=== block 1 ===
`config.mk`:
```
export PLATFORM = sky130hd
export DESIGN_NAME = scan_index_gen_flat
export DESIGN_NICKNAME = d
export VERILOG_FILES = /design/src/rtl/scan_index_gen_if.sv /design/src/rtl/scan_index_gen.sv /design/src/flat_wrapper.sv
export SDC_FILE = /design/constraint.sdc
export NUM_CORES = 1
export LEC_CHECK = 0
export CAP_MARGIN = 20
export CORE_ASPECT_RATIO = 2
export CORE_UTILIZATION = 30
export DETAILED_ROUTE_END_ITERATION = 8
export SLEW_MARGIN = 10
export SYNTH_ARGS = -nofsm -noshare
export SYNTH_HDL_FRONTEND = slang
export SYNTH_SLANG_ARGS = --single-unit
```
`constraint.sdc`:
```
create_clock -name clk_i -period 7.2 [get_ports clk_i]
set_input_delay 1.44 -clock clk_i [delete_from_list [all_inputs] [get_ports clk_i]]
set_output_delay 1.44 -clock clk_i [all_outputs]
set_load 0.01 [all_outputs]
```
`src/rtl/scan_index_gen_if.sv`:
```
// Scan index generator bus: scan controls from the controller, decoder index
// and strobes back from the generator.
interface scan_index_gen_if #(
    parameter int PRESCALE_W = 16
);
    logic                  en_i;
    logic [PRESCALE_W-1:0] period_i;
    logic [7:0]            mask_i;
    logic [2:0]            index_o;
    logic                  valid_o;
    logic                  step_o;
    logic                  wrap_o;

    // Controller side: issues enable, dwell period and position mask.
    modport master (
        output en_i, period_i, mask_i,
        input  index_o, valid_o, step_o, wrap_o
    );

    // Generator side: consumes controls, produces index and strobes.
    modport slave (
        input  en_i, period_i, mask_i,
        output index_o, valid_o, step_o, wrap_o
    );
endinterface

```
`src/rtl/scan_index_gen.sv`:
```
// Scan index generator: steps a 3-bit decoder index cyclically through the
// positions enabled in mask_i, holding each for period_i+1 cycles.
// Optional feature macro SCAN_BLANK_EN: inserts BLANK_CYCLES blanking cycles
// (valid_o low) after every index change.
module scan_index_gen #(
    parameter int PRESCALE_W   = 16,
    parameter int BLANK_CYCLES = 4
) (
    input  logic             clk_i,
    input  logic             rst_n_i,
    scan_index_gen_if.slave  bus
);

`ifdef SCAN_BLANK_EN
    typedef enum logic [1:0] {IDLE, RUN, HOLD, BLANK} state_t;
    localparam logic [PRESCALE_W-1:0] BLANK_LAST = PRESCALE_W'(BLANK_CYCLES - 1);
`else
    typedef enum logic [1:0] {IDLE, RUN, HOLD} state_t;
    // Blanking length only matters when blanking is built in.
    logic unused_blank_cfg;
    assign unused_blank_cfg = ^BLANK_CYCLES;
`endif

    state_t                state_q, state_d;
    logic [2:0]            index_q, index_d;
    logic                  valid_q, valid_d;
    logic                  step_q, step_d;
    logic                  wrap_q, wrap_d;
    logic [PRESCALE_W-1:0] cnt_q, cnt_d;

    logic [2:0] first_idx;
    logic [2:0] next_idx;
    logic       mask_nz;
    logic       cur_en;

    // Circular search for the next enabled position strictly after cur;
    // returns cur itself when it is the only enabled position.
    function automatic logic [2:0] next_after(input logic [2:0] cur, input logic [7:0] m);
        logic [2:0] cand;
        logic [2:0] res;
        logic       found;
        res   = cur;
        found = 1'b0;
        for (int k = 1; k <= 8; k++) begin
            cand = cur + 3'(k);
            if (!found && m[cand]) begin
                res   = cand;
                found = 1'b1;
            end
        end
        return res;
    endfunction

    // Search candidates: lowest enabled position (search after 7) and successor.
    always_comb begin
        first_idx = next_after(3'd7, bus.mask_i);
        next_idx  = next_after(index_q, bus.mask_i);
        mask_nz   = |bus.mask_i;
        cur_en    = bus.mask_i[index_q];
    end

    // Next-state and output decode; every index change pulses step_d.
    always_comb begin
        state_d = state_q;
        index_d = index_q;
        valid_d = valid_q;
        step_d  = 1'b0;
        wrap_d  = 1'b0;
        cnt_d   = cnt_q;
        if (!bus.en_i) begin
            state_d = IDLE;
            index_d = 3'd0;
            valid_d = 1'b0;
            cnt_d   = '0;
        end else begin
            case (state_q)
                IDLE: begin
                    if (mask_nz) begin
                        index_d = first_idx;
                        step_d  = 1'b1;
                        cnt_d   = '0;
`ifdef SCAN_BLANK_EN
                        state_d = BLANK;
                        valid_d = 1'b0;
`else
                        state_d = RUN;
                        valid_d = 1'b1;
`endif
                    end else begin
                        state_d = HOLD;
                        valid_d = 1'b0;
                    end
                end
                HOLD: begin
                    valid_d = 1'b0;
                    if (mask_nz) begin
                        index_d = next_idx;
                        step_d  = 1'b1;
                        wrap_d  = (next_idx <= index_q);
                        cnt_d   = '0;
`ifdef SCAN_BLANK_EN
                        state_d = BLANK;
`else
                        state_d = RUN;
                        valid_d = 1'b1;
`endif
                    end
                end
                RUN: begin
                    if (!mask_nz) begin
                        state_d = HOLD;
                        valid_d = 1'b0;
                        cnt_d   = '0;
                    end else if (!cur_en || (cnt_q >= bus.period_i)) begin
                        // Terminal count, or current position masked out: force a step.
                        index_d = next_idx;
                        step_d  = 1'b1;
                        wrap_d  = (next_idx <= index_q);
                        cnt_d   = '0;
`ifdef SCAN_BLANK_EN
                        state_d = BLANK;
                        valid_d = 1'b0;
`else
                        valid_d = cur_en;
`endif
                    end else begin
                        cnt_d   = cnt_q + PRESCALE_W'(1);
                        valid_d = 1'b1;
                    end
                end
`ifdef SCAN_BLANK_EN
                BLANK: begin
                    valid_d = 1'b0;
                    if (!mask_nz) begin
                        state_d = HOLD;
                        cnt_d   = '0;
                    end else if (cnt_q >= BLANK_LAST) begin
                        cnt_d = '0;
                        if (cur_en) begin
                            state_d = RUN;
                            valid_d = 1'b1;
                        end else begin
                            // Position lost during blanking: step straight on.
                            index_d = next_idx;
                            step_d  = 1'b1;
                            wrap_d  = (next_idx <= index_q);
                        end
                    end else begin
                        cnt_d = cnt_q + PRESCALE_W'(1);
                    end
                end
`endif
                default: begin
                    state_d = IDLE;
                    index_d = 3'd0;
                    valid_d = 1'b0;
                    cnt_d   = '0;
                end
            endcase
        end
    end

    // State, counter and registered outputs; async assert, sync release reset.
    always_ff @(posedge clk_i or negedge rst_n_i) begin
        if (!rst_n_i) begin
            state_q <= IDLE;
            index_q <= 3'd0;
            valid_q <= 1'b0;
            step_q  <= 1'b0;
            wrap_q  <= 1'b0;
            cnt_q   <= '0;
        end else begin
            state_q <= state_d;
            index_q <= index_d;
            valid_q <= valid_d;
            step_q  <= step_d;
            wrap_q  <= wrap_d;
            cnt_q   <= cnt_d;
        end
    end

    assign bus.index_o = index_q;
    assign bus.valid_o = valid_q;
    assign bus.step_o  = step_q;
    assign bus.wrap_o  = wrap_q;

endmodule

```
`src/flat_wrapper.sv`:
```
// flat-port wrapper written by rule: the top's interface ports become plain ports
module scan_index_gen_flat 
#(
    parameter int PRESCALE_W   = 16,
    parameter int BLANK_CYCLES = 4
)
  (clk_i, rst_n_i, bus_en_i, bus_period_i, bus_mask_i, bus_index_o, bus_valid_o, bus_step_o, bus_wrap_o);
  scan_index_gen_if #(.PRESCALE_W(PRESCALE_W)) bus_i ();
  input  logic clk_i;
  input  logic rst_n_i;
  input wire logic [$bits(bus_i.en_i)-1:0] bus_en_i;
  input wire logic [$bits(bus_i.period_i)-1:0] bus_period_i;
  input wire logic [$bits(bus_i.mask_i)-1:0] bus_mask_i;
  output wire logic [$bits(bus_i.index_o)-1:0] bus_index_o;
  output wire logic [$bits(bus_i.valid_o)-1:0] bus_valid_o;
  output wire logic [$bits(bus_i.step_o)-1:0] bus_step_o;
  output wire logic [$bits(bus_i.wrap_o)-1:0] bus_wrap_o;
  assign bus_i.en_i = bus_en_i;
  assign bus_i.period_i = bus_period_i;
  assign bus_i.mask_i = bus_mask_i;
  assign bus_index_o = bus_i.index_o;
  assign bus_valid_o = bus_i.valid_o;
  assign bus_step_o = bus_i.step_o;
  assign bus_wrap_o = bus_i.wrap_o;
  scan_index_gen #(.PRESCALE_W(PRESCALE_W), .BLANK_CYCLES(BLANK_CYCLES)) u_core (.clk_i(clk_i), .rst_n_i(rst_n_i), .bus(bus_i));
endmodule
```
Fig. 1: block 1, metal layers overlaid
Scale bar: 20 um. Two of the layers only.
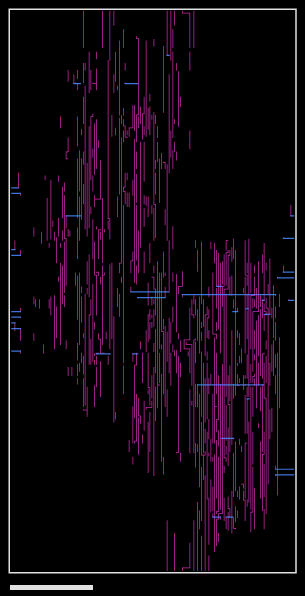
[magenta] met2 | wire length: 3790 um
[blue] met3 | wire length: 113 um

Fig. 2: block 1, clock wires, drivers and flops
Scale bar: 20 um.
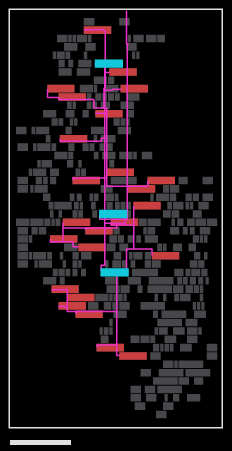
[cyan] cells driving clock nets | count: 3
[magenta] clock wires | length: 445 um
[red] flip-flops | count: 24
routed clock nets: 4

==> changes_impl.md <==
### Metrics

- Count of non-CTS buffers in the layout: 33
- Initial Util: 0.310
- Area fraction in compound gates: 0.230
- Worst R2R Path Depth: 13
- Outcome: finished, final reports clean
- CP startpoint kind: primary input
- Layout buffering overhead excluding clock cells: 0.104
- Clk pwr share: 0.166
- DR iter-0 viols: between 100 and 150
- Routability cong.: 0.771
- Gate power share: 0.613
- Clk_skew: 1.60 ps
- Pwr Total: around 0.85 mW
- # clk buffers: 4
- Fin. Hold Viols: 0
- Min-Delay Path Depth: 1
- CP required: between 7000 and 8000 ps
- Tmin final: roughly 4600 ps
- OpenROAD warnings: 30
Fig. 3: block 1, register map, names as in the netlist
Scale bar: 20 um. Other sequential cells in the stronger gray, the rest of the logic in the fainter gray.
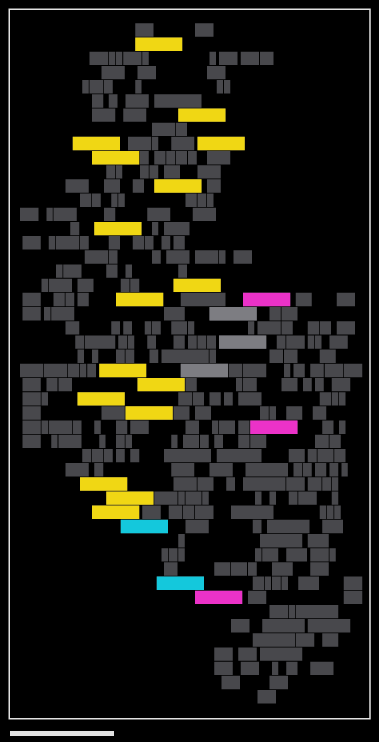
[cyan] `u_core.state_q` | sequential cells: 2
[yellow] `u_core.cnt_q` | sequential cells: 16
[magenta] `u_core.bus.index_o` | sequential cells: 3

-- routing by layer --
metal	global-route usage	up-vias	share of wire
met5	0	-	0
met4	0.0862	0	0.042
met3	0.00589	15	0.017
met2	0.290	41	0.56
met1	0.157	1143	0.38
li1	-	1185	-
-- power groups by stage --
stage | clock network, mW | registers [mW] | logic [mW]
6_report | 0.141 | 0.188 | 0.521
5_1_grt | 0.146 | 0.192 | 0.575
4_1_cts | 0.143 | 0.188 | 0.520
3_5_place_dp | 0 | 0.191 | 0.519
3_3_place_gp | 0 | 0.191 | 0.515
2_1_floorplan | 0 | 0.170 | 0.406

=== block 2 ===
[src/rtl/uart_tx_core_if.sv]
// Purpose: request-side bundle between the TX request logic and the UART serializer.
// Latency: none, wires only.
// Backpressure: BUSY returns from the serializer; requests made while it is high are dropped unless the frame is in its stop bit.
// Signals: P_DATA payload, DATA_VALID one-cycle strobe, PAR_EN/PAR_TYP parity control, BUSY frame in progress.
`timescale 1ns/1ps
interface uart_tx_core_if #(
    parameter int DATA_WIDTH = 8
);
    logic [DATA_WIDTH-1:0] P_DATA;
    logic                  DATA_VALID;
    logic                  PAR_EN;
    logic                  PAR_TYP;
    logic                  BUSY;

    modport master (
        output P_DATA,
        output DATA_VALID,
        output PAR_EN,
        output PAR_TYP,
        input  BUSY
    );

    modport slave (
        input  P_DATA,
        input  DATA_VALID,
        input  PAR_EN,
        input  PAR_TYP,
        output BUSY
    );
endinterface

[src/rtl/uart_tx_core.sv]
// Purpose: UART transmit serializer: start bit, LSB-first data, optional even/odd parity, one stop bit.
// Latency: start bit on TX_OUT right after the accepting edge; frame lasts DATA_WIDTH+2 cycles (+1 with parity).
// Backpressure: requests accepted only in IDLE or during the stop bit; anything else is dropped, never queued.
// Ports: CLK bit clock (one period = one bit), RST async active-low, bus request side (slave), TX_OUT serial line (idles 1).
`timescale 1ns/1ps
module uart_tx_core #(
    parameter int DATA_WIDTH = 8
) (
    input  logic          CLK,
    input  logic          RST,
    uart_tx_core_if.slave bus,
    output logic          TX_OUT
);
    localparam int CNT_W = $clog2(DATA_WIDTH);
    localparam logic [CNT_W-1:0] LAST_BIT = CNT_W'(DATA_WIDTH - 1);

    typedef enum logic [2:0] {
        IDLE   = 3'd0,
        START  = 3'd1,
        DATA   = 3'd2,
        PARITY = 3'd3,
        STOP   = 3'd4
    } state_t;

    state_t                state;
    logic [CNT_W-1:0]      bit_cnt;
    logic [DATA_WIDTH-1:0] data_q;     // shifts right; bit 0 is the bit on the line
    logic                  par_en_q;
    logic                  par_bit_q;
    logic                  tx_q;
    logic                  busy_q;
    logic                  load;

    // The stop bit is the only mid-frame point where a new request is taken,
    // which is what gives back-to-back frames with no idle gap.
    assign load = bus.DATA_VALID && ((state == IDLE) || (state == STOP));

    always_ff @(posedge CLK or negedge RST) begin
        if (!RST) begin
            state     <= IDLE;
            bit_cnt   <= '0;
            data_q    <= '0;
            par_en_q  <= 1'b0;
            par_bit_q <= 1'b0;
            tx_q      <= 1'b1;
            busy_q    <= 1'b0;
        end else if (load) begin
            state     <= START;
            bit_cnt   <= '0;
            data_q    <= bus.P_DATA;
            par_en_q  <= bus.PAR_EN;
            par_bit_q <= (^bus.P_DATA) ^ bus.PAR_TYP;
            tx_q      <= 1'b0;
            busy_q    <= 1'b1;
        end else begin
            case (state)
                IDLE: begin
                    tx_q   <= 1'b1;
                    busy_q <= 1'b0;
                end
                START: begin
                    state   <= DATA;
                    bit_cnt <= '0;
                    tx_q    <= data_q[0];
                end
                DATA: begin
                    if (bit_cnt == LAST_BIT) begin
                        bit_cnt <= '0;
                        if (par_en_q) begin
                            state <= PARITY;
                            tx_q  <= par_bit_q;
                        end else begin
                            state <= STOP;
                            tx_q  <= 1'b1;
                        end
                    end else begin
                        bit_cnt <= bit_cnt + 1'b1;
                        data_q  <= data_q >> 1;
                        tx_q    <= data_q[1];
                    end
                end
                PARITY: begin
                    state <= STOP;
                    tx_q  <= 1'b1;
                end
                STOP: begin
                    state  <= IDLE;
                    tx_q   <= 1'b1;
                    busy_q <= 1'b0;
                end
                default: begin
                    state   <= IDLE;
                    bit_cnt <= '0;
                    tx_q    <= 1'b1;
                    busy_q  <= 1'b0;
                end
            endcase
        end
    end

    assign TX_OUT   = tx_q;
    assign bus.BUSY = busy_q;
endmodule

[src/flat_wrapper.sv]
// flat-port wrapper written by rule: the top's interface ports become plain ports
module uart_tx_core_flat 
#(
    parameter int DATA_WIDTH = 8
)
  (CLK, RST, TX_OUT, bus_P_DATA, bus_DATA_VALID, bus_PAR_EN, bus_PAR_TYP, bus_BUSY);
  uart_tx_core_if #(.DATA_WIDTH(DATA_WIDTH)) bus_i ();
  input  logic CLK;
  input  logic RST;
  output logic TX_OUT;
  input wire logic [$bits(bus_i.P_DATA)-1:0] bus_P_DATA;
  input wire logic [$bits(bus_i.DATA_VALID)-1:0] bus_DATA_VALID;
  input wire logic [$bits(bus_i.PAR_EN)-1:0] bus_PAR_EN;
  input wire logic [$bits(bus_i.PAR_TYP)-1:0] bus_PAR_TYP;
  output wire logic [$bits(bus_i.BUSY)-1:0] bus_BUSY;
  assign bus_i.P_DATA = bus_P_DATA;
  assign bus_i.DATA_VALID = bus_DATA_VALID;
  assign bus_i.PAR_EN = bus_PAR_EN;
  assign bus_i.PAR_TYP = bus_PAR_TYP;
  assign bus_BUSY = bus_i.BUSY;
  uart_tx_core #(.DATA_WIDTH(DATA_WIDTH)) u_core (.CLK(CLK), .RST(RST), .bus(bus_i), .TX_OUT(TX_OUT));
endmodule
[config.mk]
export PLATFORM = sky130hd
export DESIGN_NAME = uart_tx_core_flat
export DESIGN_NICKNAME = d
export VERILOG_FILES = /design/src/rtl/uart_tx_core_if.sv /design/src/rtl/uart_tx_core.sv /design/src/flat_wrapper.sv
export SDC_FILE = /design/constraint.sdc
export NUM_CORES = 1
export LEC_CHECK = 0
export CAP_MARGIN = 25
export CORE_MARGIN = 3
export CORE_UTILIZATION = 59
export DETAILED_ROUTE_END_ITERATION = 8
export DONT_BUFFER_PORTS = 1
export GPL_TIMING_DRIVEN = 0
export PLACE_DENSITY = 0.75
export RECOVER_POWER = 25
export SLEW_MARGIN = 20
export SYNTH_ARGS = -nofsm -noshare
export SYNTH_HDL_FRONTEND = slang
export SYNTH_SLANG_ARGS = --single-unit
[constraint.sdc]
create_clock -name CLK -period 2.1 [get_ports CLK]
set_clock_uncertainty 0.1 [all_clocks]
set_input_delay 0.525 -clock CLK [delete_from_list [all_inputs] [get_ports CLK]]
set_output_delay 0.525 -clock CLK [all_outputs]
set_load 0.01 [all_outputs]
Fig. 4: block 2, clock wires, drivers and flops
Scale bar: 10 um.
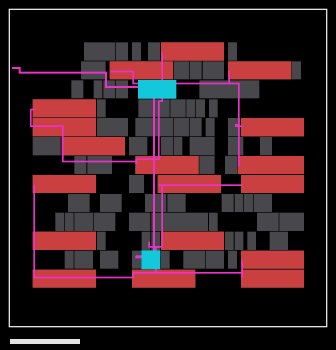
[red] flip-flops | count: 18
[cyan] cells driving clock nets | count: 3
[magenta] clock wires | length: 203 um
flops lie: spread over the die

Fig. 5: block 2, metal layers overlaid
Scale bar: 10 um. Two of the layers only.
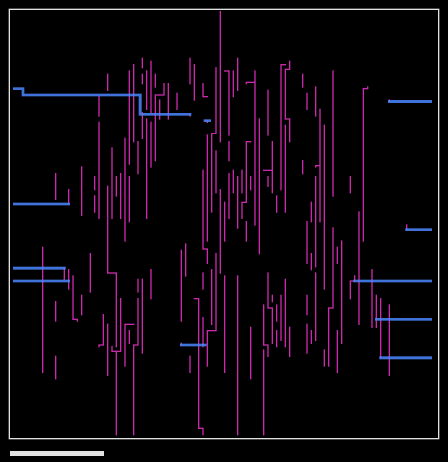
[magenta] met2 | wire length: 731 um
[blue] met3 | wire length: 66.9 um

==> changes_impl.md <==
### Metrics

- Seq share, synth: 0.493
- Top Layout Cells: nand2_1, dfrtp_1, a22oi_1
- Count of non-CTS buffers in the layout: 4
- Floorplan core area: 1380 um2
- Post-route antenna net violation count: 0
- Post-route insts no fill: 107
- Design area: about 970 um2
- Pwr dens: between 1000 and 1500 nW/um2
- Critical path depth: 5
- Sink Count: 18
- Area fraction in compound gates: 0.122
- Worst VDD drop: between 700 and 800 uV
- YS warnings: 0
- Total track usage: 0.183
- Worst slew pin tran: 792 ps
- Chip area: approximately 2000 um2
- Clk pwr share: 0.141
- Multi-input combinational cell count: 64
- CP arrival: approximately 2100 ps
- Adder-Cell Fraction of Synth Area: 0.0273
- CTS tree: done
- Outcome: finished, final reports clean
Fig. 6: block 2, clock nets
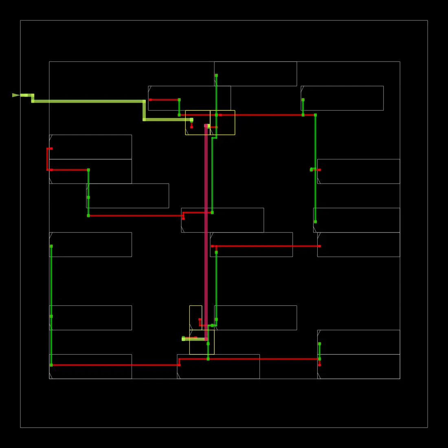
# clk buffers: 4
cts bufs inserted: 3

[metal layers]
layer | track usage | wire length (um) | vias up
met5 | 0 | 0 | -
met3 | 0.0395 | 66 | 2
met2 | 0.273 | 730 | 11
met4 | 0.0819 | 23 | 0
li1 | - | - | 313
met1 | 0.255 | 776 | 303
[power by group through the flow]
stage                     Clock [mW]  Combinational [mW]  Sequential [mW]
after floorplan                    0               0.400            0.590
after global placement             0               0.458            0.610
after detailed placement           0               0.473            0.615
after CTS                      0.184               0.484            0.609
after global routing           0.202               0.544            0.628
final                          0.178               0.478            0.609

=== block 3 ===
Fig. 7: block 3, cells colored by class
Fill, decap, tap and diode cells in gray.
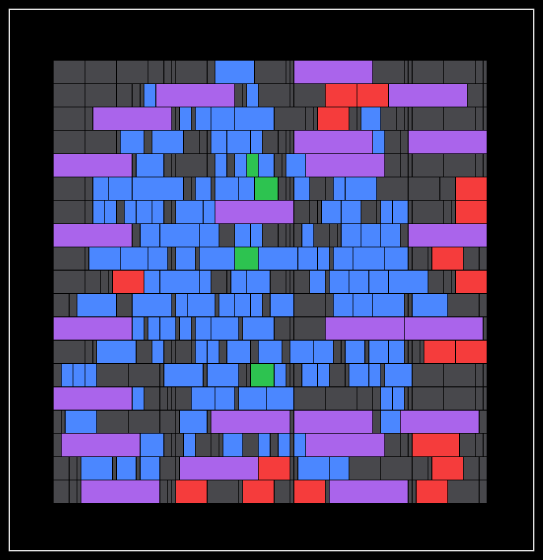
## src/rtl/usb_rx_pkg.sv

```systemverilog
`default_nettype none
// ============================================================================
// Module : usb_rx_pkg
// Brief  : Shared types and constants for the USB receive line front end.
// Rev    : 1.0
// ============================================================================
package usb_rx_pkg;

    typedef enum logic [1:0] {
        LS_J   = 2'd0,
        LS_K   = 2'd1,
        LS_SE0 = 2'd2,
        LS_SE1 = 2'd3
    } line_state_t;

    typedef enum logic [2:0] {
        IDLE = 3'd0,
        SYNC = 3'd1,
        DATA = 3'd2,
        EOP1 = 3'd3,
        EOP2 = 3'd4,
        ERR  = 3'd5
    } rx_state_t;

    // Decoded SYNC bits, LSB first: seven 0s then a 1
    localparam logic [7:0] SYNC_PATTERN = 8'b1000_0000;

    localparam int MAX_BITS_DEFAULT  = 99;
    localparam int STUFF_LEN_DEFAULT = 6;
    localparam int IDLE_MIN_DEFAULT  = 2;

    function automatic line_state_t decode_line(input logic dp, input logic dm);
        line_state_t ls;
        case ({dp, dm})
            2'b10:   ls = LS_J;
            2'b01:   ls = LS_K;
            2'b00:   ls = LS_SE0;
            default: ls = LS_SE1;
        endcase
        return ls;
    endfunction

endpackage
`default_nettype wire

```

## src/rtl/nrzi_destuff.sv

```systemverilog
`default_nettype none
// ============================================================================
// Module : nrzi_destuff
// Brief  : NRZI decoder with run-of-ones tracking for stuff-bit detection.
// Rev    : 1.0
// ============================================================================
module nrzi_destuff
    import usb_rx_pkg::*;
#(
    parameter int STUFF_LEN = STUFF_LEN_DEFAULT
) (
    input  logic        clk,
    input  logic        rst_b,
    input  line_state_t line,
    input  logic        sample,
    input  logic        clear,
    output logic        dbit,
    output logic        stuffBit,
    output logic        stuffErr
);

    localparam int c_CNT_W = $clog2(STUFF_LEN + 1);

    logic               r_prev_k;
    logic [c_CNT_W-1:0] r_ones_cnt;
    logic               w_is_jk;
    logic               w_level_k;

    assign w_is_jk   = (line == LS_J) || (line == LS_K);
    assign w_level_k = (line == LS_K);
    assign dbit      = (w_level_k == r_prev_k);
    assign stuffBit  = (r_ones_cnt == c_CNT_W'(STUFF_LEN));
    assign stuffErr  = stuffBit && w_is_jk && dbit;

    // SE0/SE1 leave the NRZI reference untouched; the run count saturates
    always_ff @(posedge clk or negedge rst_b) begin
        if (!rst_b) begin
            r_prev_k   <= 1'b0;
            r_ones_cnt <= '0;
        end else if (clear) begin
            r_prev_k   <= 1'b0;
            r_ones_cnt <= '0;
        end else if (sample && w_is_jk) begin
            r_prev_k <= w_level_k;
            if (!dbit) begin
                r_ones_cnt <= '0;
            end else if (!stuffBit) begin
                r_ones_cnt <= r_ones_cnt + 1'b1;
            end
        end
    end

endmodule
`default_nettype wire

```

## src/rtl/usb_rx_unstuff.sv

```systemverilog
`default_nettype none
// ============================================================================
// Module : usb_rx_unstuff
// Brief  : USB receive front end: SYNC detect, NRZI decode, bit unstuffing.
// Rev    : 1.0
// ============================================================================
module usb_rx_unstuff
    import usb_rx_pkg::*;
#(
    parameter int MAX_BITS  = MAX_BITS_DEFAULT,
    parameter int STUFF_LEN = STUFF_LEN_DEFAULT,
    parameter int IDLE_MIN  = IDLE_MIN_DEFAULT
) (
    input  logic       clk,
    input  logic       rst_b,
    input  logic       dp,
    input  logic       dm,
    input  logic       rx_en,
    output logic       bitOut,
    output logic       bitOutAvail,
    output logic       done,
    output logic       err,
    output logic       busy,
    output logic [6:0] bitCount
);

    localparam int c_IDLE_W = $clog2(IDLE_MIN + 1);

    line_state_t         w_line;
    rx_state_t           r_state;
    rx_state_t           w_next_state;
    logic [2:0]          r_sync_cnt;
    logic [2:0]          w_next_sync;
    logic [6:0]          r_bit_cnt;
    logic [6:0]          w_next_bit_cnt;
    logic [c_IDLE_W-1:0] r_idle_cnt;
    logic [c_IDLE_W-1:0] w_next_idle;
    logic                w_is_jk;
    logic                w_dbit;
    logic                w_stuff_bit;
    logic                w_stuff_err;
    logic                w_emit;
    logic                w_done;
    logic                w_err;
    logic                r_bit_out;
    logic                r_bit_avail;
    logic                r_done;
    logic                r_err;

    assign w_line  = decode_line(dp, dm);
    assign w_is_jk = (w_line == LS_J) || (w_line == LS_K);

    nrzi_destuff #(
        .STUFF_LEN (STUFF_LEN)
    ) u_nrzi_destuff (
        .clk      (clk),
        .rst_b    (rst_b),
        .line     (w_line),
        .sample   (rx_en),
        .clear    (!rx_en),
        .dbit     (w_dbit),
        .stuffBit (w_stuff_bit),
        .stuffErr (w_stuff_err)
    );

    always_ff @(posedge clk or negedge rst_b) begin
        if (!rst_b) begin
            r_state     <= IDLE;
            r_sync_cnt  <= '0;
            r_bit_cnt   <= '0;
            r_idle_cnt  <= '0;
            r_bit_out   <= 1'b0;
            r_bit_avail <= 1'b0;
            r_done      <= 1'b0;
            r_err       <= 1'b0;
        end else begin
            r_state     <= w_next_state;
            r_sync_cnt  <= w_next_sync;
            r_bit_cnt   <= w_next_bit_cnt;
            r_idle_cnt  <= w_next_idle;
            r_bit_out   <= w_emit & w_dbit;
            r_bit_avail <= w_emit;
            r_done      <= w_done;
            r_err       <= w_err;
        end
    end

    always_comb begin
        w_next_state   = r_state;
        w_next_sync    = r_sync_cnt;
        w_next_bit_cnt = r_bit_cnt;
        w_next_idle    = '0;
        if (!rx_en) begin
            w_next_state   = IDLE;
            w_next_sync    = '0;
            w_next_bit_cnt = '0;
        end else begin
            case (r_state)
                IDLE: begin
                    if (w_line == LS_K) begin
                        w_next_state   = SYNC;
                        w_next_sync    = 3'd1;
                        w_next_bit_cnt = '0;
                    end else if (w_line == LS_SE1) begin
                        w_next_state = ERR;
                    end
                end
                SYNC: begin
                    if (w_is_jk && (w_dbit == SYNC_PATTERN[r_sync_cnt])) begin
                        if (r_sync_cnt == 3'd7) begin
                            w_next_state   = DATA;
                            w_next_bit_cnt = '0;
                        end else begin
                            w_next_sync = r_sync_cnt + 3'd1;
                        end
                    end else begin
                        w_next_state = ERR;
                    end
                end
                DATA: begin
                    if (w_line == LS_SE0) begin
                        w_next_state = w_stuff_bit ? ERR : EOP1;
                    end else if (w_line == LS_SE1) begin
                        w_next_state = ERR;
                    end else if (w_stuff_bit) begin
                        if (w_stuff_err) begin
                            w_next_state = ERR;
                        end
                    end else if (r_bit_cnt == 7'(MAX_BITS)) begin
                        w_next_state = ERR;
                    end else begin
                        w_next_bit_cnt = r_bit_cnt + 7'd1;
                    end
                end
                EOP1: w_next_state = (w_line == LS_SE0) ? EOP2 : ERR;
                EOP2: w_next_state = (w_line == LS_J) ? IDLE : ERR;
                ERR: begin
                    if (w_line == LS_J) begin
                        if (r_idle_cnt == c_IDLE_W'(IDLE_MIN - 1)) begin
                            w_next_state = IDLE;
                        end else begin
                            w_next_idle = r_idle_cnt + 1'b1;
                        end
                    end
                end
                default: w_next_state = IDLE;
            endcase
        end
    end

    // Pulses are derived from the transition so err fires only on ERR entry
    always_comb begin
        w_emit = rx_en && (r_state == DATA) && w_is_jk && !w_stuff_bit
                 && (w_next_state == DATA);
        w_done = rx_en && (r_state == EOP2) && (w_line == LS_J);
        w_err  = rx_en && (r_state != ERR) && (w_next_state == ERR);
    end

    assign bitOut      = r_bit_out;
    assign bitOutAvail = r_bit_avail;
    assign done        = r_done;
    assign err         = r_err;
    assign busy        = (r_state != IDLE);
    assign bitCount    = r_bit_cnt;

endmodule
`default_nettype wire
```

## config.mk

```make
export PLATFORM = sky130hd
export DESIGN_NAME = usb_rx_unstuff
export DESIGN_NICKNAME = d
export VERILOG_FILES = /design/src/rtl/usb_rx_pkg.sv /design/src/rtl/nrzi_destuff.sv /design/src/rtl/usb_rx_unstuff.sv
export SDC_FILE = /design/constraint.sdc
export NUM_CORES = 1
export LEC_CHECK = 0
export CAP_MARGIN = 20
export CORE_AREA = 5 5 56 58
export DETAILED_ROUTE_END_ITERATION = 8
export DIE_AREA = 0 0 61 63
export PLACE_DENSITY = 0.81
export SKIP_LAST_GASP = 1
export SYNTH_ARGS = -nofsm -noshare
export SYNTH_HDL_FRONTEND = slang
export SYNTH_SLANG_ARGS = --single-unit
```

## constraint.sdc

```tcl
create_clock -name clk -period 3.93 [get_ports clk]
set_input_delay 1.179 -clock clk [delete_from_list [all_inputs] [get_ports clk]]
set_output_delay 1.179 -clock clk [all_outputs]
set_load 0.02 [all_outputs]
```

==> changes_impl.md <==
### Metrics

- Outcome: finished, final reports clean
- Top Layout Cells: dfrtp_1, nand2_1, clkdlybuf4s50_1
- Final Worst Setup Slack: around 730 ps
- Worst R2R Path Depth: 7
- CP max-delay cell: clkdlybuf4s50_1
- Relative slew slack: 0.639
- AND/OR/NAND/NOR Cells, Area Fraction: 0.272
- Crit-path max cell delay: roughly 530 ps
- Design area: approximately 1700 um2
- Yosys synthesis chip area: about 1500 um2
- Port Buffers: 16
- Insertion Delay late pin: around 320 ps
- Chip area: between 3000 and 4000 um2
- Iteration count of the initial detailed-routing pass: 4
- Worst Setup SP: dp
- # diodes: 0
- Period Utilization, post-route: 0.814
- Share of power burned in registers: 0.545
- Final HPWL DP: about 2.3 mm
- Fraction of layout instances using a drive strength above 1: 0.0514
- Worst Path Buf+Inv: 2
- Area fraction in compound gates: 0.183
- Synth cell count leaders: dfrtp_1, nand2_1, nor2_1
- Post-route insts no fill: between 200 and 250
Notes on Fig. 7 above:
[purple] flip-flops | cells: 23
[red] other buffers and delay cells | cells: 17
[blue] all other logic | cells: 131
[green] clock drivers and dummy loads | cells: 4

power groups by stage:
stage	Sequential, mW	Clock (mW)	Combinational [mW]
finish	0.267	0.113	0.109
global route	0.270	0.126	0.123
CTS	0.266	0.114	0.108
detailed placement	0.270	0	0.107
global placement	0.270	0	0.104
floorplan	0.259	0	0.0836
state kept, by name, indices dropped and copies added, names as in the netlist:
signal,count
r_idle_cnt,2
bitOutAvail,1
done,1
bitCount,7
r_state,3
err,1
u_nrzi_destuff.r_prev_k,1
r_sync_cnt,3
u_nrzi_destuff.r_ones_cnt,3
bitOut,1

=== block 4 ===
Fig. 8: block 4, metal layers overlaid
Scale bar: 20 um. Two of the layers only.
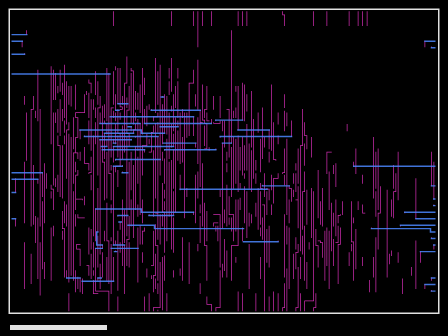
Fig. 9: block 4, register map, names as in the netlist
Scale bar: 20 um. Other sequential cells in the stronger gray, the rest of the logic in the fainter gray.
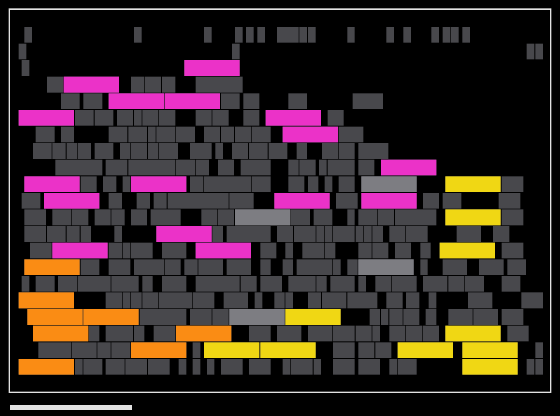
===== config.mk =====
export PLATFORM = sky130hd
export DESIGN_NAME = gcm_ae_hw_deadlock_reporter_flat
export DESIGN_NICKNAME = d
export VERILOG_FILES = /design/src/rtl/gcm_ae_hw_deadlock_reporter_if.sv /design/src/rtl/gcm_ae_hw_deadlock_reporter.sv /design/src/flat_wrapper.sv
export SDC_FILE = /design/constraint.sdc
export NUM_CORES = 1
export LEC_CHECK = 0
export CAP_MARGIN = 5
export CORE_ASPECT_RATIO = 0.7
export CORE_MARGIN = 1
export CORE_UTILIZATION = 44
export DETAILED_ROUTE_END_ITERATION = 7
export PLACE_DENSITY = 0.86
export SYNTH_ARGS = -nofsm -noshare
export SYNTH_HDL_FRONTEND = slang
export SYNTH_SLANG_ARGS = --single-unit

===== constraint.sdc =====
create_clock -name clock -period 1.95 [get_ports clock]
set_clock_uncertainty 0.05 [all_clocks]
set_input_delay 0.39 -clock clock [delete_from_list [all_inputs] [get_ports clock]]
set_output_delay 0.39 -clock clock [all_outputs]
set_load 0.005 [all_outputs]

===== src/rtl/gcm_ae_hw_deadlock_reporter_if.sv =====
// Report handshake bundle between the deadlock reporter and its consumer.
// The reporter drives valid/data; the consumer drives ready.
interface gcm_ae_hw_deadlock_reporter_if #(
  parameter int RPT_W = 42
) ();
  logic             report_valid;
  logic             report_ready;
  logic [RPT_W-1:0] report_data;

  modport master (
    output report_valid,
    output report_data,
    input  report_ready
  );

  modport slave (
    input  report_valid,
    input  report_data,
    output report_ready
  );
endinterface


===== src/rtl/gcm_ae_hw_deadlock_reporter.sv =====
// Deadlock reporter for the GCM_AE_HW_1x4 per-instance monitors.
// Confirms a deadlock once any monitor block flag persists for THRESH
// consecutive cycles, latches a one-shot report {snapshot, lowest index, ts}
// and offers it on a valid/ready handshake. The sticky deadlock flag holds
// until clear is pulsed after the report has been taken.
// Optional feature macro: GCM_DEADLOCK_TIMESTAMP_EN adds a free-running 32-bit
// timestamp whose value at declaration fills report_data[31:0]; without it that
// field is tied to zero and the port widths are unchanged.
module gcm_ae_hw_deadlock_reporter #(
  parameter int N_MON  = 7,
  parameter int IDX_W  = 3,
  parameter int THRESH = 16,
  parameter int CNT_W  = 16,
  parameter int RPT_W  = N_MON + IDX_W + 32
) (
  input  logic                          clock,
  input  logic                          reset_n,
  input  logic [N_MON-1:0]              block_sigs,
  input  logic                          clear,
  output logic                          deadlock,
  output logic [7:0]                    dl_count,
  gcm_ae_hw_deadlock_reporter_if.master rpt
);

  typedef enum logic [1:0] {
    IDLE   = 2'd0,
    WATCH  = 2'd1,
    REPORT = 2'd2,
    HOLD   = 2'd3
  } state_t;

  localparam logic [CNT_W-1:0] CNT_LAST = CNT_W'(THRESH - 1);

  state_t           state;
  logic [CNT_W-1:0] cnt;
  logic             report_valid_q;
  logic [RPT_W-1:0] report_data_q;
  logic [31:0]      ts_now;
  logic             any_block;

  assign any_block = |block_sigs;

  // Lowest set bit of the block vector; zero when nothing is blocked.
  function automatic logic [IDX_W-1:0] lowest_idx(input logic [N_MON-1:0] v);
    lowest_idx = '0;
    for (int i = N_MON - 1; i >= 0; i--) begin
      if (v[i]) lowest_idx = IDX_W'(i);
    end
  endfunction

`ifdef GCM_DEADLOCK_TIMESTAMP_EN
  logic [31:0] ts_cnt;

  // Free-running timestamp; wraps naturally at 2^32.
  always_ff @(posedge clock or negedge reset_n) begin
    if (!reset_n) ts_cnt <= '0;
    else          ts_cnt <= ts_cnt + 32'd1;
  end

  assign ts_now = ts_cnt;
`else
  assign ts_now = '0;
`endif

  // Persistence watch, report latch and sticky flag in one registered FSM.
  // NOTE: every register here uses <= so all of them see the pre-edge values
  // of each other; a blocking = would let later lines read updated state.
  always_ff @(posedge clock or negedge reset_n) begin
    if (!reset_n) begin
      // NOTE: the report register is cleared too, so a report pending at
      // reset is deliberately lost rather than replayed afterwards.
      state          <= IDLE;
      cnt            <= '0;
      deadlock       <= 1'b0;
      report_valid_q <= 1'b0;
      report_data_q  <= '0;
      dl_count       <= '0;
    end else begin
      case (state)
        IDLE: begin
          if (clear) begin
            cnt <= '0;
          end else if (any_block) begin
            state <= WATCH;
            cnt   <= CNT_W'(1);
          end
        end

        WATCH: begin
          if (clear || !any_block) begin
            state <= IDLE;
            cnt   <= '0;
          end else if (cnt == CNT_LAST) begin
            state          <= REPORT;
            cnt            <= '0;
            deadlock       <= 1'b1;
            report_valid_q <= 1'b1;
            report_data_q  <= {block_sigs, lowest_idx(block_sigs), ts_now};
            if (dl_count != 8'hFF) dl_count <= dl_count + 8'd1;
          end else begin
            cnt <= cnt + CNT_W'(1);
          end
        end

        // Clear and block inputs are ignored until the report is taken.
        REPORT: begin
          if (rpt.report_ready) begin
            state          <= HOLD;
            report_valid_q <= 1'b0;
          end
        end

        HOLD: begin
          if (clear) begin
            state    <= IDLE;
            cnt      <= '0;
            deadlock <= 1'b0;
          end
        end

        default: begin
          state <= IDLE;
          cnt   <= '0;
        end
      endcase
    end
  end

  assign rpt.report_valid = report_valid_q;
  assign rpt.report_data  = report_data_q;

endmodule


===== src/flat_wrapper.sv =====
// flat-port wrapper written by rule: the top's interface ports become plain ports
module gcm_ae_hw_deadlock_reporter_flat 
#(
  parameter int N_MON  = 7,
  parameter int IDX_W  = 3,
  parameter int THRESH = 16,
  parameter int CNT_W  = 16,
  parameter int RPT_W  = N_MON + IDX_W + 32
)
  (clock, reset_n, block_sigs, clear, deadlock, dl_count, rpt_report_valid, rpt_report_data, rpt_report_ready);
  gcm_ae_hw_deadlock_reporter_if #(.RPT_W(RPT_W)) rpt_i ();
  input  logic clock;
  input  logic reset_n;
  input  logic [N_MON-1:0] block_sigs;
  input  logic clear;
  output logic deadlock;
  output logic [7:0] dl_count;
  output wire logic [$bits(rpt_i.report_valid)-1:0] rpt_report_valid;
  output wire logic [$bits(rpt_i.report_data)-1:0] rpt_report_data;
  input wire logic [$bits(rpt_i.report_ready)-1:0] rpt_report_ready;
  assign rpt_report_valid = rpt_i.report_valid;
  assign rpt_report_data = rpt_i.report_data;
  assign rpt_i.report_ready = rpt_report_ready;
  gcm_ae_hw_deadlock_reporter #(.N_MON(N_MON), .IDX_W(IDX_W), .THRESH(THRESH), .CNT_W(CNT_W), .RPT_W(RPT_W)) u_core (.clock(clock), .reset_n(reset_n), .block_sigs(block_sigs), .clear(clear), .deadlock(deadlock), .dl_count(dl_count), .rpt(rpt_i));
endmodule

==> changes_impl.md <==
### Metrics

- Outcome: finished, final reports clean
- Post-place setup slack: -412 ps
- Yosys synthesis chip area: 2300 um2
- Leading area contributor after synthesis: dfrtp_1
- Grt ovf: 0
- Worst Setup SP: u_core.cnt[11]$_DFFE_PN0P_
- Seq/total area: 0.304
- Dominant cell by count in the synthesized netlist: dfrtp_1
- First-pass GRT wire length: just under 10 mm
- Detailed-route DRC error count: 0
- MaxCap Viol Count: 0
- Ys cells: 222
- Count of non-CTS buffers in the layout: 79
- Die height: ~63 um
- Worst Path Max Fanout: 10
- Routability cong.: 0.852
- Mean routed wirelength per cell: 16.6 um
- HP Start: u_core.rpt.report_data[33]$_DFFE_PN0P_
- Tmin final: 1940 ps
About Fig. 8:
[magenta] met2 | wire length: 3040 um
[blue] met3 | wire length: 390 um

About Fig. 9:
[magenta] `u_core.cnt` | sequential cells: 16
[orange] `u_core.dl_count` | sequential cells: 8 | where: lower left
[yellow] `u_core.rpt.report_data` | sequential cells: 10 | where: lower right

[logic make-up (layout without fill, tap and decap cells)]
family	count (synthesis)	count (layout)	synth area share
buffers and inverters	46	92	0.132
and+or+nand+nor	69	69	0.192
other	1	32	0.00163
DFF	38	38	0.413
adders and majority gates	2	2	0.0109
muxes	15	15	0.0722
xor gates and xnor gates	14	14	0.0532
AOI/OAI and AO/OA	37	37	0.125
[metal layers]
layer	global-route usage	wire, um
met2	0.360	3040
met1	0.323	2550
met4	0.0585	128
met3	0.0555	389
met5	0	0

=== block 5 ===
[config.mk]
export PLATFORM = sky130hd
export DESIGN_NAME = regmap_arbiter
export DESIGN_NICKNAME = d
export VERILOG_FILES = /design/src/rtl/regmap_arb_pkg.sv /design/src/rtl/regmap_rr_pick.sv /design/src/rtl/regmap_arbiter.sv
export SDC_FILE = /design/constraint.sdc
export NUM_CORES = 1
export LEC_CHECK = 0
export ABC_AREA = 1
export CORE_MARGIN = 2
export CORE_UTILIZATION = 40
export CTS_CLUSTER_SIZE = 20
export DETAILED_ROUTE_END_ITERATION = 16
export PLACE_DENSITY = 0.76
export REMOVE_ABC_BUFFERS = 1
export SLEW_MARGIN = 25
export SYNTH_ARGS = -nofsm -noshare
export SYNTH_HDL_FRONTEND = slang
export SYNTH_SLANG_ARGS = --single-unit
[constraint.sdc]
create_clock -name CLK -period 1.1 [get_ports CLK]
set_input_delay 0.165 -clock CLK [delete_from_list [all_inputs] [get_ports CLK]]
set_output_delay 0.165 -clock CLK [all_outputs]
set_load 0.005 [all_outputs]
[src/rtl/regmap_arb_pkg.sv]
// Shared types and default sizing for the two-requester register-map arbiter.
package regmap_arb_pkg;

  typedef enum logic [1:0] {
    IDLE  = 2'd0,
    ISSUE = 2'd1,
    RESP  = 2'd2
  } arb_state_e;

  localparam int AW_DEF       = 3;
  localparam int DW_DEF       = 2;
  localparam int NUM_REGS_DEF = 2;
  localparam int CW_DEF       = 8;

endpackage

[src/rtl/regmap_rr_pick.sv]
// Two-way round-robin pick: returns the index of the requester to serve.
module regmap_rr_pick (
  input  logic [1:0] req_i,
  input  logic       last_i,
  output logic       gnt_o
);

  // On a tie the requester that was not served last wins.
  always_comb begin
    gnt_o = 1'b0;
    if (req_i == 2'b11) begin
      gnt_o = ~last_i;
    end else if (req_i[1]) begin
      gnt_o = 1'b1;
    end else begin
      gnt_o = 1'b0;
    end
  end

endmodule

[src/rtl/regmap_arbiter.sv]
// Round-robin sequencer serialising two requesters onto the register-map slave port.
// Optional REGMAP_ARB_STATS_EN adds saturating per-requester ACK counters.
module regmap_arbiter
  import regmap_arb_pkg::*;
#(
  parameter int AW       = AW_DEF,
  parameter int DW       = DW_DEF,
  parameter int NUM_REGS = NUM_REGS_DEF
`ifdef REGMAP_ARB_STATS_EN
  ,
  parameter int CW       = CW_DEF
`endif
) (
  input  logic          CLK,
  input  logic          RST,
  input  logic          REQ0,
  input  logic          REQ1,
  input  logic          WE0,
  input  logic          WE1,
  input  logic [AW-1:0] ADDR0,
  input  logic [AW-1:0] ADDR1,
  input  logic [DW-1:0] WDATA0,
  input  logic [DW-1:0] WDATA1,
  output logic          ACK0,
  output logic          ACK1,
  output logic [DW-1:0] RDATA0,
  output logic [DW-1:0] RDATA1,
  output logic          ERR0,
  output logic          ERR1,
  output logic          WRITE,
  output logic          READ,
  output logic [AW-1:0] ADDR,
  output logic [DW-1:0] WRITE_DATA,
  input  logic [DW-1:0] READ_DATA
`ifdef REGMAP_ARB_STATS_EN
  ,
  output logic [CW-1:0] STAT_CNT0,
  output logic [CW-1:0] STAT_CNT1
`endif
);

  localparam logic [AW:0] NUM_REGS_W = NUM_REGS[AW:0];

  arb_state_e    state_q, state_d;
  logic          last_q, last_d;
  logic          win_q, win_d;
  logic          we_q, we_d;
  logic          inr_q, inr_d;
  logic          write_q, write_d, read_q, read_d;
  logic [AW-1:0] addr_q, addr_d;
  logic [DW-1:0] wdata_q, wdata_d;
  logic          ack0_q, ack0_d, ack1_q, ack1_d;
  logic          err0_q, err0_d, err1_q, err1_d;
  logic [DW-1:0] rdata0_q, rdata0_d, rdata1_q, rdata1_d;
  logic          gnt_s;

  regmap_rr_pick u_pick (
    .req_i  ({REQ1, REQ0}),
    .last_i (last_q),
    .gnt_o  (gnt_s)
  );

  // Next-state and registered-output computation for the IDLE/ISSUE/RESP sequence.
  always_comb begin
    state_d  = state_q;
    last_d   = last_q;
    win_d    = win_q;
    we_d     = we_q;
    inr_d    = inr_q;
    write_d  = 1'b0;
    read_d   = 1'b0;
    addr_d   = addr_q;
    wdata_d  = wdata_q;
    ack0_d   = 1'b0;
    ack1_d   = 1'b0;
    err0_d   = 1'b0;
    err1_d   = 1'b0;
    rdata0_d = {DW{1'b0}};
    rdata1_d = {DW{1'b0}};
    case (state_q)
      IDLE: begin
        if (REQ0 || REQ1) begin
          win_d   = gnt_s;
          we_d    = gnt_s ? WE1 : WE0;
          addr_d  = gnt_s ? ADDR1 : ADDR0;
          wdata_d = gnt_s ? WDATA1 : WDATA0;
          inr_d   = ({1'b0, addr_d} < NUM_REGS_W);
          // Strobes are registered here so they are high during the ISSUE cycle.
          write_d = inr_d & we_d;
          read_d  = inr_d & ~we_d;
          state_d = ISSUE;
        end else begin
          state_d = IDLE;
        end
      end
      ISSUE: begin
        ack0_d = ~win_q;
        ack1_d = win_q;
        if (win_q) begin
          err1_d   = ~inr_q;
          rdata1_d = (inr_q && !we_q) ? READ_DATA : {DW{1'b0}};
        end else begin
          err0_d   = ~inr_q;
          rdata0_d = (inr_q && !we_q) ? READ_DATA : {DW{1'b0}};
        end
        state_d = RESP;
      end
      RESP: begin
        last_d  = win_q;
        state_d = IDLE;
      end
      default: begin
        state_d = IDLE;
      end
    endcase
  end

  // State and output registers with synchronous reset.
  always_ff @(posedge CLK) begin
    if (RST) begin
      state_q  <= IDLE;
      last_q   <= 1'b1;
      win_q    <= 1'b0;
      we_q     <= 1'b0;
      inr_q    <= 1'b0;
      write_q  <= 1'b0;
      read_q   <= 1'b0;
      addr_q   <= {AW{1'b0}};
      wdata_q  <= {DW{1'b0}};
      ack0_q   <= 1'b0;
      ack1_q   <= 1'b0;
      err0_q   <= 1'b0;
      err1_q   <= 1'b0;
      rdata0_q <= {DW{1'b0}};
      rdata1_q <= {DW{1'b0}};
    end else begin
      state_q  <= state_d;
      last_q   <= last_d;
      win_q    <= win_d;
      we_q     <= we_d;
      inr_q    <= inr_d;
      write_q  <= write_d;
      read_q   <= read_d;
      addr_q   <= addr_d;
      wdata_q  <= wdata_d;
      ack0_q   <= ack0_d;
      ack1_q   <= ack1_d;
      err0_q   <= err0_d;
      err1_q   <= err1_d;
      rdata0_q <= rdata0_d;
      rdata1_q <= rdata1_d;
    end
  end

  assign ACK0       = ack0_q;
  assign ACK1       = ack1_q;
  assign RDATA0     = rdata0_q;
  assign RDATA1     = rdata1_q;
  assign ERR0       = err0_q;
  assign ERR1       = err1_q;
  assign WRITE      = write_q;
  assign READ       = read_q;
  assign ADDR       = addr_q;
  assign WRITE_DATA = wdata_q;

`ifdef REGMAP_ARB_STATS_EN
  logic [CW-1:0] cnt0_q, cnt0_d, cnt1_q, cnt1_d;

  // Saturating counters advance together with the registered ACK pulse.
  always_comb begin
    cnt0_d = cnt0_q;
    cnt1_d = cnt1_q;
    if (ack0_d && (cnt0_q != {CW{1'b1}})) begin
      cnt0_d = cnt0_q + {{(CW-1){1'b0}}, 1'b1};
    end else begin
      cnt0_d = cnt0_q;
    end
    if (ack1_d && (cnt1_q != {CW{1'b1}})) begin
      cnt1_d = cnt1_q + {{(CW-1){1'b0}}, 1'b1};
    end else begin
      cnt1_d = cnt1_q;
    end
  end

  // Counter registers, cleared by reset.
  always_ff @(posedge CLK) begin
    if (RST) begin
      cnt0_q <= {CW{1'b0}};
      cnt1_q <= {CW{1'b0}};
    end else begin
      cnt0_q <= cnt0_d;
      cnt1_q <= cnt1_d;
    end
  end

  assign STAT_CNT0 = cnt0_q;
  assign STAT_CNT1 = cnt1_q;
`endif

endmodule

Fig. 10: block 5, cells colored by class
Fill, decap, tap and diode cells in gray.
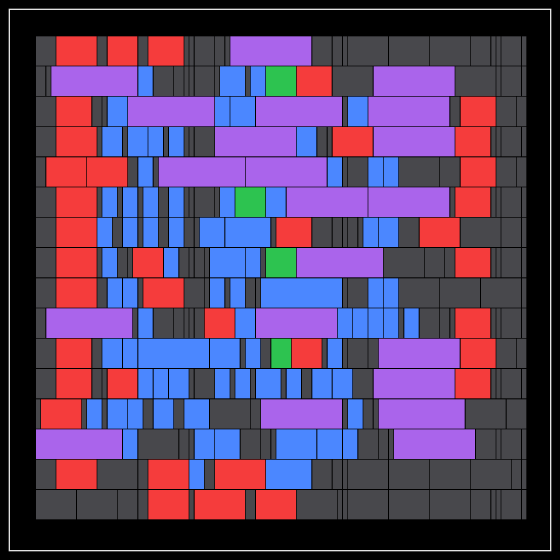
[purple] flip-flops | cells: 21
[blue] all other logic | cells: 77
[red] other buffers and delay cells | cells: 37
[green] clock drivers and dummy loads | cells: 4

Fig. 11: block 5, signal wires on met1
Scale bar: 10 um. Cells faint in the background.
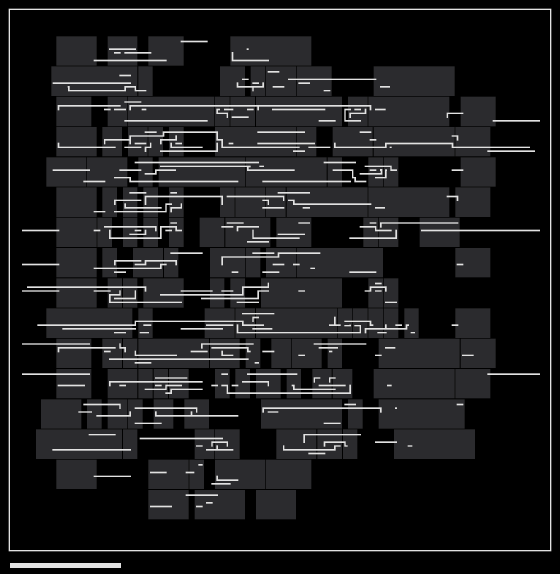
main direction: horizontal
wire length on this layer: 727 um

Fig. 12: block 5, clock wires, drivers and flops
Scale bar: 10 um.
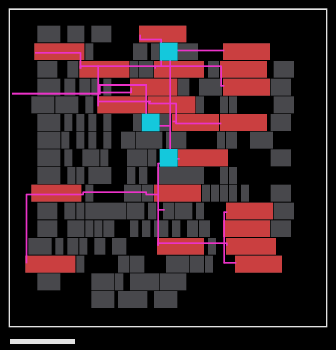
[red] flip-flops | count: 21
[cyan] cells driving clock nets | count: 3
[magenta] clock wires | length: 202 um
flops lie: spread over the die

## placed cells by master (no fill, tap or decap), types with 2 or more instances in the layout
cell | synthesis | routed
nand2_1 | 30 | 30
clkdlybuf4s50_1 | 0 | 15
dlygate4sd2_1 | 0 | 14
dfxtp_1 | 21 | 13
inv_1 | 11 | 11
nand3_1 | 11 | 11
dfxtp_2 | 0 | 8
nor2_1 | 6 | 6
buf_4 | 0 | 5
nand2_2 | 4 | 4
nor2_2 | 3 | 3
clkbuf_4 | 0 | 3
o21ai_1 | 2 | 2
dlymetal6s2s_1 | 0 | 2
==> changes_impl.md <==
### Metrics

- Area fraction in compound gates: 0.0362
- Share of power burned in registers: 0.564
- Routability cong.: about 0.77
- Internal: ~1.1 mW
- Clock Network Area Fraction: 0.0225
- Adder-Cell Fraction of Synth Area: 0
- Relative slew slack: 0.841
- GR Util met2: 0.287
- Top logic family: simple AND/OR/NAND/NOR gates
- Period Utilization, post-route: 0.958
- Hold crit path type: in2reg
- # clk buffers: 3
- Post-place setup slack: -291 ps
- Mapped cell area: between 700 and 800 um2
- Placed cell areas: 1190 um2
- Flop count: 21
- Insertion Delay late pin: 300 ps
- Mean routed wirelength per cell: about 11 um
- CP startpoint kind: flop
- Outcome: finished, final reports clean
- Worst R2R End: WRITE_DATA[0]$_SDFFE_PP0P_
- Leakage power: 0.640 nW
- Top cells by area, synth: dfxtp_1, nand2_1, nand3_1

=== block 6 ===
## src/rtl/slot_code_allocator.sv

```systemverilog
// Car-park slot allocator: grants the lowest free slot on entry, frees a slot by code on exit.
// All responses are registered and appear one cycle after the sampled strobe.
module slot_code_allocator #(
    parameter int N_SLOTS     = 16,
    parameter int CODE_W      = 4,
    parameter int INVERT_CODE = 1
) (
    input  logic                             clk,
    input  logic                             rst_n,
    input  logic                             entry_req,
    input  logic                             exit_req,
    input  logic [CODE_W-1:0]                exit_code,
    output logic                             entry_ack,
    output logic                             entry_nack,
    output logic [CODE_W-1:0]                entry_code,
    output logic                             exit_ack,
    output logic                             exit_err,
    output logic [N_SLOTS-1:0]               occupancy,
    output logic [$clog2(N_SLOTS+1)-1:0]     free_count,
    output logic                             full,
    output logic                             empty
);

    localparam int FC_W = $clog2(N_SLOTS+1);
    localparam int XW   = CODE_W + 1;

    logic [N_SLOTS-1:0] alloc_mask, exit_mask, occ_nxt;
    logic [CODE_W-1:0]  alloc_code;
    logic [XW-1:0]      exit_ext, exit_idx;
    logic               in_range, entry_ok, exit_ok;
    logic [FC_W-1:0]    fc_nxt;

    // Descending scan so the lowest free index is the last one written.
    always_comb begin
        alloc_mask = '0;
        alloc_code = '0;
        for (int i = N_SLOTS-1; i >= 0; i--) begin
            if (!occupancy[i]) begin
                alloc_mask    = '0;
                alloc_mask[i] = 1'b1;
                alloc_code    = (INVERT_CODE != 0) ? CODE_W'(N_SLOTS-1-i) : CODE_W'(i);
            end
        end
    end

    // Out-of-range codes may wrap in the inverted decode; in_range masks that off.
    always_comb begin
        exit_ext  = {1'b0, exit_code};
        in_range  = exit_ext <= XW'(N_SLOTS-1);
        exit_idx  = (INVERT_CODE != 0) ? XW'(N_SLOTS-1) - exit_ext : exit_ext;
        exit_mask = '0;
        for (int i = 0; i < N_SLOTS; i++) begin
            if (exit_idx == XW'(i)) exit_mask[i] = 1'b1;
        end
    end

    // Entry and exit see pre-edge occupancy, so the slot being freed is never re-granted.
    always_comb begin
        entry_ok = entry_req && !full;
        exit_ok  = exit_req && in_range && |(exit_mask & occupancy);
        occ_nxt  = (occupancy | (entry_ok ? alloc_mask : '0)) & ~(exit_ok ? exit_mask : '0);
        fc_nxt   = free_count + FC_W'(exit_ok) - FC_W'(entry_ok);
    end

    always_ff @(posedge clk or negedge rst_n) begin
        if (!rst_n) begin
            occupancy  <= '0;
            free_count <= FC_W'(N_SLOTS);
            full       <= 1'b0;
            empty      <= 1'b1;
            entry_ack  <= 1'b0;
            entry_nack <= 1'b0;
            entry_code <= '0;
            exit_ack   <= 1'b0;
            exit_err   <= 1'b0;
        end else begin
            occupancy  <= occ_nxt;
            free_count <= fc_nxt;
            full       <= (fc_nxt == '0);
            empty      <= (fc_nxt == FC_W'(N_SLOTS));
            entry_ack  <= entry_ok;
            entry_nack <= entry_req && full;
            if (entry_ok) entry_code <= alloc_code;
            exit_ack   <= exit_ok;
            exit_err   <= exit_req && !exit_ok;
        end
    end

endmodule

```

## config.mk

```make
export PLATFORM = sky130hd
export DESIGN_NAME = slot_code_allocator
export DESIGN_NICKNAME = d
export VERILOG_FILES = /design/src/rtl/slot_code_allocator.sv
export SDC_FILE = /design/constraint.sdc
export NUM_CORES = 1
export LEC_CHECK = 0
export ABC_CLOCK_PERIOD_IN_PS = 8940
export CORE_ASPECT_RATIO = 0.6
export CORE_UTILIZATION = 35
export CTS_CLUSTER_DIAMETER = 150
export CTS_CLUSTER_SIZE = 16
export DETAILED_ROUTE_END_ITERATION = 7
export GPL_TIMING_DRIVEN = 0
export PLACE_DENSITY = 0.62
export SYNTH_ARGS = -nofsm -noshare
export SYNTH_HDL_FRONTEND = slang
export SYNTH_SLANG_ARGS = --single-unit
```

## constraint.sdc

```tcl
create_clock -name clk -period 8.94 [get_ports clk]
set_input_delay 0.894 -clock clk [delete_from_list [all_inputs] [get_ports clk]]
set_output_delay 0.894 -clock clk [all_outputs]
set_load 0.02 [all_outputs]
```

Fig. 13: block 6, clock nets
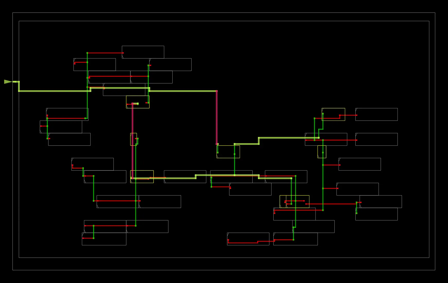
cts bufs inserted: 5
Insertion Delay late pin: 280 ps
clk_skew: 2.87 ps
Sink Count: 31

Fig. 14: block 6, clock wires, drivers and flops
Scale bar: 20 um.
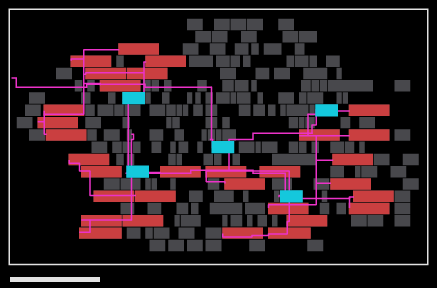
[cyan] cells driving clock nets | count: 5
[red] flip-flops | count: 31
[magenta] clock wires | length: 423 um
routed clock nets: 6

==> changes_impl.md <==
### Metrics

- # Post-CTS Setup Buffers: 0
- Largest class: logic gates
- Area Overhead vs Synth: 33.1%
- Outcome: finished, final reports clean
- Flop count: 31
- Port Buffers: 38
- Seq share, synth: 0.454
- Die height: between 50 and 60 um
- IO Pins: 39
- Leakage power: between 0.9 and 1 nW
- Synth Area per Inst: approximately 10 um2
- Crit-path max cell delay: roughly 510 ps
- CP max-delay cell: clkdlybuf4s50_1
- Iteration count of the initial detailed-routing pass: 4
- RSZ-0062 raised after global routing: no
- Area fraction in compound gates: 0.205
- Seq/total area: 0.341
- Vias: around 1500
- Site Rows: 19
- CP required: ~9000 ps
- First-pass GRT wire length: 7.14 mm
Fig. 15: block 6, metal layers overlaid
Scale bar: 20 um. Two of the layers only.
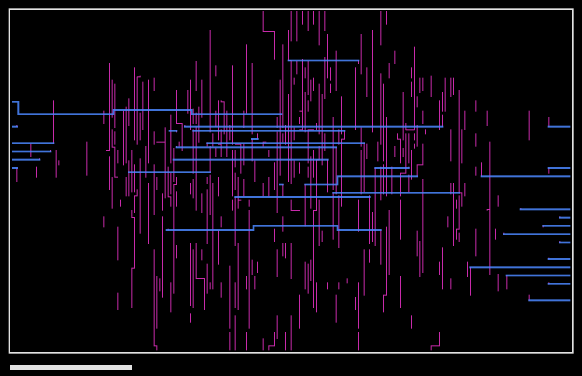
[magenta] met2 | wire length: 1630 um
[blue] met3 | wire length: 430 um

[flip-flops by register name, indices dropped and copies added (netlist names)]
name / count
full: 1
free_count: 5
exit_ack: 1
entry_ack: 1
entry_nack: 1
occupancy: 16
exit_err: 1
entry_code: 4
empty: 1
[stage by stage]
step                      hold WS [ps]  setup WS (ps)  cells
after CTS                          516           4670    277
after global placement             495           4380    268
after floorplan                    598           5210    167
after global routing               532           4480    277
after detailed placement           502           4380    269
final                              506           4670    277

=== block 7 ===
===== src/rtl/id_ex_pipe_reg.sv =====
// ID/EX pipeline register. It detects load-use hazards and inserts bubbles for
// them, squashes the slot on a branch flush and counts inserted bubbles.
module id_ex_pipe_reg #(
  parameter int unsigned DATA_W = 32,
  parameter int unsigned REG_AW = 5,
  parameter int unsigned CNT_W  = 16
) (
  input  logic              clk,
  input  logic              rst,
  input  logic              id_valid,
  input  logic              id_regwrite,
  input  logic              id_memtoreg,
  input  logic              id_memread,
  input  logic              id_memwrite,
  input  logic              id_branch,
  input  logic              id_alusrc,
  input  logic              id_regdest,
  input  logic [2:0]        id_aluop,
  input  logic [DATA_W-1:0] id_rs_data,
  input  logic [DATA_W-1:0] id_rt_data,
  input  logic [DATA_W-1:0] id_imm,
  input  logic [DATA_W-1:0] id_pc_plus4,
  input  logic [REG_AW-1:0] id_rs,
  input  logic [REG_AW-1:0] id_rt,
  input  logic [REG_AW-1:0] id_rd,
  input  logic              flush,
  input  logic              ex_stall,
  output logic              ex_valid,
  output logic              ex_regwrite,
  output logic              ex_memtoreg,
  output logic              ex_memread,
  output logic              ex_memwrite,
  output logic              ex_branch,
  output logic              ex_alusrc,
  output logic              ex_regdest,
  output logic [2:0]        ex_aluop,
  output logic [DATA_W-1:0] ex_rs_data,
  output logic [DATA_W-1:0] ex_rt_data,
  output logic [DATA_W-1:0] ex_imm,
  output logic [DATA_W-1:0] ex_pc_plus4,
  output logic [REG_AW-1:0] ex_rs,
  output logic [REG_AW-1:0] ex_rt,
  output logic [REG_AW-1:0] ex_rd,
  output logic [REG_AW-1:0] ex_wreg,
  output logic              load_use_stall,
  output logic [CNT_W-1:0]  bubble_cnt
);

  logic              r_valid;
  logic              r_regwrite;
  logic              r_memtoreg;
  logic              r_memread;
  logic              r_memwrite;
  logic              r_branch;
  logic              r_alusrc;
  logic              r_regdest;
  logic [2:0]        r_aluop;
  logic [DATA_W-1:0] r_rs_data;
  logic [DATA_W-1:0] r_rt_data;
  logic [DATA_W-1:0] r_imm;
  logic [DATA_W-1:0] r_pc_plus4;
  logic [REG_AW-1:0] r_rs;
  logic [REG_AW-1:0] r_rt;
  logic [REG_AW-1:0] r_rd;
  logic [REG_AW-1:0] r_wreg;
  logic [CNT_W-1:0]  r_bubble_cnt;

  logic w_uses_rt;
  logic w_rs_match;
  logic w_rt_match;
  logic w_load_use;
  logic w_bubble;

  // id_valid gates the whole term first so X on don't-care decoder fields
  // cannot leak into the stall.
  always_comb begin
    w_uses_rt  = ~id_alusrc | id_memwrite;
    w_rs_match = (r_rt == id_rs);
    w_rt_match = w_uses_rt & (r_rt == id_rt);
    w_load_use = 1'b0;
    if (id_valid && r_valid && r_memread && !flush && (r_rt != '0)) begin
      w_load_use = w_rs_match | w_rt_match;
    end
  end

  assign w_bubble = flush | (~ex_stall & w_load_use);

  // Data fields keep their old value on a bubble; only control is squashed.
  always_ff @(posedge clk or posedge rst) begin
    if (rst) begin
      r_valid    <= 1'b0;
      r_regwrite <= 1'b0;
      r_memtoreg <= 1'b0;
      r_memread  <= 1'b0;
      r_memwrite <= 1'b0;
      r_branch   <= 1'b0;
      r_alusrc   <= 1'b0;
      r_regdest  <= 1'b0;
      r_aluop    <= 3'b000;
      r_rs_data  <= '0;
      r_rt_data  <= '0;
      r_imm      <= '0;
      r_pc_plus4 <= '0;
      r_rs       <= '0;
      r_rt       <= '0;
      r_rd       <= '0;
      r_wreg     <= '0;
    end else if (w_bubble) begin
      r_valid    <= 1'b0;
      r_regwrite <= 1'b0;
      r_memtoreg <= 1'b0;
      r_memread  <= 1'b0;
      r_memwrite <= 1'b0;
      r_branch   <= 1'b0;
      r_alusrc   <= 1'b0;
      r_regdest  <= 1'b0;
      r_aluop    <= 3'b000;
    end else if (!ex_stall) begin
      r_valid    <= id_valid;
      r_regwrite <= id_valid ? id_regwrite : 1'b0;
      r_memtoreg <= id_valid ? id_memtoreg : 1'b0;
      r_memread  <= id_valid ? id_memread  : 1'b0;
      r_memwrite <= id_valid ? id_memwrite : 1'b0;
      r_branch   <= id_valid ? id_branch   : 1'b0;
      r_alusrc   <= id_valid ? id_alusrc   : 1'b0;
      r_regdest  <= id_valid ? id_regdest  : 1'b0;
      r_aluop    <= id_valid ? id_aluop    : 3'b000;
      r_rs_data  <= id_rs_data;
      r_rt_data  <= id_rt_data;
      r_imm      <= id_imm;
      r_pc_plus4 <= id_pc_plus4;
      r_rs       <= id_rs;
      r_rt       <= id_rt;
      r_rd       <= id_rd;
      r_wreg     <= (id_valid && id_regdest) ? id_rd : id_rt;
    end
  end

  // Only a hazard bubble counts; flush bubbles and held cycles do not.
  always_ff @(posedge clk or posedge rst) begin
    if (rst) begin
      r_bubble_cnt <= '0;
    end else if (!flush && !ex_stall && w_load_use && (r_bubble_cnt != '1)) begin
      r_bubble_cnt <= r_bubble_cnt + 1'b1;
    end
  end

  assign ex_valid       = r_valid;
  assign ex_regwrite    = r_regwrite;
  assign ex_memtoreg    = r_memtoreg;
  assign ex_memread     = r_memread;
  assign ex_memwrite    = r_memwrite;
  assign ex_branch      = r_branch;
  assign ex_alusrc      = r_alusrc;
  assign ex_regdest     = r_regdest;
  assign ex_aluop       = r_aluop;
  assign ex_rs_data     = r_rs_data;
  assign ex_rt_data     = r_rt_data;
  assign ex_imm         = r_imm;
  assign ex_pc_plus4    = r_pc_plus4;
  assign ex_rs          = r_rs;
  assign ex_rt          = r_rt;
  assign ex_rd          = r_rd;
  assign ex_wreg        = r_wreg;
  assign load_use_stall = w_load_use;
  assign bubble_cnt     = r_bubble_cnt;

endmodule


===== config.mk =====
export PLATFORM = sky130hd
export DESIGN_NAME = id_ex_pipe_reg
export DESIGN_NICKNAME = d
export VERILOG_FILES = /design/src/rtl/id_ex_pipe_reg.sv
export SDC_FILE = /design/constraint.sdc
export NUM_CORES = 1
export LEC_CHECK = 0
export ABC_AREA = 1
export CORE_MARGIN = 3
export CORE_UTILIZATION = 30
export CTS_BUF_LIST = sky130_fd_sc_hd__clkbuf_8 sky130_fd_sc_hd__clkbuf_16
export CTS_CLUSTER_SIZE = 12
export DETAILED_ROUTE_END_ITERATION = 10
export PLACE_DENSITY = 0.62
export SKIP_CTS_REPAIR_TIMING = 1
export SLEW_MARGIN = 20
export SYNTH_ARGS = -nofsm -noshare
export SYNTH_HDL_FRONTEND = slang
export SYNTH_SLANG_ARGS = --single-unit

===== constraint.sdc =====
create_clock -name clk -period 11.5 [get_ports clk]
set_input_delay 2.3 -clock clk [delete_from_list [all_inputs] [get_ports clk]]
set_output_delay 2.3 -clock clk [all_outputs]
set_load 0.05 [all_outputs]

Fig. 16: block 7, clock nets
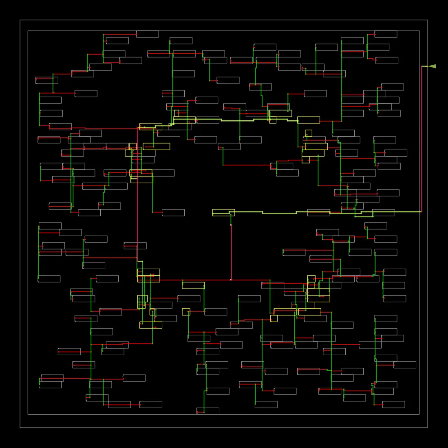
Insertion Delay late pin: 430 ps
clk_skew: 13.0 ps
cts bufs inserted: 17
flop count: 175
Sink Count: 175

==> changes_impl.md <==
### Metrics

- Yosys synthesis chip area: 7840 um2
- Floorplan core area: approximately 25000 um2
- Worst Setup SP: id_valid
- Asr flop ratio synth: 1.00
- Synth Area per Inst: 8.39 um2
- Top cells by area, synth: dfrtp_1, nand2_1, nand4_1
- Crit path capture type: output port
- Worst-path clk slew: ~70 ps
- Multiplexer share: 0
- Post-route antenna net violation count: 0
- Inverters: 37
- Internal: 1.18 mW
- CTS root buf: clkbuf_16
- Largest class: flip-flops and latches
- Pwr dens: between 150 and 200 nW/um2
- Endpoint, Worst Hold: ex_rt_data[28]$_DFFE_PP0P_
- Placed cell count: approximately 1500
- CP top delay family: buffers and inverters
- Critical path depth: 8
- Port Buffers: 333
- Chip area: around 28000 um2
- Leakage power: roughly 5.7 nW
- Crit-path max cell delay: around 820 ps
- Most numerous logic cell after layout: nand2_1
- AND/OR/NAND/NOR Cells, Area Fraction: 0.359
- Sw frac: 0.366
- Outcome: finished, final reports clean
- Cells after Synth: roughly 930
- Gate power share: 0.307
- DR vias/cell: between 4 and 5
-- flip-flops by register name, summed over array words and instances, names as in the netlist --
register,cells
ex_branch,1
ex_alusrc,1
ex_regdest,1
ex_pc_plus4,32
ex_imm,32
ex_memtoreg,1
ex_rs,5
bubble_cnt,16
ex_valid,1
ex_aluop,3
ex_wreg,5
ex_rt,5
ex_rd,5
ex_regwrite,1
ex_rs_data,32
ex_memread,1
ex_memwrite,1
ex_rt_data,32

=== block 8 ===
===== src/rtl/instr_memory_pkg.sv =====
// Shared bus definitions for the execute -> memory -> writeback pipeline.
// Field positions and struct layouts are reused by instr_execute and the writeback stage.
package instr_memory_pkg;

  localparam int EXEBUS_W = 72;
  localparam int MEMBUS_W = 71;

  localparam int EXE_WRITEREG_LSB  = 0;
  localparam int EXE_WRITEREG_MSB  = 4;
  localparam int EXE_WRITEDATA_LSB = 5;
  localparam int EXE_WRITEDATA_MSB = 36;
  localparam int EXE_ALUOUT_LSB    = 37;
  localparam int EXE_ALUOUT_MSB    = 68;
  localparam int EXE_MEMWRITE_BIT  = 69;
  localparam int EXE_MEMTOREG_BIT  = 70;
  localparam int EXE_REGWRITE_BIT  = 71;

  localparam int MEM_WRITEREG_LSB  = 0;
  localparam int MEM_WRITEREG_MSB  = 4;
  localparam int MEM_ALUOUT_LSB    = 5;
  localparam int MEM_ALUOUT_MSB    = 36;
  localparam int MEM_READDATA_LSB  = 37;
  localparam int MEM_READDATA_MSB  = 68;
  localparam int MEM_MEMTOREG_BIT  = 69;
  localparam int MEM_REGWRITE_BIT  = 70;

  // Members are listed MSB first so a cast from the flat bus lines up with the constants above.
  typedef struct packed {
    logic        regWrite;
    logic        memtoReg;
    logic        memWrite;
    logic [31:0] aluOut;
    logic [31:0] writeData;
    logic [4:0]  writeReg;
  } exebus_t;

  typedef struct packed {
    logic        regWriteWb;
    logic        memtoRegWb;
    logic [31:0] readDataWb;
    logic [31:0] aluOutWb;
    logic [4:0]  writeRegWb;
  } membus_t;

endpackage


===== src/rtl/instr_memory_if.sv =====
// Execute-to-memory bundle: the incoming exebus, the outgoing membus and the MEM-stage forwarding wires.
interface instr_memory_if;
  import instr_memory_pkg::*;

  logic [EXEBUS_W-1:0] exebus;
  logic [MEMBUS_W-1:0] membus;
  logic                regWriteMem;
  logic [4:0]          writeRegMem;
  logic [31:0]         aluOutMem;
  logic                alignFault;

  modport master (
    output exebus,
    input  membus, regWriteMem, writeRegMem, aluOutMem, alignFault
  );

  modport slave (
    input  exebus,
    output membus, regWriteMem, writeRegMem, aluOutMem, alignFault
  );

endinterface


===== src/rtl/instr_memory_data_mem.sv =====
// Word-addressed data memory: single port, synchronous write, asynchronous read.
// INIT_ZERO only affects the power-up value seen in simulation; reset never clears the array.
module data_mem #(
  parameter int DEPTH_LOG2 = 6,
  parameter int INIT_ZERO  = 1
) (
  input  logic                  clock,
  input  logic                  i_writeEn,
  input  logic [DEPTH_LOG2-1:0] i_index,
  input  logic [31:0]           i_writeData,
  output logic [31:0]           o_readData
);

  localparam int DEPTH = 1 << DEPTH_LOG2;

  logic [31:0] r_mem [DEPTH] = '{default: (INIT_ZERO != 0) ? 32'h0 : 32'hx};

  always_ff @(posedge clock) begin
    if (i_writeEn) begin
      r_mem[i_index] <= i_writeData;
    end
  end

  assign o_readData = r_mem[i_index];

endmodule


===== src/rtl/instr_memory.sv =====
// MEM stage: performs the exebus load/store, registers membus for writeback, drives forwarding.
// Define MEM_ALIGN_CHECK_EN to trap misaligned memory accesses into a sticky alignFault flag.
module instr_memory
  import instr_memory_pkg::*;
#(
  parameter int DEPTH_LOG2 = 6,
  parameter int INIT_ZERO  = 1
) (
  input  logic           clock,
  input  logic           reset,
  instr_memory_if.slave  memIf
);

  exebus_t                 w_exe;
  logic [DEPTH_LOG2-1:0]   w_index;
  logic [31:0]             w_readData;
  logic                    w_misaligned;
  logic                    w_storeEn;
  membus_t                 r_membus;

  assign w_exe   = exebus_t'(memIf.exebus);
  assign w_index = w_exe.aluOut[DEPTH_LOG2+1:2];

`ifdef MEM_ALIGN_CHECK_EN
  assign w_misaligned = (w_exe.memWrite | w_exe.memtoReg) & (w_exe.aluOut[1:0] != 2'b00);
`else
  assign w_misaligned = 1'b0;
`endif

  assign w_storeEn = w_exe.memWrite & ~reset & ~w_misaligned;

  data_mem #(
    .DEPTH_LOG2 (DEPTH_LOG2),
    .INIT_ZERO  (INIT_ZERO)
  ) u_dataMem (
    .clock       (clock),
    .i_writeEn   (w_storeEn),
    .i_index     (w_index),
    .i_writeData (w_exe.writeData),
    .o_readData  (w_readData)
  );

  // Read data is sampled before the store lands, so a combined store+load sees the old word.
  always_ff @(posedge clock) begin
    if (reset) begin
      r_membus <= '0;
    end else begin
      r_membus.regWriteWb <= w_exe.regWrite & ~w_misaligned;
      r_membus.memtoRegWb <= w_exe.memtoReg;
      r_membus.readDataWb <= w_readData;
      r_membus.aluOutWb   <= w_exe.aluOut;
      r_membus.writeRegWb <= w_exe.writeReg;
    end
  end

`ifdef MEM_ALIGN_CHECK_EN
  logic r_alignFault;

  always_ff @(posedge clock) begin
    if (reset) begin
      r_alignFault <= 1'b0;
    end else if (w_misaligned) begin
      r_alignFault <= 1'b1;
    end
  end

  assign memIf.alignFault = r_alignFault;
`else
  assign memIf.alignFault = 1'b0;
`endif

  assign memIf.membus      = r_membus;
  assign memIf.regWriteMem = w_exe.regWrite;
  assign memIf.writeRegMem = w_exe.writeReg;
  assign memIf.aluOutMem   = w_exe.aluOut;

endmodule


===== src/flat_wrapper.sv =====
// flat-port wrapper written by rule: the top's interface ports become plain ports
module instr_memory_flat import instr_memory_pkg::*;
#(
  parameter int DEPTH_LOG2 = 6,
  parameter int INIT_ZERO  = 1
)
  (clock, reset, memIf_exebus, memIf_membus, memIf_regWriteMem, memIf_writeRegMem, memIf_aluOutMem, memIf_alignFault);
  instr_memory_if memIf_i ();
  input  logic clock;
  input  logic reset;
  input wire logic [$bits(memIf_i.exebus)-1:0] memIf_exebus;
  output wire logic [$bits(memIf_i.membus)-1:0] memIf_membus;
  output wire logic [$bits(memIf_i.regWriteMem)-1:0] memIf_regWriteMem;
  output wire logic [$bits(memIf_i.writeRegMem)-1:0] memIf_writeRegMem;
  output wire logic [$bits(memIf_i.aluOutMem)-1:0] memIf_aluOutMem;
  output wire logic [$bits(memIf_i.alignFault)-1:0] memIf_alignFault;
  assign memIf_i.exebus = memIf_exebus;
  assign memIf_membus = memIf_i.membus;
  assign memIf_regWriteMem = memIf_i.regWriteMem;
  assign memIf_writeRegMem = memIf_i.writeRegMem;
  assign memIf_aluOutMem = memIf_i.aluOutMem;
  assign memIf_alignFault = memIf_i.alignFault;
  instr_memory #(.DEPTH_LOG2(DEPTH_LOG2), .INIT_ZERO(INIT_ZERO)) u_core (.clock(clock), .reset(reset), .memIf(memIf_i));
endmodule

===== config.mk =====
export PLATFORM = sky130hd
export DESIGN_NAME = instr_memory_flat
export DESIGN_NICKNAME = d
export VERILOG_FILES = /design/src/rtl/instr_memory_pkg.sv /design/src/rtl/instr_memory_if.sv /design/src/rtl/instr_memory_data_mem.sv /design/src/rtl/instr_memory.sv /design/src/flat_wrapper.sv
export SDC_FILE = /design/constraint.sdc
export NUM_CORES = 2
export LEC_CHECK = 0
export CAP_MARGIN = 20
export CORE_MARGIN = 2
export CORE_UTILIZATION = 42
export CTS_CLUSTER_SIZE = 10
export DETAILED_ROUTE_END_ITERATION = 7
export SLEW_MARGIN = 20
export SYNTH_ARGS = -nofsm -noshare
export SYNTH_HDL_FRONTEND = slang
export SYNTH_SLANG_ARGS = --single-unit

===== constraint.sdc =====
create_clock -name clock -period 4.1 [get_ports clock]
set_input_delay 0.82 -clock clock [delete_from_list [all_inputs] [get_ports clock]]
set_output_delay 0.82 -clock clock [all_outputs]
set_load 0.005 [all_outputs]

==> changes_impl.md <==
### Metrics

- Post-place setup slack: 222 ps
- OpenROAD warnings: 33
- P_seq: approximately 24 mW
- R2r setup slk: ~1700 ps
- Multi-input combinational cell count: around 2000
- Count of non-CTS buffers in the layout: ~480
- Min-Delay Path Depth: 1
- Synth Area per Inst: approximately 18 um2
- DR iter-0 viols: 6957
- Inverters: 4
- RSZ-0062 raised after global routing: no
- Hold WS: 410 ps
- Post-synth regs: 2119
- Worst slew pin tran: between 1000 and 1500 ps
- Routed wire length: around 240 mm
- Outcome: finished, final reports clean
- Floorplan core area: 190000 um2
- Top cells by area, synth: edfxtp_1, a221oi_1, dfxtp_1
- Fin. Hold Viols: 0
- Peak Freq: 312 MHz
- CP arrival: ~2400 ps
worst register-to-register path, delay by kind of cell, from the launching register on:
kind	cells	cell delay, ps
simple gates	2	800
flops	1	360
compound gates	3	1070
per-layer routing:
metal  global-route usage  up-vias  wire length, um
met1                0.346    24300            96600
met2                0.382     2859           113000
met5                    0        -               23
met3               0.0456      299            24100
met4               0.0682        4             5840
li1                     -    19500                -
state kept, by name, summed over array words and instances, names as in the netlist:
register,count
u_core.memIf.membus,71
u_core.u_dataMem.r_mem,2048
Fig. 17: block 8, clock wires, drivers and flops
Scale bar: 100 um.
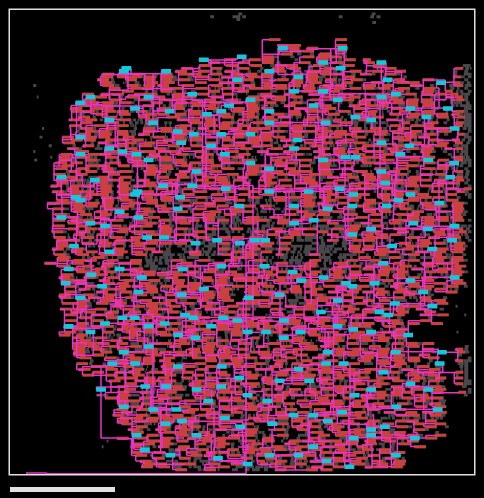
[red] flip-flops | count: 2119
[magenta] clock wires | length: 24.3 mm
[cyan] cells driving clock nets | count: 232
routed clock nets: 233


=== block 9 ===
Fig. 18: block 9, clock wires, drivers and flops
Scale bar: 20 um.
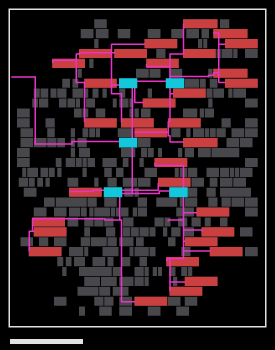
Fig. 19: block 9, metal layers overlaid
Scale bar: 20 um. Two of the layers only.
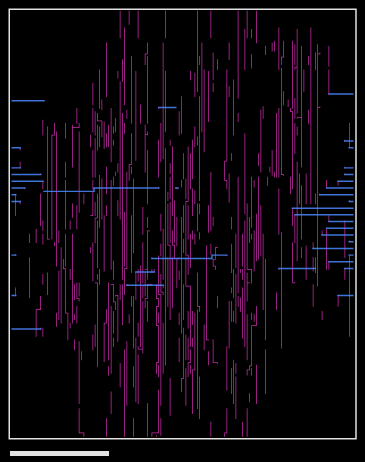
[src/rtl/ctrl_pkg.sv]
// Shared opcode/funct constants, PCSrc and ALUFun codes, and the ID/EX control
// bundle type used by the registered decoder.
package ctrl_pkg;

    typedef logic [2:0] pcsrc_t;
    typedef logic [5:0] alufun_t;

    localparam logic [5:0] OP_R     = 6'h00;
    localparam logic [5:0] OP_BLTZ  = 6'h01;
    localparam logic [5:0] OP_J     = 6'h02;
    localparam logic [5:0] OP_JAL   = 6'h03;
    localparam logic [5:0] OP_BEQ   = 6'h04;
    localparam logic [5:0] OP_BNE   = 6'h05;
    localparam logic [5:0] OP_BLEZ  = 6'h06;
    localparam logic [5:0] OP_BGTZ  = 6'h07;
    localparam logic [5:0] OP_SLTI  = 6'h0a;
    localparam logic [5:0] OP_SLTIU = 6'h0b;
    localparam logic [5:0] OP_ANDI  = 6'h0c;
    localparam logic [5:0] OP_LUI   = 6'h0f;
    localparam logic [5:0] OP_LW    = 6'h23;
    localparam logic [5:0] OP_SW    = 6'h2b;

    localparam logic [5:0] FN_SLL  = 6'h00;
    localparam logic [5:0] FN_SRL  = 6'h02;
    localparam logic [5:0] FN_SRA  = 6'h03;
    localparam logic [5:0] FN_JR   = 6'h08;
    localparam logic [5:0] FN_JALR = 6'h09;
    localparam logic [5:0] FN_SUB  = 6'h22;
    localparam logic [5:0] FN_SUBU = 6'h23;
    localparam logic [5:0] FN_AND  = 6'h24;
    localparam logic [5:0] FN_OR   = 6'h25;
    localparam logic [5:0] FN_XOR  = 6'h26;
    localparam logic [5:0] FN_NOR  = 6'h27;
    localparam logic [5:0] FN_SLT  = 6'h2a;
    localparam logic [5:0] FN_SLTU = 6'h2b;

    localparam pcsrc_t PC_SEQ  = 3'b000;
    localparam pcsrc_t PC_BR   = 3'b001;
    localparam pcsrc_t PC_JMP  = 3'b010;
    localparam pcsrc_t PC_JR   = 3'b011;
    localparam pcsrc_t PC_IRQ  = 3'b100;
    localparam pcsrc_t PC_EXC  = 3'b101;
    localparam pcsrc_t PC_JALR = 3'b110;

    localparam alufun_t ALU_ADD = 6'b000000;
    localparam alufun_t ALU_SUB = 6'b000001;
    localparam alufun_t ALU_AND = 6'b011000;
    localparam alufun_t ALU_OR  = 6'b011110;
    localparam alufun_t ALU_XOR = 6'b010110;
    localparam alufun_t ALU_NOR = 6'b010001;
    localparam alufun_t ALU_SLL = 6'b100000;
    localparam alufun_t ALU_SRL = 6'b100001;
    localparam alufun_t ALU_SRA = 6'b100011;
    localparam alufun_t ALU_SLT = 6'b110101;
    localparam alufun_t ALU_EQ  = 6'b110011;
    localparam alufun_t ALU_NE  = 6'b110001;
    localparam alufun_t ALU_LEZ = 6'b111101;
    localparam alufun_t ALU_GTZ = 6'b111111;
    localparam alufun_t ALU_LTZ = 6'b111011;

    typedef struct packed {
        pcsrc_t     pcsrc;
        logic       sign;
        logic       regwrite;
        logic [1:0] regdst;
        logic       memread;
        logic       memwrite;
        logic [1:0] memtoreg;
        logic       alusrc1;
        logic       alusrc2;
        logic       extop;
        logic       luop;
        alufun_t    alufun;
    } control_bundle_t;

    localparam control_bundle_t BUBBLE = '0;
    localparam control_bundle_t IRQ_BUNDLE = '{
        pcsrc: PC_IRQ, sign: 1'b0, regwrite: 1'b1, regdst: 2'b11,
        memread: 1'b0, memwrite: 1'b0, memtoreg: 2'b11, alusrc1: 1'b0,
        alusrc2: 1'b0, extop: 1'b0, luop: 1'b0, alufun: ALU_ADD};

    function automatic logic is_legal_op(input logic [5:0] op);
        return (op <= OP_ANDI) || (op == OP_LUI) || (op == OP_LW) || (op == OP_SW);
    endfunction

endpackage

[src/rtl/ctrl_decode_irq_if.sv]
// Bundle of decode inputs and ID/EX outputs shared by the IF/ID side and EX side.
interface ctrl_decode_irq_if
    import ctrl_pkg::*;
#(
    parameter int NUM_IRQ  = 4,
    parameter int IRQ_ID_W = (NUM_IRQ > 1) ? $clog2(NUM_IRQ) : 1
) ();
    logic [5:0]          op_code;
    logic [5:0]          funct;
    logic                id_valid;
    logic                stall;
    logic                flush;
    logic                kernel_mode;
    logic [NUM_IRQ-1:0]  irq_src;

    pcsrc_t              ex_pcsrc;
    logic                ex_sign, ex_regwrite, ex_memread, ex_memwrite;
    logic                ex_alusrc1, ex_alusrc2, ex_extop, ex_luop;
    logic [1:0]          ex_regdst;
    logic [1:0]          ex_memtoreg;
    alufun_t             ex_alufun;
    logic                ex_valid;
    logic                irq_taken;
    logic [IRQ_ID_W-1:0] irq_id;
    logic [NUM_IRQ-1:0]  irq_pending;

    modport master (
        output op_code, funct, id_valid, stall, flush, kernel_mode, irq_src,
        input  ex_pcsrc, ex_sign, ex_regwrite, ex_memread, ex_memwrite,
               ex_alusrc1, ex_alusrc2, ex_extop, ex_luop, ex_regdst,
               ex_memtoreg, ex_alufun, ex_valid, irq_taken, irq_id, irq_pending
    );

    modport slave (
        input  op_code, funct, id_valid, stall, flush, kernel_mode, irq_src,
        output ex_pcsrc, ex_sign, ex_regwrite, ex_memread, ex_memwrite,
               ex_alusrc1, ex_alusrc2, ex_extop, ex_luop, ex_regdst,
               ex_memtoreg, ex_alufun, ex_valid, irq_taken, irq_id, irq_pending
    );
endinterface

[src/rtl/irq_arbiter.sv]
// Rising-edge detection, pending latch and lowest-index arbitration for the
// external interrupt lines, plus the qualifier that commits a take.
module irq_arbiter #(
    parameter int NUM_IRQ  = 4,
    parameter int IRQ_ID_W = 2
) (
    input  logic                clk,
    input  logic                reset,
    input  logic [NUM_IRQ-1:0]  i_irq_src,
    input  logic                i_kernel_mode,
    input  logic                i_id_valid,
    input  logic                i_stall,
    input  logic                i_flush,
    output logic [NUM_IRQ-1:0]  o_pending,
    output logic                o_take,
    output logic [IRQ_ID_W-1:0] o_winner
);
    logic [NUM_IRQ-1:0]  r_hist;
    logic [NUM_IRQ-1:0]  r_pending;
    logic [NUM_IRQ-1:0]  w_edge;
    logic [NUM_IRQ-1:0]  w_clear;
    logic [IRQ_ID_W-1:0] w_winner;
    logic                w_take;

    assign w_edge = i_irq_src & ~r_hist;

    // Scan high-to-low so the lowest set index is the last one written.
    always_comb begin
        w_winner = '0;
        for (int i = NUM_IRQ - 1; i >= 0; i--) begin
            if (r_pending[i]) w_winner = IRQ_ID_W'(i);
        end
    end

    assign w_take  = (|r_pending) & ~i_kernel_mode & i_id_valid & ~i_stall & ~i_flush;
    assign w_clear = w_take ? (NUM_IRQ'(1) << w_winner) : '0;

    // A fresh edge on the winner in its own take cycle re-arms it.
    always_ff @(posedge clk or posedge reset) begin
        if (reset) begin
            r_hist    <= '0;
            r_pending <= '0;
        end else begin
            r_hist    <= i_irq_src;
            r_pending <= (r_pending & ~w_clear) | w_edge;
        end
    end

    assign o_pending = r_pending;
    assign o_take    = w_take;
    assign o_winner  = w_winner;
endmodule

[src/rtl/ctrl_decode_irq.sv]
// ID-stage control decoder with a registered ID/EX boundary, stall/flush
// handling and multi-line prioritised interrupt injection.
module ctrl_decode_irq
    import ctrl_pkg::*;
#(
    parameter int NUM_IRQ  = 4,
    parameter int IRQ_ID_W = (NUM_IRQ > 1) ? $clog2(NUM_IRQ) : 1
) (
    input  logic         clk,
    input  logic         reset,
    ctrl_decode_irq_if.slave bus
);
    control_bundle_t     w_dec;
    control_bundle_t     r_ex;
    logic                r_valid;
    logic                r_taken;
    logic [IRQ_ID_W-1:0] r_irq_id;
    logic                w_take;
    logic [IRQ_ID_W-1:0] w_winner;
    logic                w_rtype;
    logic                w_branch;

    irq_arbiter #(.NUM_IRQ(NUM_IRQ), .IRQ_ID_W(IRQ_ID_W)) u_arb (
        .clk           (clk),
        .reset         (reset),
        .i_irq_src     (bus.irq_src),
        .i_kernel_mode (bus.kernel_mode),
        .i_id_valid    (bus.id_valid),
        .i_stall       (bus.stall),
        .i_flush       (bus.flush),
        .o_pending     (bus.irq_pending),
        .o_take        (w_take),
        .o_winner      (w_winner)
    );

    assign w_rtype  = (bus.op_code == OP_R);
    assign w_branch = bus.op_code inside {OP_BLTZ, OP_BEQ, OP_BNE, OP_BLEZ, OP_BGTZ};

    always_comb begin
        w_dec = BUBBLE;
        if (w_branch)                                    w_dec.pcsrc = PC_BR;
        else if (bus.op_code inside {OP_J, OP_JAL})      w_dec.pcsrc = PC_JMP;
        else if (w_rtype && bus.funct == FN_JR)          w_dec.pcsrc = PC_JR;
        else if (w_rtype && bus.funct == FN_JALR)        w_dec.pcsrc = PC_JALR;
        w_dec.sign     = !((w_rtype && bus.funct == FN_SLTU) || bus.op_code == OP_SLTIU);
        w_dec.regwrite = !(bus.op_code == OP_SW || w_branch || bus.op_code == OP_J ||
                           (w_rtype && bus.funct == FN_JR));
        w_dec.regdst   = (bus.op_code == OP_JAL) ? 2'b10 : (w_rtype ? 2'b01 : 2'b00);
        w_dec.memread  = (bus.op_code == OP_LW);
        w_dec.memwrite = (bus.op_code == OP_SW);
        if (bus.op_code == OP_LW)                        w_dec.memtoreg = 2'b01;
        else if (bus.op_code == OP_JAL || (w_rtype && bus.funct == FN_JALR))
                                                         w_dec.memtoreg = 2'b10;
        w_dec.alusrc1  = w_rtype && (bus.funct inside {FN_SLL, FN_SRL, FN_SRA});
        w_dec.alusrc2  = !(w_rtype || bus.op_code == OP_BEQ);
        w_dec.extop    = (bus.op_code != OP_ANDI);
        w_dec.luop     = (bus.op_code == OP_LUI);
        if (w_rtype) begin
            case (bus.funct)
                FN_SUB, FN_SUBU: w_dec.alufun = ALU_SUB;
                FN_AND:          w_dec.alufun = ALU_AND;
                FN_OR:           w_dec.alufun = ALU_OR;
                FN_XOR:          w_dec.alufun = ALU_XOR;
                FN_NOR:          w_dec.alufun = ALU_NOR;
                FN_SLL:          w_dec.alufun = ALU_SLL;
                FN_SRL:          w_dec.alufun = ALU_SRL;
                FN_SRA:          w_dec.alufun = ALU_SRA;
                FN_SLT, FN_SLTU: w_dec.alufun = ALU_SLT;
                default:         w_dec.alufun = ALU_ADD;
            endcase
        end else begin
            case (bus.op_code)
                OP_ANDI:           w_dec.alufun = ALU_AND;
                OP_SLTI, OP_SLTIU: w_dec.alufun = ALU_SLT;
                OP_BEQ:            w_dec.alufun = ALU_EQ;
                OP_BNE:            w_dec.alufun = ALU_NE;
                OP_BLEZ:           w_dec.alufun = ALU_LEZ;
                OP_BGTZ:           w_dec.alufun = ALU_GTZ;
                OP_BLTZ:           w_dec.alufun = ALU_LTZ;
                default:           w_dec.alufun = ALU_ADD;
            endcase
        end
        // Illegal opcodes redirect to the exception vector and link the PC.
        if (!is_legal_op(bus.op_code)) begin
            w_dec.pcsrc    = PC_EXC;
            w_dec.regdst   = 2'b11;
            w_dec.memtoreg = 2'b10;
            w_dec.regwrite = 1'b1;
        end
    end

    always_ff @(posedge clk or posedge reset) begin
        if (reset) begin
            r_ex     <= BUBBLE;
            r_valid  <= 1'b0;
            r_taken  <= 1'b0;
            r_irq_id <= '0;
        end else begin
            r_taken <= w_take;
            if (bus.flush) begin
                r_ex    <= BUBBLE;
                r_valid <= 1'b0;
            end else if (bus.stall) begin
                r_ex    <= r_ex;
                r_valid <= r_valid;
            end else if (w_take) begin
                r_ex     <= IRQ_BUNDLE;
                r_valid  <= 1'b1;
                r_irq_id <= w_winner;
            end else if (!bus.id_valid) begin
                r_ex    <= BUBBLE;
                r_valid <= 1'b0;
            end else begin
                r_ex    <= w_dec;
                r_valid <= 1'b1;
            end
        end
    end

    assign bus.ex_pcsrc    = r_ex.pcsrc;
    assign bus.ex_sign     = r_ex.sign;
    assign bus.ex_regwrite = r_ex.regwrite;
    assign bus.ex_regdst   = r_ex.regdst;
    assign bus.ex_memread  = r_ex.memread;
    assign bus.ex_memwrite = r_ex.memwrite;
    assign bus.ex_memtoreg = r_ex.memtoreg;
    assign bus.ex_alusrc1  = r_ex.alusrc1;
    assign bus.ex_alusrc2  = r_ex.alusrc2;
    assign bus.ex_extop    = r_ex.extop;
    assign bus.ex_luop     = r_ex.luop;
    assign bus.ex_alufun   = r_ex.alufun;
    assign bus.ex_valid    = r_valid;
    assign bus.irq_taken   = r_taken;
    assign bus.irq_id      = r_irq_id;
endmodule
[src/flat_wrapper.sv]
// flat-port wrapper written by rule: the top's interface ports become plain ports
module ctrl_decode_irq_flat import ctrl_pkg::*;
#(
    parameter int NUM_IRQ  = 4,
    parameter int IRQ_ID_W = (NUM_IRQ > 1) ? $clog2(NUM_IRQ) : 1
)
  (clk, reset, bus_op_code, bus_funct, bus_id_valid, bus_stall, bus_flush, bus_kernel_mode, bus_irq_src, bus_ex_pcsrc, bus_ex_sign, bus_ex_regwrite, bus_ex_memread, bus_ex_memwrite, bus_ex_alusrc1, bus_ex_alusrc2, bus_ex_extop, bus_ex_luop, bus_ex_regdst, bus_ex_memtoreg, bus_ex_alufun, bus_ex_valid, bus_irq_taken, bus_irq_id, bus_irq_pending);
  ctrl_decode_irq_if #(.NUM_IRQ(NUM_IRQ), .IRQ_ID_W(IRQ_ID_W)) bus_i ();
  input  logic clk;
  input  logic reset;
  input wire logic [$bits(bus_i.op_code)-1:0] bus_op_code;
  input wire logic [$bits(bus_i.funct)-1:0] bus_funct;
  input wire logic [$bits(bus_i.id_valid)-1:0] bus_id_valid;
  input wire logic [$bits(bus_i.stall)-1:0] bus_stall;
  input wire logic [$bits(bus_i.flush)-1:0] bus_flush;
  input wire logic [$bits(bus_i.kernel_mode)-1:0] bus_kernel_mode;
  input wire logic [$bits(bus_i.irq_src)-1:0] bus_irq_src;
  output wire logic [$bits(bus_i.ex_pcsrc)-1:0] bus_ex_pcsrc;
  output wire logic [$bits(bus_i.ex_sign)-1:0] bus_ex_sign;
  output wire logic [$bits(bus_i.ex_regwrite)-1:0] bus_ex_regwrite;
  output wire logic [$bits(bus_i.ex_memread)-1:0] bus_ex_memread;
  output wire logic [$bits(bus_i.ex_memwrite)-1:0] bus_ex_memwrite;
  output wire logic [$bits(bus_i.ex_alusrc1)-1:0] bus_ex_alusrc1;
  output wire logic [$bits(bus_i.ex_alusrc2)-1:0] bus_ex_alusrc2;
  output wire logic [$bits(bus_i.ex_extop)-1:0] bus_ex_extop;
  output wire logic [$bits(bus_i.ex_luop)-1:0] bus_ex_luop;
  output wire logic [$bits(bus_i.ex_regdst)-1:0] bus_ex_regdst;
  output wire logic [$bits(bus_i.ex_memtoreg)-1:0] bus_ex_memtoreg;
  output wire logic [$bits(bus_i.ex_alufun)-1:0] bus_ex_alufun;
  output wire logic [$bits(bus_i.ex_valid)-1:0] bus_ex_valid;
  output wire logic [$bits(bus_i.irq_taken)-1:0] bus_irq_taken;
  output wire logic [$bits(bus_i.irq_id)-1:0] bus_irq_id;
  output wire logic [$bits(bus_i.irq_pending)-1:0] bus_irq_pending;
  assign bus_i.op_code = bus_op_code;
  assign bus_i.funct = bus_funct;
  assign bus_i.id_valid = bus_id_valid;
  assign bus_i.stall = bus_stall;
  assign bus_i.flush = bus_flush;
  assign bus_i.kernel_mode = bus_kernel_mode;
  assign bus_i.irq_src = bus_irq_src;
  assign bus_ex_pcsrc = bus_i.ex_pcsrc;
  assign bus_ex_sign = bus_i.ex_sign;
  assign bus_ex_regwrite = bus_i.ex_regwrite;
  assign bus_ex_memread = bus_i.ex_memread;
  assign bus_ex_memwrite = bus_i.ex_memwrite;
  assign bus_ex_alusrc1 = bus_i.ex_alusrc1;
  assign bus_ex_alusrc2 = bus_i.ex_alusrc2;
  assign bus_ex_extop = bus_i.ex_extop;
  assign bus_ex_luop = bus_i.ex_luop;
  assign bus_ex_regdst = bus_i.ex_regdst;
  assign bus_ex_memtoreg = bus_i.ex_memtoreg;
  assign bus_ex_alufun = bus_i.ex_alufun;
  assign bus_ex_valid = bus_i.ex_valid;
  assign bus_irq_taken = bus_i.irq_taken;
  assign bus_irq_id = bus_i.irq_id;
  assign bus_irq_pending = bus_i.irq_pending;
  ctrl_decode_irq #(.NUM_IRQ(NUM_IRQ), .IRQ_ID_W(IRQ_ID_W)) u_core (.clk(clk), .reset(reset), .bus(bus_i));
endmodule
[config.mk]
export PLATFORM = sky130hd
export DESIGN_NAME = ctrl_decode_irq_flat
export DESIGN_NICKNAME = d
export VERILOG_FILES = /design/src/rtl/ctrl_pkg.sv /design/src/rtl/ctrl_decode_irq_if.sv /design/src/rtl/irq_arbiter.sv /design/src/rtl/ctrl_decode_irq.sv /design/src/flat_wrapper.sv
export SDC_FILE = /design/constraint.sdc
export NUM_CORES = 1
export LEC_CHECK = 0
export CORE_ASPECT_RATIO = 1.25
export CORE_MARGIN = 1.5
export CORE_UTILIZATION = 35
export CTS_CLUSTER_DIAMETER = 30
export CTS_CLUSTER_SIZE = 8
export DETAILED_ROUTE_END_ITERATION = 8
export PLACE_DENSITY = 0.62
export SETUP_SLACK_MARGIN = 0.5
export SLEW_MARGIN = 40
export SYNTH_ARGS = -nofsm -noshare
export SYNTH_HDL_FRONTEND = slang
export SYNTH_HIERARCHICAL = 1
export SYNTH_SLANG_ARGS = --single-unit
[constraint.sdc]
create_clock -name clk -period 2.6 [get_ports clk]
set_input_delay 0.39 -clock clk [delete_from_list [all_inputs] [get_ports clk]]
set_output_delay 0.39 -clock clk [all_outputs]
set_load 0.03 [all_outputs]
==> changes_impl.md <==
### Metrics

- Worst Setup SP: u_core/u_arb/o_pending[3]$_DFF_PP0_
- Worst-path clk slew: roughly 80 ps
- Hold crit path type: in2async
- Largest class: logic gates
- Outcome: finished, final reports clean
- Global routing's busiest layer: met2
- CTS root buf: clkbuf_8
- # resized after CTS: 7
- Grt met1 use: 0.227
- Routed wire length: 5.28 mm
- Sw frac: 0.298
- Initial Util: 0.363
- Most numerous logic cell after layout: clkdlybuf4s50_1
- Top Layout Cells: clkdlybuf4s50_1, nand2_1, dfrtp_1
- Met1 wire length: between 2 and 2.5 mm
- Post-place setup slack: -141 ps
- IO Pins: 51
- Largest net degree at the start of global routing: 26
- AND/OR/NAND/NOR Cells, Area Fraction: 0.255
- Met2 routed WL: between 2 and 3 mm
- Clk buf depth: 2
- Internal: about 0.84 mW
- Synth Area in XOR/XNOR: 0.00892
- Slew Viols, Final: 0
- Critical path depth: 5
About Fig. 18:
[magenta] clock wires | length: 466 um
[red] flip-flops | count: 33
[cyan] cells driving clock nets | count: 5
flops lie: spread over the die
routed clock nets: 6

About Fig. 19:
[magenta] met2 | wire length: 2700 um
[blue] met3 | wire length: 181 um

-- worst reg2reg max path: stages (launching register included) --
cell and delay (ps):
dfrtp_2 410, o41a_4 490, or4b_4 560, or2_4 280
a31oi_2 160, a221o_1 140
-- metrics by stage --
stage | power, mW | area, um2
floorplan | 0.689 | 2030
global placement | 0.808 | 2700
detailed placement | 0.809 | 2700
CTS | 1.20 | 2830
global route | 1.25 | 2850
finish | 1.19 | 2850

=== block 10 ===
`src/rtl/seg_pkg.sv`:
```
// Shared constants and digit-extraction helper for the 7-segment scan path.
// Pure definitions: no latency, no flow control.
package seg_pkg;

  localparam logic [3:0] BCD_BLANK  = 4'hF;
  localparam int         BCD_W      = 4;
  localparam int         MAX_DIGITS = 8;
  localparam int         VEC_W      = BCD_W * MAX_DIGITS;

  // Callers zero-extend their packed value to VEC_W before passing it in.
  function automatic logic [BCD_W-1:0] bcd_digit(input logic [VEC_W-1:0] vec, input int idx);
    return vec[idx*BCD_W +: BCD_W];
  endfunction

endpackage

```
`src/rtl/seg_lzb_mask.sv`:
```
// Leading-zero blank mask: bit d set when digits NUM_DIGITS-1..d are all zero (d > 0).
// Combinational, zero latency, no flow control.
module seg_lzb_mask
  import seg_pkg::*;
#(
  parameter int NUM_DIGITS = 4,
  parameter int LZ_BLANK   = 1
) (
  input  logic [BCD_W*NUM_DIGITS-1:0] i_bcd,
  output logic [NUM_DIGITS-1:0]       o_mask
);

  logic w_run_zero;

  // Digit 0 is never masked so an all-zero value still shows a single "0".
  always_comb begin
    o_mask     = '0;
    w_run_zero = 1'b1;
    for (int d = NUM_DIGITS - 1; d >= 1; d--) begin
      w_run_zero = w_run_zero && (bcd_digit(VEC_W'(i_bcd), d) == 4'd0);
      o_mask[d]  = (LZ_BLANK != 0) && w_run_zero;
    end
  end

endmodule

```
`src/rtl/seg_scan_driver.sv`:
```
// Multiplexed 7-segment scan driver with blank interval and frame-aligned, tear-free value updates.
// Outputs registered (1 clk); LOAD always accepted, applied at the next frame boundary with a 1-cycle ACK.
module seg_scan_driver
  import seg_pkg::*;
#(
  parameter int NUM_DIGITS = 4,
  parameter int SCAN_DIV   = 1000,
  parameter int BLANK_CYC  = 16,
  parameter int LZ_BLANK   = 1
) (
  input  logic                        i_clk,
  input  logic                        i_rst,
  input  logic [BCD_W*NUM_DIGITS-1:0] i_digits_in,
  input  logic                        i_load,
  output logic                        o_load_ack,
  output logic [BCD_W-1:0]            o_bcd_out,
  output logic [NUM_DIGITS-1:0]       o_dig_en,
  output logic                        o_frame_start
);

  localparam int PW = $clog2(SCAN_DIV);
  localparam int IW = (NUM_DIGITS > 1) ? $clog2(NUM_DIGITS) : 1;
  localparam logic [PW-1:0] P_LAST  = PW'(SCAN_DIV - 1);
  localparam logic [PW-1:0] P_BLANK = PW'(BLANK_CYC);
  localparam logic [IW-1:0] I_LAST  = IW'(NUM_DIGITS - 1);

  // r_p/r_i name the position whose outputs are registered at the next edge.
  logic [PW-1:0]               r_p;
  logic [IW-1:0]               r_i;
  logic [BCD_W*NUM_DIGITS-1:0] r_shadow;
  logic [BCD_W*NUM_DIGITS-1:0] r_active;
  logic                        r_pending;

  logic [NUM_DIGITS-1:0] w_lz_mask;
  logic                  w_boundary;
  logic                  w_visible;
  logic [BCD_W-1:0]      w_digit;

  seg_lzb_mask #(
    .NUM_DIGITS (NUM_DIGITS),
    .LZ_BLANK   (LZ_BLANK)
  ) u_lzb (
    .i_bcd  (r_active),
    .o_mask (w_lz_mask)
  );

  assign w_boundary = (r_p == '0) && (r_i == '0);
  assign w_visible  = (r_p >= P_BLANK);
  assign w_digit    = w_lz_mask[r_i] ? BCD_BLANK : bcd_digit(VEC_W'(r_active), int'(r_i));

  always_ff @(posedge i_clk) begin
    if (i_rst) begin
      r_p <= '0;
      r_i <= '0;
    end else if (r_p == P_LAST) begin
      r_p <= '0;
      r_i <= (r_i == I_LAST) ? '0 : r_i + 1'b1;
    end else begin
      r_p <= r_p + 1'b1;
    end
  end

  // A LOAD coinciding with the boundary bypasses the shadow and wins over any pending value.
  always_ff @(posedge i_clk) begin
    if (i_rst) begin
      r_shadow   <= '0;
      r_active   <= '0;
      r_pending  <= 1'b0;
      o_load_ack <= 1'b0;
    end else begin
      o_load_ack <= 1'b0;
      if (w_boundary) begin
        if (i_load) begin
          r_active <= i_digits_in;
        end else if (r_pending) begin
          r_active <= r_shadow;
        end
        o_load_ack <= i_load || r_pending;
        r_pending  <= 1'b0;
      end else if (i_load) begin
        r_shadow  <= i_digits_in;
        r_pending <= 1'b1;
      end
    end
  end

  always_ff @(posedge i_clk) begin
    if (i_rst) begin
      o_bcd_out     <= BCD_BLANK;
      o_dig_en      <= '0;
      o_frame_start <= 1'b0;
    end else begin
      o_frame_start <= w_boundary;
      o_dig_en      <= w_visible ? (NUM_DIGITS'(1) << r_i) : '0;
      o_bcd_out     <= w_visible ? w_digit : BCD_BLANK;
    end
  end

endmodule
```
`config.mk`:
```
export PLATFORM = sky130hd
export DESIGN_NAME = seg_scan_driver
export DESIGN_NICKNAME = d
export VERILOG_FILES = /design/src/rtl/seg_pkg.sv /design/src/rtl/seg_lzb_mask.sv /design/src/rtl/seg_scan_driver.sv
export SDC_FILE = /design/constraint.sdc
export NUM_CORES = 1
export LEC_CHECK = 0
export CAP_MARGIN = 5
export CORE_ASPECT_RATIO = 0.8
export CORE_MARGIN = 1
export CORE_UTILIZATION = 57
export CTS_CLUSTER_DIAMETER = 200
export DETAILED_ROUTE_END_ITERATION = 12
export GPL_ROUTABILITY_DRIVEN = 0
export GPL_TIMING_DRIVEN = 0
export PLACE_DENSITY = 0.92
export SYNTH_ARGS = -nofsm -noshare
export SYNTH_HDL_FRONTEND = slang
export SYNTH_HIERARCHICAL = 1
export SYNTH_SLANG_ARGS = --single-unit
export TNS_END_PERCENT = 5
```
`constraint.sdc`:
```
create_clock -name i_clk -period 2.5 [get_ports i_clk]
set_input_delay 0.75 -clock i_clk [delete_from_list [all_inputs] [get_ports i_clk]]
set_output_delay 0.75 -clock i_clk [all_outputs]
set_load 0.1 [all_outputs]
```
Fig. 20: block 10, metal layers overlaid
Scale bar: 20 um. Two of the layers only.
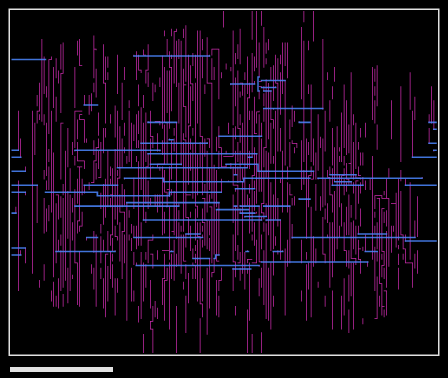
[blue] met3 | wire length: 529 um
[magenta] met2 | wire length: 3750 um

Fig. 21: block 10, clock nets
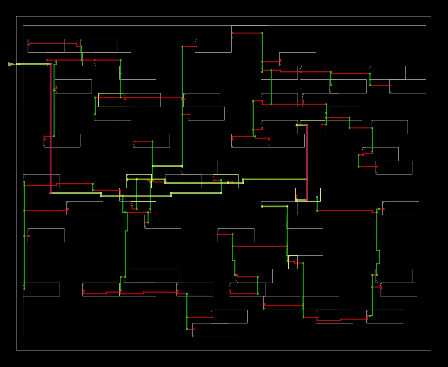
Sink Count: 55
# clk buffers: 6
clock-net power: 0.621 mW

==> changes_impl.md <==
### Metrics

- Outcome: finished, final reports clean
- Reported net switching power: between 0.6 and 0.7 mW
- Fin. Hold Viols: 0
- Worst R2R End: r_active[11]$_SDFFE_PP0P_
- Post-synth regs: between 50 and 60
- Pwr dens: 613 nW/um2
- Fraction of layout instances using a drive strength above 1: 0.0885
- Area fraction in compound gates: 0.159
- Dominant cell by count in the synthesized netlist: dfxtp_1
- Worst r2r src: r_i[1]$_SDFFE_PP0N_
- Area Overhead vs Synth: 15.9%
- Synth Area in XOR/XNOR: 0.00870
- Met2 routed WL: 3.75 mm
- CTS root buf: clkbuf_8
- RSZ-0062 raised after global routing: no
- Initial Util: 0.596
- Setup violators final: 0
- Gate power share: 0.248
- Post-route insts no fill: 435
- Cells after Synth: between 300 and 400
- Crit path capture type: flop
- P_seq: 0.994 mW
- Hold crit path type: reg2reg
- End-of-flow core utilization: 0.691
- Worst-path clk slew: 100 ps
- CP dominant cell by count: clkbuf_1
- Top logic family: simple AND/OR/NAND/NOR gates
- # Post-CTS Setup Buffers: 0
- Worst VDD drop: around 380 uV
- Yosys synthesis chip area: around 3000 um2
Fig. 22: block 10, register map, names as in the netlist
Scale bar: 20 um. Other sequential cells in the stronger gray, the rest of the logic in the fainter gray.
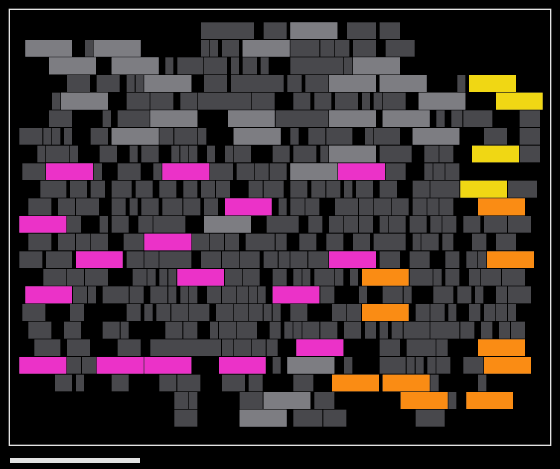
[orange] `r_p` | sequential cells: 10 | where: lower right
[yellow] `o_dig_en` | sequential cells: 4 | where: upper right
[magenta] `r_shadow` | sequential cells: 16
not colored: 25

registers in the layout (all words and copies together) (netlist names):
signal / count
o_bcd_out: 4
r_shadow: 16
r_active: 16
r_p: 10
r_i: 2
o_load_ack: 1
o_dig_en: 4
o_frame_start: 1
r_pending: 1
cell type report:
type	count	share of cell area
buffer	32	0.0479
clock buffer	6	0.0236
timing repair buffer	28	0.0818
inverter	13	0.0139
sequential	55	0.314
clock inverter	2	0.0100
multi-input combinational	237	0.486
tap	62	0.0222

=== block 11 ===
Fig. 23: block 11, clock nets
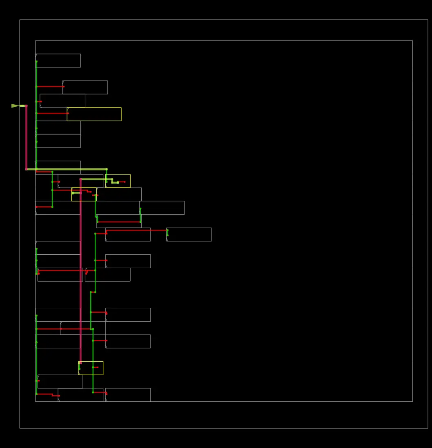
Fig. 24: block 11, metal layers overlaid
Scale bar: 20 um. Two of the layers only.
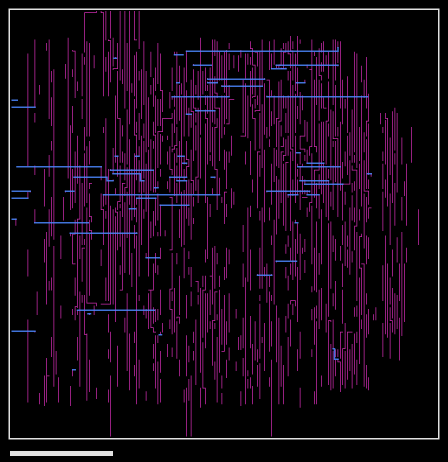
$ cat src/rtl/retospect_neuro_pkg.sv
// Shared sizing and arithmetic helpers for the neurochip cells (LIF cell, clockbox).
// Keeps configuration-chain length bookkeeping identical across every block.
package retospect_neuro_pkg;

  function automatic int sel_bits(input int n_clk);
    return (n_clk > 1) ? $clog2(n_clk) : 1;
  endfunction

  function automatic int cfg_bits(input int n_in, input int w_bits,
                                  input int ut_bits, input int s_bits);
    return n_in * w_bits + ut_bits + s_bits;
  endfunction

  // Clamp a signed value into the range of a 'bits'-wide two's complement field.
  function automatic logic signed [31:0] sat_signed(input logic signed [31:0] v,
                                                    input int bits);
    logic signed [31:0] hi;
    logic signed [31:0] lo;
    hi = (32'sd1 <<< (bits - 1)) - 32'sd1;
    lo = -(32'sd1 <<< (bits - 1));
    if (v > hi) return hi;
    if (v < lo) return lo;
    return v;
  endfunction

endpackage

$ cat src/rtl/retospect_cfg_chain.sv
// Serial configuration shift register: bits enter at the MSB and leave from the LSB,
// one bit per edge while shift_en is high; the owner gates shift_en for reset priority.
module retospect_cfg_chain #(
  parameter int WIDTH = 8
) (
  input  logic             clk,
  input  logic             rst_n,
  input  logic             shift_en,
  input  logic             ser_in,
  output logic [WIDTH-1:0] par_out,
  output logic             ser_out
);

  logic [WIDTH-1:0] r_bits;

  always_ff @(posedge clk or negedge rst_n) begin
    if (!rst_n) begin
      r_bits <= '0;
    end else if (shift_en) begin
      r_bits <= {ser_in, r_bits[WIDTH-1:1]};
    end
  end

  assign par_out = r_bits;
  assign ser_out = r_bits[0];

endmodule

$ cat src/rtl/retospect_lif_cell.sv
// Leaky integrate-and-fire cell with daisy-chained weight/threshold/decay configuration.
// One-cycle registered spike; saturating potential, clockbus-selected decay, optional refractory.
module retospect_lif_cell
  import retospect_neuro_pkg::*;
#(
  parameter int N_IN     = 4,
  parameter int W_BITS   = 3,
  parameter int UT_BITS  = 4,
  parameter int POT_BITS = 6,
  parameter int N_CLK    = 8,
  parameter int REFRACT  = 0
) (
  input  logic             clk,
  input  logic             rst_n,
  input  logic             config_en,
  input  logic             reset_nn,
  input  logic             bs_in,
  output logic             bs_out,
  input  logic [N_CLK-1:0] clockbus,
  input  logic [N_IN-1:0]  spike_in,
  output logic             spike_out
);

  localparam int SEL_BITS = sel_bits(N_CLK);
  localparam int CFG_BITS = cfg_bits(N_IN, W_BITS, UT_BITS, SEL_BITS);
  localparam int SUM_W    = POT_BITS + $clog2(N_IN) + 1;
  localparam int CMP_W    = (POT_BITS > UT_BITS + 1) ? POT_BITS : UT_BITS + 1;
  localparam int RC_W     = (REFRACT > 0) ? $clog2(REFRACT + 1) : 1;
  localparam int UT_LSB   = SEL_BITS;
  localparam int W_LSB    = SEL_BITS + UT_BITS;
  localparam logic signed [SUM_W-1:0] P_ONE = SUM_W'(1);

  logic [CFG_BITS-1:0]        w_cfg;
  logic signed [W_BITS-1:0]   w_wt [N_IN];
  logic [UT_BITS-1:0]         w_ut;
  logic [SEL_BITS-1:0]        w_sel;
  logic                       w_tick;
  logic signed [SUM_W-1:0]    w_sum;
  logic signed [SUM_W-1:0]    w_p;
  logic signed [SUM_W-1:0]    w_p_dec;
  logic signed [POT_BITS-1:0] w_p_sat;
  logic signed [CMP_W-1:0]    w_p_cmp;
  logic signed [CMP_W-1:0]    w_ut_cmp;
  logic                       w_fire;

  logic signed [POT_BITS-1:0] r_pot;
  logic                       r_spike;
  logic [RC_W-1:0]            r_refr;

  retospect_cfg_chain #(
    .WIDTH (CFG_BITS)
  ) u_chain (
    .clk      (clk),
    .rst_n    (rst_n),
    .shift_en (config_en & ~reset_nn),
    .ser_in   (bs_in),
    .par_out  (w_cfg),
    .ser_out  (bs_out)
  );

  // w[0] sits at the MSB end of the chain so it is the first field bs_in fills.
  always_comb begin
    for (int i = 0; i < N_IN; i++) begin
      w_wt[i] = w_cfg[W_LSB + (N_IN - 1 - i) * W_BITS +: W_BITS];
    end
  end

  assign w_ut  = w_cfg[UT_LSB +: UT_BITS];
  assign w_sel = w_cfg[0 +: SEL_BITS];

  // A selector beyond the populated clockbus lines matches nothing, so no decay.
  always_comb begin
    w_tick = 1'b0;
    for (int k = 0; k < N_CLK; k++) begin
      if (SEL_BITS'(k) == w_sel) w_tick = clockbus[k];
    end
  end

  always_comb begin
    w_sum = '0;
    for (int i = 0; i < N_IN; i++) begin
      if (spike_in[i]) w_sum = w_sum + SUM_W'(w_wt[i]);
    end
    if (r_refr != '0) w_sum = '0;
  end

  assign w_p = SUM_W'(r_pot) + w_sum;

  always_comb begin
    w_p_dec = w_p;
    if (w_tick) begin
      if (w_p > 0)      w_p_dec = w_p - P_ONE;
      else if (w_p < 0) w_p_dec = w_p + P_ONE;
    end
  end

  assign w_p_sat  = POT_BITS'(sat_signed(32'(w_p_dec), POT_BITS));
  assign w_p_cmp  = CMP_W'(w_p_sat);
  assign w_ut_cmp = CMP_W'($signed({1'b0, w_ut}));
  assign w_fire   = (r_refr == '0) && (w_p_cmp >= w_ut_cmp);

  always_ff @(posedge clk or negedge rst_n) begin
    if (!rst_n) begin
      r_pot   <= '0;
      r_spike <= 1'b0;
      r_refr  <= '0;
    end else if (reset_nn) begin
      r_pot   <= '0;
      r_spike <= 1'b0;
      r_refr  <= '0;
    end else if (config_en) begin
      r_spike <= 1'b0;
    end else if (w_fire) begin
      r_spike <= 1'b1;
      r_pot   <= '0;
      r_refr  <= RC_W'(REFRACT);
    end else begin
      r_spike <= 1'b0;
      r_pot   <= w_p_sat;
      if (r_refr != '0) r_refr <= r_refr - 1'b1;
    end
  end

  assign spike_out = r_spike;

endmodule

$ cat config.mk
export PLATFORM = sky130hd
export DESIGN_NAME = retospect_lif_cell
export DESIGN_NICKNAME = d
export VERILOG_FILES = /design/src/rtl/retospect_neuro_pkg.sv /design/src/rtl/retospect_cfg_chain.sv /design/src/rtl/retospect_lif_cell.sv
export SDC_FILE = /design/constraint.sdc
export NUM_CORES = 1
export LEC_CHECK = 0
export ABC_AREA = 0
export CAP_MARGIN = 20
export CORE_MARGIN = 3
export CORE_UTILIZATION = 55
export DETAILED_ROUTE_END_ITERATION = 6
export PLACE_DENSITY = 0.74
export SLEW_MARGIN = 20
export SYNTH_ARGS = -nofsm -noshare
export SYNTH_HDL_FRONTEND = slang
export SYNTH_HIERARCHICAL = 1
export SYNTH_SLANG_ARGS = --single-unit
$ cat constraint.sdc
create_clock -name clk -period 8.1 [get_ports clk]
set_input_delay 1.215 -clock clk [delete_from_list [all_inputs] [get_ports clk]]
set_output_delay 1.215 -clock clk [all_outputs]
set_load 0.1 [all_outputs]
==> changes_impl.md <==
### Metrics

- Post-synth top area share: 0.199
- Kind of critical path: in2reg
- Clk buf depth: 2
- Die height: slightly above 80 um
- Post-place setup slack: -1280 ps
- Detailed-route DRC error count: 0
- Failing checks: negative setup slack
- Final Worst Setup Slack: -374 ps
- Mean routed wirelength per cell: between 15 and 20 um
- Total track usage: 0.262
- Insertion Delay late pin: between 200 and 300 ps
- Worst Path Buf+Inv: 7
- Nets at Floorplan: around 420
- Fraction of layout instances using a drive strength above 1: 0.425
- DR vias/cell: 5.98
- Clk_skew: 8.78 ps
- Largest class: logic gates
- MaxCap Viol Count: 0
- Comb/total area: 0.600
- Dominant cell by count in the synthesized netlist: ha_1
- Outcome: finished with violations
- CTS H-Tree Depth: 1
- Die Span X: roughly 83 um
- Setup violators final: 5
Notes on Fig. 23 above:
cts bufs inserted: 3
# clk buffers: 3
flop count: 26
Sink Count: 26

Notes on Fig. 24 above:
[magenta] met2 | wire length: 4600 um
[blue] met3 | wire length: 298 um

## worst max path at each step
stage                           end  depth (start not counted)         from  slack [ps]
2_1_floorplan  r_pot[1]$_DFFE_PN0N_                         41  spike_in[0]        -170
3_3_place_gp   r_pot[1]$_DFFE_PN0N_                         39  spike_in[0]       -1080
3_5_place_dp   r_pot[1]$_DFFE_PN0N_                         38  spike_in[0]       -1280
4_1_cts        r_pot[1]$_DFFE_PN0N_                         41  spike_in[0]        -280
5_1_grt        r_pot[1]$_DFFE_PN0N_                         41  spike_in[0]        -740
6_report       r_pot[1]$_DFFE_PN0N_                         41  spike_in[0]        -370

=== block 12 ===
Fig. 25: block 12, cells colored by class
Fill, decap, tap and diode cells in gray.
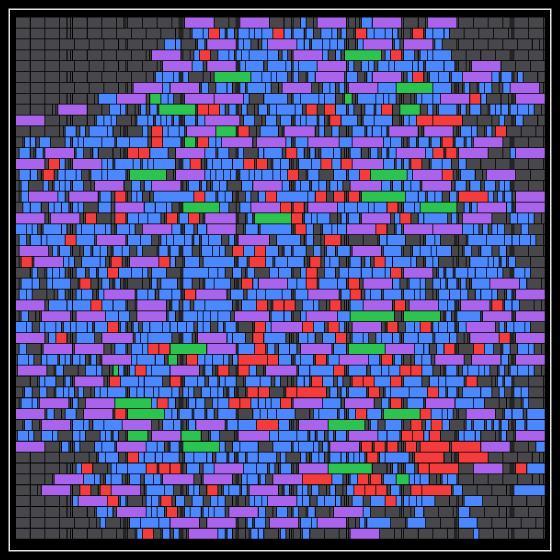
Fig. 26: block 12, clock nets
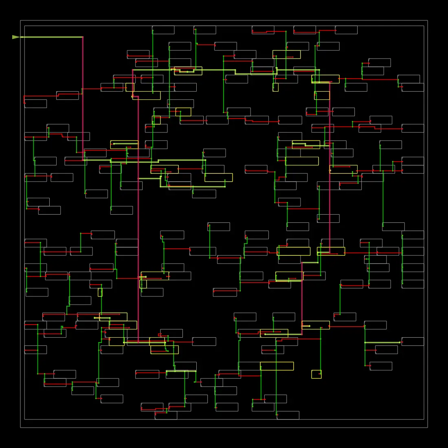
Fig. 27: block 12, register map, names as in the netlist
Scale bar: 50 um. Other sequential cells in the stronger gray, the rest of the logic in the fainter gray.
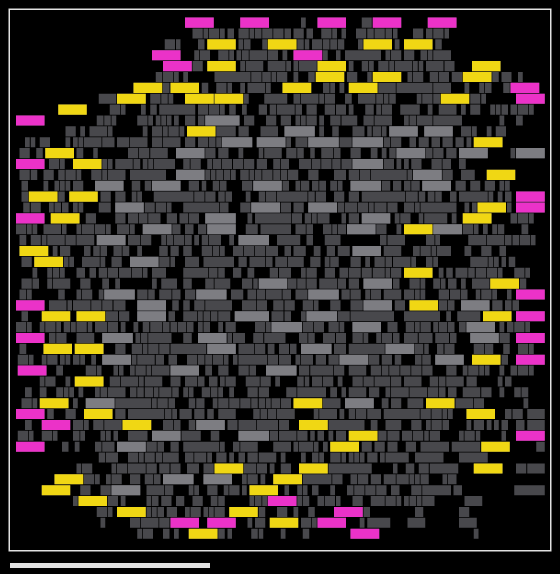
**src/rtl/riscV_unrn_pkg.sv**
```systemverilog
// Shared core definitions: timer bus addresses, timer word selector, interrupt cause.
package riscV_unrn_pkg;

  localparam logic [31:0] MTIME_MEM_ADDRESS_LOW     = 32'h0000_8004;
  localparam logic [31:0] MTIME_MEM_ADDRESS_HIGH    = 32'h0000_8008;
  localparam logic [31:0] MTIMECMP_MEM_ADDRESS_LOW  = 32'h0000_800C;
  localparam logic [31:0] MTIMECMP_MEM_ADDRESS_HIGH = 32'h0000_8010;

  typedef enum logic [1:0] {
    MTIME_LOW,
    MTIME_HIGH,
    MTIMECMP_LOW,
    MTIMECMP_HIGH
  } mtime_address_t;

  // mcause value for a machine timer interrupt (interrupt bit + code 7)
  localparam logic [31:0] M_TIMER_INT = 32'h8000_0007;

  localparam logic [63:0] MTIMECMP_RESET_VAL = 64'hFFFF_FFFF_FFFF_FFFF;

endpackage

```
**src/rtl/machine_timer_unit_mtime_counter.sv**
```systemverilog
// Prescaled 64-bit free-running mtime counter with 32-bit half loads.
// A load in a tick cycle wins: the tick is dropped, no carry into the other half.
module mtime_counter #(
  parameter int PRESCALE = 1
) (
  input  logic        clk,
  input  logic        rst,
  input  logic        load_lo,
  input  logic        load_hi,
  input  logic [31:0] wdata,
  output logic [63:0] mtime
);

  localparam int CNT_W = (PRESCALE > 1) ? $clog2(PRESCALE) : 1;
  localparam logic [CNT_W-1:0] CNT_LAST = CNT_W'(PRESCALE - 1);

  logic [CNT_W-1:0] cnt;
  logic             tick;

  assign tick = (cnt == CNT_LAST);

  always_ff @(posedge clk) begin
    if (rst) begin
      cnt   <= '0;
      mtime <= '0;
    end else begin
      cnt <= tick ? '0 : cnt + 1'b1;
      if (load_lo)
        mtime[31:0] <= wdata;
      else if (load_hi)
        mtime[63:32] <= wdata;
      else if (tick)
        mtime <= mtime + 64'd1;
    end
  end

endmodule

```
**src/rtl/machine_timer_unit.sv**
```systemverilog
// Memory-mapped RISC-V machine timer: mtime/mtimecmp words, read port, mtip level.
// Optional MTIMER_SNAPSHOT_EN: LOW reads latch mtime[63:32] so a following HIGH read is atomic.
module machine_timer_unit
  import riscV_unrn_pkg::*;
#(
  parameter int          PRESCALE  = 1,
  parameter logic [63:0] CMP_RESET = MTIMECMP_RESET_VAL
) (
  input  logic        clk,
  input  logic        rst,
  input  logic [31:0] addr_i,
  input  logic [31:0] wdata_i,
  input  logic        we_i,
  input  logic        re_i,
  output logic        hit_o,
  output logic [31:0] rdata_o,
  output logic        rvalid_o,
  output logic        mtip_o,
  output logic [63:0] mtime_o
);

  mtime_address_t sel;
  logic [63:0]    mtimecmp;
  logic [63:0]    mtime;
  logic [31:0]    rd_val;
  logic           wr_en;
  logic           rd_en;

  always_comb begin
    hit_o = 1'b1;
    sel   = MTIME_LOW;
    case (addr_i)
      MTIME_MEM_ADDRESS_LOW:     sel = MTIME_LOW;
      MTIME_MEM_ADDRESS_HIGH:    sel = MTIME_HIGH;
      MTIMECMP_MEM_ADDRESS_LOW:  sel = MTIMECMP_LOW;
      MTIMECMP_MEM_ADDRESS_HIGH: sel = MTIMECMP_HIGH;
      default:                   hit_o = 1'b0;
    endcase
  end

  assign wr_en = we_i & hit_o;
  assign rd_en = re_i & hit_o;

  mtime_counter #(.PRESCALE(PRESCALE)) u_counter (
    .clk     (clk),
    .rst     (rst),
    .load_lo (wr_en && (sel == MTIME_LOW)),
    .load_hi (wr_en && (sel == MTIME_HIGH)),
    .wdata   (wdata_i),
    .mtime   (mtime)
  );

  assign mtime_o = mtime;

`ifdef MTIMER_SNAPSHOT_EN
  logic [31:0] shadow;

  always_ff @(posedge clk) begin
    if (rst)
      shadow <= '0;
    else if (rd_en && (sel == MTIME_LOW))
      shadow <= mtime[63:32];
    else if (wr_en && (sel == MTIME_HIGH))
      shadow <= wdata_i;
  end
`endif

  // Read mux sees only current register values, giving read-old on a same-cycle write
  always_comb begin
    rd_val = '0;
    case (sel)
      MTIME_LOW:     rd_val = mtime[31:0];
`ifdef MTIMER_SNAPSHOT_EN
      MTIME_HIGH:    rd_val = shadow;
`else
      MTIME_HIGH:    rd_val = mtime[63:32];
`endif
      MTIMECMP_LOW:  rd_val = mtimecmp[31:0];
      MTIMECMP_HIGH: rd_val = mtimecmp[63:32];
      default:       rd_val = '0;
    endcase
  end

  always_ff @(posedge clk) begin
    if (rst) begin
      mtimecmp <= CMP_RESET;
      rdata_o  <= '0;
      rvalid_o <= 1'b0;
      mtip_o   <= 1'b0;
    end else begin
      rvalid_o <= rd_en;
      if (rd_en)
        rdata_o <= rd_val;
      if (wr_en && (sel == MTIMECMP_LOW))
        mtimecmp[31:0] <= wdata_i;
      if (wr_en && (sel == MTIMECMP_HIGH))
        mtimecmp[63:32] <= wdata_i;
      mtip_o <= (mtime >= mtimecmp);
    end
  end

endmodule
```
**config.mk**
```make
export PLATFORM = sky130hd
export DESIGN_NAME = machine_timer_unit
export DESIGN_NICKNAME = d
export VERILOG_FILES = /design/src/rtl/riscV_unrn_pkg.sv /design/src/rtl/machine_timer_unit_mtime_counter.sv /design/src/rtl/machine_timer_unit.sv
export SDC_FILE = /design/constraint.sdc
export NUM_CORES = 1
export LEC_CHECK = 0
export CORE_UTILIZATION = 55
export CTS_CLUSTER_SIZE = 10
export DETAILED_ROUTE_END_ITERATION = 10
export DONT_BUFFER_PORTS = 1
export PLACE_DENSITY_LB_ADDON = 0.3
export SYNTH_ARGS = -nofsm -noshare
export SYNTH_HDL_FRONTEND = slang
export SYNTH_SLANG_ARGS = --single-unit
```
**constraint.sdc**
```tcl
create_clock -name clk -period 2.3 [get_ports clk]
set_input_delay 0.46 -clock clk [delete_from_list [all_inputs] [get_ports clk]]
set_output_delay 0.46 -clock clk [all_outputs]
set_load 0.02 [all_outputs]
```
==> changes_impl.md <==
### Metrics

- Logic power comb: around 0.15 mW
- Post-route insts no fill: about 1600
- Iteration count of the initial detailed-routing pass: 5
- MaxCap Viol Count: 0
- Grt ovf: 0
- Leakage power: ~5.5 nW
- HP Start: rst
- Post-synth regs: approximately 160
- Yosys synthesis chip area: just under 10000 um2
- Initial antenna violation count: 0
- Clk buf depth: 2
- Endpoint, Worst Hold: rdata_o[2]$_SDFFE_PP0P_
- Die height: between 100 and 150 um
- Worst R2R Path Depth: 8
- Worst VDD drop: between 500 and 600 uV
- Outcome: finished, final reports clean
- CP startpoint kind: flop
- Pwr dens: around 500 nW/um2
- Peak Freq: 438 MHz
- FILL cells: between 1000 and 1500
- Nets at Floorplan: ~1400
- CTS tree: done
- Worst slew pin tran: 764 ps
- Worst r2r src: u_counter.mtime[0]$_SDFFE_PP0P_
- # diodes: 0
- Placed cell areas: 11100 um2
About Fig. 25:
[blue] all other logic | cells: 1021
[green] clock drivers and dummy loads | cells: 30
[red] other buffers and delay cells | cells: 168
[purple] flip-flops | cells: 163

About Fig. 26:
Insertion Delay late pin: 440 ps
flop count: 163
# clk buffers: 22
clock-net power: 3.01 mW

About Fig. 27:
[magenta] `rdata_o` | sequential cells: 32 | where: spread over the die
[yellow] `mtimecmp` | sequential cells: 64 | where: spread over the die

[area by class of cell]
type	instances	share of cell area
inverter	71	0.0223
multi-input combinational	950	0.509
tap	225	0.0236
clock buffer	22	0.0405
timing repair buffer	168	0.119
clock inverter	8	0.0105
sequential	163	0.276
[state kept, by name, indices dropped and copies added, names as in the netlist]
signal and flops:
mtip_o 1, rvalid_o 1, mtimecmp 64, u_counter.cnt 1, u_counter.mtime 64, rdata_o 32
[repair_timing]
item / in CTS / in global routing
endpoints found under the setup margin: 7 / 21
pin swaps: 3 / 15
endpoints found under the hold margin: 0 / 0
buffers inserted: 1 / 6
resized: 8 / 34


==> notes/layouts.md <==
Pictures saved along the way, in no particular order.

Cells colored by class.
Fill, decap, tap and diode cells in gray.
picture 1
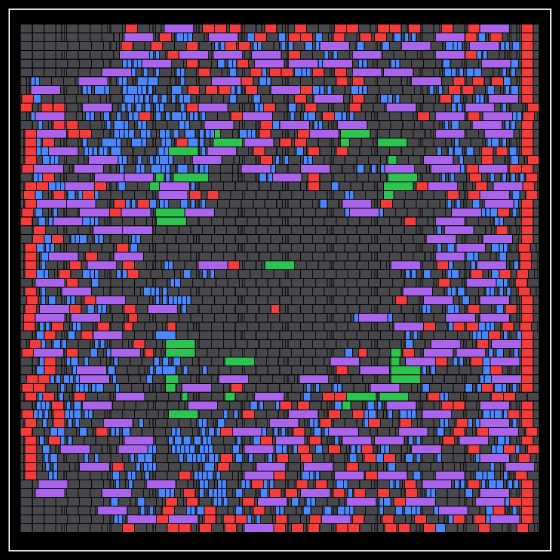
picture 2
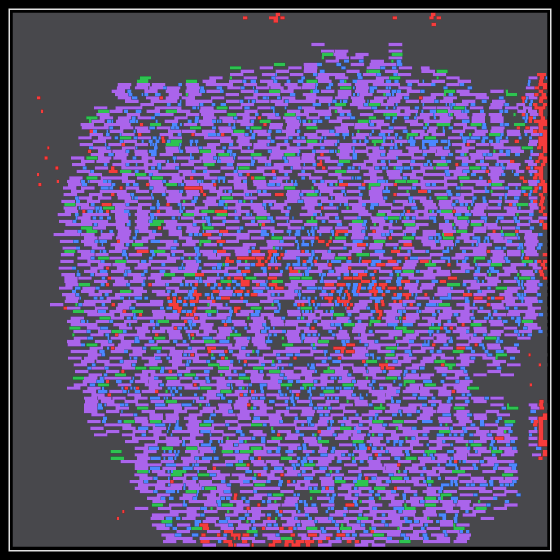
picture 3
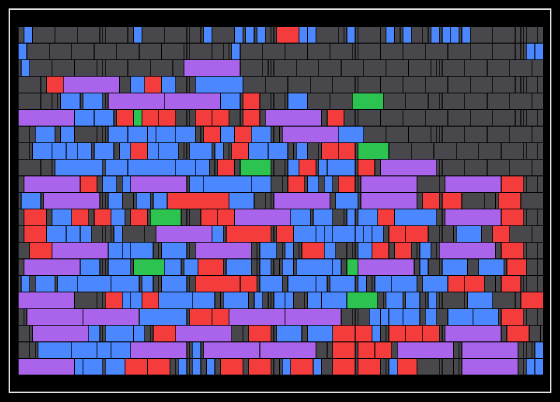
picture 4
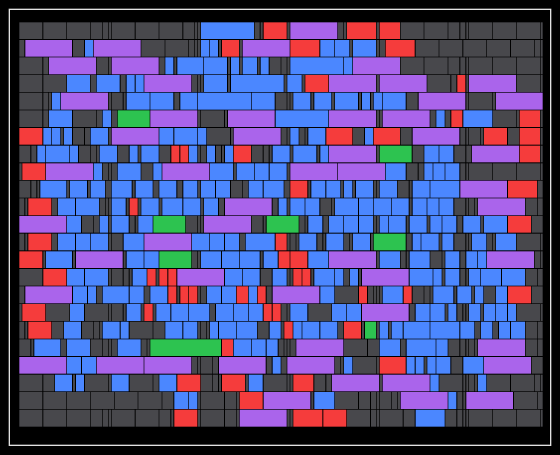
picture 5
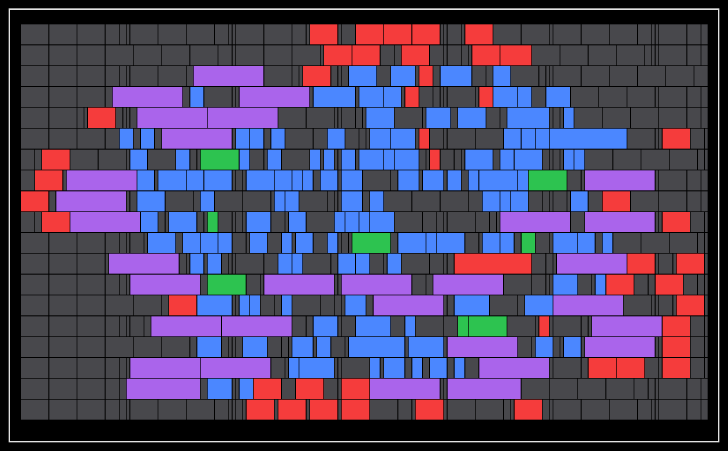
picture 6
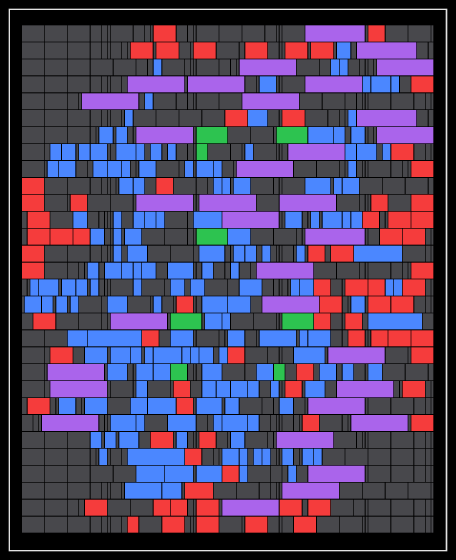
- picture 3 = block 4
- picture 5 = block 6
- picture 2 = block 8
- picture 6 = block 9
- picture 4 = block 10
- picture 1 = block 7
The one with the most sequential cells is picture 2.


==> notes/layouts.md <==
Pictures saved along the way, in no particular order.

Register map, names as in the netlist.
panel A
Scale bar: 20 um. Other sequential cells in the stronger gray, the rest of the logic in the fainter gray.
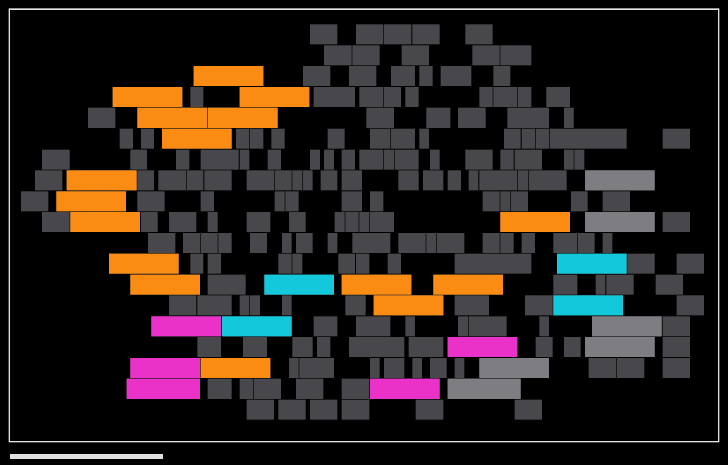
panel B
Scale bar: 100 um. Other cells in gray.
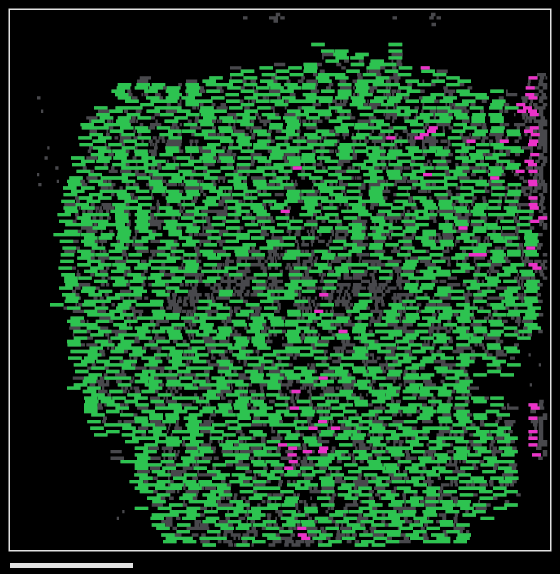
panel C
Scale bar: 10 um. Other sequential cells in the stronger gray, the rest of the logic in the fainter gray.
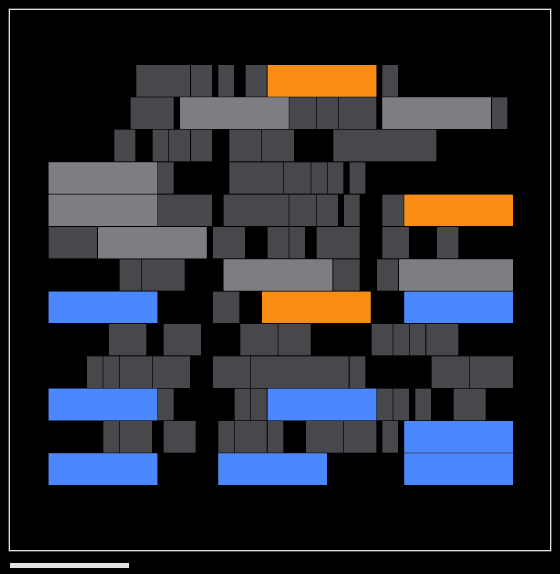
panel D
Scale bar: 20 um. Other sequential cells in the stronger gray, the rest of the logic in the fainter gray.
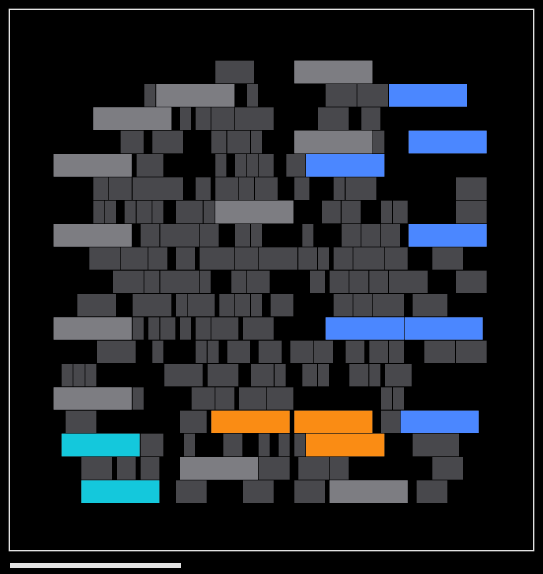
panel E
Scale bar: 20 um. Other sequential cells in the stronger gray, the rest of the logic in the fainter gray.
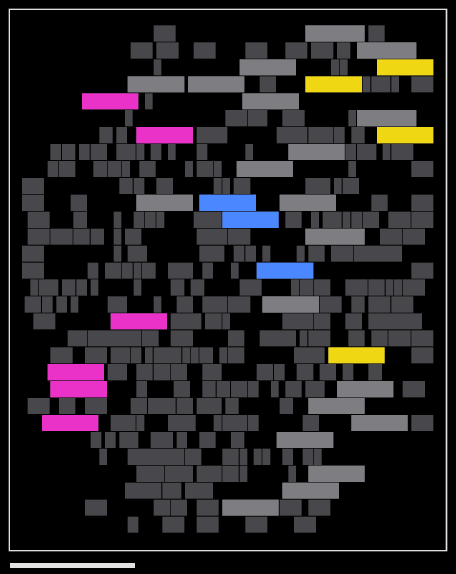
panel F
Scale bar: 50 um. Other sequential cells in the stronger gray, the rest of the logic in the fainter gray.
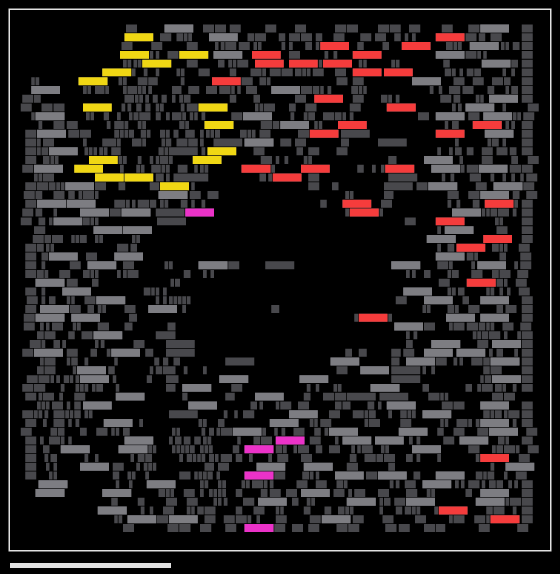
| from | picture |
|---|---|
| block 6 | panel A |
| block 2 | panel C |
| block 7 | panel F |
| block 3 | panel D |
| block 9 | panel E |
| block 8 | panel B |

Power and IR drop assume default switching activity.
